######## block 1 ########
Figure 1. Clock distribution (block 1).
(6 px per um)
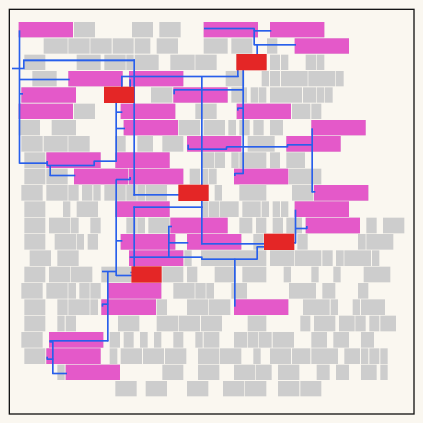
Figure 2. Wire density map (block 1).
(6 px per um) 13 x 13 tiles, from white (low) to dark blue (high), scaled to the fullest tile. Values are wire area over tile area, all layers added.
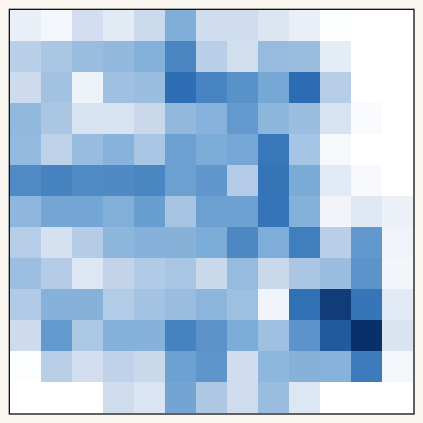
[src/rtl/spi_sched_pkg.sv]
// Shared types and constants for the SPI byte-engine scheduler.
// Requester index map: ZX=0, AVR=1, DMA=2.
package spi_sched_pkg;

  localparam int NREQ_DEF     = 3;
  localparam int BYTE_CYC_DEF = 18;
  localparam int CNT_W_DEF    = 5;
  localparam int IDX_W        = 2;

  localparam int REQ_ZX  = 0;
  localparam int REQ_AVR = 1;
  localparam int REQ_DMA = 2;

  typedef enum logic [1:0] {
    ST_IDLE  = 2'd0,
    ST_START = 2'd1,
    ST_WAIT  = 2'd2,
    ST_DONE  = 2'd3
  } state_e;

  // Round-robin pointer advance: the slot after the winner, wrapping at nreq.
  function automatic logic [IDX_W-1:0] rr_next(input logic [IDX_W-1:0] idx, input int nreq);
    if (int'(idx) >= nreq - 1) begin
      return {IDX_W{1'b0}};
    end else begin
      return idx + 2'd1;
    end
  endfunction

endpackage

[src/rtl/spi_sched_if.sv]
// Requester-side bus of the scheduler: per-requester request/CS/data in,
// per-requester ack plus shared read data and ownership status out.
interface spi_sched_if #(parameter int NREQ = spi_sched_pkg::NREQ_DEF) ();

  logic [NREQ-1:0]                   req;
  logic [NREQ-1:0]                   req_cs_n;
  logic [8*NREQ-1:0]                 req_data;
  logic [NREQ-1:0]                   ack;
  logic [7:0]                        rdata;
  logic [spi_sched_pkg::IDX_W-1:0]   owner;
  logic                              owned;
  logic                              busy;

  modport slave (
    input  req, req_cs_n, req_data,
    output ack, rdata, owner, owned, busy
  );

  modport master (
    output req, req_cs_n, req_data,
    input  ack, rdata, owner, owned, busy
  );

endinterface

[src/rtl/spi_sched_rr_arbiter.sv]
// Combinational round-robin arbiter: first claimant at or after ptr wins,
// reported as a one-hot grant and as an index.
module rr_arbiter import spi_sched_pkg::*; #(
  parameter int NREQ = NREQ_DEF
) (
  input  logic [NREQ-1:0]  claim,
  input  logic [IDX_W-1:0] ptr,
  output logic [NREQ-1:0]  gnt,
  output logic [IDX_W-1:0] idx
);

  logic             found_s;
  logic [IDX_W-1:0] cand_s;

  // Scan claimants starting at the pointer; the first hit is latched into gnt/idx.
  always_comb begin
    gnt     = {NREQ{1'b0}};
    idx     = {IDX_W{1'b0}};
    found_s = 1'b0;
    cand_s  = {IDX_W{1'b0}};
    for (int k = 0; k < NREQ; k++) begin
      cand_s = IDX_W'((int'(ptr) + k) % NREQ);
      if (!found_s && claim[cand_s]) begin
        found_s     = 1'b1;
        gnt[cand_s] = 1'b1;
        idx         = cand_s;
      end else begin
        found_s = found_s;
      end
    end
  end

endmodule

[src/rtl/spi_sched.sv]
// Shares one spi2 byte engine and the SD card CS_n between requesters:
// CS-based ownership lock, round-robin grant, fixed-length byte sequencing.
module spi_sched import spi_sched_pkg::*; #(
  parameter int NREQ     = NREQ_DEF,
  parameter int BYTE_CYC = BYTE_CYC_DEF,
  parameter int CNT_W    = CNT_W_DEF
) (
  input  logic        fclk,
  input  logic        rst,
  spi_sched_if.slave  bus,
  output logic        sdcs_n,
  output logic        spi_start,
  output logic [7:0]  spi_din,
  input  logic [7:0]  spi_dout
);

  state_e           state_q, state_d;
  logic [CNT_W-1:0] cnt_q, cnt_d;
  logic             owned_q, owned_d;
  logic [IDX_W-1:0] owner_q, owner_d;
  logic [IDX_W-1:0] rr_q, rr_d;
  logic             busy_q, busy_d;
  logic [NREQ-1:0]  ack_q, ack_d;
  logic [7:0]       rdata_q, rdata_d;
  logic             sdcs_n_q, sdcs_n_d;
  logic             spi_start_q, spi_start_d;
  logic [7:0]       spi_din_q, spi_din_d;

  logic [NREQ-1:0]  claim_s;
  logic [NREQ-1:0]  gnt_s;
  logic [IDX_W-1:0] gnt_idx_s;
  logic             cur_req_s;
  logic             cur_cs_n_s;

  assign claim_s    = bus.req | ~bus.req_cs_n;
  assign cur_req_s  = bus.req[owner_q];
  assign cur_cs_n_s = bus.req_cs_n[owner_q];

  rr_arbiter #(.NREQ(NREQ)) u_arb (
    .claim (claim_s),
    .ptr   (rr_q),
    .gnt   (gnt_s),
    .idx   (gnt_idx_s)
  );

  // Next-state logic: ownership, CS tracking and the byte sequencer.
  always_comb begin
    state_d     = state_q;
    cnt_d       = cnt_q;
    owned_d     = owned_q;
    owner_d     = owner_q;
    rr_d        = rr_q;
    busy_d      = busy_q;
    ack_d       = {NREQ{1'b0}};
    rdata_d     = rdata_q;
    spi_start_d = 1'b0;
    spi_din_d   = spi_din_q;

    // CS follows the owner but is frozen while a byte is on the wire.
    if (owned_q && !busy_q) begin
      sdcs_n_d = cur_cs_n_s;
    end else begin
      sdcs_n_d = sdcs_n_q;
    end

    case (state_q)
      ST_IDLE: begin
        if (!owned_q) begin
          if (|gnt_s) begin
            owned_d = 1'b1;
            owner_d = gnt_idx_s;
            rr_d    = rr_next(gnt_idx_s, NREQ);
          end else begin
            owned_d = 1'b0;
          end
        end else if (cur_req_s) begin
          state_d     = ST_START;
          spi_din_d   = bus.req_data[{owner_q, 3'b000} +: 8];
          spi_start_d = 1'b1;
          busy_d      = 1'b1;
        end else if (cur_cs_n_s) begin
          owned_d  = 1'b0;
          sdcs_n_d = 1'b1;
        end else begin
          state_d = ST_IDLE;
        end
      end
      ST_START: begin
        cnt_d   = CNT_W'(BYTE_CYC - 1);
        state_d = ST_WAIT;
      end
      ST_WAIT: begin
        if (cnt_q == {CNT_W{1'b0}}) begin
          state_d        = ST_DONE;
          ack_d[owner_q] = 1'b1;
          rdata_d        = spi_dout;
          busy_d         = 1'b0;
        end else begin
          cnt_d = cnt_q - {{(CNT_W-1){1'b0}}, 1'b1};
        end
      end
      ST_DONE: begin
        state_d = ST_IDLE;
      end
      default: begin
        state_d = ST_IDLE;
      end
    endcase
  end

  // State and output registers; reset aborts any transfer in flight.
  always_ff @(posedge fclk or posedge rst) begin
    if (rst) begin
      state_q     <= ST_IDLE;
      cnt_q       <= {CNT_W{1'b0}};
      owned_q     <= 1'b0;
      owner_q     <= {IDX_W{1'b0}};
      rr_q        <= {IDX_W{1'b0}};
      busy_q      <= 1'b0;
      ack_q       <= {NREQ{1'b0}};
      rdata_q     <= 8'h00;
      sdcs_n_q    <= 1'b1;
      spi_start_q <= 1'b0;
      spi_din_q   <= 8'h00;
    end else begin
      state_q     <= state_d;
      cnt_q       <= cnt_d;
      owned_q     <= owned_d;
      owner_q     <= owner_d;
      rr_q        <= rr_d;
      busy_q      <= busy_d;
      ack_q       <= ack_d;
      rdata_q     <= rdata_d;
      sdcs_n_q    <= sdcs_n_d;
      spi_start_q <= spi_start_d;
      spi_din_q   <= spi_din_d;
    end
  end

  assign bus.ack   = ack_q;
  assign bus.rdata = rdata_q;
  assign bus.owner = owner_q;
  assign bus.owned = owned_q;
  assign bus.busy  = busy_q;
  assign sdcs_n    = sdcs_n_q;
  assign spi_start = spi_start_q;
  assign spi_din   = spi_din_q;

endmodule

[src/flat_wrapper.sv]
// flat-port wrapper written by rule: the top's interface ports become plain ports
module spi_sched_flat import spi_sched_pkg::*;
#(
  parameter int NREQ     = NREQ_DEF,
  parameter int BYTE_CYC = BYTE_CYC_DEF,
  parameter int CNT_W    = CNT_W_DEF
)
  (fclk, rst, sdcs_n, spi_start, spi_din, spi_dout, bus_req, bus_req_cs_n, bus_req_data, bus_ack, bus_rdata, bus_owner, bus_owned, bus_busy);
  spi_sched_if #(.NREQ(NREQ)) bus_i ();
  input  logic fclk;
  input  logic rst;
  output logic sdcs_n;
  output logic spi_start;
  output logic [7:0] spi_din;
  input  logic [7:0] spi_dout;
  input wire logic [$bits(bus_i.req)-1:0] bus_req;
  input wire logic [$bits(bus_i.req_cs_n)-1:0] bus_req_cs_n;
  input wire logic [$bits(bus_i.req_data)-1:0] bus_req_data;
  output wire logic [$bits(bus_i.ack)-1:0] bus_ack;
  output wire logic [$bits(bus_i.rdata)-1:0] bus_rdata;
  output wire logic [$bits(bus_i.owner)-1:0] bus_owner;
  output wire logic [$bits(bus_i.owned)-1:0] bus_owned;
  output wire logic [$bits(bus_i.busy)-1:0] bus_busy;
  assign bus_i.req = bus_req;
  assign bus_i.req_cs_n = bus_req_cs_n;
  assign bus_i.req_data = bus_req_data;
  assign bus_ack = bus_i.ack;
  assign bus_rdata = bus_i.rdata;
  assign bus_owner = bus_i.owner;
  assign bus_owned = bus_i.owned;
  assign bus_busy = bus_i.busy;
  spi_sched #(.NREQ(NREQ), .BYTE_CYC(BYTE_CYC), .CNT_W(CNT_W)) u_core (.fclk(fclk), .rst(rst), .bus(bus_i), .sdcs_n(sdcs_n), .spi_start(spi_start), .spi_din(spi_din), .spi_dout(spi_dout));
endmodule
[config.mk]
export PLATFORM = sky130hd
export DESIGN_NAME = spi_sched_flat
export DESIGN_NICKNAME = d
export VERILOG_FILES = /design/src/rtl/spi_sched_pkg.sv /design/src/rtl/spi_sched_if.sv /design/src/rtl/spi_sched_rr_arbiter.sv /design/src/rtl/spi_sched.sv /design/src/flat_wrapper.sv
export SDC_FILE = /design/constraint.sdc
export NUM_CORES = 1
export LEC_CHECK = 0
export CAP_MARGIN = 0
export CORE_UTILIZATION = 45
export DETAILED_ROUTE_END_ITERATION = 6
export PLACE_DENSITY_LB_ADDON = 0.15
export SYNTH_ARGS = -nofsm -noshare
export SYNTH_HDL_FRONTEND = slang
export SYNTH_SLANG_ARGS = --single-unit
[constraint.sdc]
create_clock -name fclk -period 2.69 [get_ports fclk]
set_clock_uncertainty 0.05 [all_clocks]
set_input_delay 0.538 -clock fclk [delete_from_list [all_inputs] [get_ports fclk]]
set_output_delay 0.538 -clock fclk [all_outputs]
set_load 0.005 [all_outputs]
==> impl_metrics.ini <==
; implementation run metrics
[grt]
grt_remaining_overflow = 0
grt_pass1_wl_um = 6679
grtUsageMet1_pct = 25.99
grt_max_degree = 35

[placed_design]
dp.cells = 301
globalplace.congestion = 0.8714
dpl_worst_slack_ps = 196.5

[floorplanning]
die_w_um = 67.20
rows = 23

[route]
vias_per_cell = 5.156
drc = 0
wl_met2_um = 1949

[synthesis]
synthFlopType = dfrtp_1
mux_area_share_pct = 11.90
synth_stat.cells = 193
xor_share_pct = 0.9156

[job]
drv_cap = 0

[cts]
root_buffer = clkbuf_8
cts_tree = done

[setup_path]
cp_top_family = AND-OR/OR-AND gates
slowest_delay_ps = 480
startpoint_type = primary input
crit_fanout = 5
worstReg2RegEnd = u_core.rr_q[0]

[cells_and_area]
fin_area_um2 = 2686
flop_area_um2 = 852.1
nNonClkInverters = 12
instances_no_fill = 308
sh_seq_area_pct = 31.72
buffers_excl_clock = 67

[outcome]
status = complete, no violations

[sta]
slew_viol_final = 0

[min_path]
min_path_cells = 2

[pwr]
switching_share_pct = 36.20
About Figure 1:
[magenta] flip-flops | count: 34
[blue] clock wires | length: 422 um
[red] cells driving clock nets | count: 5
flops lie: all over the die
worst-skew pair later-pin latency: 280 ps
Clock group: 468 uW
Clk network pwr share: 16.1%

About Figure 2:
emptiest ninth of the die: top right
mean over tiles: 0.14
nearly empty tiles: 11%
densest ninth of the die: middle
GRT Util Overall: 20.37%
routed wire length per instance: 13.13 um
final wirelength: 4045 um
via count: 1588


######## block 2 ########
===== config.mk =====
export PLATFORM = sky130hd
export DESIGN_NAME = avalon_sysctrl_mem_arbiter
export DESIGN_NICKNAME = d
export VERILOG_FILES = /design/src/rtl/avalon_sysctrl_mem_arbiter.sv
export SDC_FILE = /design/constraint.sdc
export NUM_CORES = 1
export LEC_CHECK = 0
export ABC_AREA = 1
export CORE_AREA = 2 2 94 96
export CTS_CLUSTER_DIAMETER = 200
export CTS_CLUSTER_SIZE = 14
export DETAILED_ROUTE_END_ITERATION = 6
export DIE_AREA = 0 0 96 98
export GPL_TIMING_DRIVEN = 0
export HOLD_SLACK_MARGIN = 0.15
export PLACE_DENSITY = 0.67
export SYNTH_ARGS = -nofsm -noshare
export SYNTH_HDL_FRONTEND = slang
export SYNTH_SLANG_ARGS = --single-unit

===== constraint.sdc =====
create_clock -name clk -period 1.7 [get_ports clk]
set_input_delay 0.17 -clock clk [delete_from_list [all_inputs] [get_ports clk]]
set_output_delay 0.17 -clock clk [all_outputs]
set_load 0.05 [all_outputs]

===== src/rtl/avalon_sysctrl_mem_arbiter.sv =====
// Two-master Avalon-MM arbiter in front of one single-port RAM: round-robin grant, master lock, 1-cycle read return.
// Grant is combinational this cycle; a losing or lock-excluded master sees waitrequest=1 until it is granted.
module avalon_sysctrl_mem_arbiter #(
  parameter int ADDR_W = 8,
  parameter int DATA_W = 32
) (
  input  logic                clk,
  input  logic                reset,
  input  logic [ADDR_W-1:0]   m0_address,
  input  logic                m0_read,
  input  logic                m0_write,
  input  logic [DATA_W/8-1:0] m0_byteenable,
  input  logic [DATA_W-1:0]   m0_writedata,
  input  logic                m0_lock,
  output logic                m0_waitrequest,
  output logic [DATA_W-1:0]   m0_readdata,
  output logic                m0_readdatavalid,
  input  logic [ADDR_W-1:0]   m1_address,
  input  logic                m1_read,
  input  logic                m1_write,
  input  logic [DATA_W/8-1:0] m1_byteenable,
  input  logic [DATA_W-1:0]   m1_writedata,
  input  logic                m1_lock,
  output logic                m1_waitrequest,
  output logic [DATA_W-1:0]   m1_readdata,
  output logic                m1_readdatavalid,
  output logic [ADDR_W-1:0]   mem_address,
  output logic [DATA_W/8-1:0] mem_byteenable,
  output logic [DATA_W-1:0]   mem_writedata,
  output logic                mem_chipselect,
  output logic                mem_write,
  output logic                mem_clken,
  input  logic [DATA_W-1:0]   mem_readdata
);

  typedef enum logic [1:0] {IDLE, LOCK0, LOCK1} state_t;

  state_t state, state_nxt;
  logic   rr_last;
  logic   rv0, rv1;
  logic   req0, req1;
  logic   gnt0, gnt1;

  assign req0 = m0_read | m0_write;
  assign req1 = m1_read | m1_write;

  always_comb begin
    gnt0      = 1'b0;
    gnt1      = 1'b0;
    state_nxt = state;
    if (!reset) begin
      case (state)
        IDLE: begin
          // rr_last names the master granted most recently; contention goes to the other one
          if (req0 && req1) begin
            gnt0 = rr_last;
            gnt1 = !rr_last;
          end else begin
            gnt0 = req0;
            gnt1 = req1;
          end
          if (gnt0 && m0_lock)
            state_nxt = LOCK0;
          else if (gnt1 && m1_lock)
            state_nxt = LOCK1;
        end
        LOCK0: begin
          gnt0 = req0;
          if (!m0_lock && (gnt0 || !req0))
            state_nxt = IDLE;
        end
        LOCK1: begin
          gnt1 = req1;
          if (!m1_lock && (gnt1 || !req1))
            state_nxt = IDLE;
        end
        default: state_nxt = IDLE;
      endcase
    end
  end

  always_ff @(posedge clk) begin
    if (reset) begin
      state   <= IDLE;
      rr_last <= 1'b1;
      rv0     <= 1'b0;
      rv1     <= 1'b0;
    end else begin
      state <= state_nxt;
      if (gnt0)
        rr_last <= 1'b0;
      else if (gnt1)
        rr_last <= 1'b1;
      // read+write together is a write, so no return is scheduled
      rv0 <= gnt0 & m0_read & ~m0_write;
      rv1 <= gnt1 & m1_read & ~m1_write;
    end
  end

  assign m0_waitrequest   = reset | (req0 & ~gnt0);
  assign m1_waitrequest   = reset | (req1 & ~gnt1);
  assign m0_readdatavalid = rv0 & ~reset;
  assign m1_readdatavalid = rv1 & ~reset;
  assign m0_readdata      = mem_readdata;
  assign m1_readdata      = mem_readdata;

  assign mem_chipselect = gnt0 | gnt1;
  assign mem_write      = (gnt0 & m0_write) | (gnt1 & m1_write);
  assign mem_address    = gnt1 ? m1_address    : m0_address;
  assign mem_byteenable = gnt1 ? m1_byteenable : m0_byteenable;
  assign mem_writedata  = gnt1 ? m1_writedata  : m0_writedata;
  assign mem_clken      = ~reset;

endmodule


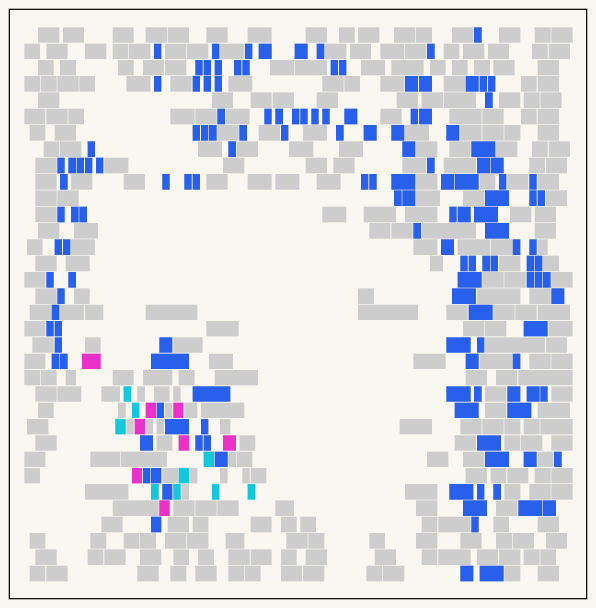
Figure 3: block 2, selected gate families.
(6 px per um)
| color | family | cells | most used |
|---|---|---|---|
| blue | NAND gates | 146 | nand2_1 |
| magenta | inverting AOI/OAI gates | 8 | a21oi_1 |
| cyan | NOR gates | 9 | nor2_1 |
logic share of the area: 21.30%
most used logic cell in the final layout: clkdlybuf4s50_1
post-route insts no fill: 586

==> impl_metrics.ini <==
; implementation run metrics
[synthesis]
top_cell = nand2_1
simple_gate_area_share_pct = 45.75
synth_area_per_cell_um2 = 5.502
synth_stat.cells = 254
netlist_area_um2 = 1398
synth.yosys.warnings = 0
yosys.area.top_type = buf_4

[setup_path]
r2r_setup_slack_ps = 560
worstReg2RegEnd = rv1
startpoint_type = flop
cp-startpoint = state[0]
path_buffers = 5
end_kind = output port

[sta]
setup_viol_count_final = 0
rsz0062_at_grt = yes
hold_viol_final = 0
hold_slack_ps = 190.5

[pwr]
intPower_uw = 1147
power_clock_uw = 221
share_comb_of_total_power_pct = 85.0
seq_cell_power_uw = 135
p_clk_share_pct = 9.3

[floorplanning]
well_tap_count = 108
num_io_pins = 243

[cells_and_area]
largest_reg_flops = 2
comb_cells = 163
syn_to_final_growth_pct = 198.0
nNonClkInverters = 14

[cts]
ctsHoldBuffers = 0
clkTransAtPathRegs_ps = 30
cts_buffers = 3
post-cts-setup-buffer-count = 4
cts_tree = done

[route]
ant_nets = 0
drc = 0
vias_per_cell = 3.966
routed_wl_um = 7827

[job]
warnings = 27

[placed_design]
globalplace.congestion = 0.7814

[outcome]
status = complete, no violations
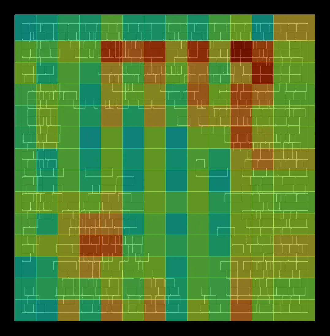
Figure 4: block 2, track usage over the die.
Core Util, Final: 49.20%
GRT Util Overall: 13.86%
GR Util met3: 3.472%
GR Util met1: 15.09%
GR peak layer: met2


######## block 3 ########
Figure 5. I/O pins on the die edge (block 3).
(6 px per um) Pins as bars across the die edge, other pins in gray.
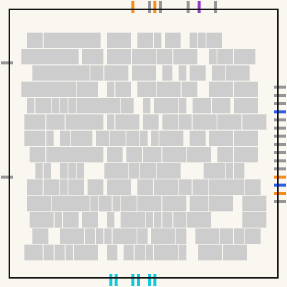
## config.mk

```make
export PLATFORM = sky130hd
export DESIGN_NAME = multicycle_main_fsm
export DESIGN_NICKNAME = d
export VERILOG_FILES = /design/src/rtl/multicycle_main_fsm.sv
export SDC_FILE = /design/constraint.sdc
export NUM_CORES = 1
export LEC_CHECK = 0
export ABC_AREA = 1
export CORE_MARGIN = 1.5
export CORE_UTILIZATION = 30
export CTS_CLUSTER_DIAMETER = 30
export DETAILED_ROUTE_END_ITERATION = 10
export GPL_ROUTABILITY_DRIVEN = 1
export GPL_TIMING_DRIVEN = 1
export PLACE_DENSITY = 0.69
export SETUP_SLACK_MARGIN = 0.1
export SYNTH_ARGS = -nofsm -noshare
export SYNTH_HDL_FRONTEND = slang
export SYNTH_SLANG_ARGS = --single-unit
```

## constraint.sdc

```tcl
create_clock -name clk -period 1.4 [get_ports clk]
set_input_delay 0.35 -clock clk [delete_from_list [all_inputs] [get_ports clk]]
set_output_delay 0.35 -clock clk [all_outputs]
set_load 0.02 [all_outputs]
```

## src/rtl/multicycle_main_fsm.sv

```systemverilog
// rtl/multicycle_main_fsm.sv - multicycle processor main control FSM
// Moore decode of State; write enables are gated off combinationally while reset is high.
module multicycle_main_fsm (
  input  logic       clk,
  input  logic       reset,
  input  logic [5:0] Op,
  input  logic       Zero,
  output logic       IorD,
  output logic       MemWrite,
  output logic       IRWrite,
  output logic       RegDst,
  output logic       MemtoReg,
  output logic       RegWrite,
  output logic       ALUSrcA,
  output logic       Branch,
  output logic       PCWrite,
  output logic [1:0] ALUSrcB,
  output logic [1:0] ALUOp,
  output logic [1:0] PCSrc,
  output logic       PCEn,
  output logic       Illegal,
  output logic [3:0] State
);

  localparam logic [3:0] FETCH  = 4'd0;
  localparam logic [3:0] DECODE = 4'd1;
  localparam logic [3:0] MEMADR = 4'd2;
  localparam logic [3:0] MEMRD  = 4'd3;
  localparam logic [3:0] MEMWB  = 4'd4;
  localparam logic [3:0] MEMWR  = 4'd5;
  localparam logic [3:0] EXEC   = 4'd6;
  localparam logic [3:0] ALUWB  = 4'd7;
  localparam logic [3:0] BRANCH = 4'd8;
  localparam logic [3:0] ADDIEX = 4'd9;
  localparam logic [3:0] ADDIWB = 4'd10;
  localparam logic [3:0] JUMP   = 4'd11;

  localparam logic [5:0] OP_LW   = 6'b100011;
  localparam logic [5:0] OP_SW   = 6'b101011;
  localparam logic [5:0] OP_RTYP = 6'b000000;
  localparam logic [5:0] OP_BEQ  = 6'b000100;
  localparam logic [5:0] OP_ADDI = 6'b001000;
  localparam logic [5:0] OP_J    = 6'b000010;

  logic [3:0] state_q;
  logic [3:0] state_d;
  logic       started_q;

  // started_q holds the FSM in FETCH for the first edge after reset release
  always_ff @(posedge clk or posedge reset) begin
    if (reset) begin
      state_q   <= FETCH;
      started_q <= 1'b0;
    end else begin
      state_q   <= state_d;
      started_q <= 1'b1;
    end
  end

  always_comb begin
    state_d = FETCH;
    if (started_q) begin
      case (state_q)
        FETCH:  state_d = DECODE;
        DECODE: begin
          case (Op)
            OP_LW, OP_SW: state_d = MEMADR;
            OP_RTYP:      state_d = EXEC;
            OP_BEQ:       state_d = BRANCH;
            OP_ADDI:      state_d = ADDIEX;
            OP_J:         state_d = JUMP;
            default:      state_d = FETCH;
          endcase
        end
        MEMADR: state_d = (Op == OP_LW) ? MEMRD : MEMWR;
        MEMRD:  state_d = MEMWB;
        EXEC:   state_d = ALUWB;
        ADDIEX: state_d = ADDIWB;
        default: state_d = FETCH;
      endcase
    end
  end

  always_comb begin
    IorD     = 1'b0;
    MemWrite = 1'b0;
    IRWrite  = 1'b0;
    RegDst   = 1'b0;
    MemtoReg = 1'b0;
    RegWrite = 1'b0;
    ALUSrcA  = 1'b0;
    Branch   = 1'b0;
    PCWrite  = 1'b0;
    ALUSrcB  = 2'b00;
    ALUOp    = 2'b00;
    PCSrc    = 2'b00;
    Illegal  = 1'b0;
    case (state_q)
      FETCH: begin
        IRWrite = 1'b1;
        PCWrite = 1'b1;
        ALUSrcB = 2'b01;
      end
      DECODE: begin
        ALUSrcB = 2'b11;
        Illegal = !(Op == OP_LW || Op == OP_SW || Op == OP_RTYP ||
                    Op == OP_BEQ || Op == OP_ADDI || Op == OP_J);
      end
      MEMADR, ADDIEX: begin
        ALUSrcA = 1'b1;
        ALUSrcB = 2'b10;
      end
      MEMRD: IorD = 1'b1;
      MEMWB: begin
        MemtoReg = 1'b1;
        RegWrite = 1'b1;
      end
      MEMWR: begin
        IorD     = 1'b1;
        MemWrite = 1'b1;
      end
      EXEC: begin
        ALUSrcA = 1'b1;
        ALUOp   = 2'b10;
      end
      ALUWB: begin
        RegDst   = 1'b1;
        RegWrite = 1'b1;
      end
      BRANCH: begin
        ALUSrcA = 1'b1;
        ALUOp   = 2'b01;
        PCSrc   = 2'b01;
        Branch  = 1'b1;
      end
      ADDIWB: RegWrite = 1'b1;
      JUMP: begin
        PCSrc   = 2'b10;
        PCWrite = 1'b1;
      end
      default: ;
    endcase
    // reset forces state_q to FETCH already; only the write enables need masking
    if (reset) begin
      IRWrite  = 1'b0;
      PCWrite  = 1'b0;
      MemWrite = 1'b0;
      RegWrite = 1'b0;
    end
  end

  assign PCEn  = PCWrite | (Branch & Zero);
  assign State = state_q;

endmodule

```

==> impl_metrics.ini <==
; implementation run metrics
[outcome]
status = finished with violations
violations = DRC, setup timing

[grt]
grtUsageMet1_pct = 22.44
grt_pass1_vias = 774
track_usage_pct = 21.07

[pwr]
seq_cell_power_uw = 162
vdd_drop_max_mv = 0.5235
pwr-share-seq_pct = 27.9
p_clk_share_pct = 27.3
power.total_uw = 582.9

[sta]
setup_ws_ps = -289.6
setup_viol_count_final = 19
period_minus_slack_ps = 1690
period_used_pct = 120.7
slew_viol_final = 0

[setup_path]
cp_top_family = flip-flops
cp-startpoint = State[0]
crit_path_end = Illegal
rr_startpoint = State[0]
path_buffers = 2

[cts]
clock_sinks = 5
post-cts-setup-buffer-count = 3

[route]
drc = 4
wl_met2_um = 1314
post_drt_wl_per_cell_um = 13.64

[synthesis]
synth_nets = 102
topCellsByArea = dfrtp_1 (24%), nand2_1 (15%), nor2_1 (14%)
xor_share_pct = 0
simple_gate_area_share_pct = 52.78

[cells_and_area]
sh_seq_area_pct = 9.784
syn_to_final_growth_pct = 157.4
logic_area_um2 = 549.3
Notes on Figure 5 above:
| color | port | pins | direction | edge |
|---|---|---|---|---|
| orange | State | 4 | output | 2 right, 2 top |
| cyan | Op | 6 | input | bottom |
| purple | MemtoReg | 1 | output | top |
| blue | PCSrc | 2 | output | right |
chip width: 44.50 um
PortBufs: 29


######## block 4 ########
Figure 6. Clock distribution (block 4).
(4 px per um)
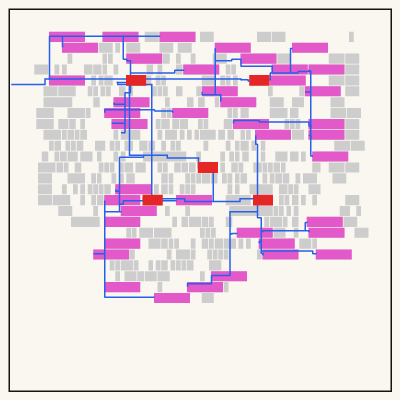
Figure 7. Selected gate families (block 4).
(6 px per um)
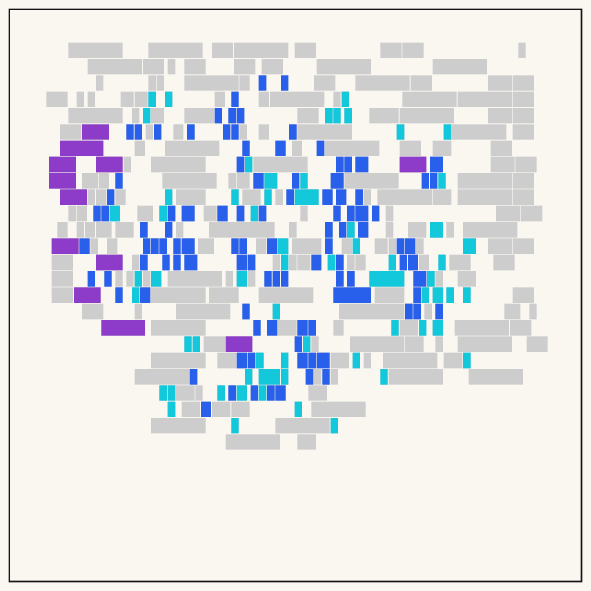
$ cat src/rtl/atm_pkg.sv
// Shared types and constants for the ATM keypad front end.
package atm_pkg;

  // Front-end transaction state.
  typedef enum logic [2:0] {
    ST_IDLE      = 3'd0,
    ST_PIN_ENT   = 3'd1,
    ST_SEL_ENT   = 3'd2,
    ST_AMT_ENT   = 3'd3,
    ST_ISSUE     = 3'd4,
    ST_WAIT_RESP = 3'd5,
    ST_DONE      = 3'd6,
    ST_LOCKED    = 3'd7
  } state_t;

  // Keypad codes above the decimal digits.
  localparam logic [3:0] KEY_ENTER = 4'hA;
  localparam logic [3:0] KEY_CLR   = 4'hB;
  localparam logic [3:0] KEY_DEP   = 4'hC;
  localparam logic [3:0] KEY_WDR   = 4'hD;
  localparam logic [3:0] KEY_CAN   = 4'hE;

  // Transaction selector codes sent to the controller.
  localparam logic [1:0] SEL_DEP = 2'b00;
  localparam logic [1:0] SEL_WDR = 2'b01;

  // True for the decimal digit keys 0-9.
  function automatic logic is_digit(input logic [3:0] k);
    return (k <= 4'd9);
  endfunction

endpackage

$ cat src/rtl/atm_dec_accum.sv
// 4-bit saturating decimal accumulator shared by PIN and amount entry.
// Each loaded digit shifts the value one decimal place; anything above 15
// pins at 4'hF. clr has priority over load_digit.
module atm_dec_accum
  import atm_pkg::*;
(
  input  logic       clk,
  input  logic       rst,
  input  logic       clr,
  input  logic       load_digit,
  input  logic [3:0] digit,
  output logic [3:0] value
);

  logic [7:0] wide_s;
  logic [3:0] sat_s;

  // Next value: value*10 + digit in 8 bits, saturated to 4 bits.
  always_comb begin
    wide_s = ({4'd0, value} * 8'd10) + {4'd0, digit};
    if (wide_s > 8'd15) begin
      sat_s = 4'hF;
    end else begin
      sat_s = wide_s[3:0];
    end
  end

  // Accumulator register.
  always_ff @(posedge clk or posedge rst) begin
    if (rst) begin
      value <= 4'd0;
    end else if (clr) begin
      value <= 4'd0;
    end else if (load_digit) begin
      value <= sat_s;
    end else begin
      value <= value;
    end
  end

endmodule

$ cat src/rtl/atm_keypad_initiator.sv
// User-side front end of the ATM controller: collects PIN, selector and
// amount from keypad strobes, issues one valid/ready request, and latches
// the controller's response for the display.
module atm_keypad_initiator
  import atm_pkg::*;
#(
  parameter int IDLE_TIMEOUT = 1000,
  parameter int RESP_TIMEOUT = 64,
  parameter int DISP_CYCLES  = 16
) (
  input  logic       clk,
  input  logic       rst,
  input  logic       key_valid,
  input  logic [3:0] key_code,
  output logic [3:0] pin,
  output logic [3:0] amt,
  output logic [1:0] sel,
  output logic       req_valid,
  input  logic       req_ready,
  input  logic       resp_valid,
  input  logic [3:0] resp_bal,
  input  logic       resp_wd,
  input  logic       resp_signal,
  output logic [3:0] bal_disp,
  output logic       denied,
  output logic       locked,
  output logic       timeout,
  output logic       busy
);

  // WAIT_RESP and DONE are mutually exclusive, so one counter serves both.
  localparam int IDLE_W   = $clog2(IDLE_TIMEOUT + 1);
  localparam int WAIT_MAX = (RESP_TIMEOUT > DISP_CYCLES) ? RESP_TIMEOUT : DISP_CYCLES;
  localparam int WAIT_W   = $clog2(WAIT_MAX + 1);

  localparam logic [IDLE_W-1:0] IDLE_LAST = IDLE_W'(IDLE_TIMEOUT - 1);
  localparam logic [WAIT_W-1:0] RESP_LAST = WAIT_W'(RESP_TIMEOUT - 1);
  localparam logic [WAIT_W-1:0] DISP_LAST = WAIT_W'(DISP_CYCLES - 1);

  state_t            state_r;
  state_t            state_next;
  logic [IDLE_W-1:0] idle_cnt_r;
  logic [WAIT_W-1:0] wait_cnt_r;
  logic [3:0]        acc_value_s;

  logic       acc_clr_s;
  logic       acc_load_s;
  logic       timeout_s;
  logic       pin_cap_s;
  logic       amt_cap_s;
  logic       amt_zero_s;
  logic       entry_clr_s;
  logic       sel_load_s;
  logic [1:0] sel_val_s;
  logic       resp_cap_s;
  logic       idle_hit_s;

  atm_dec_accum u_accum (
    .clk        (clk),
    .rst        (rst),
    .clr        (acc_clr_s),
    .load_digit (acc_load_s),
    .digit      (key_code),
    .value      (acc_value_s)
  );

  // Entry-state inactivity expiry; a same-cycle key strobe takes priority.
  always_comb begin
    idle_hit_s = (idle_cnt_r == IDLE_LAST) && !key_valid;
  end

  // Next-state and control decode.
  always_comb begin
    state_next  = state_r;
    acc_clr_s   = 1'b0;
    acc_load_s  = 1'b0;
    timeout_s   = 1'b0;
    pin_cap_s   = 1'b0;
    amt_cap_s   = 1'b0;
    amt_zero_s  = 1'b0;
    entry_clr_s = 1'b0;
    sel_load_s  = 1'b0;
    sel_val_s   = SEL_DEP;
    resp_cap_s  = 1'b0;
    case (state_r)
      ST_IDLE: begin
        if (key_valid && is_digit(key_code)) begin
          state_next = ST_PIN_ENT;
          acc_load_s = 1'b1;
        end else begin
          acc_clr_s = 1'b1;
        end
      end
      ST_PIN_ENT, ST_AMT_ENT: begin
        if (key_valid) begin
          if (key_code == KEY_CAN) begin
            state_next  = ST_IDLE;
            acc_clr_s   = 1'b1;
            entry_clr_s = 1'b1;
          end else if (key_code == KEY_CLR) begin
            acc_clr_s = 1'b1;
          end else if (key_code == KEY_ENTER) begin
            if (state_r == ST_PIN_ENT) begin
              state_next = ST_SEL_ENT;
              pin_cap_s  = 1'b1;
              acc_clr_s  = 1'b1;
            end else begin
              state_next = ST_ISSUE;
              amt_cap_s  = 1'b1;
            end
          end else if (is_digit(key_code)) begin
            acc_load_s = 1'b1;
          end else begin
            acc_load_s = 1'b0;
          end
        end else if (idle_hit_s) begin
          state_next  = ST_IDLE;
          timeout_s   = 1'b1;
          acc_clr_s   = 1'b1;
          entry_clr_s = 1'b1;
        end else begin
          state_next = state_r;
        end
      end
      ST_SEL_ENT: begin
        if (key_valid) begin
          if (key_code == KEY_CAN) begin
            state_next  = ST_IDLE;
            acc_clr_s   = 1'b1;
            entry_clr_s = 1'b1;
          end else if (key_code == KEY_DEP || key_code == KEY_WDR) begin
            state_next = ST_AMT_ENT;
            sel_load_s = 1'b1;
            sel_val_s  = (key_code == KEY_DEP) ? SEL_DEP : SEL_WDR;
            amt_zero_s = 1'b1;
            acc_clr_s  = 1'b1;
          end else begin
            state_next = state_r;
          end
        end else if (idle_hit_s) begin
          state_next  = ST_IDLE;
          timeout_s   = 1'b1;
          acc_clr_s   = 1'b1;
          entry_clr_s = 1'b1;
        end else begin
          state_next = state_r;
        end
      end
      ST_ISSUE: begin
        if (req_ready) begin
          state_next = ST_WAIT_RESP;
        end else begin
          state_next = state_r;
        end
      end
      ST_WAIT_RESP: begin
        if (resp_valid) begin
          if (resp_signal) begin
            state_next = ST_LOCKED;
          end else begin
            state_next = ST_DONE;
            resp_cap_s = 1'b1;
          end
        end else if (wait_cnt_r == RESP_LAST) begin
          state_next = ST_IDLE;
          timeout_s  = 1'b1;
          acc_clr_s  = 1'b1;
        end else begin
          state_next = state_r;
        end
      end
      ST_DONE: begin
        if (key_valid || (wait_cnt_r == DISP_LAST)) begin
          state_next = ST_IDLE;
          acc_clr_s  = 1'b1;
        end else begin
          state_next = state_r;
        end
      end
      ST_LOCKED: begin
        state_next = ST_LOCKED;
      end
      default: begin
        state_next = ST_IDLE;
        acc_clr_s  = 1'b1;
      end
    endcase
  end

  // State register.
  always_ff @(posedge clk or posedge rst) begin
    if (rst) begin
      state_r <= ST_IDLE;
    end else begin
      state_r <= state_next;
    end
  end

  // Entry inactivity counter: restarts on any key and on every state change.
  always_ff @(posedge clk or posedge rst) begin
    if (rst) begin
      idle_cnt_r <= '0;
    end else if (key_valid || (state_next != state_r)) begin
      idle_cnt_r <= '0;
    end else if (state_r == ST_PIN_ENT || state_r == ST_SEL_ENT || state_r == ST_AMT_ENT) begin
      idle_cnt_r <= idle_cnt_r + IDLE_W'(1);
    end else begin
      idle_cnt_r <= idle_cnt_r;
    end
  end

  // Response-wait / display-hold counter: restarts on every state change.
  always_ff @(posedge clk or posedge rst) begin
    if (rst) begin
      wait_cnt_r <= '0;
    end else if (state_next != state_r) begin
      wait_cnt_r <= '0;
    end else if (state_r == ST_WAIT_RESP || state_r == ST_DONE) begin
      wait_cnt_r <= wait_cnt_r + WAIT_W'(1);
    end else begin
      wait_cnt_r <= wait_cnt_r;
    end
  end

  // Status outputs, registered from the next state so they align with it.
  always_ff @(posedge clk or posedge rst) begin
    if (rst) begin
      req_valid <= 1'b0;
      busy      <= 1'b0;
      locked    <= 1'b0;
      timeout   <= 1'b0;
    end else begin
      req_valid <= (state_next == ST_ISSUE);
      busy      <= (state_next != ST_IDLE) && (state_next != ST_LOCKED);
      locked    <= (state_next == ST_LOCKED);
      timeout   <= timeout_s;
    end
  end

  // Request payload: captured on enter, frozen while the request is pending.
  always_ff @(posedge clk or posedge rst) begin
    if (rst) begin
      pin <= 4'd0;
      amt <= 4'd0;
      sel <= SEL_DEP;
    end else begin
      if (entry_clr_s) begin
        pin <= 4'd0;
      end else if (pin_cap_s) begin
        pin <= acc_value_s;
      end else begin
        pin <= pin;
      end
      if (entry_clr_s || amt_zero_s) begin
        amt <= 4'd0;
      end else if (amt_cap_s) begin
        amt <= acc_value_s;
      end else begin
        amt <= amt;
      end
      if (sel_load_s) begin
        sel <= sel_val_s;
      end else begin
        sel <= sel;
      end
    end
  end

  // Response capture for the display.
  always_ff @(posedge clk or posedge rst) begin
    if (rst) begin
      bal_disp <= 4'd0;
      denied   <= 1'b0;
    end else if (resp_cap_s) begin
      bal_disp <= resp_bal;
      denied   <= resp_wd;
    end else begin
      bal_disp <= bal_disp;
      denied   <= denied;
    end
  end

endmodule

$ cat config.mk
export PLATFORM = sky130hd
export DESIGN_NAME = atm_keypad_initiator
export DESIGN_NICKNAME = d
export VERILOG_FILES = /design/src/rtl/atm_pkg.sv /design/src/rtl/atm_dec_accum.sv /design/src/rtl/atm_keypad_initiator.sv
export SDC_FILE = /design/constraint.sdc
export NUM_CORES = 1
export LEC_CHECK = 0
export ABC_AREA = 1
export CAP_MARGIN = 5
export CORE_MARGIN = 5
export CORE_UTILIZATION = 35
export DETAILED_ROUTE_END_ITERATION = 7
export PLACE_DENSITY = 0.66
export SYNTH_ARGS = -nofsm -noshare
export SYNTH_HDL_FRONTEND = slang
export SYNTH_SLANG_ARGS = --single-unit
export TNS_END_PERCENT = 10
$ cat constraint.sdc
create_clock -name clk -period 3 [get_ports clk]
set_input_delay 0.9 -clock clk [delete_from_list [all_inputs] [get_ports clk]]
set_output_delay 0.9 -clock clk [all_outputs]
set_load 0.03 [all_outputs]
==> impl_metrics.ini <==
; implementation run metrics
[setup_path]
rr_startpoint = u_accum.value[3]
worstReg2RegEnd = u_accum.value[3]
slowest_delay_ps = 520
slowest_stage = clkdlybuf4s50_1
crit_type = in -> reg
cp.required_ps = 3200
crit_fanout = 4

[pwr]
powerComb_uw = 133
p_per_area_nw_per_um2 = 408.8
maxPowerGroup = registers
power_leakage_uw = 0.001506

[sta]
tightest_slew_ps = 515.7
rsz0062_at_grt = no

[cells_and_area]
largest_reg_flops = 10
largest-register = idle_cnt_r
fin_nets = 389
n_fill_cell = 753
comb_cells = 232
mostFrequentLayoutCell = nand2_1
dominant_cells = logic gates
clkbuf_count = 6
syn_to_final_growth_pct = 22.84
lay_top_cells = nand2_1 (75), nor2_1 (50), dfrtp_1 (42)
final-clk-cell-share_pct = 4.578

[synthesis]
synth_nets = 350
top_cell_area_share_pct = 41.44
syn-instance-count = 323
netlist_area_um2 = 2536
ys_ff = 42
synthArstFlopShare_pct = 100.0
xor_share_pct = 5.525
synthFlopType = dfrtp_1

[placed_design]
portBuffers = 32
dpl.hpwl_um = 4183
globalplace.congestion = 0.8755

[floorplanning]
die_w_um = 95.13
num_io_pins = 34

[outcome]
status = complete, no violations

[cts]
clock_sinks = 42

[grt]
grt_pass1_vias = 2086
track_usage_pct = 13.21

[route]
routed_wl_um = 5407
About Figure 6:
[blue] clock wires | length: 573 um
[magenta] flip-flops | count: 42
[red] cells driving clock nets | count: 5
routed clock nets: 6
Clock group: 556 uW
Clk network pwr share: 43.7%
skew final: 8.729 ps
worst-skew pair later-pin latency: 300 ps

About Figure 7:
| color | family | cells | most used |
|---|---|---|---|
| cyan | NOR gates | 63 | nor2_1 |
| purple | adder and majority cells | 12 | ha_1 |
| blue | NAND gates | 104 | nand2_1 |


######## block 5 ########
Figure 8. Wire density map (block 5).
(3 px per um) 26 x 26 tiles, from white (low) to dark blue (high), scaled to the fullest tile. Values are wire area over tile area, all layers added.
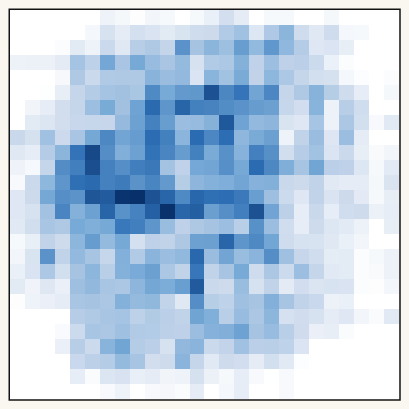
Figure 9. Track usage over the die (block 5).
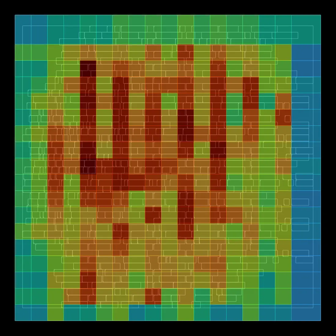
--- src/rtl/nn_pkg.sv ---
// Shared widths and the packed-word record for the accelerator write-back packer.
package nn_pkg;
   localparam int DATA_WIDTH     = 8;
   localparam int DMA_ADDR_WIDTH = 5;
   localparam int WORD_BYTES     = 4;
   localparam int LANE_W         = $clog2(WORD_BYTES);
   localparam int WADDR_W        = DMA_ADDR_WIDTH - LANE_W;

   typedef struct packed {
      logic [WADDR_W-1:0]               addr;
      logic [DATA_WIDTH*WORD_BYTES-1:0] data;
      logic [WORD_BYTES-1:0]            strb;
   } pkd_word_t;
endpackage

--- src/rtl/nn_wr_fifo.sv ---
// Count-based FIFO of packed words; head reads as zero when empty.
module nn_wr_fifo
   import nn_pkg::*;
#(
   parameter type word_t = pkd_word_t,
   parameter int  DEPTH  = 4
) (
   input  logic  i_clk,
   input  logic  i_rst,
   input  logic  i_push,
   input  word_t i_data,
   input  logic  i_pop,
   output word_t o_data,
   output logic  o_full,
   output logic  o_empty,
   output logic  o_drop
);
   localparam int PTR_W = $clog2(DEPTH);

   logic [PTR_W-1:0] wr_ptr_q, wr_ptr_d, rd_ptr_q, rd_ptr_d;
   logic [PTR_W:0]   count_q, count_d;
   logic             do_push, do_pop;
   word_t            mem_q [DEPTH];

   assign o_empty = (count_q == '0);
   assign o_full  = (count_q == (PTR_W+1)'(DEPTH));
   assign do_pop  = i_pop && !o_empty;
   // A pop frees the slot being written, so a push into a full FIFO is kept.
   assign do_push = i_push && (!o_full || do_pop);
   assign o_drop  = i_push && o_full && !do_pop;
   assign o_data  = o_empty ? word_t'('0) : mem_q[rd_ptr_q];

   always_comb begin
      wr_ptr_d = wr_ptr_q;
      rd_ptr_d = rd_ptr_q;
      count_d  = count_q;
      if (do_push) wr_ptr_d = wr_ptr_q + 1'b1;
      if (do_pop)  rd_ptr_d = rd_ptr_q + 1'b1;
      if (do_push && !do_pop)      count_d = count_q + 1'b1;
      else if (!do_push && do_pop) count_d = count_q - 1'b1;
   end

   always_ff @(posedge i_clk or posedge i_rst) begin
      if (i_rst) begin
         wr_ptr_q <= '0;
         rd_ptr_q <= '0;
         count_q  <= '0;
      end else begin
         wr_ptr_q <= wr_ptr_d;
         rd_ptr_q <= rd_ptr_d;
         count_q  <= count_d;
      end
   end

   always_ff @(posedge i_clk) begin
      if (do_push) mem_q[wr_ptr_q] <= i_data;
   end
endmodule

--- src/rtl/nn_wr_pack.sv ---
// Packs byte writes from the accelerator DMA port into word writes with lane strobes.
module nn_wr_pack #(
   parameter int DATA_WIDTH     = nn_pkg::DATA_WIDTH,
   parameter int DMA_ADDR_WIDTH = nn_pkg::DMA_ADDR_WIDTH,
   parameter int WORD_BYTES     = nn_pkg::WORD_BYTES,
   parameter int FIFO_DEPTH     = 4
) (
   input  logic                                        i_clk,
   input  logic                                        i_rst,
   input  logic                                        i_wr_en,
   input  logic [DMA_ADDR_WIDTH-1:0]                   i_wr_addr,
   input  logic [DATA_WIDTH-1:0]                       i_wr_data,
   input  logic                                        i_flush,
   output logic                                        o_mem_wr_valid,
   input  logic                                        i_mem_wr_ready,
   output logic [DMA_ADDR_WIDTH-$clog2(WORD_BYTES)-1:0] o_mem_wr_addr,
   output logic [DATA_WIDTH*WORD_BYTES-1:0]            o_mem_wr_data,
   output logic [WORD_BYTES-1:0]                       o_mem_wr_strb,
   output logic                                        o_overflow,
   output logic                                        o_idle
);
   localparam int LANE_W  = $clog2(WORD_BYTES);
   localparam int WADDR_W = DMA_ADDR_WIDTH - LANE_W;
   localparam int WORD_W  = DATA_WIDTH * WORD_BYTES;

   typedef struct packed {
      logic [WADDR_W-1:0]    addr;
      logic [WORD_W-1:0]     data;
      logic [WORD_BYTES-1:0] strb;
   } word_t;

   word_t               pk_q, pk_d, push_word, head, merged, fresh;
   logic                overflow_q, overflow_d;
   logic                push, fifo_empty, fifo_full, fifo_drop;
   logic [LANE_W-1:0]   lane;
   logic [WADDR_W-1:0]  waddr;
   logic                pk_empty;

   assign lane     = i_wr_addr[LANE_W-1:0];
   assign waddr    = i_wr_addr[DMA_ADDR_WIDTH-1:LANE_W];
   assign pk_empty = (pk_q.strb == '0);

   always_comb begin
      fresh      = word_t'('0);
      fresh.addr = waddr;
      fresh.data[lane*DATA_WIDTH +: DATA_WIDTH] = i_wr_data;
      fresh.strb[lane] = 1'b1;

      merged = pk_q;
      merged.data[lane*DATA_WIDTH +: DATA_WIDTH] = i_wr_data;
      merged.strb[lane] = 1'b1;
      if (pk_empty) merged = fresh;

      pk_d      = pk_q;
      push      = 1'b0;
      push_word = pk_q;
      if (i_wr_en) begin
         // A byte for another word evicts the pack; flush cannot also push it this cycle.
         if (!pk_empty && pk_q.addr != waddr) begin
            push = 1'b1;
            pk_d = fresh;
         end else if (&merged.strb || i_flush) begin
            push      = 1'b1;
            push_word = merged;
            pk_d      = word_t'('0);
         end else begin
            pk_d = merged;
         end
      end else if (i_flush && !pk_empty) begin
         push = 1'b1;
         pk_d = word_t'('0);
      end
   end

   assign overflow_d = overflow_q | fifo_drop;

   always_ff @(posedge i_clk or posedge i_rst) begin
      if (i_rst) begin
         pk_q       <= word_t'('0);
         overflow_q <= 1'b0;
      end else begin
         pk_q       <= pk_d;
         overflow_q <= overflow_d;
      end
   end

   nn_wr_fifo #(
      .word_t (word_t),
      .DEPTH  (FIFO_DEPTH)
   ) u_fifo (
      .i_clk   (i_clk),
      .i_rst   (i_rst),
      .i_push  (push),
      .i_data  (push_word),
      .i_pop   (o_mem_wr_valid && i_mem_wr_ready),
      .o_data  (head),
      .o_full  (fifo_full),
      .o_empty (fifo_empty),
      .o_drop  (fifo_drop)
   );

   assign o_mem_wr_valid = !fifo_empty;
   assign o_mem_wr_addr  = head.addr;
   assign o_mem_wr_data  = head.data;
   assign o_mem_wr_strb  = head.strb;
   assign o_overflow     = overflow_q;
   assign o_idle         = pk_empty && fifo_empty && !i_wr_en;
endmodule

--- config.mk ---
export PLATFORM = sky130hd
export DESIGN_NAME = nn_wr_pack
export DESIGN_NICKNAME = d
export VERILOG_FILES = /design/src/rtl/nn_pkg.sv /design/src/rtl/nn_wr_fifo.sv /design/src/rtl/nn_wr_pack.sv
export SDC_FILE = /design/constraint.sdc
export NUM_CORES = 1
export LEC_CHECK = 0
export CAP_MARGIN = 25
export CORE_MARGIN = 3
export CORE_UTILIZATION = 57
export DETAILED_ROUTE_END_ITERATION = 6
export MAX_ROUTING_LAYER = met4
export PLACE_DENSITY = 0.89
export SYNTH_ARGS = -nofsm -noshare
export SYNTH_HDL_FRONTEND = slang
export SYNTH_SLANG_ARGS = --single-unit
--- constraint.sdc ---
create_clock -name i_clk -period 3.05 [get_ports i_clk]
set_input_delay 0.61 -clock i_clk [delete_from_list [all_inputs] [get_ports i_clk]]
set_output_delay 0.61 -clock i_clk [all_outputs]
set_load 0.05 [all_outputs]
==> impl_metrics.ini <==
; implementation run metrics
[synthesis]
ys_ff = 203
aoi_share_pct = 12.25
yosysUniqueCellTypes = 48
postSynthSeqShare_pct = 67.18
netlist_area_um2 = 8723
top_cell_area_share_pct = 53.70
synth_nets = 512

[cells_and_area]
buffers_excl_clock = 95
instances_no_fill = 764
n_fill_cell = 784
buf_share_pct = 12.62
dominant_cells = flip-flops and latches
largest-register = u_fifo.mem_q
flop_area_um2 = 5862

[grt]
antenna_found_initial = 0
grt_pass1_wl_um = 31310

[outcome]
status = complete, no violations

[cts]
clk_latency_ps = 480
post-cts-setup-buffer-count = 0
clock_sinks = 203
clkTransAtPathRegs_ps = 60
ctsHoldBuffers = 0

[sta]
setup_ws_ps = 152.5
period_minus_slack_ps = 2898

[pwr]
seq_cell_power_uw = 3720
p_per_area_nw_per_um2 = 1088
pwr-share-seq_pct = 31.5

[setup_path]
r2r_setup_slack_ps = 510
worst_ep_arrival_time_ps = 2290
startpoint_type = flop

[route]
wl_met2_um = 10470
dr_wl_met3_um = 1644
dr.pass1.iters = 5
About Figure 8:
nearly empty tiles: 18%
densest ninth of the die: middle
fullest tile: 0.70
tiles over half the peak: 19%
mean over tiles: 0.20

About Figure 9:
Core Util, Final: 73.67%
GR Util met3: 3.889%
GR peak layer: met2
met2 Use GR: 41.70%


######## block 6 ########
### src/rtl/read_from_cache.sv
// Read-side cache way access: one-hot way select, fixed-latency capture, valid/ready response.
// Optional macro READ_FROM_CACHE_ONEHOT_CHECK_EN rejects non-one-hot requests with rsp_err.
module read_from_cache #(
    parameter int NUM_WAYS     = 4,
    parameter int DATA_WIDTH   = 32,
    parameter int READ_LATENCY = 1
) (
    input  logic                         clk,
    input  logic                         rst,
    input  logic                         req_valid,
    output logic                         req_ready,
    input  logic [NUM_WAYS-1:0]          req_way,
    output logic [NUM_WAYS-1:0]          way_ren,
    input  logic [NUM_WAYS*DATA_WIDTH-1:0] way_data_out,
    output logic                         rsp_valid,
    input  logic                         rsp_ready,
    output logic [DATA_WIDTH-1:0]        rsp_data,
    output logic                         rsp_err
);

    localparam int CNT_W = 2;

    if (READ_LATENCY < 1 || READ_LATENCY > 4) begin : g_bad_latency
        $error("read_from_cache: READ_LATENCY must be in 1..4");
    end

    typedef enum logic [1:0] {IDLE, ISSUE, WAIT, RESP} state_t;

    state_t                r_state;
    logic [NUM_WAYS-1:0]   r_sel;
    logic [CNT_W-1:0]      r_cnt;
    logic [NUM_WAYS-1:0]   r_way_ren;
    logic                  r_rsp_valid;
    logic [DATA_WIDTH-1:0] r_rsp_data;
    logic [DATA_WIDTH-1:0] w_mux_data;
    logic                  w_capture;
    logic                  w_accept;
    logic                  w_legal;

`ifdef READ_FROM_CACHE_ONEHOT_CHECK_EN
    localparam logic [NUM_WAYS-1:0] WAY_ONE = NUM_WAYS'(1);
    logic r_rsp_err;

    assign w_legal = (req_way != '0) && ((req_way & (req_way - WAY_ONE)) == '0);

    always_ff @(posedge clk or posedge rst) begin
        if (rst)
            r_rsp_err <= 1'b0;
        else if (w_accept)
            r_rsp_err <= ~w_legal;
        else if (w_capture)
            r_rsp_err <= 1'b0;
    end

    assign rsp_err = r_rsp_err;
`else
    assign w_legal = 1'b1;
    assign rsp_err = 1'b0;
`endif

    // NOTE: gating with rst keeps req_ready low for the whole reset window, not just until the next edge.
    assign req_ready = (r_state == IDLE) && !rst;
    assign w_accept  = req_valid && req_ready;
    assign w_capture = ((r_state == ISSUE) && (READ_LATENCY == 1)) ||
                       ((r_state == WAIT) && (r_cnt == CNT_W'(1)));

    // AND-OR mux: multi-hot selects OR their words together, zero select yields zero.
    always_comb begin
        w_mux_data = '0;
        for (int i = 0; i < NUM_WAYS; i++)
            w_mux_data |= {DATA_WIDTH{r_sel[i]}} & way_data_out[i*DATA_WIDTH +: DATA_WIDTH];
    end

    // NOTE: sequential state uses non-blocking assignments so every register samples pre-edge values.
    always_ff @(posedge clk or posedge rst) begin
        if (rst) begin
            r_state     <= IDLE;
            r_sel       <= '0;
            r_cnt       <= '0;
            r_way_ren   <= '0;
            r_rsp_valid <= 1'b0;
            r_rsp_data  <= '0;
        end else begin
            r_way_ren <= '0;
            case (r_state)
                IDLE: begin
                    if (w_accept) begin
                        r_sel <= req_way;
                        if (w_legal) begin
                            r_way_ren <= req_way;
                            r_state   <= ISSUE;
                        end else begin
                            r_rsp_data  <= '0;
                            r_rsp_valid <= 1'b1;
                            r_state     <= RESP;
                        end
                    end
                end
                ISSUE: begin
                    r_cnt <= CNT_W'(READ_LATENCY - 1);
                    if (w_capture) begin
                        r_rsp_data  <= w_mux_data;
                        r_rsp_valid <= 1'b1;
                        r_state     <= RESP;
                    end else begin
                        r_state <= WAIT;
                    end
                end
                WAIT: begin
                    r_cnt <= r_cnt - CNT_W'(1);
                    if (w_capture) begin
                        r_rsp_data  <= w_mux_data;
                        r_rsp_valid <= 1'b1;
                        r_state     <= RESP;
                    end
                end
                RESP: begin
                    if (rsp_ready) begin
                        r_rsp_valid <= 1'b0;
                        r_state     <= IDLE;
                    end
                end
                default: r_state <= IDLE;
            endcase
        end
    end

    assign way_ren   = r_way_ren;
    assign rsp_valid = r_rsp_valid;
    assign rsp_data  = r_rsp_data;

endmodule

### config.mk
export PLATFORM = sky130hd
export DESIGN_NAME = read_from_cache
export DESIGN_NICKNAME = d
export VERILOG_FILES = /design/src/rtl/read_from_cache.sv
export SDC_FILE = /design/constraint.sdc
export NUM_CORES = 1
export LEC_CHECK = 0
export ABC_AREA = 0
export CORE_ASPECT_RATIO = 0.8
export CORE_MARGIN = 4
export CORE_UTILIZATION = 30
export CTS_CLUSTER_DIAMETER = 120
export DETAILED_ROUTE_END_ITERATION = 6
export HOLD_SLACK_MARGIN = 0.15
export PLACE_DENSITY = 0.69
export SYNTH_ARGS = -nofsm -noshare
export SYNTH_HDL_FRONTEND = slang
export SYNTH_SLANG_ARGS = --single-unit
export TNS_END_PERCENT = 5
### constraint.sdc
create_clock -name clk -period 2 [get_ports clk]
set_input_delay 0.5 -clock clk [delete_from_list [all_inputs] [get_ports clk]]
set_output_delay 0.5 -clock clk [all_outputs]
set_load 0.005 [all_outputs]
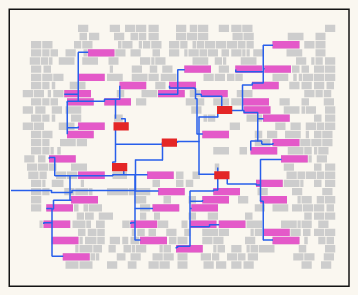
Figure 10: block 6, clock distribution.
(3 px per um)
[red] cells driving clock nets | count: 5
[magenta] flip-flops | count: 45
[blue] clock wires | length: 587 um
routed clock nets: 6

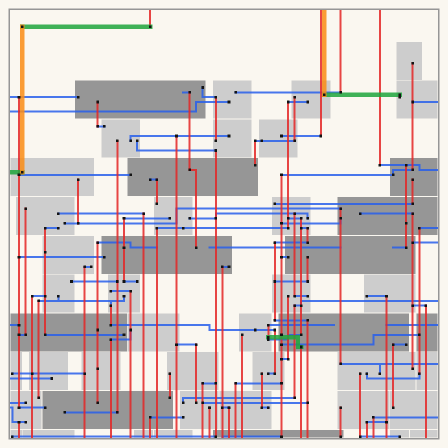
Figure 11: block 6, layout detail.
Window x 41 to 71, y 13 to 43 um. Cells in gray, sequential cells in the stronger gray; small squares are vias.
| color | layer |
|---|---|
| green | met3 |
| orange | met4 |
| red | met2 |
| blue | met1 |
sequential cells in the window: 8
cells with their middle in the window: 37
most frequent: dfrtp_1 (8), clkdlybuf4s50_1 (7), buf_4 (6)
netlist names of flops here include: r_sel (3), way_ren (3), rsp_data (2)

==> impl_metrics.ini <==
; implementation run metrics
[pwr]
p_clk_share_pct = 9.9
power.total_uw = 5946
powerComb_uw = 3740
intPower_uw = 3907
share_comb_of_total_power_pct = 62.9
vdd_drop_max_mv = 0.5234
seq_cell_power_uw = 1620

[synthesis]
logic_family = AND-OR/OR-AND gates
synth_stat.cells = 234
yosys_area_um2 = 2634
synthTopCellsByCount = a22oi_1 (64), dfrtp_1 (45), nand2_1 (33)
synthArstFlopShare_pct = 100.0
yosysUniqueCellTypes = 27
synth_area_per_cell_um2 = 11.26
mux_area_share_pct = 18.38

[route]
vias_per_cell = 4.921
wl_met1_um = 3527
dr_wl_met3_um = 776

[cts]
post-cts-setup-buffer-count = 2
cts_buffer_depth = 2
ctsHoldBuffers = 0
cts_buffers = 5

[floorplanning]
die_h_um = 91.81

[cells_and_area]
final-clk-cell-share_pct = 2.096
nNonClkInverters = 7
logic_area_um2 = 1340
dominant_cells = buffers
buf_share_pct = 40.64
flop_area_um2 = 1126

[sta]
fmax_ghz = 0.5412
setup_viol_count_final = 0

[setup_path]
crit_path_end = req_ready

[job]
drv_cap = 0

[min_path]
min_to = rsp_data[29]

[outcome]
status = complete, no violations

######## block 7 ########
$ cat src/rtl/mips_phase_sequencer.sv
// ---------------------------------------------------------------------------
// mips_phase_sequencer
//
// Generates the four non-overlapping phase strobes (pc, inst, data, reg) that
// step a single-cycle MIPS datapath through one instruction. Each phase lasts
// a parameterised number of clock ticks. Cycles run back-to-back while `run`
// is high, or one at a time on a `step` pulse. A non-zero `max_cycles` stops
// the sequencer in DONE once `cycle_count` reaches it. From DONE, only
// `clear` or reset returns the block to IDLE.
//
// Ports
//   clock        in   single clock, rising edge
//   reset_n      in   asynchronous active-low reset
//   run          in   level: run instruction cycles back-to-back
//   step         in   pulse: run exactly one instruction cycle (IDLE only)
//   clear        in   pulse: zero cycle_count, leave DONE (IDLE/DONE only)
//   max_cycles   in   stop limit on cycle_count, 0 = unlimited
//   pc_clock     out  registered strobe, high in PC phase
//   inst_clock   out  registered strobe, high in INST phase
//   data_clock   out  registered strobe, high in DATA phase
//   reg_clock    out  registered strobe, high in REG phase
//   phase        out  0=PC 1=INST 2=DATA 3=REG, 0 when not busy
//   busy         out  high in any phase state
//   done         out  high in DONE
//   cycle_count  out  completed instruction cycles (wraps)
// ---------------------------------------------------------------------------
module mips_phase_sequencer #(
    parameter int unsigned PC_TICKS   = 1,
    parameter int unsigned INST_TICKS = 5,
    parameter int unsigned DATA_TICKS = 5,
    parameter int unsigned REG_TICKS  = 1
) (
    input  logic        clock,
    input  logic        reset_n,
    input  logic        run,
    input  logic        step,
    input  logic        clear,
    input  logic [31:0] max_cycles,
    output logic        pc_clock,
    output logic        inst_clock,
    output logic        data_clock,
    output logic        reg_clock,
    output logic [1:0]  phase,
    output logic        busy,
    output logic        done,
    output logic [31:0] cycle_count
);

    typedef enum logic [2:0] {
        StIdle,
        StPc,
        StInst,
        StData,
        StReg,
        StDone
    } state_e;

    // Reload values: the counter holds the ticks remaining after the current one.
    localparam logic [7:0] PcLoad   = 8'(PC_TICKS - 1);
    localparam logic [7:0] InstLoad = 8'(INST_TICKS - 1);
    localparam logic [7:0] DataLoad = 8'(DATA_TICKS - 1);
    localparam logic [7:0] RegLoad  = 8'(REG_TICKS - 1);

    state_e      state_q, state_d;
    logic [7:0]  tick_q, tick_d;
    logic [31:0] count_q, count_d;
    logic        pc_q, pc_d;
    logic        inst_q, inst_d;
    logic        data_q, data_d;
    logic        reg_q, reg_d;
    logic [1:0]  phase_q, phase_d;
    logic        busy_q, busy_d;
    logic        done_q, done_d;

    logic        limit_hit;
    logic        inc_hit;
    logic        last_tick;
    logic [31:0] count_inc;

    always_comb begin
        state_d   = state_q;
        tick_d    = tick_q;
        count_d   = count_q;
        count_inc = count_q + 32'd1;
        limit_hit = (max_cycles != 32'd0) && (count_q >= max_cycles);
        // The stop decision at the end of REG uses the post-increment count.
        inc_hit   = (max_cycles != 32'd0) && (count_inc >= max_cycles);
        last_tick = (tick_q == 8'd0);

        unique case (state_q)
            StIdle: begin
                if (clear) begin
                    count_d = 32'd0;
                end else if (run || step) begin
                    state_d = limit_hit ? StDone : StPc;
                end
            end
            StPc: begin
                if (last_tick) state_d = StInst;
                else           tick_d  = tick_q - 8'd1;
            end
            StInst: begin
                if (last_tick) state_d = StData;
                else           tick_d  = tick_q - 8'd1;
            end
            StData: begin
                if (last_tick) state_d = StReg;
                else           tick_d  = tick_q - 8'd1;
            end
            StReg: begin
                if (last_tick) begin
                    count_d = count_inc;
                    if (inc_hit)  state_d = StDone;
                    else if (run) state_d = StPc;
                    else          state_d = StIdle;
                end else begin
                    tick_d = tick_q - 8'd1;
                end
            end
            StDone: begin
                if (clear) begin
                    count_d = 32'd0;
                    state_d = StIdle;
                end
            end
            default: state_d = StIdle;
        endcase

        // Every state change reloads the tick counter for the state being entered.
        if (state_d != state_q) begin
            unique case (state_d)
                StPc:    tick_d = PcLoad;
                StInst:  tick_d = InstLoad;
                StData:  tick_d = DataLoad;
                StReg:   tick_d = RegLoad;
                default: tick_d = 8'd0;
            endcase
        end

        // Outputs are decoded from the next state so they are flop outputs
        // that line up exactly with the state register.
        pc_d    = (state_d == StPc);
        inst_d  = (state_d == StInst);
        data_d  = (state_d == StData);
        reg_d   = (state_d == StReg);
        busy_d  = pc_d || inst_d || data_d || reg_d;
        done_d  = (state_d == StDone);
        phase_d = 2'd0;
        if (inst_d) phase_d = 2'd1;
        if (data_d) phase_d = 2'd2;
        if (reg_d)  phase_d = 2'd3;
    end

    always_ff @(posedge clock or negedge reset_n) begin
        if (!reset_n) begin
            state_q <= StIdle;
            tick_q  <= 8'd0;
            count_q <= 32'd0;
            pc_q    <= 1'b0;
            inst_q  <= 1'b0;
            data_q  <= 1'b0;
            reg_q   <= 1'b0;
            phase_q <= 2'd0;
            busy_q  <= 1'b0;
            done_q  <= 1'b0;
        end else begin
            state_q <= state_d;
            tick_q  <= tick_d;
            count_q <= count_d;
            pc_q    <= pc_d;
            inst_q  <= inst_d;
            data_q  <= data_d;
            reg_q   <= reg_d;
            phase_q <= phase_d;
            busy_q  <= busy_d;
            done_q  <= done_d;
        end
    end

    assign pc_clock    = pc_q;
    assign inst_clock  = inst_q;
    assign data_clock  = data_q;
    assign reg_clock   = reg_q;
    assign phase       = phase_q;
    assign busy        = busy_q;
    assign done        = done_q;
    assign cycle_count = count_q;

endmodule
$ cat config.mk
export PLATFORM = sky130hd
export DESIGN_NAME = mips_phase_sequencer
export DESIGN_NICKNAME = d
export VERILOG_FILES = /design/src/rtl/mips_phase_sequencer.sv
export SDC_FILE = /design/constraint.sdc
export NUM_CORES = 1
export LEC_CHECK = 0
export CAP_MARGIN = 30
export CORE_UTILIZATION = 40
export DETAILED_ROUTE_END_ITERATION = 6
export GPL_ROUTABILITY_DRIVEN = 0
export SETUP_SLACK_MARGIN = 0.4
export SKIP_CTS_REPAIR_TIMING = 1
export SYNTH_ARGS = -nofsm -noshare
export SYNTH_HDL_FRONTEND = slang
export SYNTH_SLANG_ARGS = --single-unit
$ cat constraint.sdc
create_clock -name clock -period 5 [get_ports clock]
set_clock_uncertainty 0.15 [all_clocks]
set_input_delay 1.25 -clock clock [delete_from_list [all_inputs] [get_ports clock]]
set_output_delay 1.25 -clock clock [all_outputs]
set_load 0.02 [all_outputs]
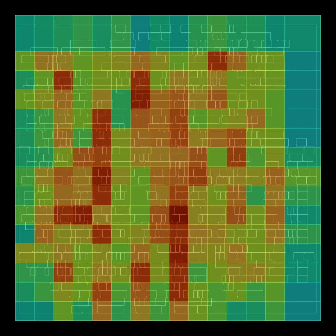
Figure 12: block 7, track usage over the die.
met2 Use GR: 38.77%
GR Util met1: 28.26%

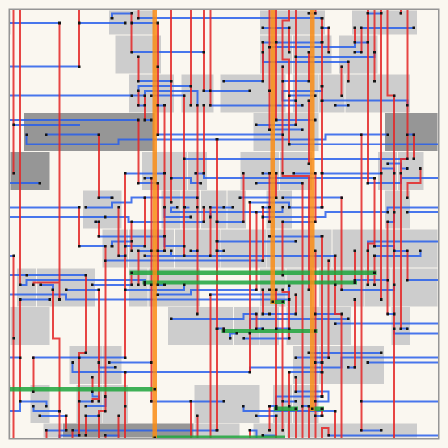
Figure 13: block 7, layout detail.
Window x 40 to 70, y 18 to 48 um. Cells in gray, sequential cells in the stronger gray; small squares are vias.
| color | layer |
|---|---|
| red | met2 |
| green | met3 |
| orange | met4 |
| blue | met1 |
cells with their middle in the window: 58
netlist names of flops here include: cycle_count (1)
sequential cells in the window: 1
most frequent: ha_1 (10), a21oi_1 (6), o21ai_0 (6)

==> impl_metrics.ini <==
; implementation run metrics
[sta]
tightest_slew_ps = 729.3
period_used_pct = 86.11
setup_viol_count_final = 0
fmax_ghz = 0.2323
slew_viol_final = 0
period_minus_slack_ps = 4305

[cts]
clk_latency_ps = 310
cts_buffers = 5

[min_path]
worstHoldStart = tick_q[5]
min_path_cells = 2
min_to = tick_q[5]

[placed_design]
portBuffers = 76
dpl_worst_slack_ps = 306.5

[synthesis]
postSynthSeqShare_pct = 27.60
synth_stat.cells = 551
synthArstFlopShare_pct = 100.0
top_cell = ha_1
yosysUniqueCellTypes = 55
synthTopCellsByCount = ha_1 (67), o21ai_0 (55), nand2_1 (54)

[cells_and_area]
fin_area_um2 = 5759
clkbuf_count = 5
dominant_cells = logic gates

[pwr]
intPower_uw = 957.5
share_comb_of_total_power_pct = 44.0
maxPowerGroup = combinational logic
p_sw_uw = 649.3
pwr-share-seq_pct = 33.1

[floorplanning]
die_h_um = 109.5
rows = 38

[route]
routed_wl_um = 12940
wl_met2_um = 6189

[setup_path]
slowest_delay_ps = 610
crit_path_end = busy
cp.depth = 15
cpMostUsedCell = nand3_1
cp-startpoint = cycle_count[0]
slowest_stage = or4_1

[outcome]
status = complete, no violations

######## block 8 ########
Figure 14. The metal 4 layer (block 8).
(4 px per um) Supply wires on this layer in gray.
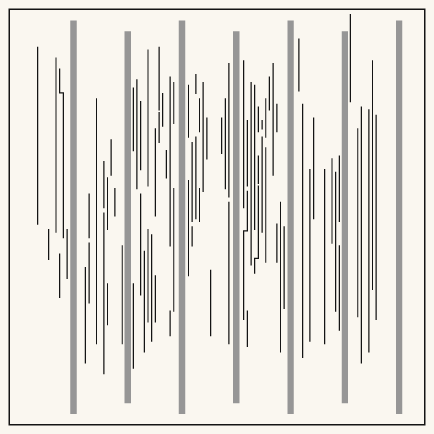
### src/rtl/alu_shift_pkg.sv
// Shared definitions for the ALU shift pipeline: widths, op encodings and bit reversal.
// Rotate support in the top level is enabled by defining ALU_SHIFT_ROTATE_EN.
package alu_shift_pkg;

   localparam int XLEN    = 32;
   localparam int SHAMT_W = 5;

   typedef enum logic [1:0] {
      OP_SLL = 2'b00,
      OP_SRL = 2'b01,
      OP_ROL = 2'b10,
      OP_SRA = 2'b11
   } shift_op_e;

   function automatic logic [XLEN-1:0] rev(input logic [XLEN-1:0] d);
      logic [XLEN-1:0] r;
      for (int i = 0; i < XLEN; i++) begin
         r[i] = d[XLEN-1-i];
      end
      return r;
   endfunction

endpackage

### src/rtl/barrel_shl_32b.sv
// 32-bit logarithmic left barrel shifter: one conditional power-of-two stage per shamt bit.
module barrel_shl_32b
   import alu_shift_pkg::*;
(
   input  logic [XLEN-1:0]    data_i,
   input  logic [SHAMT_W-1:0] shamt_i,
   output logic [XLEN-1:0]    data_o
);

   // Cascade of shift-by-2^i stages.
   always_comb begin
      logic [XLEN-1:0] v;
      v = data_i;
      for (int i = 0; i < SHAMT_W; i++) begin
         v = shamt_i[i] ? (v << (32'd1 << i)) : v;
      end
      data_o = v;
   end

endmodule

### src/rtl/bit_reverse_32b.sv
// Combinational 32-bit bit reversal, used around the left shifter to form right shifts.
module bit_reverse_32b
   import alu_shift_pkg::*;
(
   input  logic [XLEN-1:0] d_i,
   output logic [XLEN-1:0] q_o
);

   assign q_o = rev(d_i);

endmodule

### src/rtl/alu_shift_pipe.sv
// Two-stage SLL/SRL/SRA shift unit with valid/ready handshake on both sides.
// Define ALU_SHIFT_ROTATE_EN to make op 2'b10 a rotate-left; otherwise it passes the operand through.
module alu_shift_pipe
   import alu_shift_pkg::*;
(
   input  logic               clk,
   input  logic               rst,
   input  logic               in_valid,
   output logic               in_ready,
   input  logic [1:0]         in_op,
   input  logic [XLEN-1:0]    in_a,
   input  logic [SHAMT_W-1:0] in_shamt,
   output logic               out_valid,
   input  logic               out_ready,
   output logic [XLEN-1:0]    out_result
);

   logic               s1_valid_q, s1_valid_d;
   shift_op_e          s1_op_q, s1_op_d;
   logic [XLEN-1:0]    s1_a_q, s1_a_d;
   logic [SHAMT_W-1:0] s1_shamt_q, s1_shamt_d;
   logic               out_valid_q, out_valid_d;
   logic [XLEN-1:0]    out_result_q, out_result_d;

   logic               adv_s, accept_s, load_s2_s;
   logic [XLEN-1:0]    pre_rev_s, pre_s, sh_s, post_rev_s, post_s, sra_mask_s, result_s;

   assign adv_s     = !out_valid_q || out_ready;
   assign in_ready  = !rst && (!s1_valid_q || adv_s);
   assign accept_s  = in_valid && in_ready;
   assign load_s2_s = s1_valid_q && adv_s;

   // Right shifts run through the left shifter on the reversed operand.
   bit_reverse_32b u_rev_pre (.d_i(s1_a_q), .q_o(pre_rev_s));
   assign pre_s = s1_op_q[0] ? pre_rev_s : s1_a_q;

   barrel_shl_32b u_shl (.data_i(pre_s), .shamt_i(s1_shamt_q), .data_o(sh_s));

   bit_reverse_32b u_rev_post (.d_i(sh_s), .q_o(post_rev_s));
   assign post_s = s1_op_q[0] ? post_rev_s : sh_s;

   assign sra_mask_s = ~rev({XLEN{1'b1}} << s1_shamt_q);

`ifdef ALU_SHIFT_ROTATE_EN
   logic [SHAMT_W-1:0] rot_amt_s;
   logic [XLEN-1:0]    rot_sh_s;

   // a >> (32-s) == rev(rev(a) << (32-s)); 32-s wraps to 0 when s=0, giving a|a = a.
   assign rot_amt_s = {SHAMT_W{1'b0}} - s1_shamt_q;
   barrel_shl_32b u_shl_rot (.data_i(pre_rev_s), .shamt_i(rot_amt_s), .data_o(rot_sh_s));
`endif

   // Final result select per op.
   always_comb begin
      result_s = post_s;
      case (s1_op_q)
         OP_SLL:  result_s = post_s;
         OP_SRL:  result_s = post_s;
         OP_SRA:  result_s = post_s | (s1_a_q[XLEN-1] ? sra_mask_s : {XLEN{1'b0}});
`ifdef ALU_SHIFT_ROTATE_EN
         OP_ROL:  result_s = sh_s | rev(rot_sh_s);
`else
         OP_ROL:  result_s = s1_a_q;
`endif
         default: result_s = post_s;
      endcase
   end

   // Next-state for both pipeline stages.
   always_comb begin
      s1_valid_d   = s1_valid_q;
      s1_op_d      = s1_op_q;
      s1_a_d       = s1_a_q;
      s1_shamt_d   = s1_shamt_q;
      out_valid_d  = out_valid_q;
      out_result_d = out_result_q;

      if (accept_s) begin
         s1_valid_d = 1'b1;
         s1_op_d    = shift_op_e'(in_op);
         s1_a_d     = in_a;
         s1_shamt_d = in_shamt;
      end else if (load_s2_s) begin
         s1_valid_d = 1'b0;
      end else begin
         s1_valid_d = s1_valid_q;
      end

      if (load_s2_s) begin
         out_valid_d  = 1'b1;
         out_result_d = result_s;
      end else if (out_ready) begin
         out_valid_d  = 1'b0;
      end else begin
         out_valid_d  = out_valid_q;
      end
   end

   // Stage registers.
   always_ff @(posedge clk or posedge rst) begin
      if (rst) begin
         s1_valid_q   <= 1'b0;
         s1_op_q      <= OP_SLL;
         s1_a_q       <= {XLEN{1'b0}};
         s1_shamt_q   <= {SHAMT_W{1'b0}};
         out_valid_q  <= 1'b0;
         out_result_q <= {XLEN{1'b0}};
      end else begin
         s1_valid_q   <= s1_valid_d;
         s1_op_q      <= s1_op_d;
         s1_a_q       <= s1_a_d;
         s1_shamt_q   <= s1_shamt_d;
         out_valid_q  <= out_valid_d;
         out_result_q <= out_result_d;
      end
   end

   assign out_valid  = out_valid_q;
   assign out_result = out_result_q;

endmodule
### config.mk
export PLATFORM = sky130hd
export DESIGN_NAME = alu_shift_pipe
export DESIGN_NICKNAME = d
export VERILOG_FILES = /design/src/rtl/alu_shift_pkg.sv /design/src/rtl/barrel_shl_32b.sv /design/src/rtl/bit_reverse_32b.sv /design/src/rtl/alu_shift_pipe.sv
export SDC_FILE = /design/constraint.sdc
export NUM_CORES = 1
export LEC_CHECK = 0
export CAP_MARGIN = 20
export CORE_MARGIN = 2
export CORE_UTILIZATION = 62
export DETAILED_ROUTE_END_ITERATION = 7
export GPL_TIMING_DRIVEN = 1
export PLACE_DENSITY = 0.88
export SKIP_CTS_REPAIR_TIMING = 1
export SYNTH_ARGS = -nofsm -noshare
export SYNTH_HDL_FRONTEND = slang
export SYNTH_SLANG_ARGS = --single-unit
### constraint.sdc
create_clock -name clk -period 3.85 [get_ports clk]
set_clock_uncertainty 0.1 [all_clocks]
set_input_delay 0.385 -clock clk [delete_from_list [all_inputs] [get_ports clk]]
set_output_delay 0.385 -clock clk [all_outputs]
set_load 0.01 [all_outputs]
==> impl_metrics.ini <==
; implementation run metrics
[pwr]
p_sw_uw = 1945

[sta]
setup_viol_count_final = 0

[placed_design]
dpl_cell_area_um2 = 7024
dpl.hpwl_um = 18140

[floorplanning]
die_area_um2 = 10710

[synthesis]
top_cell_area_share_pct = 29.76
postSynthSeqShare_pct = 29.76
simple_gate_area_share_pct = 16.51
synth_nets = 729
mux_area_share_pct = 26.01
synthTopCellsByCount = nor2_1 (79), dfrtp_1 (73), mux2_2 (70)
syn-instance-count = 686
xor_share_pct = 0.1427
netlist_area_um2 = 6138
top_cell = nor2_1

[cells_and_area]
buffers_excl_clock = 107
fin_nets = 788
logic_area_um2 = 4003
seq_cells = 73
instances_no_fill = 883
fin_util_pct = 74.39

[route]
post_drt_wl_per_cell_um = 27.57
wl_met2_um = 10170

[setup_path]
cp_top_family = AND-OR/OR-AND gates
end_kind = flop
crit_fanout = 33

[outcome]
status = complete, no violations
About Figure 14:
share of all routed wire: 8.2%
wire length on this layer: 1990 um
main direction: vertical
nets with wire on the layer: 75
final wirelength: 24340 um
via count: 6774


######## block 9 ########
[config.mk]
export PLATFORM = sky130hd
export DESIGN_NAME = wide_fifo_wr_arbiter
export DESIGN_NICKNAME = d
export VERILOG_FILES = /design/src/rtl/wide_fifo_wr_arbiter.sv
export SDC_FILE = /design/constraint.sdc
export NUM_CORES = 1
export LEC_CHECK = 0
export ABC_CLOCK_PERIOD_IN_PS = 2500
export CORE_AREA = 10 10 562 564
export CTS_CLUSTER_DIAMETER = 40
export DETAILED_ROUTE_END_ITERATION = 8
export DIE_AREA = 0 0 572 574
export RECOVER_POWER = 50
export SYNTH_ARGS = -nofsm -noshare
export SYNTH_HDL_FRONTEND = slang
export SYNTH_SLANG_ARGS = --single-unit
[constraint.sdc]
create_clock -name clk_i -period 2.5 [get_ports clk_i]
set_input_delay 0.25 -clock clk_i [delete_from_list [all_inputs] [get_ports clk_i]]
set_output_delay 0.25 -clock clk_i [all_outputs]
set_load 0.005 [all_outputs]
[src/rtl/wide_fifo_wr_arbiter.sv]
// -----------------------------------------------------------------------------
// wide_fifo_wr_arbiter
//
// Write-side controller for a wide FIFO built from C_NUMBER_FIFOS FIFO36_72
// slices (data width W = 64*C_NUMBER_FIFOS, parity width P = 8*C_NUMBER_FIFOS).
// After reset it sequences the FIFO's own reset (FIFO_RST high for C_RST_HOLD
// cycles, then C_RST_WAIT quiet cycles), then shares the single write port
// among C_NUM_PORTS AXI-Stream masters at packet granularity: round-robin
// search from a rotating pointer, grant locked until the TLAST beat.
// Accepted beats pass through one output register stage onto DI/DIP/WREN.
//
// Ports
//   clk_i               single clock, also the FIFO WRCLK
//   rst_i               synchronous, active-high reset
//   s_tdata_i           port i data at [(i+1)*W-1 -: W]
//   s_tkeep_i           port i byte enables (contiguous from LSB)
//   s_tlast_i           per-port end of packet
//   s_tvalid_i          per-port beat valid
//   s_tready_o          per-port beat ready (beat taken on TVALID & TREADY)
//   fifo_rst_o          FIFO RST
//   fifo_di_o           FIFO DI
//   fifo_dip_o          FIFO DIP: {0.., port[2:0], tlast, highest TKEEP index}
//   fifo_wren_o         FIFO WREN
//   fifo_almostfull_i   FIFO ALMOSTFULL (offset >= 3 covers pipeline latency)
//   fifo_wrerr_i        FIFO WRERR
//   init_done_o         high once reset sequencing has finished
//   wr_error_o          sticky: a FIFO write error was seen since reset
// -----------------------------------------------------------------------------
module wide_fifo_wr_arbiter #(
  parameter int C_NUMBER_FIFOS = 4,
  parameter int C_NUM_PORTS    = 4,
  parameter int C_RST_HOLD     = 5,
  parameter int C_RST_WAIT     = 4
) (
  input  logic                                      clk_i,
  input  logic                                      rst_i,
  input  logic [C_NUM_PORTS*64*C_NUMBER_FIFOS-1:0]  s_tdata_i,
  input  logic [C_NUM_PORTS*8*C_NUMBER_FIFOS-1:0]   s_tkeep_i,
  input  logic [C_NUM_PORTS-1:0]                    s_tlast_i,
  input  logic [C_NUM_PORTS-1:0]                    s_tvalid_i,
  output logic [C_NUM_PORTS-1:0]                    s_tready_o,
  output logic                                      fifo_rst_o,
  output logic [64*C_NUMBER_FIFOS-1:0]              fifo_di_o,
  output logic [8*C_NUMBER_FIFOS-1:0]               fifo_dip_o,
  output logic                                      fifo_wren_o,
  input  logic                                      fifo_almostfull_i,
  input  logic                                      fifo_wrerr_i,
  output logic                                      init_done_o,
  output logic                                      wr_error_o
);

  localparam int W       = 64 * C_NUMBER_FIFOS;
  localparam int KB      = W / 8;                 // TKEEP bits per port
  localparam int P       = 8 * C_NUMBER_FIFOS;
  localparam int KW      = $clog2(KB);            // width of the TKEEP index field
  localparam int PW      = $clog2(C_NUM_PORTS);
  localparam int CNT_MAX = (C_RST_HOLD > C_RST_WAIT) ? C_RST_HOLD : C_RST_WAIT;
  localparam int CW      = $clog2(CNT_MAX + 1);

  typedef enum logic [1:0] {
    ST_RST_HOLD,
    ST_RST_WAIT,
    ST_IDLE,
    ST_XFER
  } state_t;

  state_t          state_q;
  logic [CW-1:0]   cnt_q;
  logic [PW-1:0]   rr_q;
  logic [PW-1:0]   grant_q;
  logic            fifo_rst_q;
  logic            init_done_q;
  logic            wr_error_q;
  logic            wren_q;
  logic [W-1:0]    di_q;
  logic [P-1:0]    dip_q;

  logic [PW-1:0]   grant_d;
  logic            grant_found_d;
  logic [W-1:0]    beat_data;
  logic [KB-1:0]   beat_keep;
  logic            beat_last;
  logic            beat_accept;
  logic [KW-1:0]   keep_hi;
  logic [P-1:0]    dip_d;

  // Port index k places after base, wrapping modulo C_NUM_PORTS.
  function automatic logic [PW-1:0] port_after(input logic [PW-1:0] base, input int k);
    int sum;
    sum = int'(base) + k;
    if (sum >= C_NUM_PORTS) sum = sum - C_NUM_PORTS;
    return sum[PW-1:0];
  endfunction

  // Round-robin search: first valid port at or after the rotating pointer.
  always_comb begin
    // NOTE: every always_comb output gets a default before any branch, so no
    // path leaves it unassigned and no latch is inferred.
    grant_d       = rr_q;
    grant_found_d = 1'b0;
    for (int k = 0; k < C_NUM_PORTS; k++) begin
      if (!grant_found_d && s_tvalid_i[port_after(rr_q, k)]) begin
        grant_found_d = 1'b1;
        grant_d       = port_after(rr_q, k);
      end
    end
  end

  // Beat of the granted port.
  assign beat_data   = s_tdata_i[int'(grant_q)*W +: W];
  assign beat_keep   = s_tkeep_i[int'(grant_q)*KB +: KB];
  assign beat_last   = s_tlast_i[grant_q];
  assign beat_accept = (state_q == ST_XFER) && s_tvalid_i[grant_q] && !fifo_almostfull_i;

  // ALMOSTFULL gates TREADY combinationally; the flag offset absorbs the
  // output register plus the FIFO's own flag latency.
  always_comb begin
    s_tready_o = '0;
    if (state_q == ST_XFER) s_tready_o[grant_q] = !fifo_almostfull_i;
  end

  // Sideband encoding: highest set TKEEP index (all-zero keep encodes 0),
  // then TLAST, then the source port index.
  always_comb begin
    keep_hi = '0;
    for (int b = 0; b < KB; b++) begin
      if (beat_keep[b]) keep_hi = KW'(b);
    end
    dip_d                 = '0;
    dip_d[KW-1:0]         = keep_hi;
    dip_d[KW]             = beat_last;
    dip_d[KW+3:KW+1]      = 3'(grant_q);
  end

  always_ff @(posedge clk_i) begin
    // NOTE: sequential state uses non-blocking assignments only, so every
    // register here samples values from before this clock edge.
    if (rst_i) begin
      state_q     <= ST_RST_HOLD;
      cnt_q       <= '0;
      rr_q        <= '0;
      grant_q     <= '0;
      fifo_rst_q  <= 1'b1;
      init_done_q <= 1'b0;
      wr_error_q  <= 1'b0;
      wren_q      <= 1'b0;
      // NOTE: the wide data/parity registers are reset on purpose so the
      // FIFO inputs are defined zeros throughout reset sequencing.
      di_q        <= '0;
      dip_q       <= '0;
    end else begin
      wren_q <= 1'b0;
      if (fifo_wrerr_i) wr_error_q <= 1'b1;

      case (state_q)
        ST_RST_HOLD: begin
          if (cnt_q == CW'(C_RST_HOLD - 1)) begin
            state_q    <= ST_RST_WAIT;
            cnt_q      <= '0;
            fifo_rst_q <= 1'b0;
          end else begin
            cnt_q <= cnt_q + 1'b1;
          end
        end

        ST_RST_WAIT: begin
          if (cnt_q == CW'(C_RST_WAIT - 1)) begin
            state_q     <= ST_IDLE;
            cnt_q       <= '0;
            init_done_q <= 1'b1;
          end else begin
            cnt_q <= cnt_q + 1'b1;
          end
        end

        ST_IDLE: begin
          if (grant_found_d) begin
            grant_q <= grant_d;
            state_q <= ST_XFER;
          end
        end

        ST_XFER: begin
          // Grant stays locked while TVALID is low; only TLAST releases it.
          if (beat_accept) begin
            wren_q <= 1'b1;
            di_q   <= beat_data;
            dip_q  <= dip_d;
            if (beat_last) begin
              state_q <= ST_IDLE;
              rr_q    <= port_after(grant_q, 1);
            end
          end
        end

        default: state_q <= ST_RST_HOLD;
      endcase
    end
  end

  assign fifo_rst_o  = fifo_rst_q;
  assign fifo_di_o   = di_q;
  assign fifo_dip_o  = dip_q;
  assign fifo_wren_o = wren_q;
  assign init_done_o = init_done_q;
  assign wr_error_o  = wr_error_q;

endmodule

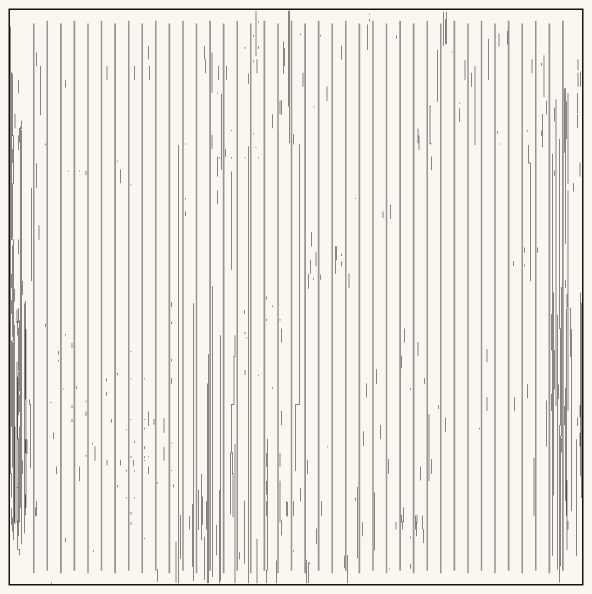
Figure 15: block 9, the metal 4 layer.
(1 px per um) Supply wires on this layer in gray.
wire length on this layer: 14600 um
share of all routed wire: 5.3%
longest straight run: 447 um
main direction: vertical

==> impl_metrics.ini <==
; implementation run metrics
[pwr]
share_comb_of_total_power_pct = 15.2
pwr-share-seq_pct = 24.1
p_sw_uw = 4490

[setup_path]
startpoint_type = flop
crit_type = reg -> reg
cp.depth = 8
crit_path_end = fifo_dip_o[0]

[synthesis]
ys_ff = 277

[cells_and_area]
n_fill_cell = 34618
buffers_excl_clock = 1566
fin_nets = 4332

[placed_design]
globalplace.congestion = 1.003

[floorplanning]
die_area_um2 = 328300
well_tap_count = 3997

[sta]
setup_viol_count_final = 1
setup_ws_ps = -2.757
rsz0062_at_grt = yes

[outcome]
status = finished with violations
violations = setup timing

[cts]
post_cts_resize_count = 23
root_buffer = clkbuf_16

[grt]
grt_pass1_vias = 21914
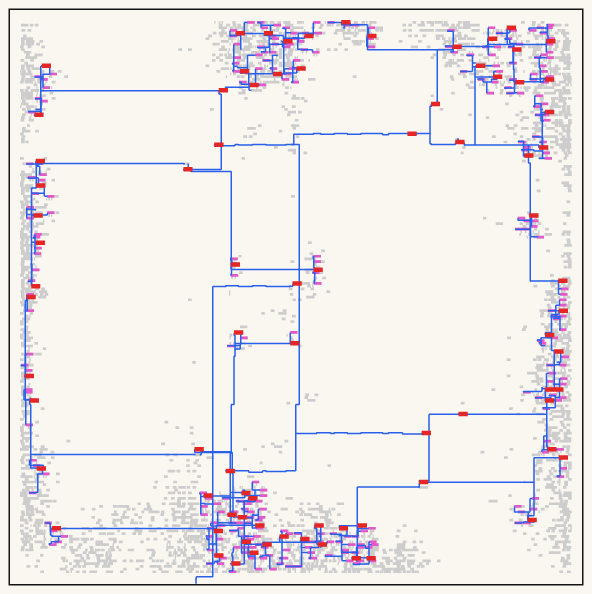
Figure 16: block 9, clock distribution.
(1 px per um)
[blue] clock wires | length: 8260 um
[magenta] flip-flops | count: 277
[red] cells driving clock nets | count: 81
routed clock nets: 82
flops lie: all over the die
Clock group: 11200 uW
skew final: 108.1 ps
Clk network pwr share: 60.8%
worst-skew pair later-pin latency: 810 ps


######## block 10 ########
Figure 17. The metal 4 layer (block 10).
(3 px per um) Supply wires on this layer in gray.
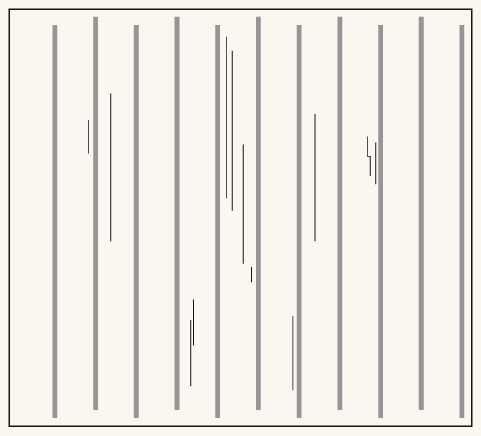
Figure 18. Wire density map (block 10).
(2 px per um) 31 x 28 tiles, from white (low) to dark blue (high), scaled to the fullest tile. Values are wire area over tile area, all layers added.
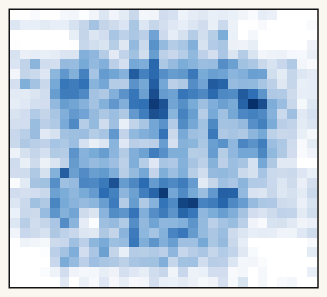
Figure 19. Selected gate families (block 10).
(4 px per um)
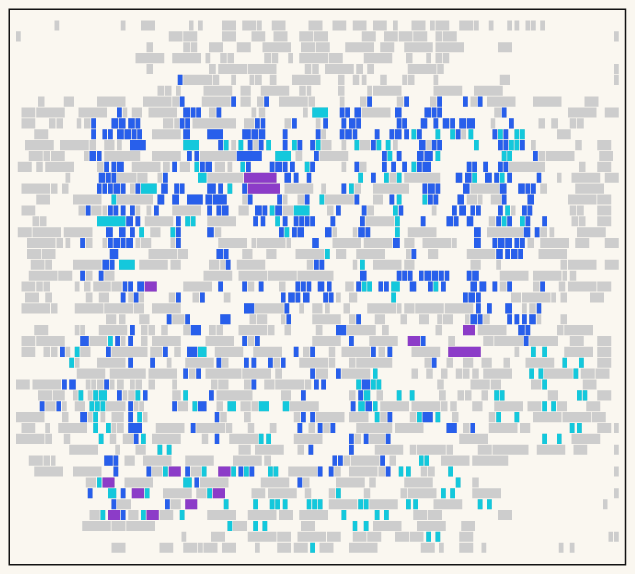
--- config.mk ---
export PLATFORM = sky130hd
export DESIGN_NAME = instruction_loader
export DESIGN_NICKNAME = d
export VERILOG_FILES = /design/src/rtl/loader_pkg.sv /design/src/rtl/byte_assembler.sv /design/src/rtl/instruction_loader.sv
export SDC_FILE = /design/constraint.sdc
export NUM_CORES = 1
export LEC_CHECK = 0
export ABC_AREA = 1
export CAP_MARGIN = 30
export CORE_ASPECT_RATIO = 0.9
export CORE_UTILIZATION = 40
export CTS_CLUSTER_SIZE = 16
export DETAILED_ROUTE_END_ITERATION = 10
export SYNTH_ARGS = -nofsm -noshare
export SYNTH_HDL_FRONTEND = slang
export SYNTH_HIERARCHICAL = 1
export SYNTH_SLANG_ARGS = --single-unit
--- constraint.sdc ---
create_clock -name clock -period 2.7 [get_ports clock]
set_input_delay 0.54 -clock clock [delete_from_list [all_inputs] [get_ports clock]]
set_output_delay 0.54 -clock clock [all_outputs]
set_load 0.03 [all_outputs]
--- src/rtl/loader_pkg.sv ---
// Shared types and constants for the boot-time instruction loader.
package loader_pkg;

  typedef enum logic [2:0] {
    COUNT = 3'd0,
    DATA  = 3'd1,
    WRITE = 3'd2,
    CHECK = 3'd3,
    DONE  = 3'd4,
    ERROR = 3'd5
  } state_t;

  localparam int WORD_BYTES  = 4;
  localparam int COUNT_BYTES = 4;
  localparam int BYTE_IDX_W  = $clog2((COUNT_BYTES > WORD_BYTES) ? COUNT_BYTES : WORD_BYTES);

  // Byte address of word `idx` relative to `base`, wrapping modulo 2^64.
  function automatic logic [63:0] word_addr(input logic [63:0] base, input logic [31:0] idx);
    return base + {30'd0, idx, 2'b00};
  endfunction

endpackage

--- src/rtl/byte_assembler.sv ---
// Collects bytes into a little-endian 32-bit word; shared by the count field and data words.
module byte_assembler
  import loader_pkg::*;
(
  input  logic        clock,
  input  logic        reset,
  input  logic        clear,
  input  logic        take,
  input  logic [7:0]  data,
  output logic [31:0] word,
  output logic        word_complete
);

  logic [BYTE_IDX_W-1:0] idx_r;
  logic [31:0]           shreg_r;

  // Word as it will look once the current byte is shifted in at the top.
  always_comb begin
    word          = {data, shreg_r[31:8]};
    word_complete = take && (idx_r == BYTE_IDX_W'(WORD_BYTES - 1));
  end

  // Byte index and shift register update.
  always_ff @(posedge clock) begin
    if (!reset || clear) begin
      idx_r   <= '0;
      shreg_r <= 32'd0;
    end else if (take) begin
      idx_r   <= idx_r + BYTE_IDX_W'(1);
      shreg_r <= word;
    end else begin
      idx_r   <= idx_r;
      shreg_r <= shreg_r;
    end
  end

endmodule

--- src/rtl/instruction_loader.sv ---
// Boot loader: parses count/words/checksum from a byte stream, writes instruction memory
// and releases the processor only after a verified image.
module instruction_loader
  import loader_pkg::*;
#(
  parameter int          IMEM_DEPTH_WORDS = 1024,
  parameter logic [63:0] BASE_ADDR        = 64'h0
) (
  input  logic        clock,
  input  logic        reset,
  input  logic        start,
  input  logic        in_valid,
  input  logic [7:0]  in_data,
  output logic        in_ready,
  output logic        imem_we,
  output logic [63:0] imem_addr,
  output logic [31:0] imem_wdata,
  output logic        cpu_hold,
  output logic        done,
  output logic        error,
  output logic [31:0] words_loaded
);

  state_t      state_r;
  logic [31:0] n_words_r;
  logic [31:0] word_index_r;
  logic [7:0]  xor_r;
  logic        accept_s;
  logic        take_s;
  logic        restart_s;
  logic [31:0] asm_word_s;
  logic        word_complete_s;

  // in_ready is a pure state decode, forced low while reset is asserted.
  always_comb begin
    case (state_r)
      COUNT, DATA, CHECK: in_ready = reset;
      default:            in_ready = 1'b0;
    endcase
    accept_s  = in_valid && in_ready;
    take_s    = accept_s && ((state_r == COUNT) || (state_r == DATA));
    restart_s = start && ((state_r == DONE) || (state_r == ERROR));
  end

  assign words_loaded = word_index_r;

  byte_assembler u_asm (
    .clock         (clock),
    .reset         (reset),
    .clear         (restart_s),
    .take          (take_s),
    .data          (in_data),
    .word          (asm_word_s),
    .word_complete (word_complete_s)
  );

  // Load sequencer with registered memory-port and status outputs.
  always_ff @(posedge clock) begin
    if (!reset) begin
      state_r      <= COUNT;
      n_words_r    <= 32'd0;
      word_index_r <= 32'd0;
      xor_r        <= 8'd0;
      imem_we      <= 1'b0;
      imem_addr    <= BASE_ADDR;
      imem_wdata   <= 32'd0;
      cpu_hold     <= 1'b1;
      done         <= 1'b0;
      error        <= 1'b0;
    end else begin
      case (state_r)
        COUNT: begin
          if (word_complete_s) begin
            n_words_r <= asm_word_s;
            if (asm_word_s > 32'(IMEM_DEPTH_WORDS)) begin
              state_r <= ERROR;
              error   <= 1'b1;
            end else if (asm_word_s == 32'd0) begin
              state_r <= CHECK;
            end else begin
              state_r <= DATA;
            end
          end
        end
        DATA: begin
          if (accept_s) begin
            xor_r <= xor_r ^ in_data;
            if (word_complete_s) begin
              imem_we    <= 1'b1;
              imem_wdata <= asm_word_s;
              imem_addr  <= word_addr(BASE_ADDR, word_index_r);
              state_r    <= WRITE;
            end
          end
        end
        WRITE: begin
          imem_we      <= 1'b0;
          word_index_r <= word_index_r + 32'd1;
          state_r      <= ((word_index_r + 32'd1) == n_words_r) ? CHECK : DATA;
        end
        CHECK: begin
          if (accept_s) begin
            if (in_data == xor_r) begin
              state_r  <= DONE;
              done     <= 1'b1;
              cpu_hold <= 1'b0;
            end else begin
              state_r <= ERROR;
              error   <= 1'b1;
            end
          end
        end
        DONE, ERROR: begin
          if (start) begin
            state_r      <= COUNT;
            n_words_r    <= 32'd0;
            word_index_r <= 32'd0;
            xor_r        <= 8'd0;
            done         <= 1'b0;
            error        <= 1'b0;
            cpu_hold     <= 1'b1;
          end
        end
        default: begin
          state_r  <= COUNT;
          imem_we  <= 1'b0;
          cpu_hold <= 1'b1;
        end
      endcase
    end
  end

endmodule
==> impl_metrics.ini <==
; implementation run metrics
[outcome]
status = complete, no violations

[route]
drc = 0
dr.pass1.iters = 5

[floorplanning]
fp_util_pct = 41.18

[setup_path]
crit_path_end = state_r[1]
crit_type = reg -> reg
crit_fanout = 10

[sta]
period_minus_slack_ps = 2435
setup_viol_count_final = 0

[cells_and_area]
logic_area_um2 = 4088
nNonClkInverters = 98
n_fill_cell = 2055
sh_seq_area_pct = 33.32

[cts]
cts_buffer_depth = 2
clock_sinks = 169
h-tree-depth = 4
root_buffer = clkbuf_16

[synthesis]
synthArstFlopShare_pct = 0
synthTopCellsByCount = nand2_1 (301), dfxtp_1 (169), nor2_1 (154)
ys_ff = 169
netlist_area_um2 = 8282

[min_path]
min_to = cpu_hold

[placed_design]
dpl.hpwl_um = 17950

[pwr]
p_sw_uw = 2643

[grt]
met2_usage_pct = 37.99
Notes on Figure 17 above:
share of all routed wire: 1.4%
nets with wire on the layer: 9
longest straight run: 53.7 um
via count: 7914
final wirelength: 24690 um

Notes on Figure 18 above:
nearly empty tiles: 9.8%
tiles over half the peak: 21%
fullest tile: 0.58
densest ninth of the die: middle
GRT Util Overall: 23.84%
routed wire length per instance: 15.76 um

Notes on Figure 19 above:
| color | family | cells | most used |
|---|---|---|---|
| cyan | NOR gates | 171 | nor2_1 |
| blue | NAND gates | 409 | nand2_1 |
| purple | XOR/XNOR gates | 14 | xor2_1 |
logic share of the area: 40.26%
most used logic cell in the final layout: nand2_1
post-route insts no fill: 1566


######## block 11 ########
Figure 20. Track usage over the die (block 11).
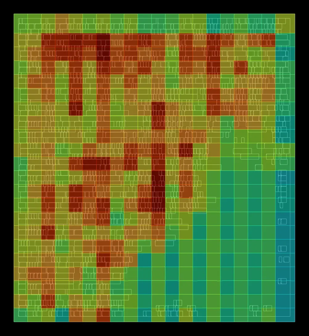
Figure 21. The metal 4 layer (block 11).
(3 px per um) Supply wires on this layer in gray.
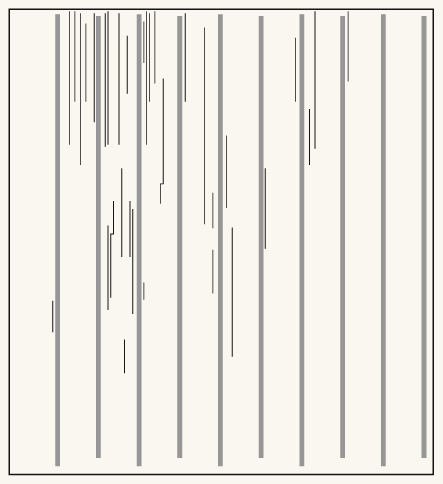
Figure 22. Wire density map (block 11).
(2 px per um) 28 x 31 tiles, from white (low) to dark blue (high), scaled to the fullest tile. Values are wire area over tile area, all layers added.
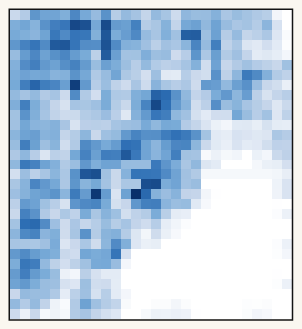
[src/rtl/spi_seq_pkg.sv]
// spi_seq_pkg: shared definitions for the SPI configuration sequencer.
// Holds the frame width shared with the SPI engine, the FSM state encoding
// and the readback check (the chip echoes LSB-first, the engine shifts MSB-first).
package spi_seq_pkg;

    localparam int SPI_NDATA = 48;

    localparam logic [2:0] ST_IDLE      = 3'd0;
    localparam logic [2:0] ST_START     = 3'd1;
    localparam logic [2:0] ST_WAIT_LOW  = 3'd2;
    localparam logic [2:0] ST_WAIT_HIGH = 3'd3;
    localparam logic [2:0] ST_CHECK     = 3'd4;
    localparam logic [2:0] ST_GAP       = 3'd5;

    typedef enum logic [2:0] {
        IDLE      = ST_IDLE,
        START     = ST_START,
        WAIT_LOW  = ST_WAIT_LOW,
        WAIT_HIGH = ST_WAIT_HIGH,
        CHECK     = ST_CHECK,
        GAP       = ST_GAP
    } state_t;

    // True when rb[ndata-1-i] == wr[i] for every i < ndata.
    function automatic logic bitrev_match(input logic [63:0] wr,
                                          input logic [63:0] rb,
                                          input int          ndata);
        logic ok;
        ok = 1'b1;
        for (int i = 0; i < 64; i++) begin
            if (i < ndata) begin
                ok = ok & (rb[6'(ndata - 1 - i)] == wr[6'(i)]);
            end else begin
                ok = ok;
            end
        end
        return ok;
    endfunction

endpackage

[src/rtl/spi_seq_refresh_timer.sv]
// spi_seq_refresh_timer: free-running refresh interval counter with a sticky
// pending flag. Used by spi_cfg_sequencer only when SPI_SEQ_REFRESH_EN is defined.
import spi_seq_pkg::*;

module spi_seq_refresh_timer #(
    parameter int REFRESH_CYC = 1000000
) (
    input  logic clk,
    input  logic rst,
    input  logic refresh_en,
    input  logic clear,
    output logic expire
);

    localparam logic [31:0] CNT_LAST = 32'(REFRESH_CYC - 1);

    logic [31:0] cnt_r;
    logic        pend_r;

    // Count enabled cycles, wrapping at the end of each refresh interval.
    always_ff @(posedge clk or posedge rst) begin
        if (rst) begin
            cnt_r <= 32'd0;
        end else if (!refresh_en) begin
            cnt_r <= 32'd0;
        end else if (cnt_r == CNT_LAST) begin
            cnt_r <= 32'd0;
        end else begin
            cnt_r <= cnt_r + 32'd1;
        end
    end

    // Latch an expiry until the sequencer consumes it; a fresh expiry wins over clear.
    always_ff @(posedge clk or posedge rst) begin
        if (rst) begin
            pend_r <= 1'b0;
        end else if (refresh_en && (cnt_r == CNT_LAST)) begin
            pend_r <= 1'b1;
        end else if (clear) begin
            pend_r <= 1'b0;
        end else begin
            pend_r <= pend_r;
        end
    end

    assign expire = pend_r;

endmodule

[src/rtl/spi_cfg_sequencer.sv]
// spi_cfg_sequencer: front end for the 48-bit SPI configuration engine.
// Captures host words, starts the engine, follows the swr profile to detect
// completion, verifies the bit-reversed echo and retries on mismatch.
// Macro SPI_SEQ_REFRESH_EN adds the periodic rewrite of the verified shadow word.
import spi_seq_pkg::*;

module spi_cfg_sequencer #(
    parameter int NDATA       = SPI_NDATA,
    parameter int MAX_RETRY   = 3,
    parameter int TIMEOUT_CYC = 1024,
    parameter int REFRESH_CYC = 1000000,
    parameter int GAP_CYC     = 4
) (
    input  logic        clk,
    input  logic        rst,
    input  logic        host_req,
    input  logic [63:0] host_data,
    output logic        host_ack,
    input  logic        refresh_en,
    output logic        spi_en,
    output logic [63:0] spi_masterdata,
    input  logic        spi_swr,
    input  logic [63:0] spi_readback,
    output logic        busy,
    output logic        done,
    output logic        err,
    output logic [15:0] err_cnt,
    output logic [63:0] last_readback,
    output logic [63:0] shadow
);

    localparam logic [7:0]  RETRY_MAX = 8'(MAX_RETRY);
    localparam logic [31:0] TMO_LAST  = 32'(TIMEOUT_CYC - 1);
    localparam logic [7:0]  GAP_LAST  = 8'(GAP_CYC - 1);

    state_t             state_r;
    logic [NDATA-1:0]   working_r;
    logic [NDATA-1:0]   shadow_r;
    logic [7:0]         retry_r;
    logic [7:0]         gap_r;
    logic [31:0]        tmo_r;
    logic               retry_pend_r;
    logic               host_ack_r;
    logic               spi_en_r;
    logic               busy_r;
    logic               done_r;
    logic               err_r;
    logic [15:0]        err_cnt_r;
    logic [63:0]        last_readback_r;
    logic               pass_s;
    logic               refresh_go_s;
    logic               unused_s;

`ifdef SPI_SEQ_REFRESH_EN
    logic shadow_valid_r;
    logic refresh_pend_s;
    logic refresh_clear_s;

    spi_seq_refresh_timer #(
        .REFRESH_CYC (REFRESH_CYC)
    ) u_refresh_timer (
        .clk        (clk),
        .rst        (rst),
        .refresh_en (refresh_en),
        .clear      (refresh_clear_s),
        .expire     (refresh_pend_s)
    );

    // Consume a pending refresh in IDLE when the host is quiet; drop it if no word was ever verified.
    always_comb begin
        refresh_clear_s = 1'b0;
        refresh_go_s    = 1'b0;
        if ((state_r == IDLE) && !host_req && refresh_en && refresh_pend_s) begin
            refresh_clear_s = 1'b1;
            refresh_go_s    = shadow_valid_r;
        end else begin
            refresh_clear_s = 1'b0;
            refresh_go_s    = 1'b0;
        end
    end

    assign unused_s = ^host_data[63:NDATA];
`else
    assign refresh_go_s = 1'b0;
    assign unused_s     = ^{host_data[63:NDATA], refresh_en, (REFRESH_CYC > 0)};
`endif

    assign spi_masterdata = {{(64-NDATA){1'b0}}, working_r};
    assign shadow         = {{(64-NDATA){1'b0}}, shadow_r};
    assign pass_s         = bitrev_match(spi_masterdata, spi_readback, NDATA);

    assign host_ack      = host_ack_r;
    assign spi_en        = spi_en_r;
    assign busy          = busy_r;
    assign done          = done_r;
    assign err           = err_r;
    assign err_cnt       = err_cnt_r;
    assign last_readback = last_readback_r;

    // Transaction FSM with all host- and engine-facing outputs registered.
    always_ff @(posedge clk or posedge rst) begin
        if (rst) begin
            state_r         <= IDLE;
            working_r       <= '0;
            shadow_r        <= '0;
            retry_r         <= 8'd0;
            gap_r           <= 8'd0;
            tmo_r           <= 32'd0;
            retry_pend_r    <= 1'b0;
            host_ack_r      <= 1'b0;
            spi_en_r        <= 1'b0;
            busy_r          <= 1'b0;
            done_r          <= 1'b0;
            err_r           <= 1'b0;
            err_cnt_r       <= 16'd0;
            last_readback_r <= 64'd0;
`ifdef SPI_SEQ_REFRESH_EN
            shadow_valid_r  <= 1'b0;
`endif
        end else begin
            host_ack_r <= 1'b0;
            spi_en_r   <= 1'b0;
            done_r     <= 1'b0;
            case (state_r)
                IDLE: begin
                    if (host_req) begin
                        working_r  <= host_data[NDATA-1:0];
                        host_ack_r <= 1'b1;
                        err_r      <= 1'b0;
                        state_r    <= START;
                    end else if (refresh_go_s) begin
                        working_r <= shadow_r;
                        state_r   <= START;
                    end else begin
                        state_r <= IDLE;
                    end
                end
                START: begin
                    spi_en_r <= 1'b1;
                    busy_r   <= 1'b1;
                    tmo_r    <= 32'd0;
                    state_r  <= WAIT_LOW;
                end
                WAIT_LOW: begin
                    if (!spi_swr) begin
                        tmo_r   <= 32'd0;
                        state_r <= WAIT_HIGH;
                    end else if (tmo_r == TMO_LAST) begin
                        err_r        <= 1'b1;
                        retry_pend_r <= 1'b0;
                        gap_r        <= 8'd0;
                        state_r      <= GAP;
                    end else begin
                        tmo_r <= tmo_r + 32'd1;
                    end
                end
                WAIT_HIGH: begin
                    if (spi_swr) begin
                        tmo_r   <= 32'd0;
                        state_r <= CHECK;
                    end else if (tmo_r == TMO_LAST) begin
                        err_r        <= 1'b1;
                        retry_pend_r <= 1'b0;
                        gap_r        <= 8'd0;
                        state_r      <= GAP;
                    end else begin
                        tmo_r <= tmo_r + 32'd1;
                    end
                end
                CHECK: begin
                    last_readback_r <= spi_readback;
                    gap_r           <= 8'd0;
                    state_r         <= GAP;
                    if (pass_s) begin
                        shadow_r     <= working_r;
                        retry_pend_r <= 1'b0;
`ifdef SPI_SEQ_REFRESH_EN
                        shadow_valid_r <= 1'b1;
`endif
                    end else begin
                        if (err_cnt_r != 16'hFFFF) begin
                            err_cnt_r <= err_cnt_r + 16'd1;
                        end else begin
                            err_cnt_r <= err_cnt_r;
                        end
                        if (retry_r < RETRY_MAX) begin
                            retry_r      <= retry_r + 8'd1;
                            retry_pend_r <= 1'b1;
                        end else begin
                            err_r        <= 1'b1;
                            retry_pend_r <= 1'b0;
                        end
                    end
                end
                GAP: begin
                    if (gap_r == GAP_LAST) begin
                        if (retry_pend_r) begin
                            state_r <= START;
                        end else begin
                            state_r <= IDLE;
                            done_r  <= 1'b1;
                            busy_r  <= 1'b0;
                            retry_r <= 8'd0;
                        end
                    end else begin
                        gap_r <= gap_r + 8'd1;
                    end
                end
                default: begin
                    state_r <= IDLE;
                    busy_r  <= 1'b0;
                end
            endcase
        end
    end

endmodule

[config.mk]
export PLATFORM = sky130hd
export DESIGN_NAME = spi_cfg_sequencer
export DESIGN_NICKNAME = d
export VERILOG_FILES = /design/src/rtl/spi_seq_pkg.sv /design/src/rtl/spi_seq_refresh_timer.sv /design/src/rtl/spi_cfg_sequencer.sv
export SDC_FILE = /design/constraint.sdc
export NUM_CORES = 1
export LEC_CHECK = 0
export ABC_AREA = 1
export ABC_CLOCK_PERIOD_IN_PS = 6100
export CAP_MARGIN = 20
export CORE_ASPECT_RATIO = 1.1
export CORE_MARGIN = 2
export CORE_UTILIZATION = 45
export CTS_CLUSTER_SIZE = 16
export DETAILED_ROUTE_END_ITERATION = 8
export GPL_TIMING_DRIVEN = 0
export PLACE_DENSITY = 0.89
export SYNTH_ARGS = -nofsm -noshare
export SYNTH_HDL_FRONTEND = slang
export SYNTH_SLANG_ARGS = --single-unit
[constraint.sdc]
create_clock -name clk -period 6.1 [get_ports clk]
set_input_delay 0.61 -clock clk [delete_from_list [all_inputs] [get_ports clk]]
set_output_delay 0.61 -clock clk [all_outputs]
set_load 0.01 [all_outputs]
==> impl_metrics.ini <==
; implementation run metrics
[cts]
cts_buffer_depth = 2
cts_buffers = 17
clkTransAtPathRegs_ps = 80

[cells_and_area]
buf_share_pct = 25.04
drive_gt1_share_pct = 11.97
comb_area_share_pct = 29.98
diodes = 0
mostFrequentLayoutCell = nand2_1

[floorplanning]
well_tap_count = 256
die_area_um2 = 21770

[synthesis]
top_cell = nand2_1
xor_share_pct = 2.550
synthTopCellsByCount = nand2_1 (509), dfrtp_1 (185), nor2_1 (105)

[pwr]
power.total_uw = 5358

[placed_design]
dp.cells = 1761

[route]
ant_nets = 0
top_layer = met4

[outcome]
status = complete, no violations

[setup_path]
crit_type = reg -> out
r2r_setup_slack_ps = 4110

[sta]
rsz0062_at_grt = no
slew_viol_final = 0

[min_path]
worstHoldStart = last_readback[28]
About Figure 20:
routed wire length per instance: 14.58 um
met2 Use GR: 42.28%
GR Util met1: 27.57%
GRT Util Overall: 24.13%
GR Util met3: 6.749%

About Figure 21:
share of all routed wire: 3.8%
main direction: vertical
nets with wire on the layer: 29
wire length on this layer: 982 um
final wirelength: 26150 um
via count: 8699

About Figure 22:
emptiest ninth of the die: bottom right
mean over tiles: 0.20
fullest tile: 0.64
densest ninth of the die: top left


######## block 12 ########
Figure 23. Clock distribution (block 12).
(3 px per um)
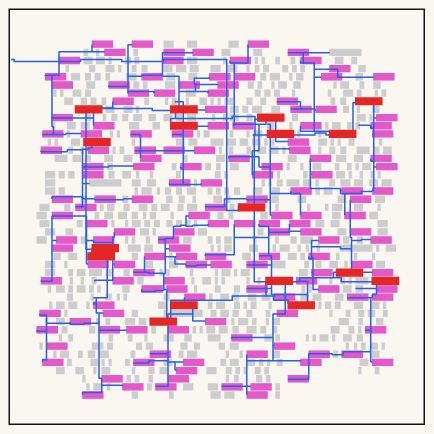
===== config.mk =====
export PLATFORM = sky130hd
export DESIGN_NAME = sw_debouncer_flat
export DESIGN_NICKNAME = d
export VERILOG_FILES = /design/src/rtl/sw_debouncer_if.sv /design/src/rtl/sw_debouncer.sv /design/src/flat_wrapper.sv
export SDC_FILE = /design/constraint.sdc
export NUM_CORES = 1
export LEC_CHECK = 0
export CELL_PAD_IN_SITES_DETAIL_PLACEMENT = 1
export CELL_PAD_IN_SITES_GLOBAL_PLACEMENT = 1
export CORE_MARGIN = 8
export CORE_UTILIZATION = 43
export DETAILED_ROUTE_END_ITERATION = 10
export PLACE_DENSITY = 0.71
export SLEW_MARGIN = 10
export SYNTH_ARGS = -nofsm -noshare
export SYNTH_HDL_FRONTEND = slang
export SYNTH_SLANG_ARGS = --single-unit
export TNS_END_PERCENT = 5

===== constraint.sdc =====
create_clock -name clk_i -period 2.3 [get_ports clk_i]
set_input_delay 0.46 -clock clk_i [delete_from_list [all_inputs] [get_ports clk_i]]
set_output_delay 0.46 -clock clk_i [all_outputs]
set_load 0.02 [all_outputs]

===== src/rtl/sw_debouncer_if.sv =====
// Switch bus between raw switch source and debounced consumers.
// Carries raw levels in, clean levels and edge strobes out.
interface sw_debouncer_if #(
  parameter int WIDTH = 7
);
  logic [WIDTH-1:0] sw_i;
  logic [WIDTH-1:0] sw_o;
  logic [WIDTH-1:0] rise_o;
  logic [WIDTH-1:0] fall_o;
  logic             changed_o;

  modport master (
    output sw_i,
    input  sw_o,
    input  rise_o,
    input  fall_o,
    input  changed_o
  );

  modport slave (
    input  sw_i,
    output sw_o,
    output rise_o,
    output fall_o,
    output changed_o
  );
endinterface


===== src/rtl/sw_debouncer.sv =====
// Slide-switch conditioner: per-bit synchroniser, stability
// filter, registered level bus and one-cycle rise/fall strobes.
module sw_debouncer #(
  parameter int WIDTH         = 7,
  parameter int SYNC_STAGES   = 2,
  parameter int STABLE_CYCLES = 100000
) (
  input  logic          clk_i,
  input  logic          rst_i,
  sw_debouncer_if.slave bus
);
  localparam int CW = $clog2(STABLE_CYCLES + 1);
  localparam logic [CW-1:0] LAST = CW'(STABLE_CYCLES - 1);

  logic [WIDTH-1:0] sync_q [SYNC_STAGES];
  logic [WIDTH-1:0] sync;
  logic [CW-1:0]    cnt_q  [WIDTH];
  logic [CW-1:0]    cnt_d  [WIDTH];
  logic [WIDTH-1:0] sw_q;
  logic [WIDTH-1:0] sw_d;
  logic [WIDTH-1:0] acc;
  logic [WIDTH-1:0] rise_q;
  logic [WIDTH-1:0] rise_d;
  logic [WIDTH-1:0] fall_q;
  logic [WIDTH-1:0] fall_d;
  logic             changed_q;
  logic             changed_d;

  assign sync = sync_q[SYNC_STAGES-1];

  always_ff @(posedge clk_i) begin
    if (rst_i) begin
      for (int s = 0; s < SYNC_STAGES; s++)
        sync_q[s] <= '0;
      for (int b = 0; b < WIDTH; b++)
        cnt_q[b] <= '0;
      sw_q      <= '0;
      rise_q    <= '0;
      fall_q    <= '0;
      changed_q <= 1'b0;
    end else begin
      sync_q[0] <= bus.sw_i;
      for (int s = 1; s < SYNC_STAGES; s++)
        sync_q[s] <= sync_q[s-1];
      for (int b = 0; b < WIDTH; b++)
        cnt_q[b] <= cnt_d[b];
      sw_q      <= sw_d;
      rise_q    <= rise_d;
      fall_q    <= fall_d;
      changed_q <= changed_d;
    end
  end

  // Any return to the accepted level wipes the count.
  always_comb begin
    sw_d = sw_q;
    acc  = '0;
    for (int b = 0; b < WIDTH; b++) begin
      cnt_d[b] = '0;
      if (sync[b] != sw_q[b]) begin
        if (cnt_q[b] == LAST) begin
          acc[b]  = 1'b1;
          sw_d[b] = sync[b];
        end else begin
          cnt_d[b] = cnt_q[b] + CW'(1);
        end
      end
    end
  end

  always_comb begin
    rise_d    = acc & sync;
    fall_d    = acc & ~sync;
    changed_d = |acc;
  end

  assign bus.sw_o      = sw_q;
  assign bus.rise_o    = rise_q;
  assign bus.fall_o    = fall_q;
  assign bus.changed_o = changed_q;
endmodule

===== src/flat_wrapper.sv =====
// flat-port wrapper written by rule: the top's interface ports become plain ports
module sw_debouncer_flat 
#(
  parameter int WIDTH         = 7,
  parameter int SYNC_STAGES   = 2,
  parameter int STABLE_CYCLES = 100000
)
  (clk_i, rst_i, bus_sw_i, bus_sw_o, bus_rise_o, bus_fall_o, bus_changed_o);
  sw_debouncer_if #(.WIDTH(WIDTH)) bus_i ();
  input  logic clk_i;
  input  logic rst_i;
  input wire logic [$bits(bus_i.sw_i)-1:0] bus_sw_i;
  output wire logic [$bits(bus_i.sw_o)-1:0] bus_sw_o;
  output wire logic [$bits(bus_i.rise_o)-1:0] bus_rise_o;
  output wire logic [$bits(bus_i.fall_o)-1:0] bus_fall_o;
  output wire logic [$bits(bus_i.changed_o)-1:0] bus_changed_o;
  assign bus_i.sw_i = bus_sw_i;
  assign bus_sw_o = bus_i.sw_o;
  assign bus_rise_o = bus_i.rise_o;
  assign bus_fall_o = bus_i.fall_o;
  assign bus_changed_o = bus_i.changed_o;
  sw_debouncer #(.WIDTH(WIDTH), .SYNC_STAGES(SYNC_STAGES), .STABLE_CYCLES(STABLE_CYCLES)) u_core (.clk_i(clk_i), .rst_i(rst_i), .bus(bus_i));
endmodule

==> impl_metrics.ini <==
; implementation run metrics
[sta]
fin_skew_ps = 8.134
slew_headroom_pct = 60.80
slew_viol_final = 0

[route]
post_drt_wl_per_cell_um = 15.27
vias = 4960
top_layer = met4
routed_wl_um = 14050

[outcome]
status = complete, no violations

[pwr]
pwr-share-seq_pct = 47.5
power_clock_uw = 2930
share_comb_of_total_power_pct = 1.2

[setup_path]
path_buffers = 1
cp.depth = 1

[cells_and_area]
mostFrequentLayoutCell = dfxtp_1
comb_cells = 498
diodes = 0
largest_reg_flops = 119
clkbuf_count = 19
lay_top_cells = dfxtp_1 (155), nor2_1 (102), xor2_1 (52)
syn_to_final_growth_pct = 17.07

[floorplanning]
num_io_pins = 31

[min_path]
worstHoldStart = u_core.sync_q[0][6]

[synthesis]
synth_area_per_cell_um2 = 9.229
yosys_area_um2 = 6386
synth_stat.cells = 692
postSynthSeqShare_pct = 48.59
xor_share_pct = 11.93
syn-instance-count = 692
ys_sh_adder_pct = 1.371

[cts]
cts_buffers = 17
post_cts_resize_count = 0
clkTransAtPathRegs_ps = 60

[placed_design]
portBuffers = 30
dp.cells = 889
## Picture notes: Figure 23
[magenta] flip-flops | count: 155
[red] cells driving clock nets | count: 17
[blue] clock wires | length: 1960 um
routed clock nets: 18


######## block 13 ########
Figure 24. Track usage over the die (block 13).
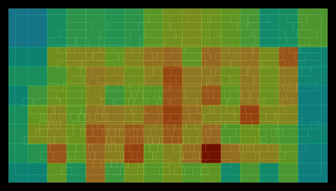
Figure 25. Layout detail (block 13).
Window x 42 to 72, y 4 to 34 um. Cells in gray, sequential cells in the stronger gray; small squares are vias.
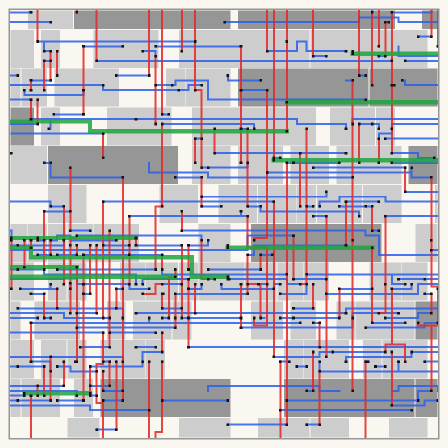
Figure 26. Clock distribution (block 13).
(4 px per um)
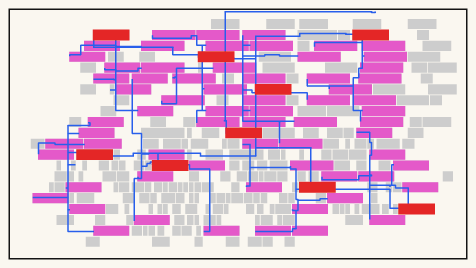
## src/rtl/uart_rx_if.sv

```systemverilog
// Receive-side bundle of the UART receiver: serial line in, FIFO read port and sticky error flags out.
interface uart_rx_if;
  logic       rx;
  logic       rd_en;
  logic [7:0] rd_data;
  logic       rd_valid;
  logic       clr_err;
  logic       frame_err;
  logic       overrun;
  logic       parity_err;

  modport master (
    output rx, rd_en, clr_err,
    input  rd_data, rd_valid, frame_err, overrun, parity_err
  );

  modport slave (
    input  rx, rd_en, clr_err,
    output rd_data, rd_valid, frame_err, overrun, parity_err
  );
endinterface

```

## src/rtl/uart_rx.sv

```systemverilog
// Oversampling UART receiver (8N1, or 8E1 when UART_RX_PARITY_EN is defined) feeding a small FWFT FIFO.
// Framing, overrun and parity errors are sticky until clr_err.
//
// state    | meaning
// ---------+----------------------------------------------------------
// S_IDLE   | line idle, waiting for rx_s low on a tick
// S_START  | confirming start bit at its middle; high there is a glitch
// S_DATA   | sampling 8 data bits LSB-first at bit centre
// S_PARITY | sampling even-parity bit (UART_RX_PARITY_EN builds only)
// S_STOP   | sampling stop bit; good byte pushed, low stop is framing error
// S_BREAK  | line held low after framing error, waiting for it to go high
module uart_rx #(
  parameter int CLK_FREQ   = 50_000_000,
  parameter int BAUD       = 115200,
  parameter int OVERSAMPLE = 16,
  parameter int FIFO_DEPTH = 4
) (
  input  logic     clk,
  input  logic     rst_n,
  uart_rx_if.slave bus
);

  localparam int DIV_RAW = CLK_FREQ / (BAUD * OVERSAMPLE);
  localparam int DIV     = (DIV_RAW < 1) ? 1 : DIV_RAW;
  localparam int DW      = (DIV > 1) ? $clog2(DIV) : 1;
  localparam int SCW     = $clog2(OVERSAMPLE);
  localparam int AW      = $clog2(FIFO_DEPTH);

  localparam logic [DW-1:0]  DIV_LAST = DW'(DIV - 1);
  localparam logic [SCW-1:0] SC_HALF  = SCW'(OVERSAMPLE / 2 - 1);
  localparam logic [SCW-1:0] SC_LAST  = SCW'(OVERSAMPLE - 1);

  typedef enum logic [2:0] {
    S_IDLE, S_START, S_DATA, S_PARITY, S_STOP, S_BREAK
  } state_t;

  state_t         state_q, state_d;
  logic [1:0]     sync_q;
  logic [DW-1:0]  div_q, div_d;
  logic [SCW-1:0] sc_q, sc_d;
  logic [2:0]     bc_q, bc_d;
  logic [7:0]     sh_q, sh_d;
  logic           par_bad_q, par_bad_d;
  logic           frame_err_q, overrun_q, parity_err_q;
  logic [AW:0]    wr_ptr_q, rd_ptr_q;
  logic [7:0]     mem_q [FIFO_DEPTH];

  logic rx_s, tick;
  logic push_req, frame_set, parity_set;
  logic fifo_empty, fifo_full, do_push, do_pop, ovr_set;

  assign rx_s = sync_q[1];
  assign tick = (div_q == DIV_LAST);
  assign div_d = tick ? '0 : div_q + 1'b1;

  always_comb begin
    state_d    = state_q;
    sc_d       = sc_q;
    bc_d       = bc_q;
    sh_d       = sh_q;
    par_bad_d  = par_bad_q;
    push_req   = 1'b0;
    frame_set  = 1'b0;
    parity_set = 1'b0;
    case (state_q)
      S_IDLE: begin
        if (tick && !rx_s) begin
          state_d = S_START;
          sc_d    = '0;
        end
      end
      S_START: begin
        if (tick) begin
          if (sc_q == SC_HALF) begin
            if (rx_s) begin
              state_d = S_IDLE;
            end else begin
              state_d   = S_DATA;
              sc_d      = '0;
              bc_d      = '0;
              par_bad_d = 1'b0;
            end
          end else begin
            sc_d = sc_q + 1'b1;
          end
        end
      end
      S_DATA: begin
        if (tick) begin
          if (sc_q == SC_LAST) begin
            sc_d = '0;
            sh_d = {rx_s, sh_q[7:1]};
            if (bc_q == 3'd7) begin
`ifdef UART_RX_PARITY_EN
              state_d = S_PARITY;
`else
              state_d = S_STOP;
`endif
            end else begin
              bc_d = bc_q + 1'b1;
            end
          end else begin
            sc_d = sc_q + 1'b1;
          end
        end
      end
      S_PARITY: begin
`ifdef UART_RX_PARITY_EN
        if (tick) begin
          if (sc_q == SC_LAST) begin
            sc_d    = '0;
            state_d = S_STOP;
            // Even parity: data ones plus parity bit must be even.
            if (rx_s != (^sh_q)) begin
              par_bad_d  = 1'b1;
              parity_set = 1'b1;
            end
          end else begin
            sc_d = sc_q + 1'b1;
          end
        end
`else
        state_d = S_IDLE;
`endif
      end
      S_STOP: begin
        if (tick) begin
          if (sc_q == SC_LAST) begin
            sc_d = '0;
            if (rx_s) begin
              push_req = !par_bad_q;
              state_d  = S_IDLE;
            end else begin
              frame_set = 1'b1;
              state_d   = S_BREAK;
            end
          end else begin
            sc_d = sc_q + 1'b1;
          end
        end
      end
      S_BREAK: begin
        if (rx_s) state_d = S_IDLE;
      end
      default: state_d = S_IDLE;
    endcase
  end

  assign fifo_empty = (wr_ptr_q == rd_ptr_q);
  assign fifo_full  = (wr_ptr_q[AW] != rd_ptr_q[AW]) &&
                      (wr_ptr_q[AW-1:0] == rd_ptr_q[AW-1:0]);
  assign do_pop     = bus.rd_en && !fifo_empty;
  // A pop in the same cycle frees the slot the push needs.
  assign do_push    = push_req && (!fifo_full || do_pop);
  assign ovr_set    = push_req && fifo_full && !do_pop;

  assign bus.rd_valid   = !fifo_empty;
  assign bus.rd_data    = fifo_empty ? 8'h00 : mem_q[rd_ptr_q[AW-1:0]];
  assign bus.frame_err  = frame_err_q;
  assign bus.overrun    = overrun_q;
  assign bus.parity_err = parity_err_q;

  always_ff @(posedge clk or negedge rst_n) begin
    if (!rst_n) begin
      state_q      <= S_IDLE;
      sync_q       <= 2'b11;
      div_q        <= '0;
      sc_q         <= '0;
      bc_q         <= '0;
      sh_q         <= '0;
      par_bad_q    <= 1'b0;
      frame_err_q  <= 1'b0;
      overrun_q    <= 1'b0;
      parity_err_q <= 1'b0;
      wr_ptr_q     <= '0;
      rd_ptr_q     <= '0;
    end else begin
      state_q      <= state_d;
      sync_q       <= {sync_q[0], bus.rx};
      div_q        <= div_d;
      sc_q         <= sc_d;
      bc_q         <= bc_d;
      sh_q         <= sh_d;
      par_bad_q    <= par_bad_d;
      frame_err_q  <= frame_set  | (frame_err_q  & ~bus.clr_err);
      overrun_q    <= ovr_set    | (overrun_q    & ~bus.clr_err);
      parity_err_q <= parity_set | (parity_err_q & ~bus.clr_err);
      if (do_push) wr_ptr_q <= wr_ptr_q + 1'b1;
      if (do_pop)  rd_ptr_q <= rd_ptr_q + 1'b1;
    end
  end

  always_ff @(posedge clk) begin
    if (do_push) mem_q[wr_ptr_q[AW-1:0]] <= sh_q;
  end

endmodule

```

## src/flat_wrapper.sv

```systemverilog
// flat-port wrapper written by rule: the top's interface ports become plain ports
module uart_rx_flat 
#(
  parameter int CLK_FREQ   = 50_000_000,
  parameter int BAUD       = 115200,
  parameter int OVERSAMPLE = 16,
  parameter int FIFO_DEPTH = 4
)
  (clk, rst_n, bus_rx, bus_rd_en, bus_clr_err, bus_rd_data, bus_rd_valid, bus_frame_err, bus_overrun, bus_parity_err);
  uart_rx_if bus_i ();
  input  logic clk;
  input  logic rst_n;
  input wire logic [$bits(bus_i.rx)-1:0] bus_rx;
  input wire logic [$bits(bus_i.rd_en)-1:0] bus_rd_en;
  input wire logic [$bits(bus_i.clr_err)-1:0] bus_clr_err;
  output wire logic [$bits(bus_i.rd_data)-1:0] bus_rd_data;
  output wire logic [$bits(bus_i.rd_valid)-1:0] bus_rd_valid;
  output wire logic [$bits(bus_i.frame_err)-1:0] bus_frame_err;
  output wire logic [$bits(bus_i.overrun)-1:0] bus_overrun;
  output wire logic [$bits(bus_i.parity_err)-1:0] bus_parity_err;
  assign bus_i.rx = bus_rx;
  assign bus_i.rd_en = bus_rd_en;
  assign bus_i.clr_err = bus_clr_err;
  assign bus_rd_data = bus_i.rd_data;
  assign bus_rd_valid = bus_i.rd_valid;
  assign bus_frame_err = bus_i.frame_err;
  assign bus_overrun = bus_i.overrun;
  assign bus_parity_err = bus_i.parity_err;
  uart_rx #(.CLK_FREQ(CLK_FREQ), .BAUD(BAUD), .OVERSAMPLE(OVERSAMPLE), .FIFO_DEPTH(FIFO_DEPTH)) u_core (.clk(clk), .rst_n(rst_n), .bus(bus_i));
endmodule
```

## config.mk

```make
export PLATFORM = sky130hd
export DESIGN_NAME = uart_rx_flat
export DESIGN_NICKNAME = d
export VERILOG_FILES = /design/src/rtl/uart_rx_if.sv /design/src/rtl/uart_rx.sv /design/src/flat_wrapper.sv
export SDC_FILE = /design/constraint.sdc
export NUM_CORES = 1
export LEC_CHECK = 0
export CORE_AREA = 2 2 112 60
export CTS_CLUSTER_DIAMETER = 30
export DETAILED_ROUTE_END_ITERATION = 8
export DIE_AREA = 0 0 114 62
export PLACE_DENSITY = 0.7
export SLEW_MARGIN = 25
export SYNTH_ARGS = -nofsm -noshare
export SYNTH_HDL_FRONTEND = slang
export SYNTH_SLANG_ARGS = --single-unit
```

## constraint.sdc

```tcl
create_clock -name clk -period 2 [get_ports clk]
set_input_delay 0.4 -clock clk [delete_from_list [all_inputs] [get_ports clk]]
set_output_delay 0.4 -clock clk [all_outputs]
set_load 0.1 [all_outputs]
```

==> impl_metrics.ini <==
; implementation run metrics
[sta]
setup_viol_count_final = 9
slew_headroom_pct = 71.31
hold_slack_ps = 353.7
setup_ws_ps = -153.0
rsz0062_at_grt = yes
setup_tns_ps = -1198

[cells_and_area]
final-clk-cell-share_pct = 7.255
comb_area_share_pct = 29.22
instances_no_fill = 344
seq_cells = 66
diodes = 0

[pwr]
vdd_drop_max_mv = 0.4796
p_sw_uw = 858.1

[synthesis]
logic_family = simple AND/OR/NAND/NOR gates
synthFlopType = edfxtp_1
xor_share_pct = 3.205
synth_stat.cells = 216
ys_ff = 66
aoi_share_pct = 5.525

[placed_design]
globalplace.congestion = 0.8092

[grt]
grt_pass1_vias = 1760
grt_max_degree = 35

[route]
drt_iter0_drc = 212
drc = 0
dr_wl_met3_um = 479
vias_per_cell = 5.262
routed_wl_um = 5809
wl_met1_um = 3085

[job]
drv_cap = 0

[setup_path]
slowest_delay_ps = 500

[outcome]
violations = setup timing
status = finished with violations

[floorplanning]
well_tap_count = 80

[cts]
h-tree-depth = 3
## Picture notes: Figure 24
Core Util, Final: 60.94%
GRT Util Overall: 18.71%

## Picture notes: Figure 25
| color | layer |
|---|---|
| green | met3 |
| blue | met1 |
| red | met2 |
cells with their middle in the window: 72
most frequent: buf_4 (10), nand2_1 (9)
netlist names of flops here include: u_core.state_q (2)
sequential cells in the window: 5

## Picture notes: Figure 26
[magenta] flip-flops | count: 66
[blue] clock wires | length: 826 um
[red] cells driving clock nets | count: 9
routed clock nets: 10
Clk network pwr share: 41.1%
worst-skew pair later-pin latency: 330 ps
skew final: 2.150 ps
Clock group: 1470 uW


######## block 14 ########
Figure 27. Wire density map (block 14).
(1 px per um) 39 x 39 tiles, from white (low) to dark blue (high), scaled to the fullest tile. Values are wire area over tile area, all layers added.
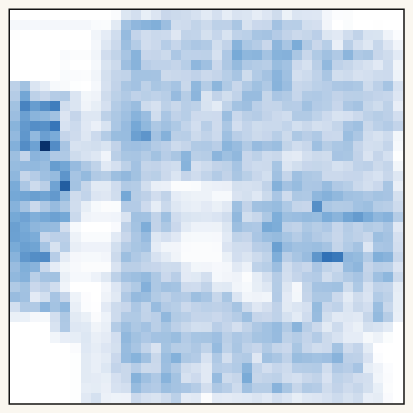
Figure 28. Layout detail (block 14).
Window x 182 to 212, y 103 to 133 um. Cells in gray, sequential cells in the stronger gray; small squares are vias.
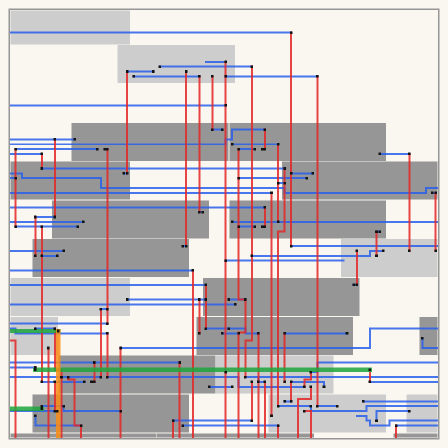
--- src/rtl/pipeline_trace_buffer_if.sv ---
// Retirement-record input stream and oldest-first readout stream of the trace buffer.
interface pipeline_trace_buffer_if #(
  parameter int XLEN = 32
);
  logic            rec_valid;
  logic [XLEN-1:0] rec_pc;
  logic [XLEN-1:0] rec_instr;
  logic [4:0]      rec_rd;
  logic [XLEN-1:0] rec_wdata;
  logic            rec_regwrite;

  logic            out_valid;
  logic            out_ready;
  logic [XLEN-1:0] out_pc;
  logic [XLEN-1:0] out_instr;
  logic [4:0]      out_rd;
  logic [XLEN-1:0] out_wdata;
  logic            out_regwrite;

  modport master (
    output rec_valid, rec_pc, rec_instr, rec_rd, rec_wdata, rec_regwrite, out_ready,
    input  out_valid, out_pc, out_instr, out_rd, out_wdata, out_regwrite
  );

  modport slave (
    input  rec_valid, rec_pc, rec_instr, rec_rd, rec_wdata, rec_regwrite, out_ready,
    output out_valid, out_pc, out_instr, out_rd, out_wdata, out_regwrite
  );
endinterface

--- src/rtl/pipeline_trace_buffer.sv ---
// Circular retirement-trace recorder beside WB: wrap / stop-when-full / PC-trigger
// capture, saturating perf counters, and first-word-fall-through drain once DONE.
module pipeline_trace_buffer #(
  parameter int XLEN  = 32,
  parameter int DEPTH = 16,
  parameter int CNT_W = 32
) (
  input  logic                     clock,
  input  logic                     reset,
  input  logic [1:0]               mode,
  input  logic                     arm,
  input  logic                     stop,
  input  logic [XLEN-1:0]          trig_pc,
  input  logic [$clog2(DEPTH):0]   post_count,
  input  logic                     stall_in,
  pipeline_trace_buffer_if.slave   trc,
  output logic [1:0]               state,
  output logic [$clog2(DEPTH):0]   count,
  output logic                     overflow,
  output logic                     triggered,
  output logic [CNT_W-1:0]         cycle_cnt,
  output logic [CNT_W-1:0]         retire_cnt,
  output logic [CNT_W-1:0]         stall_cnt
);
  localparam int AW = $clog2(DEPTH);
  localparam int RW = 3 * XLEN + 6;
  localparam logic [AW:0] DEPTH_C = (AW + 1)'(DEPTH);
  localparam logic [AW:0] LAST_C  = DEPTH_C - 1'b1;

  typedef enum logic [1:0] {S_IDLE = 2'b00, S_CAPTURE = 2'b01, S_POST = 2'b10, S_DONE = 2'b11} state_e;
  typedef enum logic [1:0] {M_WRAP = 2'b00, M_STOP = 2'b01, M_TRIG = 2'b10} mode_e;

  state_e          state_q, state_d;
  mode_e           mode_q, mode_d;
  logic [XLEN-1:0] trig_pc_q, trig_pc_d;
  logic [AW:0]     post_q, post_d;
  logic [AW:0]     rem_q, rem_d;
  logic [AW-1:0]   wr_ptr_q, wr_ptr_d, rd_ptr_q, rd_ptr_d;
  logic [AW:0]     count_q, count_d;
  logic            ovf_q, ovf_d, trig_q, trig_d;
  logic [CNT_W-1:0] cyc_q, cyc_d, ret_q, ret_d, stl_q, stl_d;
  logic            mem_we;
  logic            pop;
  logic [RW-1:0]   mem_q [DEPTH];

  function automatic logic [CNT_W-1:0] sat_inc(input logic [CNT_W-1:0] v);
    return (v == '1) ? v : v + CNT_W'(1);
  endfunction

  assign trc.out_valid = (state_q == S_DONE) && (count_q != '0);
  assign pop           = trc.out_valid && trc.out_ready;
  assign {trc.out_pc, trc.out_instr, trc.out_wdata, trc.out_rd, trc.out_regwrite} = mem_q[rd_ptr_q];

  always_comb begin
    state_d   = state_q;
    mode_d    = mode_q;
    trig_pc_d = trig_pc_q;
    post_d    = post_q;
    rem_d     = rem_q;
    wr_ptr_d  = wr_ptr_q;
    rd_ptr_d  = rd_ptr_q;
    count_d   = count_q;
    ovf_d     = ovf_q;
    trig_d    = trig_q;
    cyc_d     = cyc_q;
    ret_d     = ret_q;
    stl_d     = stl_q;
    mem_we    = 1'b0;
    if (arm) begin
      state_d   = S_CAPTURE;
      mode_d    = (mode == 2'b11) ? M_WRAP : mode_e'(mode);
      trig_pc_d = trig_pc;
      post_d    = (post_count > LAST_C) ? LAST_C : post_count;
      rem_d     = '0;
      wr_ptr_d  = '0;
      rd_ptr_d  = '0;
      count_d   = '0;
      ovf_d     = 1'b0;
      trig_d    = 1'b0;
      cyc_d     = '0;
      ret_d     = '0;
      stl_d     = '0;
    end else begin
      case (state_q)
        S_CAPTURE, S_POST: begin
          cyc_d = sat_inc(cyc_q);
          if (stall_in) stl_d = sat_inc(stl_q);
          if (trc.rec_valid) begin
            mem_we   = 1'b1;
            wr_ptr_d = wr_ptr_q + 1'b1;
            ret_d    = sat_inc(ret_q);
            // Full buffer: the write lands on the oldest slot, so the read side advances with it.
            if (count_q == DEPTH_C) begin
              rd_ptr_d = rd_ptr_q + 1'b1;
              ovf_d    = 1'b1;
            end else begin
              count_d = count_q + 1'b1;
            end
            if (mode_q == M_STOP && count_q == LAST_C) state_d = S_DONE;
            if (state_q == S_CAPTURE && mode_q == M_TRIG && trc.rec_pc == trig_pc_q) begin
              trig_d = 1'b1;
              if (post_q == '0) begin
                state_d = S_DONE;
              end else begin
                state_d = S_POST;
                rem_d   = post_q;
              end
            end
            if (state_q == S_POST) begin
              rem_d = rem_q - 1'b1;
              if (rem_q == (AW + 1)'(1)) state_d = S_DONE;
            end
          end
          if (stop) state_d = S_DONE;
        end
        S_DONE: begin
          if (pop) begin
            rd_ptr_d = rd_ptr_q + 1'b1;
            count_d  = count_q - 1'b1;
          end
        end
        default: ;
      endcase
    end
  end

  always_ff @(posedge clock) begin
    if (reset) begin
      state_q   <= S_IDLE;
      mode_q    <= M_WRAP;
      trig_pc_q <= '0;
      post_q    <= '0;
      rem_q     <= '0;
      wr_ptr_q  <= '0;
      rd_ptr_q  <= '0;
      count_q   <= '0;
      ovf_q     <= 1'b0;
      trig_q    <= 1'b0;
      cyc_q     <= '0;
      ret_q     <= '0;
      stl_q     <= '0;
    end else begin
      state_q   <= state_d;
      mode_q    <= mode_d;
      trig_pc_q <= trig_pc_d;
      post_q    <= post_d;
      rem_q     <= rem_d;
      wr_ptr_q  <= wr_ptr_d;
      rd_ptr_q  <= rd_ptr_d;
      count_q   <= count_d;
      ovf_q     <= ovf_d;
      trig_q    <= trig_d;
      cyc_q     <= cyc_d;
      ret_q     <= ret_d;
      stl_q     <= stl_d;
    end
  end

  always_ff @(posedge clock) begin
    if (mem_we && !reset) begin
      mem_q[wr_ptr_q] <= {trc.rec_pc, trc.rec_instr, trc.rec_wdata, trc.rec_rd, trc.rec_regwrite};
    end
  end

  assign state      = state_q;
  assign count      = count_q;
  assign overflow   = ovf_q;
  assign triggered  = trig_q;
  assign cycle_cnt  = cyc_q;
  assign retire_cnt = ret_q;
  assign stall_cnt  = stl_q;
endmodule

--- src/flat_wrapper.sv ---
// flat-port wrapper written by rule: the top's interface ports become plain ports
module pipeline_trace_buffer_flat 
#(
  parameter int XLEN  = 32,
  parameter int DEPTH = 16,
  parameter int CNT_W = 32
)
  (clock, reset, mode, arm, stop, trig_pc, post_count, stall_in, state, count, overflow, triggered, cycle_cnt, retire_cnt, stall_cnt, trc_rec_valid, trc_rec_pc, trc_rec_instr, trc_rec_rd, trc_rec_wdata, trc_rec_regwrite, trc_out_ready, trc_out_valid, trc_out_pc, trc_out_instr, trc_out_rd, trc_out_wdata, trc_out_regwrite);
  pipeline_trace_buffer_if #(.XLEN(XLEN)) trc_i ();
  input  logic clock;
  input  logic reset;
  input  logic [1:0] mode;
  input  logic arm;
  input  logic stop;
  input  logic [XLEN-1:0] trig_pc;
  input  logic [$clog2(DEPTH):0] post_count;
  input  logic stall_in;
  output logic [1:0] state;
  output logic [$clog2(DEPTH):0] count;
  output logic overflow;
  output logic triggered;
  output logic [CNT_W-1:0] cycle_cnt;
  output logic [CNT_W-1:0] retire_cnt;
  output logic [CNT_W-1:0] stall_cnt;
  input wire logic [$bits(trc_i.rec_valid)-1:0] trc_rec_valid;
  input wire logic [$bits(trc_i.rec_pc)-1:0] trc_rec_pc;
  input wire logic [$bits(trc_i.rec_instr)-1:0] trc_rec_instr;
  input wire logic [$bits(trc_i.rec_rd)-1:0] trc_rec_rd;
  input wire logic [$bits(trc_i.rec_wdata)-1:0] trc_rec_wdata;
  input wire logic [$bits(trc_i.rec_regwrite)-1:0] trc_rec_regwrite;
  input wire logic [$bits(trc_i.out_ready)-1:0] trc_out_ready;
  output wire logic [$bits(trc_i.out_valid)-1:0] trc_out_valid;
  output wire logic [$bits(trc_i.out_pc)-1:0] trc_out_pc;
  output wire logic [$bits(trc_i.out_instr)-1:0] trc_out_instr;
  output wire logic [$bits(trc_i.out_rd)-1:0] trc_out_rd;
  output wire logic [$bits(trc_i.out_wdata)-1:0] trc_out_wdata;
  output wire logic [$bits(trc_i.out_regwrite)-1:0] trc_out_regwrite;
  assign trc_i.rec_valid = trc_rec_valid;
  assign trc_i.rec_pc = trc_rec_pc;
  assign trc_i.rec_instr = trc_rec_instr;
  assign trc_i.rec_rd = trc_rec_rd;
  assign trc_i.rec_wdata = trc_rec_wdata;
  assign trc_i.rec_regwrite = trc_rec_regwrite;
  assign trc_i.out_ready = trc_out_ready;
  assign trc_out_valid = trc_i.out_valid;
  assign trc_out_pc = trc_i.out_pc;
  assign trc_out_instr = trc_i.out_instr;
  assign trc_out_rd = trc_i.out_rd;
  assign trc_out_wdata = trc_i.out_wdata;
  assign trc_out_regwrite = trc_i.out_regwrite;
  pipeline_trace_buffer #(.XLEN(XLEN), .DEPTH(DEPTH), .CNT_W(CNT_W)) u_core (.clock(clock), .reset(reset), .mode(mode), .arm(arm), .stop(stop), .trig_pc(trig_pc), .post_count(post_count), .stall_in(stall_in), .trc(trc_i), .state(state), .count(count), .overflow(overflow), .triggered(triggered), .cycle_cnt(cycle_cnt), .retire_cnt(retire_cnt), .stall_cnt(stall_cnt));
endmodule
--- config.mk ---
export PLATFORM = sky130hd
export DESIGN_NAME = pipeline_trace_buffer_flat
export DESIGN_NICKNAME = d
export VERILOG_FILES = /design/src/rtl/pipeline_trace_buffer_if.sv /design/src/rtl/pipeline_trace_buffer.sv /design/src/flat_wrapper.sv
export SDC_FILE = /design/constraint.sdc
export NUM_CORES = 1
export LEC_CHECK = 0
export CORE_UTILIZATION = 45
export CTS_CLUSTER_DIAMETER = 150
export DETAILED_ROUTE_END_ITERATION = 10
export PLACE_DENSITY = 0.67
export SETUP_SLACK_MARGIN = 0.02
export SLEW_MARGIN = 0
export SYNTH_ARGS = -nofsm -noshare
export SYNTH_HDL_FRONTEND = slang
export SYNTH_SLANG_ARGS = --single-unit
--- constraint.sdc ---
create_clock -name clock -period 14.1 [get_ports clock]
set_input_delay 2.115 -clock clock [delete_from_list [all_inputs] [get_ports clock]]
set_output_delay 2.115 -clock clock [all_outputs]
set_load 0.02 [all_outputs]
==> impl_metrics.ini <==
; implementation run metrics
[pwr]
switching_share_pct = 20.02

[synthesis]
syn-instance-count = 3169
top_cell = edfxtp_1
synth_area_per_cell_um2 = 21.75

[cells_and_area]
instances_no_fill = 5795
final-clk-cell-share_pct = 7.328
n_fill_cell = 11578
mostFrequentLayoutCell = edfxtp_1

[cts]
clk_latency_ps = 820

[setup_path]
worst_ep_arrival_time_ps = 5680

[placed_design]
dp.cells = 5444

[floorplanning]
rows = 143
core_area_um2 = 151900

[route]
top_layer = met5

[outcome]
status = complete, no violations
Notes on Figure 27 above:
nearly empty tiles: 8.7%
fullest tile: 0.69
emptiest ninth of the die: bottom left

Notes on Figure 28 above:
| color | layer |
|---|---|
| blue | met1 |
| green | met3 |
| red | met2 |
| orange | met4 |
most frequent: edfxtp_1 (11), mux4_2 (4)
cells with their middle in the window: 18
sequential cells in the window: 11
netlist names of flops here include: u_core.mem_q (11)


######## block 15 ########
Figure 29. Track usage over the die (block 15).
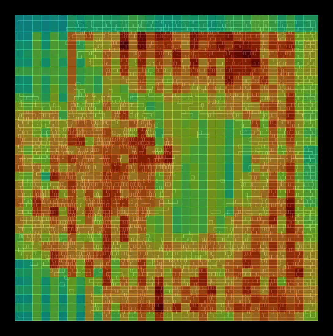
Figure 30. The metal 4 layer (block 15).
(2 px per um) Supply wires on this layer in gray.
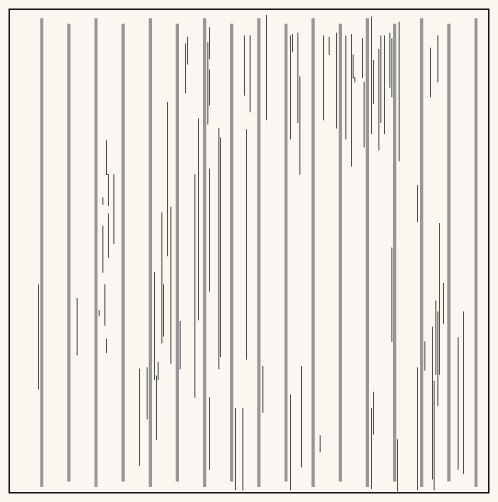
[config.mk]
export PLATFORM = sky130hd
export DESIGN_NAME = sha1_msg_padder
export DESIGN_NICKNAME = d
export VERILOG_FILES = /design/src/rtl/sha1_pkg.sv /design/src/rtl/sha1_last_word_pack.sv /design/src/rtl/sha1_msg_padder.sv
export SDC_FILE = /design/constraint.sdc
export NUM_CORES = 1
export LEC_CHECK = 0
export ABC_AREA = 1
export CAP_MARGIN = 40
export CORE_AREA = 2 2 237 239
export DETAILED_ROUTE_END_ITERATION = 12
export DIE_AREA = 0 0 239 241
export PLACE_DENSITY = 0.8
export SYNTH_ARGS = -nofsm -noshare
export SYNTH_HDL_FRONTEND = slang
export SYNTH_SLANG_ARGS = --single-unit
export TNS_END_PERCENT = 10
[constraint.sdc]
create_clock -name CLK -period 3.58 [get_ports CLK]
set_input_delay 1.074 -clock CLK [delete_from_list [all_inputs] [get_ports CLK]]
set_output_delay 1.074 -clock CLK [all_outputs]
set_load 0.01 [all_outputs]
[src/rtl/sha1_pkg.sv]
// Shared SHA-1 definitions: padder FSM states, block geometry, padding marker
// and the initial hash words used by the compression core and digest wrapper.
package sha1_pkg;

  localparam int          SHA1_BLK_W    = 512;
  localparam int          SHA1_WORDS    = 16;
  localparam logic [31:0] SHA1_PAD_WORD = 32'h8000_0000;

  localparam logic [31:0] SHA1_H0 = 32'h6745_2301;
  localparam logic [31:0] SHA1_H1 = 32'hEFCD_AB89;
  localparam logic [31:0] SHA1_H2 = 32'h98BA_DCFE;
  localparam logic [31:0] SHA1_H3 = 32'h1032_5476;
  localparam logic [31:0] SHA1_H4 = 32'hC3D2_E1F0;

  typedef enum logic [2:0] {
    ST_FILL   = 3'd0,
    ST_PAD    = 3'd1,
    ST_LEN_HI = 3'd2,
    ST_LEN_LO = 3'd3,
    ST_SEND   = 3'd4,
    ST_WAIT   = 3'd5
  } state_t;

endpackage

[src/rtl/sha1_last_word_pack.sv]
// Final message word shaping: keeps the valid leading bytes, appends the 0x80
// marker right after them, or flags that the marker belongs in the next word.
module sha1_last_word_pack
  import sha1_pkg::*;
(
  input  logic [31:0] din_i,
  input  logic [2:0]  bytes_i,
  output logic [31:0] word_o,
  output logic        pend80_o,
  output logic [2:0]  nbytes_o
);

  always_comb begin
    word_o   = din_i;
    pend80_o = 1'b0;
    nbytes_o = bytes_i;
    case (bytes_i)
      3'd0: word_o = SHA1_PAD_WORD;
      3'd1: word_o = {din_i[31:24], 24'h80_0000};
      3'd2: word_o = {din_i[31:16], 16'h8000};
      3'd3: word_o = {din_i[31:8], 8'h80};
      default: begin
        // Full word (values above 4 are treated as 4): marker goes in the next word.
        word_o   = din_i;
        pend80_o = 1'b1;
        nbytes_o = 3'd4;
      end
    endcase
  end

endmodule

[src/rtl/sha1_msg_padder.sv]
// SHA-1 message padder: packs a big-endian word stream into padded 512-bit
// blocks and hands them one at a time to the compression core.
module sha1_msg_padder
  import sha1_pkg::*;
#(
  parameter int LEN_W     = 64,
  parameter int BLK_WORDS = 16
) (
  input  logic         CLK,
  input  logic         RST,
  input  logic [31:0]  DIN,
  input  logic         DIN_VALID,
  input  logic         DIN_LAST,
  input  logic [2:0]   DIN_BYTES,
  output logic         DIN_READY,
  output logic [511:0] BLK_OUT,
  output logic         BLK_START,
  output logic         BLK_FIRST,
  output logic         BLK_LAST,
  input  logic         CORE_DONE,
  output logic         MSG_DONE,
  output logic         BUSY,
  output logic [2:0]   dbg_state_o
);

  state_t             state_q, state_d;
  logic [3:0]         widx_q, widx_d;
  logic [LEN_W-1:0]   bitlen_q, bitlen_d;
  logic               first_q, first_d;
  logic               last_q, last_d;
  logic               pend80_q, pend80_d;
  logic               resume_pad_q, resume_pad_d;
  logic               busy_q, busy_d;
  logic               done_prev_q;
  logic [31:0]        buf_q [BLK_WORDS];

  logic               wr_en, buf_clr, done_rise;
  logic [3:0]         wr_idx;
  logic [31:0]        wr_data;
  logic [31:0]        pack_word;
  logic               pack_pend80;
  logic [2:0]         pack_nbytes;
  logic [63:0]        len64;

  sha1_last_word_pack u_pack (
    .din_i    (DIN),
    .bytes_i  (DIN_BYTES),
    .word_o   (pack_word),
    .pend80_o (pack_pend80),
    .nbytes_o (pack_nbytes)
  );

  assign len64     = 64'(bitlen_q);
  assign done_rise = CORE_DONE & ~done_prev_q;

  always_comb begin
    state_d      = state_q;
    widx_d       = widx_q;
    bitlen_d     = bitlen_q;
    first_d      = first_q;
    last_d       = last_q;
    pend80_d     = pend80_q;
    resume_pad_d = resume_pad_q;
    busy_d       = busy_q;
    wr_en        = 1'b0;
    wr_idx       = widx_q;
    wr_data      = '0;
    buf_clr      = 1'b0;
    MSG_DONE     = 1'b0;
    case (state_q)
      ST_FILL: begin
        if (DIN_VALID) begin
          wr_en  = 1'b1;
          busy_d = 1'b1;
          last_d = 1'b0;
          if (!DIN_LAST) begin
            wr_data      = DIN;
            bitlen_d     = bitlen_q + LEN_W'(32);
            resume_pad_d = 1'b0;
            if (widx_q == 4'd15) state_d = ST_SEND;
            else                 widx_d  = 4'(widx_q + 4'd1);
          end else begin
            wr_data      = pack_word;
            pend80_d     = pack_pend80;
            bitlen_d     = bitlen_q + LEN_W'({pack_nbytes, 3'b000});
            resume_pad_d = 1'b1;
            widx_d       = 4'(widx_q + 4'd1);
            state_d      = (widx_q == 4'd15) ? ST_SEND : ST_PAD;
          end
        end
      end
      ST_PAD: begin
        if (widx_q == 4'd14 && !pend80_q) begin
          state_d = ST_LEN_HI;
        end else begin
          wr_en    = 1'b1;
          wr_data  = pend80_q ? SHA1_PAD_WORD : 32'h0;
          pend80_d = 1'b0;
          if (widx_q == 4'd15) begin
            state_d      = ST_SEND;
            last_d       = 1'b0;
            resume_pad_d = 1'b1;
            widx_d       = 4'd0;
          end else begin
            widx_d = 4'(widx_q + 4'd1);
          end
        end
      end
      ST_LEN_HI: begin
        wr_en   = 1'b1;
        wr_idx  = 4'd14;
        wr_data = len64[63:32];
        state_d = ST_LEN_LO;
      end
      ST_LEN_LO: begin
        wr_en   = 1'b1;
        wr_idx  = 4'd15;
        wr_data = len64[31:0];
        last_d  = 1'b1;
        state_d = ST_SEND;
      end
      ST_SEND: state_d = ST_WAIT;
      ST_WAIT: begin
        // A DONE level already high on entry is the previous block's; wait for a fresh edge.
        if (done_rise) begin
          buf_clr = 1'b1;
          widx_d  = 4'd0;
          first_d = 1'b0;
          if (last_q) begin
            MSG_DONE = 1'b1;
            first_d  = 1'b1;
            bitlen_d = '0;
            busy_d   = 1'b0;
            last_d   = 1'b0;
            state_d  = ST_FILL;
          end else begin
            state_d = resume_pad_q ? ST_PAD : ST_FILL;
          end
        end
      end
      default: state_d = ST_FILL;
    endcase
  end

  always_ff @(posedge CLK) begin
    if (RST) begin
      state_q      <= ST_FILL;
      widx_q       <= '0;
      bitlen_q     <= '0;
      first_q      <= 1'b1;
      last_q       <= 1'b0;
      pend80_q     <= 1'b0;
      resume_pad_q <= 1'b0;
      busy_q       <= 1'b0;
      done_prev_q  <= 1'b0;
      for (int i = 0; i < BLK_WORDS; i++) buf_q[i] <= '0;
    end else begin
      state_q      <= state_d;
      widx_q       <= widx_d;
      bitlen_q     <= bitlen_d;
      first_q      <= first_d;
      last_q       <= last_d;
      pend80_q     <= pend80_d;
      resume_pad_q <= resume_pad_d;
      busy_q       <= busy_d;
      done_prev_q  <= CORE_DONE;
      if (buf_clr) begin
        for (int i = 0; i < BLK_WORDS; i++) buf_q[i] <= '0;
      end else if (wr_en) begin
        buf_q[wr_idx] <= wr_data;
      end
    end
  end

  always_comb begin
    BLK_OUT = '0;
    for (int i = 0; i < BLK_WORDS; i++) BLK_OUT[511-32*i -: 32] = buf_q[i];
  end

  assign DIN_READY   = (state_q == ST_FILL);
  assign BLK_START   = (state_q == ST_SEND);
  assign BLK_FIRST   = first_q & ((state_q == ST_SEND) | (state_q == ST_WAIT));
  assign BLK_LAST    = last_q  & ((state_q == ST_SEND) | (state_q == ST_WAIT));
  assign BUSY        = busy_q;
  assign dbg_state_o = state_q;

endmodule

==> impl_metrics.ini <==
; implementation run metrics
[cells_and_area]
mostFrequentLayoutCell = nor2_1
diodes = 0
comb_cells = 1310
sh_seq_area_pct = 51.97
dominant_cells = flip-flops and latches

[sta]
setup_viol_count_final = 0
fmax_ghz = 0.2888
setup_ws_ps = 117.6
slew_headroom_pct = 44.88

[pwr]
p_clk_share_pct = 40.2
power_leakage_uw = 0.01164
pwr-share-seq_pct = 50.0

[floorplanning]
die_area_um2 = 57600

[setup_path]
slowest_stage = clkdlybuf4s50_1
slowest_delay_ps = 580
reg2reg_depth = 8
cpMostUsedCell = clkdlybuf4s50_1
cp.required_ps = 2510
cp-startpoint = CORE_DONE
rr_startpoint = dbg_state_o[2]
crit_path_end = MSG_DONE

[synthesis]
synthFlopType = edfxtp_1
postSynthSeqShare_pct = 71.82
ys_sh_adder_pct = 0.4585
netlist_area_um2 = 23470
yosys_area_um2 = 23470
mux_area_share_pct = 0
aoi_share_pct = 3.444

[cts]
root_buffer = clkbuf_16
cts_tree = done

[min_path]
min_to = last_q
hp-class = reg -> reg

[grt]
antenna_found_initial = 1
grt-busiest-layer = met2
grt_pass1_vias = 18315
track_usage_pct = 28.73

[job]
drv_cap = 0
warnings = 28

[placed_design]
dpl_cell_area_um2 = 30470
portBuffers = 560

[route]
wl_met1_um = 30290
drc = 0

[outcome]
status = complete, no violations
Notes on Figure 29 above:
GR Util met3: 4.941%
met2 Use GR: 50.20%

Notes on Figure 30 above:
nets with wire on the layer: 59
main direction: vertical
longest straight run: 120 um
share of all routed wire: 3.9%
wire length on this layer: 3280 um


######## block 16 ########
==> src/rtl/multicycle_ctrl.sv <==
// Multi-cycle LEGv8 control FSM: fetch/decode/execute/memory/writeback with req/ack memories.
// Define CTRL_PERF_EN to add the InstrCount/WaitCount performance counters.
module multicycle_ctrl #(
   parameter int CNT_W = 32
) (
   input  logic        CLK,
   input  logic        Reset_L,
   input  logic [10:0] Opcode,
   input  logic        Zero,
   input  logic        IMemAck,
   input  logic        DMemAck,
   output logic        IMemReq,
   output logic        IRWrite,
   output logic        PCWrite,
   output logic        PCSrc,
   output logic [1:0]  SignOp,
   output logic        ALUSrc,
   output logic [1:0]  ALUOp,
   output logic        DMemRead,
   output logic        DMemWrite,
   output logic        RegWrite,
   output logic        MemToReg,
   output logic        Illegal,
   output logic        InsRetired,
   output logic [2:0]  State
`ifdef CTRL_PERF_EN
   ,
   output logic [CNT_W-1:0] InstrCount,
   output logic [CNT_W-1:0] WaitCount
`endif
);

   typedef enum logic [2:0] {
      FETCH  = 3'd0,
      DECODE = 3'd1,
      EXEC   = 3'd2,
      MEM    = 3'd3,
      WB     = 3'd4
   } stateT;

   typedef enum logic [2:0] {
      CLS_NONE,
      CLS_R,
      CLS_I,
      CLS_LD,
      CLS_ST,
      CLS_CBZ,
      CLS_B
   } classT;

   stateT      state;
   stateT      nextState;
   classT      insClass;
   classT      decClass;
   logic [1:0] signOpReg;
   logic [1:0] decSignOp;

   if (CNT_W < 1) begin : gBadCntW
      $error("CNT_W must be at least 1");
   end

   always_comb begin
      decClass = CLS_NONE;
      casez (Opcode)
         11'b10001011000, 11'b11001011000,
         11'b10001010000, 11'b10101010000: decClass = CLS_R;
         11'b1001000100?, 11'b1101000100?,
         11'b1001001000?, 11'b1011001000?: decClass = CLS_I;
         11'b11111000010:                  decClass = CLS_LD;
         11'b11111000000:                  decClass = CLS_ST;
         11'b10110100???:                  decClass = CLS_CBZ;
         11'b000101?????:                  decClass = CLS_B;
         default:                          decClass = CLS_NONE;
      endcase
   end

   always_comb begin
      case (decClass)
         CLS_LD, CLS_ST: decSignOp = 2'b01;
         CLS_B:          decSignOp = 2'b10;
         CLS_CBZ:        decSignOp = 2'b11;
         default:        decSignOp = 2'b00;
      endcase
   end

   // Class and immediate select are captured once in DECODE and held to the end of the instruction.
   always_ff @(posedge CLK) begin
      if (!Reset_L) begin
         state     <= FETCH;
         insClass  <= CLS_NONE;
         signOpReg <= 2'b00;
      end else begin
         state <= nextState;
         if (state == DECODE) begin
            insClass  <= decClass;
            signOpReg <= decSignOp;
         end
      end
   end

   always_comb begin
      nextState  = state;
      IMemReq    = 1'b0;
      IRWrite    = 1'b0;
      PCWrite    = 1'b0;
      PCSrc      = 1'b0;
      SignOp     = 2'b00;
      ALUSrc     = 1'b0;
      ALUOp      = 2'b00;
      DMemRead   = 1'b0;
      DMemWrite  = 1'b0;
      RegWrite   = 1'b0;
      MemToReg   = 1'b0;
      Illegal    = 1'b0;
      InsRetired = 1'b0;
      State      = state;
      case (state)
         FETCH: begin
            IMemReq = 1'b1;
            if (IMemAck) begin
               IRWrite   = 1'b1;
               PCWrite   = 1'b1;
               nextState = DECODE;
            end
         end
         DECODE: begin
            if (decClass == CLS_NONE) begin
               Illegal    = 1'b1;
               InsRetired = 1'b1;
               nextState  = FETCH;
            end else begin
               nextState = EXEC;
            end
         end
         EXEC: begin
            SignOp = signOpReg;
            case (insClass)
               CLS_R: begin
                  ALUOp     = 2'b10;
                  nextState = WB;
               end
               CLS_I: begin
                  ALUSrc    = 1'b1;
                  ALUOp     = 2'b10;
                  nextState = WB;
               end
               CLS_LD, CLS_ST: begin
                  ALUSrc    = 1'b1;
                  nextState = MEM;
               end
               CLS_CBZ: begin
                  ALUOp      = 2'b01;
                  PCSrc      = 1'b1;
                  PCWrite    = Zero;
                  InsRetired = 1'b1;
                  nextState  = FETCH;
               end
               CLS_B: begin
                  PCSrc      = 1'b1;
                  PCWrite    = 1'b1;
                  InsRetired = 1'b1;
                  nextState  = FETCH;
               end
               default: nextState = FETCH;
            endcase
         end
         MEM: begin
            SignOp = signOpReg;
            if (insClass == CLS_LD) begin
               DMemRead = 1'b1;
               if (DMemAck) nextState = WB;
            end else if (insClass == CLS_ST) begin
               DMemWrite = 1'b1;
               if (DMemAck) begin
                  InsRetired = 1'b1;
                  nextState  = FETCH;
               end
            end else begin
               nextState = FETCH;
            end
         end
         WB: begin
            SignOp     = signOpReg;
            RegWrite   = 1'b1;
            MemToReg   = (insClass == CLS_LD);
            InsRetired = 1'b1;
            nextState  = FETCH;
         end
         default: nextState = FETCH;
      endcase
      // Reset forces every strobe low immediately so a held memory request cannot linger.
      if (!Reset_L) begin
         IMemReq    = 1'b0;
         IRWrite    = 1'b0;
         PCWrite    = 1'b0;
         PCSrc      = 1'b0;
         SignOp     = 2'b00;
         ALUSrc     = 1'b0;
         ALUOp      = 2'b00;
         DMemRead   = 1'b0;
         DMemWrite  = 1'b0;
         RegWrite   = 1'b0;
         MemToReg   = 1'b0;
         Illegal    = 1'b0;
         InsRetired = 1'b0;
         State      = 3'd0;
      end
   end

`ifdef CTRL_PERF_EN
   always_ff @(posedge CLK) begin
      if (!Reset_L) begin
         InstrCount <= '0;
         WaitCount  <= '0;
      end else begin
         if (InsRetired) InstrCount <= InstrCount + 1'b1;
         if ((IMemReq && !IMemAck) || ((DMemRead || DMemWrite) && !DMemAck))
            WaitCount <= WaitCount + 1'b1;
      end
   end
`endif

endmodule
==> config.mk <==
export PLATFORM = sky130hd
export DESIGN_NAME = multicycle_ctrl
export DESIGN_NICKNAME = d
export VERILOG_FILES = /design/src/rtl/multicycle_ctrl.sv
export SDC_FILE = /design/constraint.sdc
export NUM_CORES = 1
export LEC_CHECK = 0
export ABC_AREA = 1
export ABC_CLOCK_PERIOD_IN_PS = 1290
export CAP_MARGIN = 20
export CELL_PAD_IN_SITES_DETAIL_PLACEMENT = 1
export CELL_PAD_IN_SITES_GLOBAL_PLACEMENT = 1
export CORE_ASPECT_RATIO = 0.5
export CORE_MARGIN = 5
export CORE_UTILIZATION = 24
export CTS_CLUSTER_DIAMETER = 150
export CTS_CLUSTER_SIZE = 28
export DETAILED_ROUTE_END_ITERATION = 6
export PLACE_DENSITY_LB_ADDON = 0.1
export SLEW_MARGIN = 20
export SYNTH_ARGS = -nofsm -noshare
export SYNTH_HDL_FRONTEND = slang
export SYNTH_SLANG_ARGS = --single-unit
==> constraint.sdc <==
create_clock -name CLK -period 1.29 [get_ports CLK]
set_clock_uncertainty 0.15 [all_clocks]
set_input_delay 0.129 -clock CLK [delete_from_list [all_inputs] [get_ports CLK]]
set_output_delay 0.129 -clock CLK [all_outputs]
set_load 0.01 [all_outputs]
==> impl_metrics.ini <==
; implementation run metrics
[cells_and_area]
comb_area_share_pct = 43.53
top_regs = insClass x3, state x3, signOpReg x2
fin_area_um2 = 1770
buf_share_pct = 35.12

[route]
dr_wl_met3_um = 177
ant_nets = 0

[outcome]
violations = setup timing
status = finished with violations

[sta]
setup_viol_count_final = 24
slew_headroom_pct = 81.94
setup_ws_ps = -371.3
hold_slack_ps = 333.3

[placed_design]
dp.cells = 260
dpl_cell_area_um2 = 1444

[setup_path]
r2r_setup_slack_ps = -270
slowest_stage = dfxtp_4

[pwr]
power.total_uw = 1371
vdd_drop_max_mv = 0.2968

[floorplanning]
num_io_pins = 34
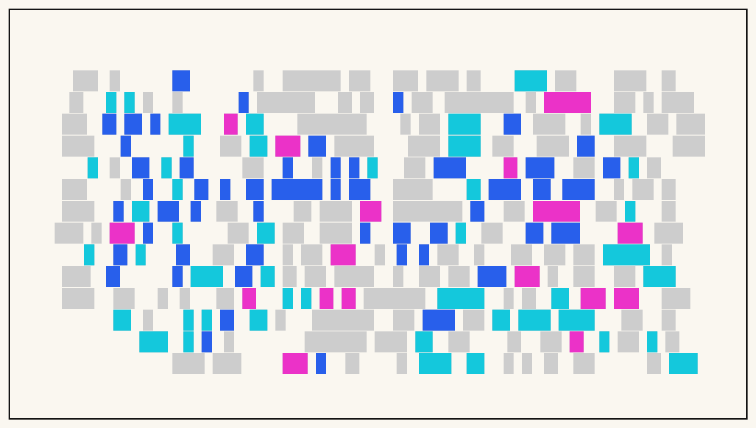
Figure 31: block 16, selected gate families.
(8 px per um)
| color | family | cells |
|---|---|---|
| magenta | inverting AOI/OAI gates | 17 |
| blue | NAND gates | 52 |
| cyan | NOR gates | 46 |

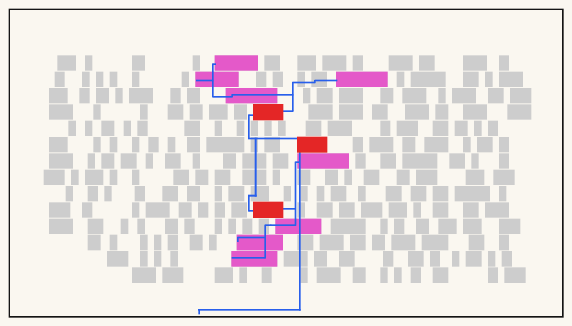
Figure 32: block 16, clock distribution.
(6 px per um)
[blue] clock wires | length: 152 um
[red] cells driving clock nets | count: 3
[magenta] flip-flops | count: 8
routed clock nets: 4
Clock group: 303 uW
worst-skew pair later-pin latency: 230 ps
Clk network pwr share: 22.1%


######## block 17 ########
Figure 33. Track usage over the die (block 17).
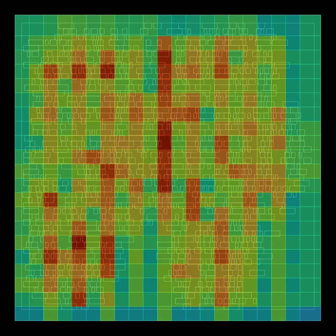
[config.mk]
export PLATFORM = sky130hd
export DESIGN_NAME = btn_conditioner
export DESIGN_NICKNAME = d
export VERILOG_FILES = /design/src/rtl/btn_conditioner_pkg.sv /design/src/rtl/btn_conditioner_debounce_ch.sv /design/src/rtl/btn_conditioner.sv
export SDC_FILE = /design/constraint.sdc
export NUM_CORES = 1
export LEC_CHECK = 0
export CAP_MARGIN = 5
export CELL_PAD_IN_SITES_DETAIL_PLACEMENT = 1
export CELL_PAD_IN_SITES_GLOBAL_PLACEMENT = 2
export CORE_MARGIN = 3
export CORE_UTILIZATION = 41
export DETAILED_ROUTE_END_ITERATION = 8
export PLACE_DENSITY = 0.92
export SYNTH_ARGS = -nofsm -noshare
export SYNTH_HDL_FRONTEND = slang
export SYNTH_SLANG_ARGS = --single-unit
[constraint.sdc]
create_clock -name CLK -period 4.7 [get_ports CLK]
set_input_delay 0.47 -clock CLK [delete_from_list [all_inputs] [get_ports CLK]]
set_output_delay 0.47 -clock CLK [all_outputs]
set_load 0.02 [all_outputs]
[src/rtl/btn_conditioner_pkg.sv]
// Shared definitions for the button conditioner: per-channel debounce states
// and the default debounce length.
package btn_conditioner_pkg;

    typedef enum logic [1:0] {
        IDLE         = 2'd0,
        PRESS_WAIT   = 2'd1,
        PRESSED      = 2'd2,
        RELEASE_WAIT = 2'd3
    } btn_state_e;

    localparam int DEBOUNCE_CYCLES_DEFAULT = 1000000;

endpackage

[src/rtl/btn_conditioner_debounce_ch.sv]
// One button channel: two-flop synchronizer feeding a press/release debounce FSM.
// pulse_o is the next-cycle press strobe; the top registers it after selection.
module btn_debounce_ch
    import btn_conditioner_pkg::*;
#(
    parameter int DEBOUNCE_CYCLES = DEBOUNCE_CYCLES_DEFAULT
) (
    input  logic clk_i,
    input  logic rst_i,
    input  logic btn_i,
    output logic level_o,
    output logic pulse_o
);

    localparam int CW = $clog2(DEBOUNCE_CYCLES + 1);
    localparam logic [CW-1:0] CNT_DONE = CW'(DEBOUNCE_CYCLES);

    logic [1:0]    sync_q;
    btn_state_e    state_q, state_d;
    logic [CW-1:0] cnt_q, cnt_d, cntInc;
    logic          level_q, level_d;
    logic          pulse_d;
    logic          sample;

    assign sample = sync_q[1];

    always_ff @(posedge clk_i) begin
        if (rst_i) begin
            sync_q  <= '0;
            state_q <= IDLE;
            cnt_q   <= '0;
            level_q <= 1'b0;
        end else begin
            sync_q  <= {sync_q[0], btn_i};
            state_q <= state_d;
            cnt_q   <= cnt_d;
            level_q <= level_d;
        end
    end

    // The counter holds how many consecutive samples have disagreed with the
    // accepted level; any agreeing sample throws the candidate change away.
    always_comb begin
        state_d = state_q;
        cnt_d   = cnt_q;
        level_d = level_q;
        pulse_d = 1'b0;
        cntInc  = cnt_q + CW'(1);
        case (state_q)
            IDLE: begin
                if (sample) begin
                    state_d = PRESS_WAIT;
                    cnt_d   = CW'(1);
                end else begin
                    cnt_d = '0;
                end
            end
            PRESS_WAIT: begin
                if (!sample) begin
                    state_d = IDLE;
                    cnt_d   = '0;
                end else if (cntInc == CNT_DONE) begin
                    state_d = PRESSED;
                    cnt_d   = '0;
                    level_d = 1'b1;
                    pulse_d = 1'b1;
                end else begin
                    cnt_d = cntInc;
                end
            end
            PRESSED: begin
                if (!sample) begin
                    state_d = RELEASE_WAIT;
                    cnt_d   = CW'(1);
                end else begin
                    cnt_d = '0;
                end
            end
            RELEASE_WAIT: begin
                if (sample) begin
                    state_d = PRESSED;
                    cnt_d   = '0;
                end else if (cntInc == CNT_DONE) begin
                    state_d = IDLE;
                    cnt_d   = '0;
                    level_d = 1'b0;
                end else begin
                    cnt_d = cntInc;
                end
            end
            default: begin
                state_d = IDLE;
                cnt_d   = '0;
            end
        endcase
    end

    assign level_o = level_q;
    assign pulse_o = pulse_d;

endmodule

[src/rtl/btn_conditioner.sv]
// Debounces N_BTN raw buttons into levels and one-cycle press strobes.
// Define BTN_ONEHOT_PULSE_EN to keep only the lowest-index strobe per cycle.
module btn_conditioner
    import btn_conditioner_pkg::*;
#(
    parameter int N_BTN           = 6,
    parameter int DEBOUNCE_CYCLES = DEBOUNCE_CYCLES_DEFAULT
) (
    input  logic             CLK,
    input  logic             RST,
    input  logic [N_BTN-1:0] BTN_IN,
    output logic [N_BTN-1:0] BTN_LEVEL,
    output logic [N_BTN-1:0] BTN_PULSE,
    output logic             ANY_PULSE
);

    logic [N_BTN-1:0] pulseRaw;
    logic [N_BTN-1:0] pulseSel;
    logic [N_BTN-1:0] pulse_q;
    logic             any_q;

    for (genvar i = 0; i < N_BTN; i++) begin : g_ch
        btn_debounce_ch #(
            .DEBOUNCE_CYCLES(DEBOUNCE_CYCLES)
        ) u_ch (
            .clk_i  (CLK),
            .rst_i  (RST),
            .btn_i  (BTN_IN[i]),
            .level_o(BTN_LEVEL[i]),
            .pulse_o(pulseRaw[i])
        );
    end

`ifdef BTN_ONEHOT_PULSE_EN
    // Two's-complement trick isolates the lowest set bit.
    assign pulseSel = pulseRaw & (~pulseRaw + N_BTN'(1));
`else
    assign pulseSel = pulseRaw;
`endif

    always_ff @(posedge CLK) begin
        if (RST) begin
            pulse_q <= '0;
            any_q   <= 1'b0;
        end else begin
            pulse_q <= pulseSel;
            any_q   <= |pulseSel;
        end
    end

    assign BTN_PULSE = pulse_q;
    assign ANY_PULSE = any_q;

endmodule
==> impl_metrics.ini <==
; implementation run metrics
[outcome]
status = complete, no violations

[pwr]
p_per_area_nw_per_um2 = 310.7
pwr-share-seq_pct = 47.7

[route]
top_layer = met4
drt_iter0_drc = 337

[sta]
period_used_pct = 68.99
rsz0062_at_grt = no
setup_ws_ps = 1457
slew_viol_final = 0

[cells_and_area]
fin_nets = 993
syn_to_final_growth_pct = 10.28
diodes = 0
comb_cells = 744
largest_reg_flops = 120
top_regs = g_ch.u_ch.cnt_q x120, g_ch.u_ch.sync_q x12
sh_seq_area_pct = 34.44
fin_area_um2 = 9126
flop_area_um2 = 3143

[setup_path]
cp.depth = 7
path_buffers = 0
worst_ep_arrival_time_ps = 3530
cp-startpoint = g_ch[3].u_ch.cnt_q[3]
cp_top_family = simple AND/OR/NAND/NOR gates

[cts]
cts_buffer_depth = 2
ctsHoldBuffers = 0
clock_sinks = 157

[floorplanning]
die_h_um = 148.1
well_tap_count = 265
num_io_pins = 21
rows = 51

[synthesis]
synthArstFlopShare_pct = 0
postSynthSeqShare_pct = 37.98
## Picture notes: Figure 33
met2 Use GR: 30.26%
GR Util met3: 2.986%
Core Util, Final: 46.43%


######## block 18 ########
Figure 34. Selected gate families (block 18).
(6 px per um)
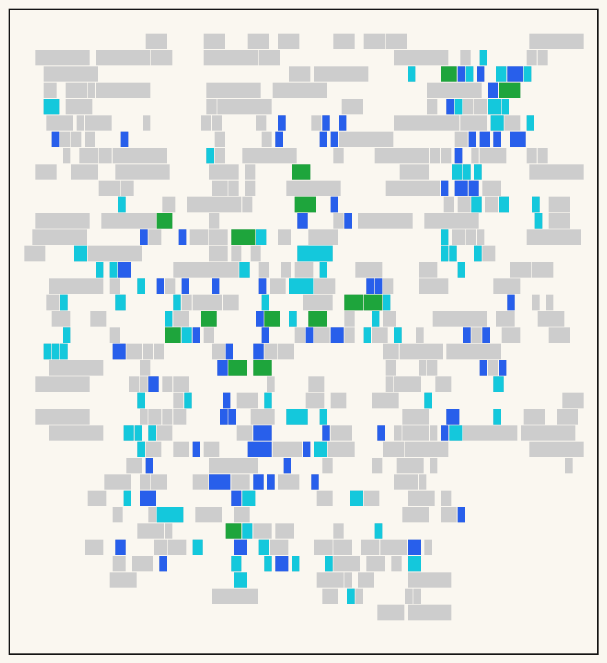
Figure 35. The metal 4 layer (block 18).
(4 px per um) Supply wires on this layer in gray.
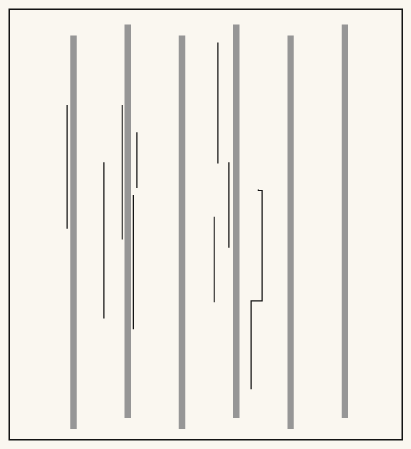
<file path="src/rtl/serdesphy_ana_pll_pkg.sv">
// Shared types and helpers for the PLL charge-pump / loop-filter model.
package serdesphy_ana_pll_pkg;

  typedef enum logic [1:0] {
    StOff,
    StPrecharge,
    StActive
  } pll_state_e;

  // cp_current select to base pump current in LSBs per cycle.
  function automatic logic [2:0] base_current(input logic [1:0] sel);
    logic [2:0] cur;
    cur = 3'd0;
    unique case (sel)
      2'd0:    cur = 3'd0;
      2'd1:    cur = 3'd1;
      2'd2:    cur = 3'd2;
      2'd3:    cur = 3'd4;
      default: cur = 3'd0;
    endcase
    return cur;
  endfunction

  // Clamp a signed value into the code range [0, max_code].
  function automatic int clamp_code(input int val, input int max_code);
    int res;
    res = val;
    if (val < 0) begin
      res = 0;
    end else if (val > max_code) begin
      res = max_code;
    end
    return res;
  endfunction

endpackage

</file>
<file path="src/rtl/serdesphy_ana_pll_run_detect.sv">
// Tracks consecutive same-direction pump cycles and raises a sticky runaway flag.
module serdesphy_ana_pll_run_detect
  import serdesphy_ana_pll_pkg::*;
#(
  parameter int unsigned MAX_RUN = 64
) (
  input  logic clk,
  input  logic rst_n,
  input  logic clear,
  input  logic advance,
  input  logic pump_up,
  input  logic pump_dn,
  output logic runaway
);

  localparam int unsigned CntW = $clog2(MAX_RUN + 1);
  localparam logic [CntW-1:0] RunMax = CntW'(MAX_RUN);

  logic [CntW-1:0] run_q, run_d;
  // Last nonzero direction: 2'b01 up, 2'b10 down, 2'b00 none yet.
  logic [1:0] last_dir_q, last_dir_d;
  logic [1:0] dir_now;
  logic runaway_q, runaway_d;

  assign dir_now = {pump_dn, pump_up};

  // Run-length next state; frozen when neither clear nor advance.
  always_comb begin
    run_d      = run_q;
    last_dir_d = last_dir_q;
    runaway_d  = runaway_q;
    if (clear) begin
      run_d      = '0;
      last_dir_d = 2'b00;
      runaway_d  = 1'b0;
    end else if (advance) begin
      if (dir_now == 2'b00) begin
        run_d = '0;
      end else begin
        if (dir_now != last_dir_q) begin
          run_d = CntW'(1);
        end else if (run_q != RunMax) begin
          run_d = run_q + 1'b1;
        end
        last_dir_d = dir_now;
      end
      if (run_d == RunMax) begin
        runaway_d = 1'b1;
      end
    end
  end

  // Run-length state registers.
  always_ff @(posedge clk or negedge rst_n) begin
    if (!rst_n) begin
      run_q      <= '0;
      last_dir_q <= 2'b00;
      runaway_q  <= 1'b0;
    end else begin
      run_q      <= run_d;
      last_dir_q <= last_dir_d;
      runaway_q  <= runaway_d;
    end
  end

  assign runaway = runaway_q;

endmodule

</file>
<file path="src/rtl/serdesphy_ana_pll_cp_filter.sv">
// Charge pump + loop filter model: integrates PFD pulses into a saturating
// capacitor code, adds a one-cycle proportional kick, and drives the VCO word.
module serdesphy_ana_pll_cp_filter
  import serdesphy_ana_pll_pkg::*;
#(
  parameter int unsigned CTRL_W         = 10,
  parameter int unsigned INIT_CODE      = 512,
  parameter int unsigned PRECHARGE_STEP = 16,
  parameter int unsigned GAIN_SHIFT     = 0,
  parameter int unsigned PROP_SHIFT     = 2,
  parameter int unsigned LEAK_PERIOD    = 0,
  parameter int unsigned MAX_RUN        = 64
) (
  input  logic              clk,
  input  logic              rst_n,
  input  logic              enable,
  input  logic              hold,
  input  logic [1:0]        cp_current,
  input  logic              up_pulse,
  input  logic              down_pulse,
  output logic [CTRL_W-1:0] vctrl,
  output logic              ready,
  output logic              sat_hi,
  output logic              sat_lo,
  output logic              runaway,
  output logic              charge_out
);

  // Signed headroom so integ +/- step never wraps before clamping.
  localparam int unsigned SW = CTRL_W + 2;
  localparam int MaxCode = int'((1 << CTRL_W) - 1);
  localparam logic [CTRL_W-1:0] InitCode = CTRL_W'(INIT_CODE);
  localparam logic [CTRL_W-1:0] MaxCodeW = '1;
  localparam int unsigned LeakW = (LEAK_PERIOD > 1) ? $clog2(LEAK_PERIOD) : 1;
  localparam logic [LeakW-1:0] LeakTc = LeakW'((LEAK_PERIOD > 0) ? LEAK_PERIOD - 1 : 0);

  pll_state_e state_q, state_d;
  logic [1:0] cur_q;
  logic [CTRL_W-1:0] integ_q, integ_d, vctrl_q, vctrl_d;
  logic [LeakW-1:0] leak_q, leak_d, leak_wrap;
  logic ready_q, ready_d, sat_hi_q, sat_hi_d, sat_lo_q, sat_lo_d, charge_q, charge_d;

  logic pump_up, pump_dn, pump_active, loop_run, run_clear;
  logic signed [SW-1:0] step_s, prop_s, acc_s, out_s;
  logic [CTRL_W-1:0] integ_pump, vctrl_pump;

  assign pump_up     = up_pulse & ~down_pulse;
  assign pump_dn     = down_pulse & ~up_pulse;
  assign pump_active = (state_q == StActive) & enable;
  assign loop_run    = pump_active & ~hold;
  assign run_clear   = ~pump_active;
  assign leak_wrap   = (leak_q == LeakTc) ? '0 : leak_q + 1'b1;

  // Pumped integrator value and VCO word including the proportional kick.
  always_comb begin
    step_s = $signed({{(SW - 3){1'b0}}, base_current(cur_q)}) << GAIN_SHIFT;
    prop_s = step_s << PROP_SHIFT;
    acc_s  = $signed({2'b00, integ_q});
    if (pump_up) begin
      acc_s = acc_s + step_s;
    end else if (pump_dn) begin
      acc_s = acc_s - step_s;
    end
    integ_pump = CTRL_W'(clamp_code(int'(acc_s), MaxCode));
    out_s = $signed({2'b00, integ_pump});
    if (pump_up) begin
      out_s = out_s + prop_s;
    end else if (pump_dn) begin
      out_s = out_s - prop_s;
    end
    vctrl_pump = CTRL_W'(clamp_code(int'(out_s), MaxCode));
  end

  // FSM next state and loop-filter datapath.
  always_comb begin
    state_d  = state_q;
    integ_d  = integ_q;
    vctrl_d  = vctrl_q;
    leak_d   = leak_q;
    charge_d = 1'b0;
    if (!enable) begin
      state_d = StOff;
      integ_d = '0;
      vctrl_d = '0;
      leak_d  = '0;
    end else begin
      unique case (state_q)
        StOff: begin
          state_d = StPrecharge;
          integ_d = '0;
          vctrl_d = '0;
          leak_d  = '0;
        end
        StPrecharge: begin
          if (32'(InitCode - integ_q) > PRECHARGE_STEP) begin
            integ_d = integ_q + CTRL_W'(PRECHARGE_STEP);
          end else begin
            integ_d = InitCode;
          end
          vctrl_d = integ_d;
          if (integ_d == InitCode) begin
            state_d = StActive;
          end
        end
        StActive: begin
          if (hold) begin
            vctrl_d = integ_q;
          end else if (pump_up || pump_dn) begin
            integ_d  = integ_pump;
            vctrl_d  = vctrl_pump;
            charge_d = (cur_q != 2'd0);
            if (LEAK_PERIOD > 0) begin
              leak_d = leak_wrap;
            end
          end else begin
            if (LEAK_PERIOD > 0) begin
              leak_d = leak_wrap;
              // Leak one LSB toward the precharge target at terminal count.
              if (leak_q == LeakTc) begin
                if (integ_q < InitCode) begin
                  integ_d = integ_q + 1'b1;
                end else if (integ_q > InitCode) begin
                  integ_d = integ_q - 1'b1;
                end
              end
            end
            vctrl_d = integ_d;
          end
        end
        default: begin
          state_d = StOff;
          integ_d = '0;
          vctrl_d = '0;
          leak_d  = '0;
        end
      endcase
    end
    ready_d  = (state_d == StActive);
    sat_hi_d = (integ_d == MaxCodeW);
    sat_lo_d = (state_d == StActive) && (integ_d == '0);
  end

  // State, integrator and registered outputs.
  always_ff @(posedge clk or negedge rst_n) begin
    if (!rst_n) begin
      state_q  <= StOff;
      cur_q    <= 2'd0;
      integ_q  <= '0;
      vctrl_q  <= '0;
      leak_q   <= '0;
      ready_q  <= 1'b0;
      sat_hi_q <= 1'b0;
      sat_lo_q <= 1'b0;
      charge_q <= 1'b0;
    end else begin
      state_q  <= state_d;
      cur_q    <= cp_current;
      integ_q  <= integ_d;
      vctrl_q  <= vctrl_d;
      leak_q   <= leak_d;
      ready_q  <= ready_d;
      sat_hi_q <= sat_hi_d;
      sat_lo_q <= sat_lo_d;
      charge_q <= charge_d;
    end
  end

  serdesphy_ana_pll_run_detect #(
    .MAX_RUN(MAX_RUN)
  ) u_run_detect (
    .clk    (clk),
    .rst_n  (rst_n),
    .clear  (run_clear),
    .advance(loop_run),
    .pump_up(pump_up),
    .pump_dn(pump_dn),
    .runaway(runaway)
  );

  assign vctrl      = vctrl_q;
  assign ready      = ready_q;
  assign sat_hi     = sat_hi_q;
  assign sat_lo     = sat_lo_q;
  assign charge_out = charge_q;

endmodule

</file>
<file path="config.mk">
export PLATFORM = sky130hd
export DESIGN_NAME = serdesphy_ana_pll_cp_filter
export DESIGN_NICKNAME = d
export VERILOG_FILES = /design/src/rtl/serdesphy_ana_pll_pkg.sv /design/src/rtl/serdesphy_ana_pll_run_detect.sv /design/src/rtl/serdesphy_ana_pll_cp_filter.sv
export SDC_FILE = /design/constraint.sdc
export NUM_CORES = 1
export LEC_CHECK = 0
export CORE_ASPECT_RATIO = 1.1
export CORE_MARGIN = 2
export CORE_UTILIZATION = 35
export DETAILED_ROUTE_END_ITERATION = 10
export PLACE_DENSITY = 0.48
export RECOVER_POWER = 25
export SLEW_MARGIN = 20
export SYNTH_ARGS = -nofsm -noshare
export SYNTH_HDL_FRONTEND = slang
export SYNTH_SLANG_ARGS = --single-unit
</file>
<file path="constraint.sdc">
create_clock -name clk -period 9.43 [get_ports clk]
set_clock_uncertainty 0.2 [all_clocks]
set_input_delay 1.886 -clock clk [delete_from_list [all_inputs] [get_ports clk]]
set_output_delay 1.886 -clock clk [all_outputs]
set_load 0.02 [all_outputs]
</file>
==> impl_metrics.ini <==
; implementation run metrics
[floorplanning]
die_area_um2 = 10490
fp_util_pct = 36.08
rows = 37

[cells_and_area]
sh_seq_area_pct = 25.20
comb_area_share_pct = 58.92
syn_to_final_growth_pct = 11.29

[sta]
hold_slack_ps = 297.4
setup_viol_count_final = 0
slew_viol_final = 39

[route]
drc = 0
top_layer = met4

[cts]
cts_buffer_depth = 2
post_cts_resize_count = 0

[synthesis]
aoi_share_pct = 21.14
top_cell_area_share_pct = 28.04
topCellsByArea = dfrtp_1 (28%), ha_1 (8.9%), nor2_1 (5.5%)

[outcome]
violations = capacitance limit, slew limit
status = finished with violations

[pwr]
seq_cell_power_uw = 166
share_comb_of_total_power_pct = 16.5

[setup_path]
reg2reg_depth = 17
crit_type = in -> reg

[job]
drv_cap = 1
## Picture notes: Figure 34
| color | family | cells | most used |
|---|---|---|---|
| cyan | NOR gates | 78 | nor2_1 |
| blue | NAND gates | 73 | nand2_1 |
| green | AND-OR and OR-AND gates | 15 | a211o_1 |

## Picture notes: Figure 35
wire length on this layer: 275 um
share of all routed wire: 2.7%


######## block 19 ########
Figure 36. Wire density map (block 19).
(1.5 px per um) 22 x 16 tiles, from white (low) to dark blue (high), scaled to the fullest tile. Values are wire area over tile area, all layers added.
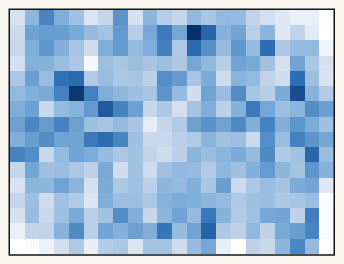
Figure 37. Selected gate families (block 19).
(3 px per um)
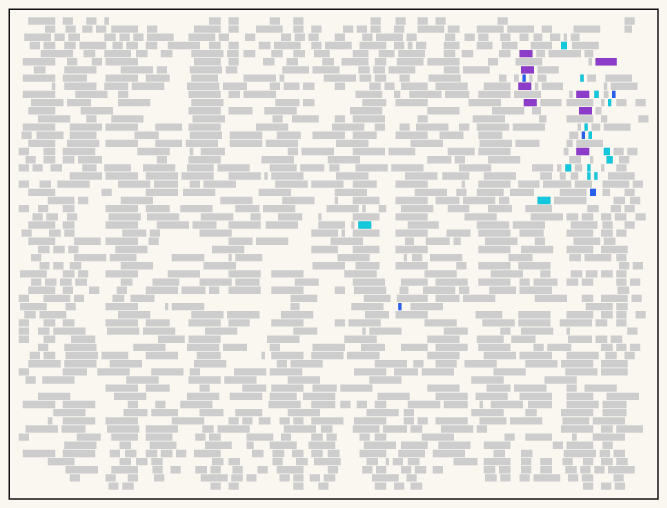
## src/rtl/wb_stage.sv

```systemverilog
// wb_stage: merges ALU and buffered long-latency results into one RF write port.
// Optional macro WB_FWD_EN adds a bypass of the value committing this cycle.
module wb_stage #(
    parameter int B_DEPTH      = 4,
    parameter int STARVE_LIMIT = 8
) (
    input  logic                     clk,
    input  logic                     rst_n,
    input  logic                     a_valid,
    output logic                     a_ready,
    input  logic [4:0]               a_rd,
    input  logic [63:0]              a_data,
    input  logic                     b_valid,
    output logic                     b_ready,
    input  logic [4:0]               b_rd,
    input  logic [63:0]              b_data,
    output logic [$clog2(B_DEPTH):0] b_pending,
`ifdef WB_FWD_EN
    input  logic [4:0]               fwd_rs1,
    input  logic [4:0]               fwd_rs2,
    output logic                     fwd_hit1,
    output logic                     fwd_hit2,
    output logic [63:0]              fwd_data,
`endif
    output logic                     rf_en,
    output logic                     rf_we,
    output logic [4:0]               rf_rd,
    output logic [63:0]              rf_wdata
);

    localparam int PW = $clog2(B_DEPTH);
    localparam logic [PW:0] DEPTH = (PW+1)'(B_DEPTH);
    localparam logic [7:0] LIMIT = 8'(STARVE_LIMIT);

    logic [4:0]    q_rd   [B_DEPTH];
    logic [63:0]   q_data [B_DEPTH];
    logic [PW-1:0] wr_ptr;
    logic [PW-1:0] rd_ptr;
    logic [PW:0]   count;
    logic [7:0]    starve_cnt;

    logic        starve_mode;
    logic        empty;
    logic        a_fire;
    logic        b_push;
    logic        pop;
    logic        sel;
    logic [4:0]  sel_rd;
    logic [63:0] sel_data;

    assign empty       = (count == '0);
    assign starve_mode = (starve_cnt >= LIMIT);
    assign a_ready     = ~starve_mode;
    assign b_ready     = (count < DEPTH);
    assign a_fire      = a_valid & a_ready;
    assign b_push      = b_valid & b_ready;
    assign b_pending   = count;
    assign rf_en       = rf_we & ~clk;

    // Pick one result: a starving head first, then ALU, then any head.
    always_comb begin
        pop      = 1'b0;
        sel      = 1'b0;
        sel_rd   = a_rd;
        sel_data = a_data;
        if (starve_mode && !empty) begin
            pop      = 1'b1;
            sel      = 1'b1;
            sel_rd   = q_rd[rd_ptr];
            sel_data = q_data[rd_ptr];
        end else if (a_fire) begin
            sel = 1'b1;
        end else if (!empty) begin
            pop      = 1'b1;
            sel      = 1'b1;
            sel_rd   = q_rd[rd_ptr];
            sel_data = q_data[rd_ptr];
        end
    end

    // FIFO storage; contents are don't-care until pushed.
    always_ff @(posedge clk) begin
        if (b_push) begin
            q_rd[wr_ptr]   <= b_rd;
            q_data[wr_ptr] <= b_data;
        end
    end

    // FIFO pointers and occupancy.
    always_ff @(posedge clk or negedge rst_n) begin
        if (!rst_n) begin
            wr_ptr <= '0;
            rd_ptr <= '0;
            count  <= '0;
        end else begin
            if (b_push) wr_ptr <= wr_ptr + PW'(1);
            if (pop)    rd_ptr <= rd_ptr + PW'(1);
            case ({b_push, pop})
                2'b10:   count <= count + (PW+1)'(1);
                2'b01:   count <= count - (PW+1)'(1);
                default: count <= count;
            endcase
        end
    end

    // Saturating count of cycles the head has been left waiting.
    always_ff @(posedge clk or negedge rst_n) begin
        if (!rst_n) begin
            starve_cnt <= '0;
        end else if (empty || pop) begin
            starve_cnt <= '0;
        end else if (starve_cnt != 8'hFF) begin
            starve_cnt <= starve_cnt + 8'd1;
        end
    end

    // Commit register; x0 results are consumed without a write.
    always_ff @(posedge clk or negedge rst_n) begin
        if (!rst_n) begin
            rf_we    <= 1'b0;
            rf_rd    <= '0;
            rf_wdata <= '0;
        end else if (sel && (sel_rd != 5'd0)) begin
            rf_we    <= 1'b1;
            rf_rd    <= sel_rd;
            rf_wdata <= sel_data;
        end else begin
            rf_we <= 1'b0;
        end
    end

`ifdef WB_FWD_EN
    assign fwd_hit1 = rf_we & (fwd_rs1 == rf_rd) & (fwd_rs1 != 5'd0);
    assign fwd_hit2 = rf_we & (fwd_rs2 == rf_rd) & (fwd_rs2 != 5'd0);
    assign fwd_data = rf_wdata;
`endif

endmodule

```

## config.mk

```make
export PLATFORM = sky130hd
export DESIGN_NAME = wb_stage
export DESIGN_NICKNAME = d
export VERILOG_FILES = /design/src/rtl/wb_stage.sv
export SDC_FILE = /design/constraint.sdc
export NUM_CORES = 1
export LEC_CHECK = 0
export CELL_PAD_IN_SITES_DETAIL_PLACEMENT = 1
export CELL_PAD_IN_SITES_GLOBAL_PLACEMENT = 1
export CORE_ASPECT_RATIO = 0.75
export CORE_MARGIN = 2
export CORE_UTILIZATION = 42
export DETAILED_ROUTE_END_ITERATION = 7
export PLACE_DENSITY_LB_ADDON = 0.05
export SLEW_MARGIN = 30
export SYNTH_ARGS = -nofsm -noshare
export SYNTH_HDL_FRONTEND = slang
export SYNTH_SLANG_ARGS = --single-unit
```

## constraint.sdc

```tcl
create_clock -name clk -period 3 [get_ports clk]
set_clock_uncertainty 0.15 [all_clocks]
set_input_delay 0.3 -clock clk [delete_from_list [all_inputs] [get_ports clk]]
set_output_delay 0.3 -clock clk [all_outputs]
set_load 0.02 [all_outputs]
```

==> impl_metrics.ini <==
; implementation run metrics
[outcome]
status = complete, no violations

[placed_design]
dp.cells = 1312
dpl_worst_slack_ps = 373.9

[synthesis]
edf_count = 276
ys_ff = 361
synth.yosys.warnings = 0
postSynthSeqShare_pct = 73.77
ys_sh_adder_pct = 0.7621

[cells_and_area]
buf_share_pct = 12.95
buffers_excl_clock = 230
largest-register = q_data

[setup_path]
slowest_delay_ps = 620
cp-startpoint = clk

[cts]
clk_latency_ps = 630
post-cts-setup-buffer-count = 0

[pwr]
p_sw_uw = 5433
seq_cell_power_uw = 7070
switching_share_pct = 28.84
power_leakage_uw = 0.006397

[floorplanning]
rows = 58
well_tap_count = 450

[sta]
setup_tns_ps = 0

[job]
warnings = 33

[grt]
grt_pass1_wl_um = 47490
## Picture notes: Figure 36
nearly empty tiles: 1.4%
tiles over half the peak: 27%
fullest tile: 0.34
mean over tiles: 0.14
via count: 7025
final wirelength: 30460 um
GRT Util Overall: 18.00%
routed wire length per instance: 21.93 um

## Picture notes: Figure 37
| color | family | cells | most used |
|---|---|---|---|
| cyan | NOR gates | 14 | nor2_1 |
| blue | NAND gates | 5 | nand2_1 |
| purple | adder and majority cells | 8 | ha_1 |
logic share of the area: 19.35%
post-route insts no fill: 1389
most used logic cell in the final layout: edfxtp_1


######## block 20 ########
===== src/rtl/pipelined_adder.sv =====
// Segmented carry-ripple adder/subtractor with a valid/ready stage pipeline.
// Define PIPELINED_ADDER_SAT_EN to saturate Result on signed overflow.
module pipelined_adder #(
   parameter int WIDTH  = 32,
   parameter int STAGES = 4
) (
   input  logic             Clk,
   input  logic             Reset,
   input  logic             InValid,
   output logic             InReady,
   input  logic [WIDTH-1:0] A,
   input  logic [WIDTH-1:0] B,
   input  logic             Sub,
   output logic             OutValid,
   input  logic             OutReady,
   output logic [WIDTH-1:0] Result,
   output logic             CarryOut,
   output logic             Overflow
);

   localparam int SEG  = WIDTH / STAGES;
   localparam int LAST = STAGES - 1;

   // Handshake (both ports): a transfer happens on a rising edge where valid
   // and ready are both high; ready never depends on the same side's valid.

   logic [STAGES-1:0] st_v, st_c, nx_v, nx_c, ld;
   logic [WIDTH-1:0]  st_a [STAGES];
   logic [WIDTH-1:0]  st_b [STAGES];
   logic [WIDTH-1:0]  st_s [STAGES];
   logic [WIDTH-1:0]  nx_a [STAGES];
   logic [WIDTH-1:0]  nx_b [STAGES];
   logic [WIDTH-1:0]  nx_s [STAGES];
   logic              ovf;

   // Stage k can load unless it and every stage after it are full while the output stalls.
   always_comb begin : load_logic
      for (int k = 0; k < STAGES; k++)
         ld[k] = OutReady || !(&(st_v | ((STAGES'(1) << k) - STAGES'(1))));
   end

   always_comb begin : next_stage
      logic [WIDTH-1:0] pa, pb, ps;
      logic             pc, pv;
      logic [SEG:0]     seg;
      for (int k = 0; k < STAGES; k++) begin
         if (k == 0) begin
            pa = A;
            pb = Sub ? ~B : B;
            ps = '0;
            pc = Sub;
            pv = InValid;
         end else begin
            pa = st_a[(k == 0) ? 0 : k - 1];
            pb = st_b[(k == 0) ? 0 : k - 1];
            ps = st_s[(k == 0) ? 0 : k - 1];
            pc = st_c[(k == 0) ? 0 : k - 1];
            pv = st_v[(k == 0) ? 0 : k - 1];
         end
         seg = {1'b0, pa[k*SEG +: SEG]} + {1'b0, pb[k*SEG +: SEG]} + {{SEG{1'b0}}, pc};
         nx_a[k] = pa;
         nx_b[k] = pb;
         nx_s[k] = ps;
         nx_s[k][k*SEG +: SEG] = seg[SEG-1:0];
         nx_c[k] = seg[SEG];
         nx_v[k] = pv;
      end
   end

   always_ff @(posedge Clk) begin
      if (Reset) begin
         st_v <= '0;
         st_c <= '0;
         for (int k = 0; k < STAGES; k++) begin
            st_a[k] <= '0;
            st_b[k] <= '0;
            st_s[k] <= '0;
         end
      end else begin
         for (int k = 0; k < STAGES; k++) begin
            if (ld[k]) begin
               st_v[k] <= nx_v[k];
               st_c[k] <= nx_c[k];
               st_a[k] <= nx_a[k];
               st_b[k] <= nx_b[k];
               st_s[k] <= nx_s[k];
            end
         end
      end
   end

   // st_b holds the already-inverted operand, so one sign rule covers add and subtract.
   assign ovf      = (st_a[LAST][WIDTH-1] == st_b[LAST][WIDTH-1]) &&
                     (st_s[LAST][WIDTH-1] != st_a[LAST][WIDTH-1]);
   assign InReady  = ld[0];
   assign OutValid = st_v[LAST];
   assign CarryOut = st_c[LAST];
   assign Overflow = ovf;

`ifdef PIPELINED_ADDER_SAT_EN
   assign Result = !ovf ? st_s[LAST] :
                   st_a[LAST][WIDTH-1] ? {1'b1, {(WIDTH-1){1'b0}}} : {1'b0, {(WIDTH-1){1'b1}}};
`else
   assign Result = st_s[LAST];
`endif

endmodule


===== config.mk =====
export PLATFORM = sky130hd
export DESIGN_NAME = pipelined_adder
export DESIGN_NICKNAME = d
export VERILOG_FILES = /design/src/rtl/pipelined_adder.sv
export SDC_FILE = /design/constraint.sdc
export NUM_CORES = 1
export LEC_CHECK = 0
export CAP_MARGIN = 20
export CORE_MARGIN = 4
export CORE_UTILIZATION = 35
export DETAILED_ROUTE_END_ITERATION = 8
export SLEW_MARGIN = 25
export SYNTH_ARGS = -nofsm -noshare
export SYNTH_HDL_FRONTEND = slang
export SYNTH_SLANG_ARGS = --single-unit
export TNS_END_PERCENT = 10

===== constraint.sdc =====
create_clock -name Clk -period 4.45 [get_ports Clk]
set_input_delay 0.445 -clock Clk [delete_from_list [all_inputs] [get_ports Clk]]
set_output_delay 0.445 -clock Clk [all_outputs]
set_load 0.02 [all_outputs]

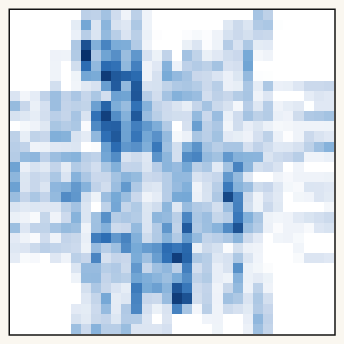
Figure 38: block 20, wire density map.
(2 px per um) 32 x 32 tiles, from white (low) to dark blue (high), scaled to the fullest tile. Values are wire area over tile area, all layers added.
fullest tile: 0.37
mean over tiles: 0.084
tiles over half the peak: 11%
nearly empty tiles: 24%
emptiest ninth of the die: bottom right
final wirelength: 14220 um
routed wire length per instance: 13.64 um

==> impl_metrics.ini <==
; implementation run metrics
[setup_path]
end_kind = output port
crit_type = in -> out
path_cells = clkdlybuf4s50_1 -> nor3b_4 -> nand2_1 -> clkdlybuf4s50_1
cpMostUsedCell = clkdlybuf4s50_1
startpoint_type = primary input
path_buffers = 2
reg2reg_depth = 7

[sta]
hold_slack_ps = 458.9
period_used_pct = 59.69
rsz0062_at_grt = no

[grt]
track_usage_pct = 11.34
grt_pass1_wl_um = 23840
antenna_found_initial = 0
grtUsageMet3_pct = 2.918

[pwr]
p_sw_uw = 874.3
intPower_uw = 3009

[cells_and_area]
logic_area_um2 = 2683
n_fill_cell = 2125
flop_area_um2 = 5505
drive_gt1_share_pct = 7.044
fin_util_pct = 43.93
comb_cells = 386
fin_area_um2 = 10280

[synthesis]
synth_nets = 711
yosys_area_um2 = 8319
netlist_area_um2 = 8319
logic_family = simple AND/OR/NAND/NOR gates

[floorplanning]
rows = 56
well_tap_count = 319
fp_util_pct = 35.55

[min_path]
min_to = st_c[3]

[cts]
cts_buffer_depth = 2
root_buffer = clkbuf_16

[route]
vias_per_cell = 4.352

[outcome]
status = complete, no violations
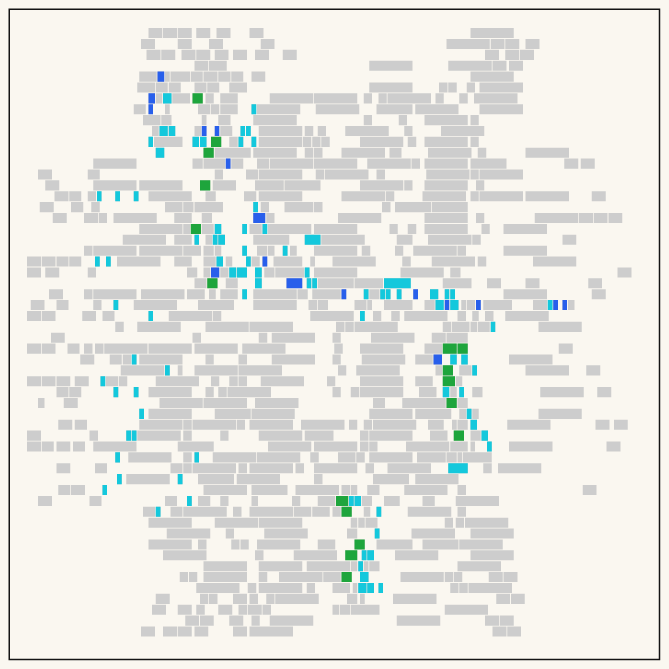
Figure 39: block 20, selected gate families.
(4 px per um)
| color | family | cells | most used |
|---|---|---|---|
| green | AND-OR and OR-AND gates | 17 | o21a_1 |
| cyan | NOR gates | 88 | nor2_1 |
| blue | NAND gates | 17 | nand2_1 |
most used logic cell in the final layout: edfxtp_1
post-route insts no fill: 1043
logic share of the area: 26.09%


######## block 21 ########
**src/rtl/spatz_valu_sequencer_pkg.sv**
```systemverilog
// Shared types and constants for the vector integer ALU sequencer.
//   valu_op_e    : arithmetic/logic operation encoding (values above VXOR are illegal)
//   vew_e        : selected element width (SEW)
//   seq_state_e  : sequencer FSM states
//   WordWidth / NrWordsPerVreg / VrfAddrWidth / vrf_addr_t : default VRF geometry
package spatz_valu_sequencer_pkg;

    localparam int unsigned VLEN           = 256;
    localparam int unsigned WordWidth      = 64;
    localparam int unsigned NrVregs        = 32;
    localparam int unsigned NrWordsPerVreg = VLEN / WordWidth;
    localparam int unsigned VrfAddrWidth   = $clog2(NrVregs * NrWordsPerVreg);

    typedef logic [VrfAddrWidth-1:0] vrf_addr_t;

    typedef enum logic [1:0] {
        EW_8  = 2'd0,
        EW_16 = 2'd1,
        EW_32 = 2'd2,
        EW_64 = 2'd3
    } vew_e;

    typedef enum logic [2:0] {
        VADD = 3'd0,
        VSUB = 3'd1,
        VAND = 3'd2,
        VOR  = 3'd3,
        VXOR = 3'd4
    } valu_op_e;

    typedef enum logic [1:0] {
        IDLE  = 2'd0,
        READ  = 2'd1,
        WRITE = 2'd2,
        DONE  = 2'd3
    } seq_state_e;

endpackage

```
**src/rtl/spatz_simd_alu.sv**
```systemverilog
// Combinational SIMD integer ALU: result = b op a, element-wise at SEW.
//   op     : operation
//   sew    : element width; ADD/SUB carries/borrows stay inside each element
//   a      : operand A (vs1 or replicated scalar)
//   b      : operand B (vs2)
//   result : element-wise result
module spatz_simd_alu
    import spatz_valu_sequencer_pkg::*;
#(
    parameter int unsigned Width = 64
) (
    input  valu_op_e          op,
    input  vew_e              sew,
    input  logic [Width-1:0]  a,
    input  logic [Width-1:0]  b,
    output logic [Width-1:0]  result
);

    logic sub;
    assign sub = (op == VSUB);

    always_comb begin
        result = '0;
        case (op)
            VAND: result = b & a;
            VOR:  result = b | a;
            VXOR: result = b ^ a;
            VADD, VSUB: begin
                // Each lane is computed in its own slice, so carries never
                // propagate across element boundaries.
                case (sew)
                    EW_8:
                        for (int i = 0; i < Width/8; i++)
                            result[i*8 +: 8] = sub ? b[i*8 +: 8] - a[i*8 +: 8]
                                                   : b[i*8 +: 8] + a[i*8 +: 8];
                    EW_16:
                        for (int i = 0; i < Width/16; i++)
                            result[i*16 +: 16] = sub ? b[i*16 +: 16] - a[i*16 +: 16]
                                                     : b[i*16 +: 16] + a[i*16 +: 16];
                    EW_32:
                        for (int i = 0; i < Width/32; i++)
                            result[i*32 +: 32] = sub ? b[i*32 +: 32] - a[i*32 +: 32]
                                                     : b[i*32 +: 32] + a[i*32 +: 32];
                    default:
                        for (int i = 0; i < Width/64; i++)
                            result[i*64 +: 64] = sub ? b[i*64 +: 64] - a[i*64 +: 64]
                                                     : b[i*64 +: 64] + a[i*64 +: 64];
                endcase
            end
            default: result = '0;
        endcase
    end

endmodule

```
**src/rtl/spatz_valu_sequencer.sv**
```systemverilog
// Vector integer ALU sequencer. Accepts one decoded request, walks vd word by
// word (read vs1/vs2 -> compute -> write with byte enables), then pulses a
// completion response.
//   req_*      : request handshake and decoded fields from the controller
//   rsp_*      : one-cycle completion pulse with tag and illegal-op flag
//   vrf_r*     : two read ports ([0] = vs1, [1] = vs2), valid may differ per port
//   vrf_w*     : write port, held stable until vrf_wvalid_i
module spatz_valu_sequencer #(
    parameter int unsigned VLEN      = 256,
    parameter int unsigned WordWidth = 64,
    parameter int unsigned NrVregs   = 32,
    parameter int unsigned VlWidth   = 6,
    parameter int unsigned IdWidth   = 3,
    localparam int unsigned AddrW    = $clog2(NrVregs * (VLEN / WordWidth))
) (
    input  logic                       clk_i,
    input  logic                       rst_i,
    input  logic                       req_valid_i,
    output logic                       req_ready_o,
    input  logic [2:0]                 req_op_i,
    input  logic [4:0]                 req_vd_i,
    input  logic [4:0]                 req_vs1_i,
    input  logic [4:0]                 req_vs2_i,
    input  logic                       req_use_scalar_i,
    input  logic [WordWidth-1:0]       req_rs1_i,
    input  logic [1:0]                 req_vsew_i,
    input  logic [VlWidth-1:0]         req_vl_i,
    input  logic [IdWidth-1:0]         req_id_i,
    output logic                       rsp_valid_o,
    output logic [IdWidth-1:0]         rsp_id_o,
    output logic                       rsp_err_o,
    output logic [1:0][AddrW-1:0]      vrf_raddr_o,
    output logic [1:0]                 vrf_re_o,
    input  logic [1:0][WordWidth-1:0]  vrf_rdata_i,
    input  logic [1:0]                 vrf_rvalid_i,
    output logic [AddrW-1:0]           vrf_waddr_o,
    output logic [WordWidth-1:0]       vrf_wdata_o,
    output logic                       vrf_we_o,
    output logic [WordWidth/8-1:0]     vrf_wbe_o,
    input  logic                       vrf_wvalid_i
);
    import spatz_valu_sequencer_pkg::*;

    localparam int unsigned NrWords  = VLEN / WordWidth;
    localparam int unsigned BytesW   = WordWidth / 8;
    localparam int unsigned ByteOffW = $clog2(BytesW);
    localparam int unsigned IdxW     = (NrWords > 1) ? $clog2(NrWords) : 1;
    localparam int unsigned NbW      = VlWidth + 3;   // vl << 3 never overflows

    seq_state_e               state_q, state_d;
    valu_op_e                 op_q;
    vew_e                     sew_q;
    logic [4:0]               vd_q, vs1_q, vs2_q;
    logic                     scalar_q, err_q;
    logic [WordWidth-1:0]     rs1_q;
    logic [IdWidth-1:0]       id_q;
    logic [IdxW-1:0]          widx_q, last_q;
    logic [ByteOffW-1:0]      rem_q;
    logic                     got1_q, got2_q;
    logic [WordWidth-1:0]     op1_q, op2_q, res_q;

    function automatic logic [AddrW-1:0] word_addr(input logic [4:0] vreg,
                                                   input logic [IdxW-1:0] idx);
        return AddrW'(vreg) * AddrW'(NrWords) + AddrW'(idx);
    endfunction

    // Request sizing: bytes touched (clamped to one register) and word count.
    logic [NbW-1:0] vl_bytes, nbytes, nwords;
    logic           illegal;
    assign vl_bytes = NbW'(req_vl_i) << req_vsew_i;
    assign nbytes   = (vl_bytes > NbW'(VLEN/8)) ? NbW'(VLEN/8) : vl_bytes;
    assign nwords   = (nbytes + NbW'(BytesW-1)) >> ByteOffW;
    assign illegal  = (req_op_i > VXOR);

    // Scalar operand replicated at SEW.
    logic [WordWidth-1:0] rep;
    always_comb begin
        rep = '0;
        case (sew_q)
            EW_8:    for (int i = 0; i < WordWidth/8;  i++) rep[i*8  +: 8]  = rs1_q[7:0];
            EW_16:   for (int i = 0; i < WordWidth/16; i++) rep[i*16 +: 16] = rs1_q[15:0];
            EW_32:   for (int i = 0; i < WordWidth/32; i++) rep[i*32 +: 32] = rs1_q[31:0];
            default: for (int i = 0; i < WordWidth/64; i++) rep[i*64 +: 64] = rs1_q[63:0];
        endcase
    end

    // Operands forward from the read ports in the cycle they arrive, so the
    // result can be registered as soon as the last needed port shows rvalid.
    logic                 rd_done;
    logic [WordWidth-1:0] opa, opb, alu_res;
    assign rd_done = (scalar_q | got1_q | vrf_rvalid_i[0]) & (got2_q | vrf_rvalid_i[1]);
    assign opa     = scalar_q ? rep : (got1_q ? op1_q : vrf_rdata_i[0]);
    assign opb     = got2_q ? op2_q : vrf_rdata_i[1];

    spatz_simd_alu #(.Width(WordWidth)) i_alu (
        .op     (op_q),
        .sew    (sew_q),
        .a      (opa),
        .b      (opb),
        .result (alu_res)
    );

    always_comb begin
        state_d = state_q;
        case (state_q)
            IDLE:  if (req_valid_i) state_d = (illegal || nwords == '0) ? DONE : READ;
            READ:  if (rd_done) state_d = WRITE;
            WRITE: if (vrf_wvalid_i) state_d = (widx_q == last_q) ? DONE : READ;
            default: state_d = IDLE;
        endcase
    end

    always_comb begin
        req_ready_o = (state_q == IDLE);
        rsp_valid_o = (state_q == DONE);
        rsp_id_o    = (state_q == DONE) ? id_q : '0;
        rsp_err_o   = (state_q == DONE) & err_q;
        vrf_re_o    = '0;
        vrf_raddr_o = '0;
        vrf_we_o    = 1'b0;
        vrf_waddr_o = '0;
        vrf_wdata_o = '0;
        vrf_wbe_o   = '0;
        if (state_q == READ) begin
            vrf_re_o       = {1'b1, ~scalar_q};
            vrf_raddr_o[0] = word_addr(vs1_q, widx_q);
            vrf_raddr_o[1] = word_addr(vs2_q, widx_q);
        end
        if (state_q == WRITE) begin
            vrf_we_o    = 1'b1;
            vrf_waddr_o = word_addr(vd_q, widx_q);
            vrf_wdata_o = res_q;
            vrf_wbe_o   = '1;
            // Partial tail: only bytes below nbytes mod BytesW on the last word.
            if (widx_q == last_q && rem_q != '0)
                vrf_wbe_o = (BytesW'(1) << rem_q) - BytesW'(1);
        end
    end

    always_ff @(posedge clk_i) begin
        if (rst_i) begin
            state_q  <= IDLE;
            op_q     <= VADD;
            sew_q    <= EW_8;
            vd_q     <= '0;
            vs1_q    <= '0;
            vs2_q    <= '0;
            scalar_q <= 1'b0;
            err_q    <= 1'b0;
            rs1_q    <= '0;
            id_q     <= '0;
            widx_q   <= '0;
            last_q   <= '0;
            rem_q    <= '0;
            got1_q   <= 1'b0;
            got2_q   <= 1'b0;
            op1_q    <= '0;
            op2_q    <= '0;
            res_q    <= '0;
        end else begin
            state_q <= state_d;
            case (state_q)
                IDLE: if (req_valid_i) begin
                    op_q     <= valu_op_e'(req_op_i);
                    sew_q    <= vew_e'(req_vsew_i);
                    vd_q     <= req_vd_i;
                    vs1_q    <= req_vs1_i;
                    vs2_q    <= req_vs2_i;
                    scalar_q <= req_use_scalar_i;
                    rs1_q    <= req_rs1_i;
                    id_q     <= req_id_i;
                    err_q    <= illegal;
                    widx_q   <= '0;
                    last_q   <= IdxW'(nwords - NbW'(1));
                    rem_q    <= nbytes[ByteOffW-1:0];
                    got1_q   <= 1'b0;
                    got2_q   <= 1'b0;
                end
                READ: begin
                    if (vrf_re_o[0] && vrf_rvalid_i[0]) begin
                        op1_q  <= vrf_rdata_i[0];
                        got1_q <= 1'b1;
                    end
                    if (vrf_rvalid_i[1]) begin
                        op2_q  <= vrf_rdata_i[1];
                        got2_q <= 1'b1;
                    end
                    if (rd_done) begin
                        res_q  <= alu_res;
                        got1_q <= 1'b0;
                        got2_q <= 1'b0;
                    end
                end
                WRITE: if (vrf_wvalid_i && widx_q != last_q) widx_q <= widx_q + IdxW'(1);
                default: ;
            endcase
        end
    end

endmodule
```
**config.mk**
```make
export PLATFORM = sky130hd
export DESIGN_NAME = spatz_valu_sequencer
export DESIGN_NICKNAME = d
export VERILOG_FILES = /design/src/rtl/spatz_valu_sequencer_pkg.sv /design/src/rtl/spatz_simd_alu.sv /design/src/rtl/spatz_valu_sequencer.sv
export SDC_FILE = /design/constraint.sdc
export NUM_CORES = 2
export LEC_CHECK = 0
export ABC_CLOCK_PERIOD_IN_PS = 6800
export CORE_MARGIN = 5
export CORE_UTILIZATION = 59
export DETAILED_ROUTE_END_ITERATION = 6
export GPL_TIMING_DRIVEN = 0
export MAX_ROUTING_LAYER = met4
export PLACE_DENSITY_LB_ADDON = 0.2
export SLEW_MARGIN = 20
export SYNTH_ARGS = -nofsm -noshare
export SYNTH_HDL_FRONTEND = slang
export SYNTH_HIERARCHICAL = 1
export SYNTH_SLANG_ARGS = --single-unit
```
**constraint.sdc**
```tcl
create_clock -name clk_i -period 6.8 [get_ports clk_i]
set_input_delay 1.36 -clock clk_i [delete_from_list [all_inputs] [get_ports clk_i]]
set_output_delay 1.36 -clock clk_i [all_outputs]
set_load 0.005 [all_outputs]
```
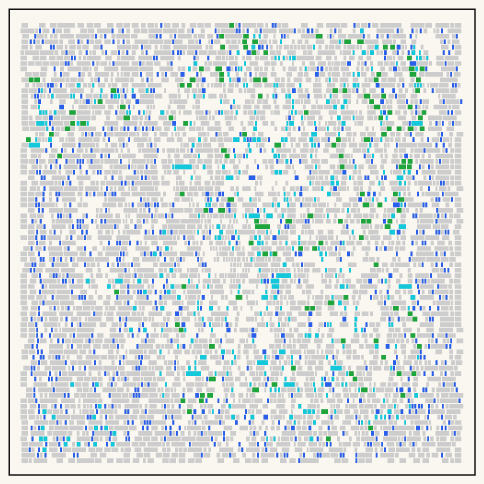
Figure 40: block 21, selected gate families.
(2 px per um)
| color | family | cells | most used |
|---|---|---|---|
| blue | NAND gates | 841 | nand2_1 |
| green | AND-OR and OR-AND gates | 140 | a21o_1 |
| cyan | NOR gates | 396 | nor2_1 |
post-route insts no fill: 5154
most used logic cell in the final layout: nand2_1
logic share of the area: 63.02%

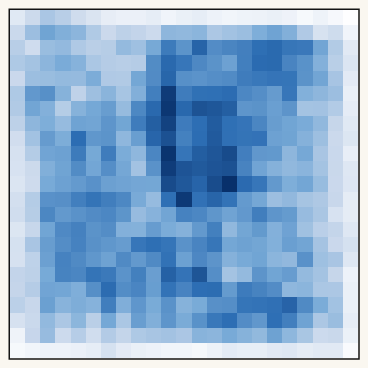
Figure 41: block 21, wire density map.
(1.5 px per um) 23 x 23 tiles, from white (low) to dark blue (high), scaled to the fullest tile. Values are wire area over tile area, all layers added.
fullest tile: 0.89
nearly empty tiles: 0.20%
densest ninth of the die: middle
tiles over half the peak: 50%
mean over tiles: 0.42
final wirelength: 125100 um
routed wire length per instance: 24.28 um
via count: 32769

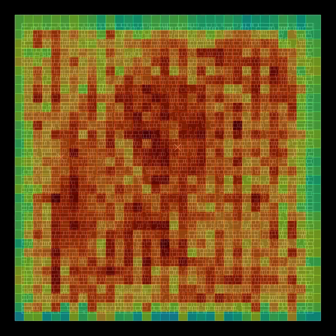
Figure 42: block 21, track usage over the die.
Core Util, Final: 71.73%
GR Util met1: 57.04%
GR Util met3: 13.05%
GRT Util Overall: 44.99%
met2 Use GR: 65.69%

==> impl_metrics.ini <==
; implementation run metrics
[outcome]
status = finished with violations
violations = DRC

[setup_path]
end_kind = flop
rr_startpoint = scalar_q
cp_top_family = AND-OR/OR-AND gates
crit_type = reg -> reg
worstReg2RegEnd = res_q[62]
worst_ep_arrival_time_ps = 7160
cp-startpoint = scalar_q

[pwr]
power_leakage_uw = 0.01397
power.total_uw = 8739
switching_share_pct = 45.78
maxPowerGroup = combinational logic

[cts]
cts_buffer_depth = 3
cts_tree = done
post-cts-setup-buffer-count = 8
ctsHoldBuffers = 0
cts_buffers = 31

[synthesis]
yosys.area.top_type = dfxtp_1
synthArstFlopShare_pct = 0
netlist_area_um2 = 29110
synth.yosys.warnings = 6
synth_stat.cells = 4088
ys_ff = 292

[cells_and_area]
clkbuf_count = 48
fin_area_um2 = 35040
flop_area_um2 = 5846
lay_top_cells = nand2_1 (751), a21oi_1 (546), clkdlybuf4s50_1 (328)

[route]
dr.pass1.iters = 7
drc = 5
wl_met2_um = 51340

[placed_design]
dpl_cell_area_um2 = 33230

[grt]
grt_max_degree = 17

[min_path]
min_path_cells = 2

[sta]
setup_viol_count_final = 0
fmax_ghz = 0.1492
setup_ws_ps = 99.22
hold_slack_ps = 449.5
fin_skew_ps = 50.20

[floorplanning]
well_tap_count = 664
fp_util_pct = 59.58

######## block 22 ########
Figure 43. Clock distribution (block 22).
(4 px per um)
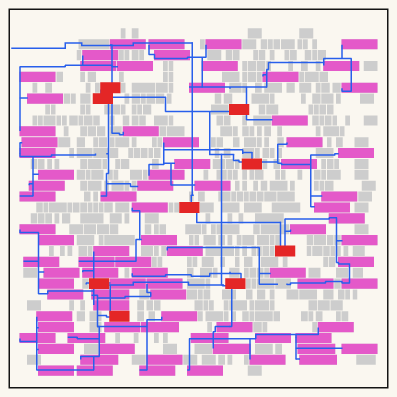
Figure 44. Layout detail (block 22).
Window x 32 to 62, y 13 to 43 um. Cells in gray, sequential cells in the stronger gray; small squares are vias.
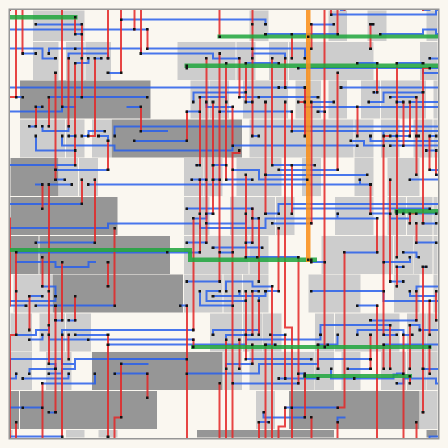
--- config.mk ---
export PLATFORM = sky130hd
export DESIGN_NAME = mole_game_ctrl
export DESIGN_NICKNAME = d
export VERILOG_FILES = /design/src/rtl/mole_game_ctrl.sv
export SDC_FILE = /design/constraint.sdc
export NUM_CORES = 1
export LEC_CHECK = 0
export ABC_AREA = 1
export CAP_MARGIN = 40
export CORE_MARGIN = 2
export CORE_UTILIZATION = 55
export CTS_CLUSTER_DIAMETER = 60
export DETAILED_ROUTE_END_ITERATION = 16
export GPL_TIMING_DRIVEN = 1
export PLACE_DENSITY_LB_ADDON = 0.15
export SLEW_MARGIN = 40
export SYNTH_ARGS = -nofsm -noshare
export SYNTH_HDL_FRONTEND = slang
export SYNTH_SLANG_ARGS = --single-unit
export TNS_END_PERCENT = 1
--- constraint.sdc ---
create_clock -name dclk -period 6.5 [get_ports dclk]
set_input_delay 0.65 -clock dclk [delete_from_list [all_inputs] [get_ports dclk]]
set_output_delay 0.65 -clock dclk [all_outputs]
set_load 0.05 [all_outputs]
--- src/rtl/mole_game_ctrl.sv ---
// mole_game_ctrl: whack-a-mole game controller.
// Synchronizes the whack switches and start button, runs a tick-paced round,
// pops moles from an LFSR, and keeps a saturating 0..99 score plus its BCD digits.
// Optional build macro: WRONG_HIT_PENALTY_EN -- whacking an empty hole in play
// costs one point (saturating at 0); undefined, such whacks are ignored.
module mole_game_ctrl #(
    parameter int TICK_DIV   = 25000000,
    parameter int GAME_TICKS = 60
) (
    input  logic       dclk,
    input  logic       clr_n,
    input  logic [3:0] sw,
    input  logic       start,
    output logic [3:0] mole,
    output logic [6:0] score,
    output logic [3:0] score_tens,
    output logic [3:0] score_ones,
    output logic [1:0] state,
    output logic       tick
);

    localparam int CNT_W = $clog2(TICK_DIV);

    typedef enum logic [1:0] {
        IDLE = 2'b00,
        PLAY = 2'b01,
        OVER = 2'b10,
        BAD  = 2'b11
    } state_t;

    state_t            st, st_nx;
    logic [3:0]        sw_p0, sw_p1, sw_p2;
    logic              start_p0, start_p1, start_p2;
    logic [3:0]        hit;
    logic              go;
    logic [15:0]       lfsr;
    logic [CNT_W-1:0]  cnt, cnt_nx;
    logic [7:0]        rnd, rnd_nx;
    logic [3:0]        mole_nx;
    logic [6:0]        score_nx;
    logic [2:0]        nhit, nmiss, nwrong;
    logic signed [7:0] score_sum;

    // Clamp a signed running score into the displayable 0..99 range
    function automatic logic [6:0] sat_score(input logic signed [7:0] v);
        if (v < 8'sd0) begin
            return 7'd0;
        end else if (v > 8'sd99) begin
            return 7'd99;
        end else begin
            return v[6:0];
        end
    endfunction

    assign state = st;
    assign hit   = sw_p1 & ~sw_p2;
    assign go    = start_p1 & ~start_p2;
    assign tick  = (st == PLAY) && (cnt == CNT_W'(TICK_DIV - 1));

    // Two-flop synchronizers followed by one delay flop for rising-edge detection
    always_ff @(posedge dclk or negedge clr_n) begin
        if (!clr_n) begin
            sw_p0    <= '0;
            sw_p1    <= '0;
            sw_p2    <= '0;
            start_p0 <= 1'b0;
            start_p1 <= 1'b0;
            start_p2 <= 1'b0;
        end else begin
            sw_p0    <= sw;
            sw_p1    <= sw_p0;
            sw_p2    <= sw_p1;
            start_p0 <= start;
            start_p1 <= start_p0;
            start_p2 <= start_p1;
        end
    end

    // Free-running Fibonacci LFSR (taps 16,14,13,11), right-shifting
    always_ff @(posedge dclk or negedge clr_n) begin
        if (!clr_n) begin
            lfsr <= 16'hACE1;
        end else begin
            lfsr <= {lfsr[0] ^ lfsr[2] ^ lfsr[3] ^ lfsr[5], lfsr[15:1]};
        end
    end

    // Next-state and game datapath: whacks beat same-cycle ticks per hole
    always_comb begin
        st_nx     = st;
        mole_nx   = mole;
        score_nx  = score;
        rnd_nx    = rnd;
        cnt_nx    = '0;
        nhit      = '0;
        nmiss     = '0;
        nwrong    = '0;
        score_sum = $signed({1'b0, score});
        case (st)
            IDLE: begin
                mole_nx = '0;
                if (go) begin
                    st_nx    = PLAY;
                    score_nx = '0;
                    rnd_nx   = '0;
                end
            end
            PLAY: begin
                for (int i = 0; i < 4; i++) begin
                    if (hit[i] && mole[i]) begin
                        mole_nx[i] = 1'b0;
                        nhit       = nhit + 3'd1;
                    end else if (hit[i]) begin
`ifdef WRONG_HIT_PENALTY_EN
                        nwrong = nwrong + 3'd1;
`endif
                    end else if (tick) begin
                        if (mole[i]) begin
                            mole_nx[i] = 1'b0;
                            nmiss      = nmiss + 3'd1;
                        end else if (lfsr[4*i +: 4] < 4'd4) begin
                            mole_nx[i] = 1'b1;
                        end
                    end
                end
                score_sum = $signed({1'b0, score}) + $signed({5'b0, nhit})
                          - $signed({5'b0, nmiss}) - $signed({5'b0, nwrong});
                score_nx  = sat_score(score_sum);
                cnt_nx    = tick ? '0 : cnt + CNT_W'(1);
                if (tick) begin
                    rnd_nx = rnd + 8'd1;
                    if (rnd_nx == 8'(GAME_TICKS)) begin
                        st_nx   = OVER;
                        mole_nx = '0;
                        cnt_nx  = '0;
                    end
                end
            end
            OVER: begin
                mole_nx = '0;
                if (go) begin
                    st_nx    = PLAY;
                    score_nx = '0;
                    rnd_nx   = '0;
                end
            end
            default: begin
                st_nx   = IDLE;
                mole_nx = '0;
            end
        endcase
    end

    // State register
    always_ff @(posedge dclk or negedge clr_n) begin
        if (!clr_n) begin
            st <= IDLE;
        end else begin
            st <= st_nx;
        end
    end

    // Game registers: moles, score, round and tick counters
    always_ff @(posedge dclk or negedge clr_n) begin
        if (!clr_n) begin
            mole  <= '0;
            score <= '0;
            rnd   <= '0;
            cnt   <= '0;
        end else begin
            mole  <= mole_nx;
            score <= score_nx;
            rnd   <= rnd_nx;
            cnt   <= cnt_nx;
        end
    end

    // BCD split of the score, one cycle behind it
    always_ff @(posedge dclk or negedge clr_n) begin
        if (!clr_n) begin
            score_tens <= '0;
            score_ones <= '0;
        end else begin
            score_tens <= 4'(score / 7'd10);
            score_ones <= 4'(score % 7'd10);
        end
    end

endmodule

==> impl_metrics.ini <==
; implementation run metrics
[pwr]
p_per_area_nw_per_um2 = 197.8
vdd_drop_max_mv = 0.1531
powerComb_uw = 69.8
power.total_uw = 1000
p_sw_uw = 281.5
switching_share_pct = 28.14

[job]
warnings = 29

[outcome]
status = complete, no violations

[route]
post_drt_wl_per_cell_um = 13.56

[cells_and_area]
largest-register = cnt
dominant_cells = flip-flops and latches
fin_nets = 559
comb_area_share_pct = 40.46

[placed_design]
dpl.hpwl_um = 6380
portBuffers = 28

[synthesis]
synthTopCellsByCount = nand2_1 (85), dfrtp_1 (77), inv_1 (63)
top_cell_area_share_pct = 43.02
simple_gate_area_share_pct = 26.03
yosys_area_um2 = 4479
synth_area_per_cell_um2 = 9.049
yosysUniqueCellTypes = 43

[setup_path]
cp_top_family = adder cells
crit_fanout = 13
path_buffers = 2
crit_path_end = score[4]
worst_ep_arrival_time_ps = 5730
end_kind = flop
reg2reg_depth = 28

[sta]
slew_headroom_pct = 52.95
period_minus_slack_ps = 5486

[cts]
cts_buffers = 9
cts_tree = done
clock_sinks = 85
ctsHoldBuffers = 0
About Figure 43:
[red] cells driving clock nets | count: 9
[blue] clock wires | length: 1050 um
[magenta] flip-flops | count: 85
flops lie: all over the die
routed clock nets: 10

About Figure 44:
| color | layer |
|---|---|
| blue | met1 |
| red | met2 |
| green | met3 |
| orange | met4 |
sequential cells in the window: 8
netlist names of flops here include: lfsr (3), mole (3)
cells with their middle in the window: 79
most frequent: inv_1 (17), nand2_1 (11), nor2_1 (9)


######## block 23 ########
Figure 45. Wire density map (block 23).
(6 px per um) 13 x 13 tiles, from white (low) to dark blue (high), scaled to the fullest tile. Values are wire area over tile area, all layers added.
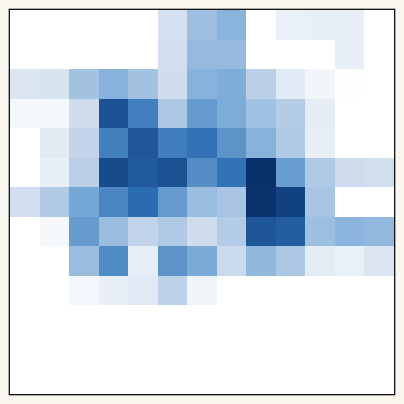
Figure 46. Clock distribution (block 23).
(6 px per um)
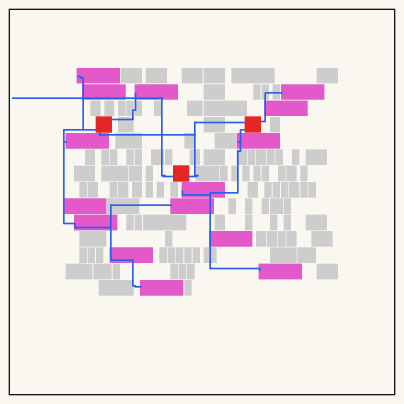
$ cat config.mk
export PLATFORM = sky130hd
export DESIGN_NAME = task2_2_fa
export DESIGN_NICKNAME = d
export VERILOG_FILES = /design/src/rtl/task2_2_fa.sv
export SDC_FILE = /design/constraint.sdc
export NUM_CORES = 1
export LEC_CHECK = 0
export ABC_AREA = 1
export CORE_MARGIN = 8
export CORE_UTILIZATION = 35
export DETAILED_ROUTE_END_ITERATION = 10
export SYNTH_ARGS = -nofsm -noshare
export SYNTH_HDL_FRONTEND = slang
export SYNTH_SLANG_ARGS = --single-unit
$ cat constraint.sdc
create_clock -name clk -period 2.3 [get_ports clk]
set_clock_uncertainty 0.1 [all_clocks]
set_input_delay 0.46 -clock clk [delete_from_list [all_inputs] [get_ports clk]]
set_output_delay 0.46 -clock clk [all_outputs]
set_load 0.05 [all_outputs]
$ cat src/rtl/task2_2_fa.sv
// Single-bit full adder with registered outputs and an exhaustive built-in self-test.
// The BIST drives its own copy of the adder logic from a 3-bit index and checks it against a ROM.
module task2_2_fa (
    input  logic       clk,
    input  logic       rst,
    input  logic       A,
    input  logic       B,
    input  logic       C,
    input  logic       bist_start,
    output logic       X,
    output logic       Y,
    output logic       X_q,
    output logic       Y_q,
    output logic       bist_busy,
    output logic       bist_done,
    output logic       bist_pass,
    output logic [3:0] bist_err_cnt
);

    typedef enum logic {StIdle, StRun} bist_state_e;

    // Golden truth table, bit i holds the result for ABC = i.
    localparam logic [7:0] SumRom   = 8'b1001_0110;
    localparam logic [7:0] CarryRom = 8'b1110_1000;

    bist_state_e state;
    logic [2:0]  idx;
    logic        bist_x;
    logic        bist_y;
    logic        mismatch;
    logic [3:0]  err_next;

    function automatic logic [1:0] full_add(input logic a, input logic b, input logic c);
        return {(a & b) | (a & c) | (b & c), a ^ b ^ c};
    endfunction

    always_comb begin
        {Y, X}           = full_add(A, B, C);
        {bist_y, bist_x} = full_add(idx[2], idx[1], idx[0]);
        mismatch         = (bist_x != SumRom[idx]) || (bist_y != CarryRom[idx]);
        err_next         = bist_err_cnt;
        if (mismatch && (bist_err_cnt < 4'd8)) begin
            err_next = bist_err_cnt + 4'd1;
        end
    end

    always_ff @(posedge clk) begin
        if (rst) begin
            X_q <= 1'b0;
            Y_q <= 1'b0;
        end else begin
            X_q <= X;
            Y_q <= Y;
        end
    end

    always_ff @(posedge clk) begin
        if (rst) begin
            state        <= StIdle;
            idx          <= 3'd0;
            bist_busy    <= 1'b0;
            bist_done    <= 1'b0;
            bist_pass    <= 1'b0;
            bist_err_cnt <= 4'd0;
        end else begin
            unique case (state)
                StIdle: begin
                    if (bist_start) begin
                        state        <= StRun;
                        idx          <= 3'd0;
                        bist_busy    <= 1'b1;
                        bist_done    <= 1'b0;
                        bist_pass    <= 1'b0;
                        bist_err_cnt <= 4'd0;
                    end
                end
                StRun: begin
                    bist_err_cnt <= err_next;
                    if (idx == 3'd7) begin
                        // Verdict includes the final vector's compare result.
                        state     <= StIdle;
                        bist_busy <= 1'b0;
                        bist_done <= 1'b1;
                        bist_pass <= (err_next == 4'd0);
                    end else begin
                        idx <= idx + 3'd1;
                    end
                end
                default: state <= StIdle;
            endcase
        end
    end

endmodule

==> impl_metrics.ini <==
; implementation run metrics
[synthesis]
xor_share_pct = 3.106
ys_ff = 15
yosysUniqueCellTypes = 18
synth_area_per_cell_um2 = 7.461
synthFlopType = dfxtp_1
top_cell_area_share_pct = 37.27

[grt]
antenna_found_initial = 0
grt_pass1_wl_um = 2815
grt_remaining_overflow = 0
met2_usage_pct = 14.81

[pwr]
share_comb_of_total_power_pct = 25.6
p_per_area_nw_per_um2 = 564.6
intPower_uw = 394.5
powerComb_uw = 149
power_leakage_uw = 0.0004922

[cts]
clock_sinks = 15
cts_buffers = 3
cts_buffer_depth = 2
cts_tree = done

[job]
drv_cap = 0

[sta]
setup_tns_ps = 0
hold_slack_ps = 367.9
hold_viol_final = 0
period_used_pct = 96.45
rsz0062_at_grt = no

[setup_path]
crit_fanout = 2
startpoint_type = primary input
cp_top_family = adder cells
slowest_delay_ps = 610

[cells_and_area]
clkbuf_count = 3
sh_seq_area_pct = 29.20

[placed_design]
dpl_cell_area_um2 = 1001

[floorplanning]
core_area_um2 = 2191
die_h_um = 63.98
die_w_um = 63.98
well_tap_count = 28

[route]
vias = 687
drc = 0

[outcome]
status = complete, no violations
## Picture notes: Figure 45
mean over tiles: 0.060
nearly empty tiles: 45%
fullest tile: 0.28
densest ninth of the die: middle
tiles over half the peak: 15%
emptiest ninth of the die: bottom right

## Picture notes: Figure 46
[red] cells driving clock nets | count: 3
[magenta] flip-flops | count: 15
[blue] clock wires | length: 209 um
routed clock nets: 4


######## block 24 ########
Figure 47. Layout detail (block 24).
Window x 38 to 68, y 29 to 59 um. Cells in gray, sequential cells in the stronger gray; small squares are vias.
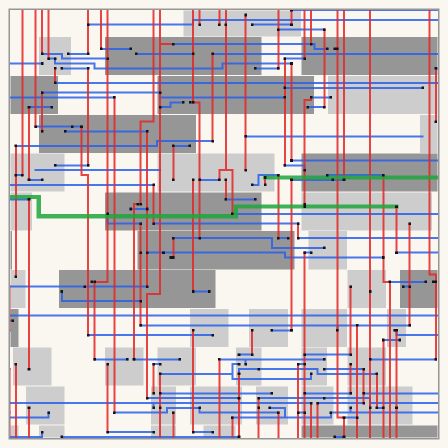
Figure 48. Clock distribution (block 24).
(2 px per um)
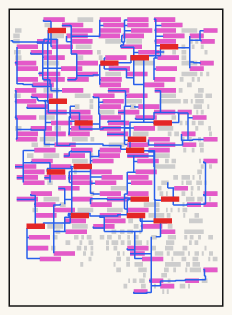
Figure 49. Track usage over the die (block 24).
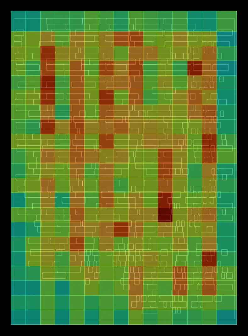
===== config.mk =====
export PLATFORM = sky130hd
export DESIGN_NAME = uart_tx_fifo
export DESIGN_NICKNAME = d
export VERILOG_FILES = /design/src/rtl/uart_tx_fifo.sv
export SDC_FILE = /design/constraint.sdc
export NUM_CORES = 1
export LEC_CHECK = 0
export CAP_MARGIN = 10
export CELL_PAD_IN_SITES_DETAIL_PLACEMENT = 1
export CELL_PAD_IN_SITES_GLOBAL_PLACEMENT = 2
export CORE_ASPECT_RATIO = 1.4
export CORE_UTILIZATION = 40
export DETAILED_ROUTE_END_ITERATION = 8
export DONT_BUFFER_PORTS = 1
export PLACE_DENSITY = 0.65
export SYNTH_ARGS = -nofsm -noshare
export SYNTH_HDL_FRONTEND = slang
export SYNTH_SLANG_ARGS = --single-unit

===== constraint.sdc =====
create_clock -name sys_clk_i -period 3.45 [get_ports sys_clk_i]
set_input_delay 0.345 -clock sys_clk_i [delete_from_list [all_inputs] [get_ports sys_clk_i]]
set_output_delay 0.345 -clock sys_clk_i [all_outputs]
set_load 0.05 [all_outputs]

===== src/rtl/uart_tx_fifo.sv =====
// rtl/uart_tx_fifo.sv - byte FIFO and strobe/busy issue sequencer feeding a TX-only UART
module uart_tx_fifo #(
    parameter int DEPTH  = 16,
    parameter int ADDR_W = 4
) (
    input  logic              sys_clk_i,
    input  logic              sys_rst_n_i,
    input  logic              wr_i,
    input  logic [7:0]        dat_i,
    output logic              full_o,
    output logic              empty_o,
    output logic [ADDR_W:0]   level_o,
    output logic              overflow_o,
    output logic              idle_o,
    output logic              uart_wr_o,
    output logic [7:0]        uart_dat_o,
    input  logic              uart_busy_i
);

    typedef enum logic [1:0] {
        ST_IDLE      = 2'd0,
        ST_ISSUE     = 2'd1,
        ST_WAIT_BUSY = 2'd2,
        ST_WAIT_DONE = 2'd3
    } state_t;

    logic [7:0]      mem_q [DEPTH];
    logic [ADDR_W:0] wr_ptr_q, wr_ptr_d;
    logic [ADDR_W:0] rd_ptr_q, rd_ptr_d;
    logic            overflow_q, overflow_d;
    state_t          state_q;
    logic            uart_wr_q;
    logic [7:0]      uart_dat_q;
    logic            push;
    logic            pop;

    // Occupancy comes straight from the extra pointer bit, so full and empty
    // are never ambiguous and both reflect start-of-cycle state.
    assign level_o    = wr_ptr_q - rd_ptr_q;
    assign full_o     = (level_o == (ADDR_W + 1)'(DEPTH));
    assign empty_o    = (level_o == '0);
    assign overflow_o = overflow_q;
    assign idle_o     = empty_o && (state_q == ST_IDLE);
    assign uart_wr_o  = uart_wr_q;
    assign uart_dat_o = uart_dat_q;

    // Push is refused while full even if a pop frees a slot this cycle.
    always_comb begin
        push       = wr_i && !full_o;
        pop        = (state_q == ST_IDLE) && !empty_o;
        wr_ptr_d   = wr_ptr_q + (ADDR_W + 1)'(push);
        rd_ptr_d   = rd_ptr_q + (ADDR_W + 1)'(pop);
        overflow_d = overflow_q || (wr_i && full_o);
    end

    // Storage array; contents need no reset since pointers define validity.
    always_ff @(posedge sys_clk_i) begin
        if (sys_rst_n_i && push) begin
            mem_q[wr_ptr_q[ADDR_W-1:0]] <= dat_i;
        end
    end

    // Pointers and sticky overflow flag.
    always_ff @(posedge sys_clk_i) begin
        if (!sys_rst_n_i) begin
            wr_ptr_q   <= '0;
            rd_ptr_q   <= '0;
            overflow_q <= 1'b0;
        end else begin
            wr_ptr_q   <= wr_ptr_d;
            rd_ptr_q   <= rd_ptr_d;
            overflow_q <= overflow_d;
        end
    end

    // Issue sequencer: pop in IDLE, strobe for one cycle, then wait for the
    // UART busy pulse to rise and fall before popping again.
    always_ff @(posedge sys_clk_i) begin
        if (!sys_rst_n_i) begin
            state_q    <= ST_IDLE;
            uart_wr_q  <= 1'b0;
            uart_dat_q <= 8'h00;
        end else begin
            uart_wr_q <= 1'b0;
            case (state_q)
                ST_IDLE: begin
                    if (pop) begin
                        uart_dat_q <= mem_q[rd_ptr_q[ADDR_W-1:0]];
                        uart_wr_q  <= 1'b1;
                        state_q    <= ST_ISSUE;
                    end
                end
                ST_ISSUE: begin
                    state_q <= ST_WAIT_BUSY;
                end
                ST_WAIT_BUSY: begin
                    if (uart_busy_i) begin
                        state_q <= ST_WAIT_DONE;
                    end
                end
                ST_WAIT_DONE: begin
                    if (!uart_busy_i) begin
                        state_q <= ST_IDLE;
                    end
                end
                default: begin
                    state_q <= ST_IDLE;
                end
            endcase
        end
    end

endmodule


==> impl_metrics.ini <==
; implementation run metrics
[grt]
grt_pass1_wl_um = 20240
grt_pass1_vias = 3501

[pwr]
power_clock_uw = 1890
powerComb_uw = 1530
maxPowerGroup = registers
intPower_uw = 3795

[synthesis]
ys_ff = 150
synthFlopType = edfxtp_1
syn-instance-count = 345
top_cell_area_share_pct = 63.46

[route]
wl_met1_um = 5708
drc = 0
vias_per_cell = 5.407
routed_wl_um = 13170
vias = 3185
dr_wl_met3_um = 405

[cells_and_area]
buffers_excl_clock = 40
flop_area_um2 = 4287
fin_nets = 412
nNonClkInverters = 14
diodes = 0
dominant_cells = flip-flops and latches
clkbuf_count = 18

[cts]
clock_sinks = 150

[floorplanning]
die_h_um = 147.6
fp_util_pct = 41.38

[sta]
fin_skew_ps = 10.28
setup_viol_count_final = 0
period_minus_slack_ps = 3238
hold_viol_final = 0
period_used_pct = 93.87
hold_slack_ps = 21.13

[min_path]
worstHoldStart = dat_i[6]
hp-class = in -> reg

[setup_path]
slowest_stage = fa_2
crit_type = reg -> out
cp_top_family = AND-OR/OR-AND gates
cp.required_ps = 3110
r2r_setup_slack_ps = 400
cp-startpoint = wr_ptr_q[0]

[placed_design]
dp.cells = 544

[outcome]
status = complete, no violations
About Figure 47:
| color | layer |
|---|---|
| blue | met1 |
| green | met3 |
| red | met2 |
cells with their middle in the window: 31
most frequent: buf_4 (9), edfxtp_1 (8), nor3_1 (3)
sequential cells in the window: 8
netlist names of flops here include: mem_q (8)

About Figure 48:
[magenta] flip-flops | count: 150
[blue] clock wires | length: 1790 um
[red] cells driving clock nets | count: 17
routed clock nets: 18

About Figure 49:
Core Util, Final: 48.91%
routed wire length per instance: 22.36 um
GRT Util Overall: 18.22%
GR peak layer: met2


######## block 25 ########
<file path="src/rtl/topk_stream_sorter.sv">
// Streaming top-K selector.
// Keeps the best DEPTH entries seen since the last init, ranked by the low
// KEY_WIDTH bits of each entry. It keeps either the largest or the smallest
// keys, depending on MAX_MODE. A flush drains the kept entries in rank order
// over a valid/ready stream.
//
// state  | meaning
// ACCEPT | taking entries on din, single-cycle sorted insert
// DRAIN  | presenting slot[0] on dout, shifting the list up on each handshake
module topk_stream_sorter #(
  parameter int DATA_WIDTH = 16,
  parameter int KEY_WIDTH  = 12,
  parameter int DEPTH      = 64,
  parameter bit MAX_MODE   = 1'b1,
  localparam int CW        = $clog2(DEPTH + 1)
) (
  input  logic                  clk,
  input  logic                  rstn,
  input  logic                  init,
  input  logic [DATA_WIDTH-1:0] din,
  input  logic                  din_valid,
  output logic                  din_ready,
  input  logic                  flush,
  output logic [DATA_WIDTH-1:0] dout,
  output logic                  dout_valid,
  input  logic                  dout_ready,
  output logic                  dout_last,
  output logic [CW-1:0]         count
);

  typedef enum logic {ACCEPT = 1'b0, DRAIN = 1'b1} state_e;

  state_e                state_q, state_d;
  logic [DATA_WIDTH-1:0] slot_q [DEPTH];
  logic [DATA_WIDTH-1:0] slot_d [DEPTH];
  logic [DEPTH-1:0]      valid_q, valid_d;
  logic [CW-1:0]         count_q, count_d;
  logic [DATA_WIDTH-1:0] dout_q, dout_d;
  logic                  dout_valid_q, dout_valid_d;
  logic                  dout_last_q, dout_last_d;

  logic [KEY_WIDTH-1:0]  key;
  logic [DEPTH-1:0]      better;
  logic                  pop;

  // Rank the incoming key against every slot; an empty slot always loses.
  // Equal keys are not "better", so a newer duplicate lands behind the older one.
  always_comb begin
    key = din[KEY_WIDTH-1:0];
    for (int i = 0; i < DEPTH; i++) begin
      if (!valid_q[i]) begin
        better[i] = 1'b1;
      end else if (MAX_MODE) begin
        better[i] = key > slot_q[i][KEY_WIDTH-1:0];
      end else begin
        better[i] = key < slot_q[i][KEY_WIDTH-1:0];
      end
    end
  end

  // A drain beat leaves only when the registered valid is seen with ready.
  assign pop = (state_q == DRAIN) && dout_valid_q && dout_ready;

  // Next-state for storage, count and mode; init overrides everything.
  always_comb begin
    slot_d  = slot_q;
    valid_d = valid_q;
    count_d = count_q;
    state_d = state_q;

    if (init) begin
      valid_d = '0;
      count_d = '0;
      state_d = ACCEPT;
    end else if (state_q == ACCEPT) begin
      if (din_valid) begin
        // The first "better" slot takes din, everything behind it moves down
        // one place; the old last entry falls off the end when full.
        if (better[0]) begin
          slot_d[0]  = din;
          valid_d[0] = 1'b1;
        end
        for (int i = 1; i < DEPTH; i++) begin
          if (better[i] && better[i-1]) begin
            slot_d[i]  = slot_q[i-1];
            valid_d[i] = valid_q[i-1];
          end else if (better[i]) begin
            slot_d[i]  = din;
            valid_d[i] = 1'b1;
          end
        end
        if (count_q != CW'(DEPTH)) begin
          count_d = count_q + CW'(1);
        end
      end
      // A same-cycle accept counts as content, so the flush is honoured.
      if (flush && ((count_q != '0) || din_valid)) begin
        state_d = DRAIN;
      end
    end else if (pop) begin
      for (int i = 0; i < DEPTH - 1; i++) begin
        slot_d[i]  = slot_q[i+1];
        valid_d[i] = valid_q[i+1];
      end
      valid_d[DEPTH-1] = 1'b0;
      count_d = count_q - CW'(1);
      if (count_q == CW'(1)) begin
        state_d = ACCEPT;
      end
    end
  end

  // Output registers are loaded from next-state so dout tracks slot[0] with
  // no combinational path from din or dout_ready; dout holds when idle.
  always_comb begin
    dout_d       = dout_q;
    dout_valid_d = 1'b0;
    dout_last_d  = 1'b0;
    if (state_d == DRAIN) begin
      dout_d       = slot_d[0];
      dout_valid_d = valid_d[0];
      dout_last_d  = (count_d == CW'(1));
    end
  end

  // State, storage and output registers.
  always_ff @(posedge clk or negedge rstn) begin
    if (!rstn) begin
      state_q      <= ACCEPT;
      valid_q      <= '0;
      count_q      <= '0;
      dout_q       <= '0;
      dout_valid_q <= 1'b0;
      dout_last_q  <= 1'b0;
      for (int i = 0; i < DEPTH; i++) begin
        slot_q[i] <= '0;
      end
    end else begin
      state_q      <= state_d;
      valid_q      <= valid_d;
      count_q      <= count_d;
      dout_q       <= dout_d;
      dout_valid_q <= dout_valid_d;
      dout_last_q  <= dout_last_d;
      for (int i = 0; i < DEPTH; i++) begin
        slot_q[i] <= slot_d[i];
      end
    end
  end

  assign din_ready  = (state_q == ACCEPT);
  assign dout       = dout_q;
  assign dout_valid = dout_valid_q;
  assign dout_last  = dout_last_q;
  assign count      = count_q;

endmodule

</file>
<file path="config.mk">
export PLATFORM = sky130hd
export DESIGN_NAME = topk_stream_sorter
export DESIGN_NICKNAME = d
export VERILOG_FILES = /design/src/rtl/topk_stream_sorter.sv
export SDC_FILE = /design/constraint.sdc
export NUM_CORES = 2
export LEC_CHECK = 0
export CAP_MARGIN = 5
export CORE_ASPECT_RATIO = 0.9
export CORE_MARGIN = 5
export CORE_UTILIZATION = 45
export DETAILED_ROUTE_END_ITERATION = 8
export GPL_TIMING_DRIVEN = 0
export PLACE_DENSITY = 0.65
export SYNTH_ARGS = -nofsm -noshare
export SYNTH_HDL_FRONTEND = slang
export SYNTH_SLANG_ARGS = --single-unit
</file>
<file path="constraint.sdc">
create_clock -name clk -period 3.99 [get_ports clk]
set_input_delay 0.798 -clock clk [delete_from_list [all_inputs] [get_ports clk]]
set_output_delay 0.798 -clock clk [all_outputs]
set_load 0.02 [all_outputs]
</file>
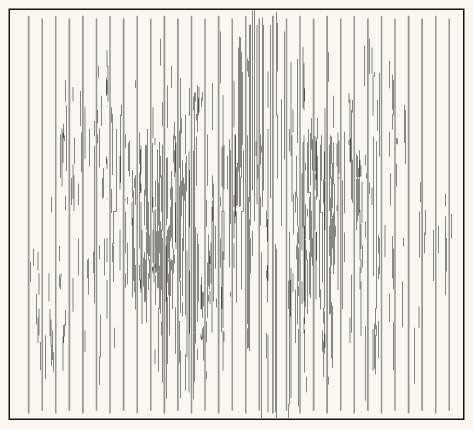
Figure 50: block 25, the metal 4 layer.
(1 px per um) Supply wires on this layer in gray.
nets with wire on the layer: 271
longest straight run: 241 um
wire length on this layer: 22.9 mm
main direction: vertical
share of all routed wire: 6.5%
via count: 76504
final wirelength: 354400 um

==> impl_metrics.ini <==
; implementation run metrics
[outcome]
status = finished with violations
violations = capacitance limit, slew limit, setup timing

[synthesis]
topCellsByArea = dfrtp_1 (35%), ha_1 (12%), mux2i_1 (12%)
xor_share_pct = 0.06615
ys_sh_adder_pct = 12.14
synthFlopType = dfrtp_1

[floorplanning]
rows = 146

[sta]
setup_ws_ps = -263.1
fmax_ghz = 0.2351
slew_viol_final = 33
setup_viol_count_final = 175

[cells_and_area]
fin_nets = 9527
buf_share_pct = 4.752
final-clk-cell-share_pct = 5.045
seq_cells = 1114
drive_gt1_share_pct = 8.767

[route]
wl_met2_um = 143600

[job]
warnings = 59
drv_cap = 3

[grt]
grt_remaining_overflow = 0

[setup_path]
worst_ep_arrival_time_ps = 4880

[pwr]
p_sw_uw = 15030
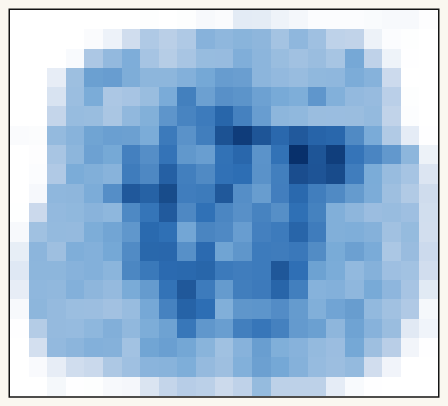
Figure 51: block 25, wire density map.
23 x 20 tiles, from white (low) to dark blue (high), scaled to the fullest tile. Values are wire area over tile area, all layers added.
densest ninth of the die: middle
mean over tiles: 0.34
nearly empty tiles: 13%
fullest tile: 0.82
GRT Util Overall: 36.99%
routed wire length per instance: 31.54 um


######## block 26 ########
[src/rtl/vga_sync_decoder.sv]
//==============================================================================
// Module   : vga_sync_decoder
// Brief    : Rebuilds position counters from HSYNC/VSYNC strobes, measures the
//            incoming timing and runs a lock FSM on it.
// Revision : 1.0 - initial release
//==============================================================================
`default_nettype none

module vga_sync_decoder #(
    parameter int CW          = 10,
    parameter int LOCK_FRAMES = 2
) (
    input  logic          CLK,
    input  logic          RST,
    input  logic          HSYNC_IN,
    input  logic          VSYNC_IN,
    output logic [CW-1:0] HORIZ_C,
    output logic [CW-1:0] VERT_C,
    output logic [CW-1:0] LINE_LEN,
    output logic [CW-1:0] HSYNC_LEN,
    output logic [CW-1:0] FRAME_LINES,
    output logic          NEW_FRAME,
    output logic          LOCKED,
    output logic          TIMING_ERR
);

    localparam int                 c_FCW       = (LOCK_FRAMES > 1) ? $clog2(LOCK_FRAMES) : 1;
    localparam logic [c_FCW-1:0]   c_LOCK_LAST = c_FCW'(LOCK_FRAMES - 1);
    localparam logic [CW-1:0]      c_MAX       = '1;

    localparam logic [1:0] c_ST_SEARCH = 2'd0;
    localparam logic [1:0] c_ST_VERIFY = 2'd1;
    localparam logic [1:0] c_ST_LOCKED = 2'd2;

    logic             r_hs_q, r_vs_q;
    logic [CW-1:0]    r_horiz, r_vert;
    logic [CW-1:0]    r_line_len, r_hsync_len, r_frame_lines;
    logic             r_new_frame, r_timing_err;
    logic             r_line_valid, r_vs_pend, r_h_ovf, r_v_ovf;
    logic [1:0]       r_state;
    logic [CW-1:0]    r_ref_line, r_ref_frame;
    logic             r_ref_valid;
    logic [c_FCW-1:0] r_frame_cnt;

    logic             w_hs_rise, w_hs_fall, w_vs_rise, w_boundary;
    logic [CW-1:0]    w_h_inc, w_v_inc;
    logic [1:0]       w_state_nxt;
    logic             w_err, w_cap_line, w_cap_frame, w_cnt_inc;

    assign w_hs_rise  = HSYNC_IN & ~r_hs_q;
    assign w_hs_fall  = ~HSYNC_IN & r_hs_q;
    assign w_vs_rise  = VSYNC_IN & ~r_vs_q;
    // A vsync seen earlier in the line, or on this very edge, makes this hsync the frame boundary
    assign w_boundary = w_hs_rise & (r_vs_pend | w_vs_rise);
    assign w_h_inc    = r_horiz + 1'b1;
    assign w_v_inc    = r_vert + 1'b1;

    always_ff @(posedge CLK) begin
        if (RST) begin
            r_hs_q        <= 1'b0;
            r_vs_q        <= 1'b0;
            r_horiz       <= '0;
            r_vert        <= '0;
            r_line_len    <= '0;
            r_hsync_len   <= '0;
            r_frame_lines <= '0;
            r_new_frame   <= 1'b0;
            r_timing_err  <= 1'b0;
            r_line_valid  <= 1'b0;
            r_vs_pend     <= 1'b0;
            r_h_ovf       <= 1'b0;
            r_v_ovf       <= 1'b0;
        end else begin
            r_hs_q       <= HSYNC_IN;
            r_vs_q       <= VSYNC_IN;
            r_new_frame  <= 1'b0;
            r_timing_err <= w_err;

            if (w_hs_rise) begin
                r_horiz      <= '0;
                r_line_valid <= 1'b1;
                if (r_line_valid) begin
                    r_line_len <= w_h_inc;
                end
            end else if (r_horiz != c_MAX) begin
                r_horiz <= w_h_inc;
                if (w_h_inc == c_MAX) begin
                    r_h_ovf <= 1'b1;
                end
            end

            if (w_hs_fall) begin
                r_hsync_len <= w_h_inc;
            end

            if (w_boundary) begin
                r_vert        <= '0;
                r_frame_lines <= w_v_inc;
                r_new_frame   <= 1'b1;
                r_vs_pend     <= 1'b0;
                r_h_ovf       <= 1'b0;
                r_v_ovf       <= 1'b0;
            end else begin
                if (w_vs_rise) begin
                    r_vs_pend <= 1'b1;
                end
                if (w_hs_rise && (r_vert != c_MAX)) begin
                    r_vert <= w_v_inc;
                    if (w_v_inc == c_MAX) begin
                        r_v_ovf <= 1'b1;
                    end
                end
            end
        end
    end

    always_ff @(posedge CLK) begin
        if (RST) begin
            r_state <= c_ST_SEARCH;
        end else begin
            r_state <= w_state_nxt;
        end
    end

    // Line length is checked on every hsync; frame length only once the line check has passed
    always_comb begin
        w_state_nxt = r_state;
        w_err       = 1'b0;
        w_cap_line  = 1'b0;
        w_cap_frame = 1'b0;
        w_cnt_inc   = 1'b0;
        case (r_state)
            c_ST_SEARCH: begin
                if (w_boundary && r_line_valid) begin
                    w_cap_line  = 1'b1;
                    w_state_nxt = c_ST_VERIFY;
                end
            end
            c_ST_VERIFY, c_ST_LOCKED: begin
                if (w_hs_rise) begin
                    if ((w_h_inc != r_ref_line) || r_h_ovf || r_v_ovf) begin
                        w_err       = 1'b1;
                        w_state_nxt = c_ST_SEARCH;
                    end else if (w_boundary) begin
                        if (!r_ref_valid) begin
                            w_cap_frame = 1'b1;
                        end else if (w_v_inc != r_ref_frame) begin
                            w_err       = 1'b1;
                            w_state_nxt = c_ST_SEARCH;
                        end else if (r_state == c_ST_VERIFY) begin
                            if (r_frame_cnt == c_LOCK_LAST) begin
                                w_state_nxt = c_ST_LOCKED;
                            end else begin
                                w_cnt_inc = 1'b1;
                            end
                        end
                    end
                end
            end
            default: w_state_nxt = c_ST_SEARCH;
        endcase
    end

    always_ff @(posedge CLK) begin
        if (RST) begin
            r_ref_line  <= '0;
            r_ref_frame <= '0;
            r_ref_valid <= 1'b0;
            r_frame_cnt <= '0;
        end else begin
            if (w_cap_line) begin
                r_ref_line  <= w_h_inc;
                r_ref_valid <= 1'b0;
                r_frame_cnt <= '0;
            end
            if (w_cap_frame) begin
                r_ref_frame <= w_v_inc;
                r_ref_valid <= 1'b1;
            end
            if (w_cnt_inc) begin
                r_frame_cnt <= r_frame_cnt + 1'b1;
            end
        end
    end

    assign HORIZ_C     = r_horiz;
    assign VERT_C      = r_vert;
    assign LINE_LEN    = r_line_len;
    assign HSYNC_LEN   = r_hsync_len;
    assign FRAME_LINES = r_frame_lines;
    assign NEW_FRAME   = r_new_frame;
    assign LOCKED      = (r_state == c_ST_LOCKED);
    assign TIMING_ERR  = r_timing_err;

endmodule

`default_nettype wire

[config.mk]
export PLATFORM = sky130hd
export DESIGN_NAME = vga_sync_decoder
export DESIGN_NICKNAME = d
export VERILOG_FILES = /design/src/rtl/vga_sync_decoder.sv
export SDC_FILE = /design/constraint.sdc
export NUM_CORES = 1
export LEC_CHECK = 0
export CORE_ASPECT_RATIO = 0.9
export CORE_UTILIZATION = 54
export CTS_CLUSTER_SIZE = 16
export DETAILED_ROUTE_END_ITERATION = 10
export PLACE_DENSITY_LB_ADDON = 0.3
export REMOVE_ABC_BUFFERS = 1
export SETUP_SLACK_MARGIN = 0.3
export SLEW_MARGIN = 30
export SYNTH_ARGS = -nofsm -noshare
export SYNTH_HDL_FRONTEND = slang
export SYNTH_SLANG_ARGS = --single-unit
[constraint.sdc]
create_clock -name CLK -period 3.2 [get_ports CLK]
set_clock_uncertainty 0.05 [all_clocks]
set_input_delay 0.64 -clock CLK [delete_from_list [all_inputs] [get_ports CLK]]
set_output_delay 0.64 -clock CLK [all_outputs]
set_load 0.005 [all_outputs]
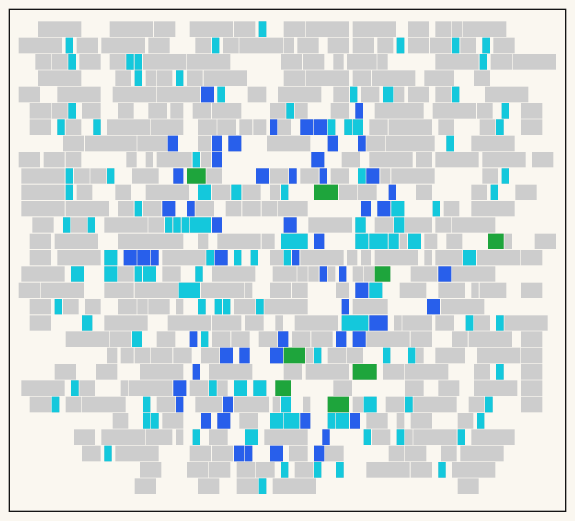
Figure 52: block 26, selected gate families.
(6 px per um)
| color | family | cells |
|---|---|---|
| cyan | NOR gates | 108 |
| blue | NAND gates | 57 |
| green | AND-OR and OR-AND gates | 8 |
post-route insts no fill: 598
logic share of the area: 44.35%
most used logic cell in the final layout: dfxtp_1

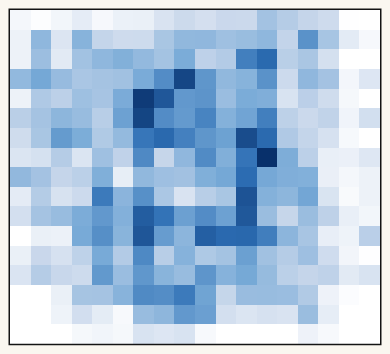
Figure 53: block 26, wire density map.
(4 px per um) 18 x 17 tiles, from white (low) to dark blue (high), scaled to the fullest tile. Values are wire area over tile area, all layers added.
fullest tile: 0.58
tiles over half the peak: 21%
densest ninth of the die: middle
routed wire length per instance: 15.44 um
final wirelength: 9234 um
via count: 3416
GRT Util Overall: 25.24%

==> impl_metrics.ini <==
; implementation run metrics
[sta]
fmax_ghz = 0.3640
hold_slack_ps = 405.1
setup_tns_ps = 0
slew_viol_final = 0

[placed_design]
globalplace.congestion = 0.8936

[cells_and_area]
fin_util_pct = 67.78
sh_seq_area_pct = 34.31

[cts]
h-tree-depth = 3
cts_buffers = 9
post-cts-setup-buffer-count = 0

[synthesis]
synthFlopType = dfxtp_1
aoi_share_pct = 16.32
ys_sh_adder_pct = 2.830
postSynthSeqShare_pct = 41.26
netlist_area_um2 = 3979
synthTopCellsByCount = dfxtp_1 (82), nor2_1 (77), a211oi_1 (43)
xor_share_pct = 8.805

[pwr]
powerComb_uw = 278
power_clock_uw = 796

[setup_path]
path_buffers = 1

[outcome]
status = complete, no violations


==> notes/layouts.md <==
Pictures saved along the way, in no particular order.

Selected gate families.
(a)
(12 px per um)
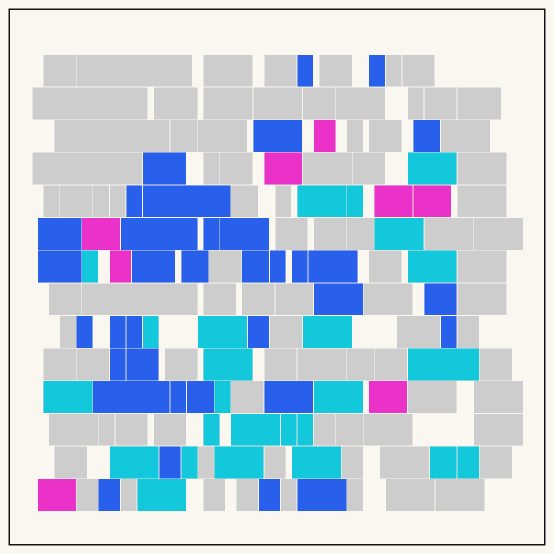
(b)
(4 px per um)
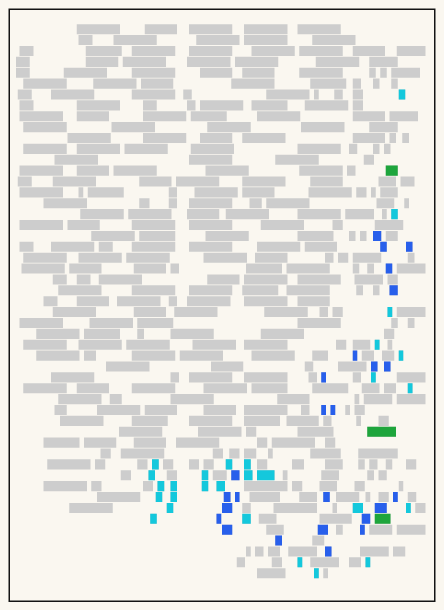
(c)
(4 px per um)
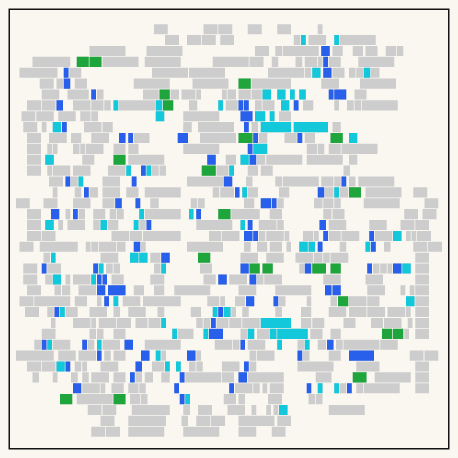
(d)
(2 px per um)
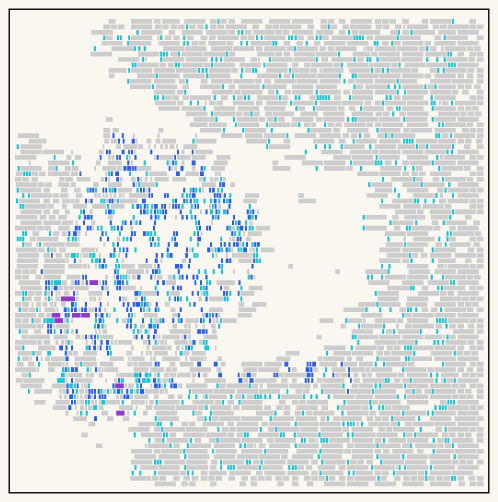
(e)
(6 px per um)
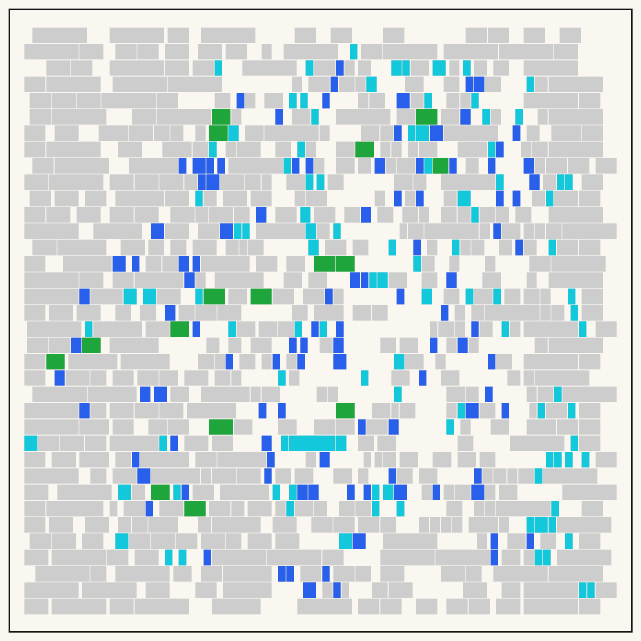
(f)
(4 px per um)
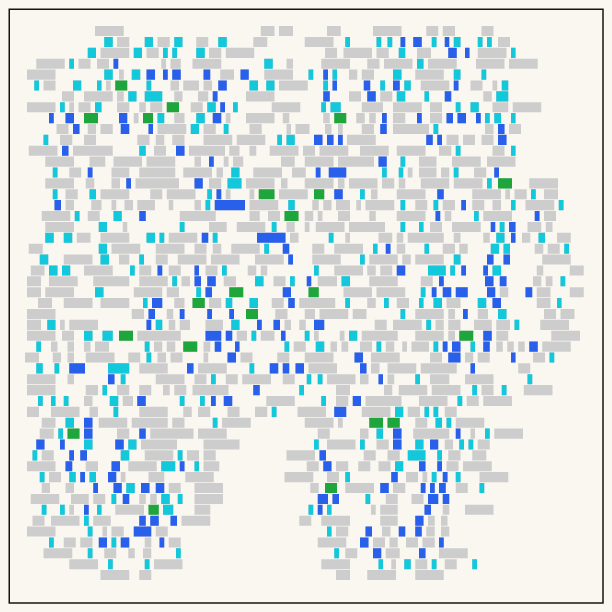
Block 7 is (c).
Block 24 is (b).
Block 8 is (e).
Block 15 is (d).
Block 17 is (f).
Block 3 is (a).
The one with the smallest die is (a).
The one with the fewest cells is (a).


==> layout pictures side by side <==
Track usage over the die.
Plate I
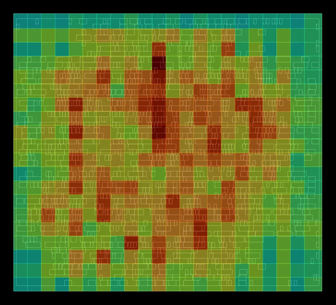
Plate II
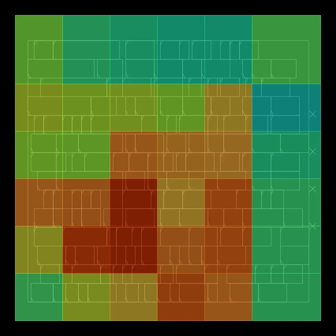
Plate III
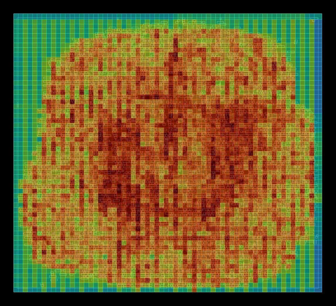
Plate IV
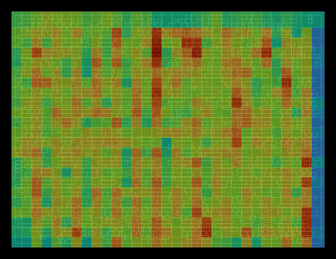
Plate V
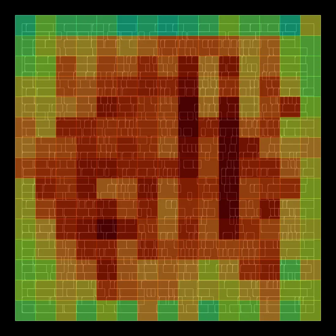
Plate VI
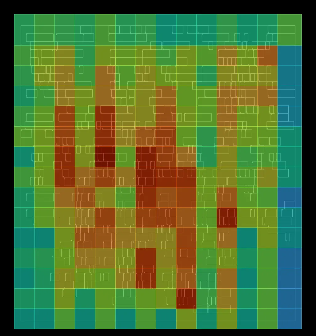
block 10: Plate I
block 18: Plate VI
block 8: Plate V
block 25: Plate III
block 3: Plate II
block 19: Plate IV
Of these, highest track usage: Plate V

Power figures rest on the tool's default switching activity, not on a simulated workload.
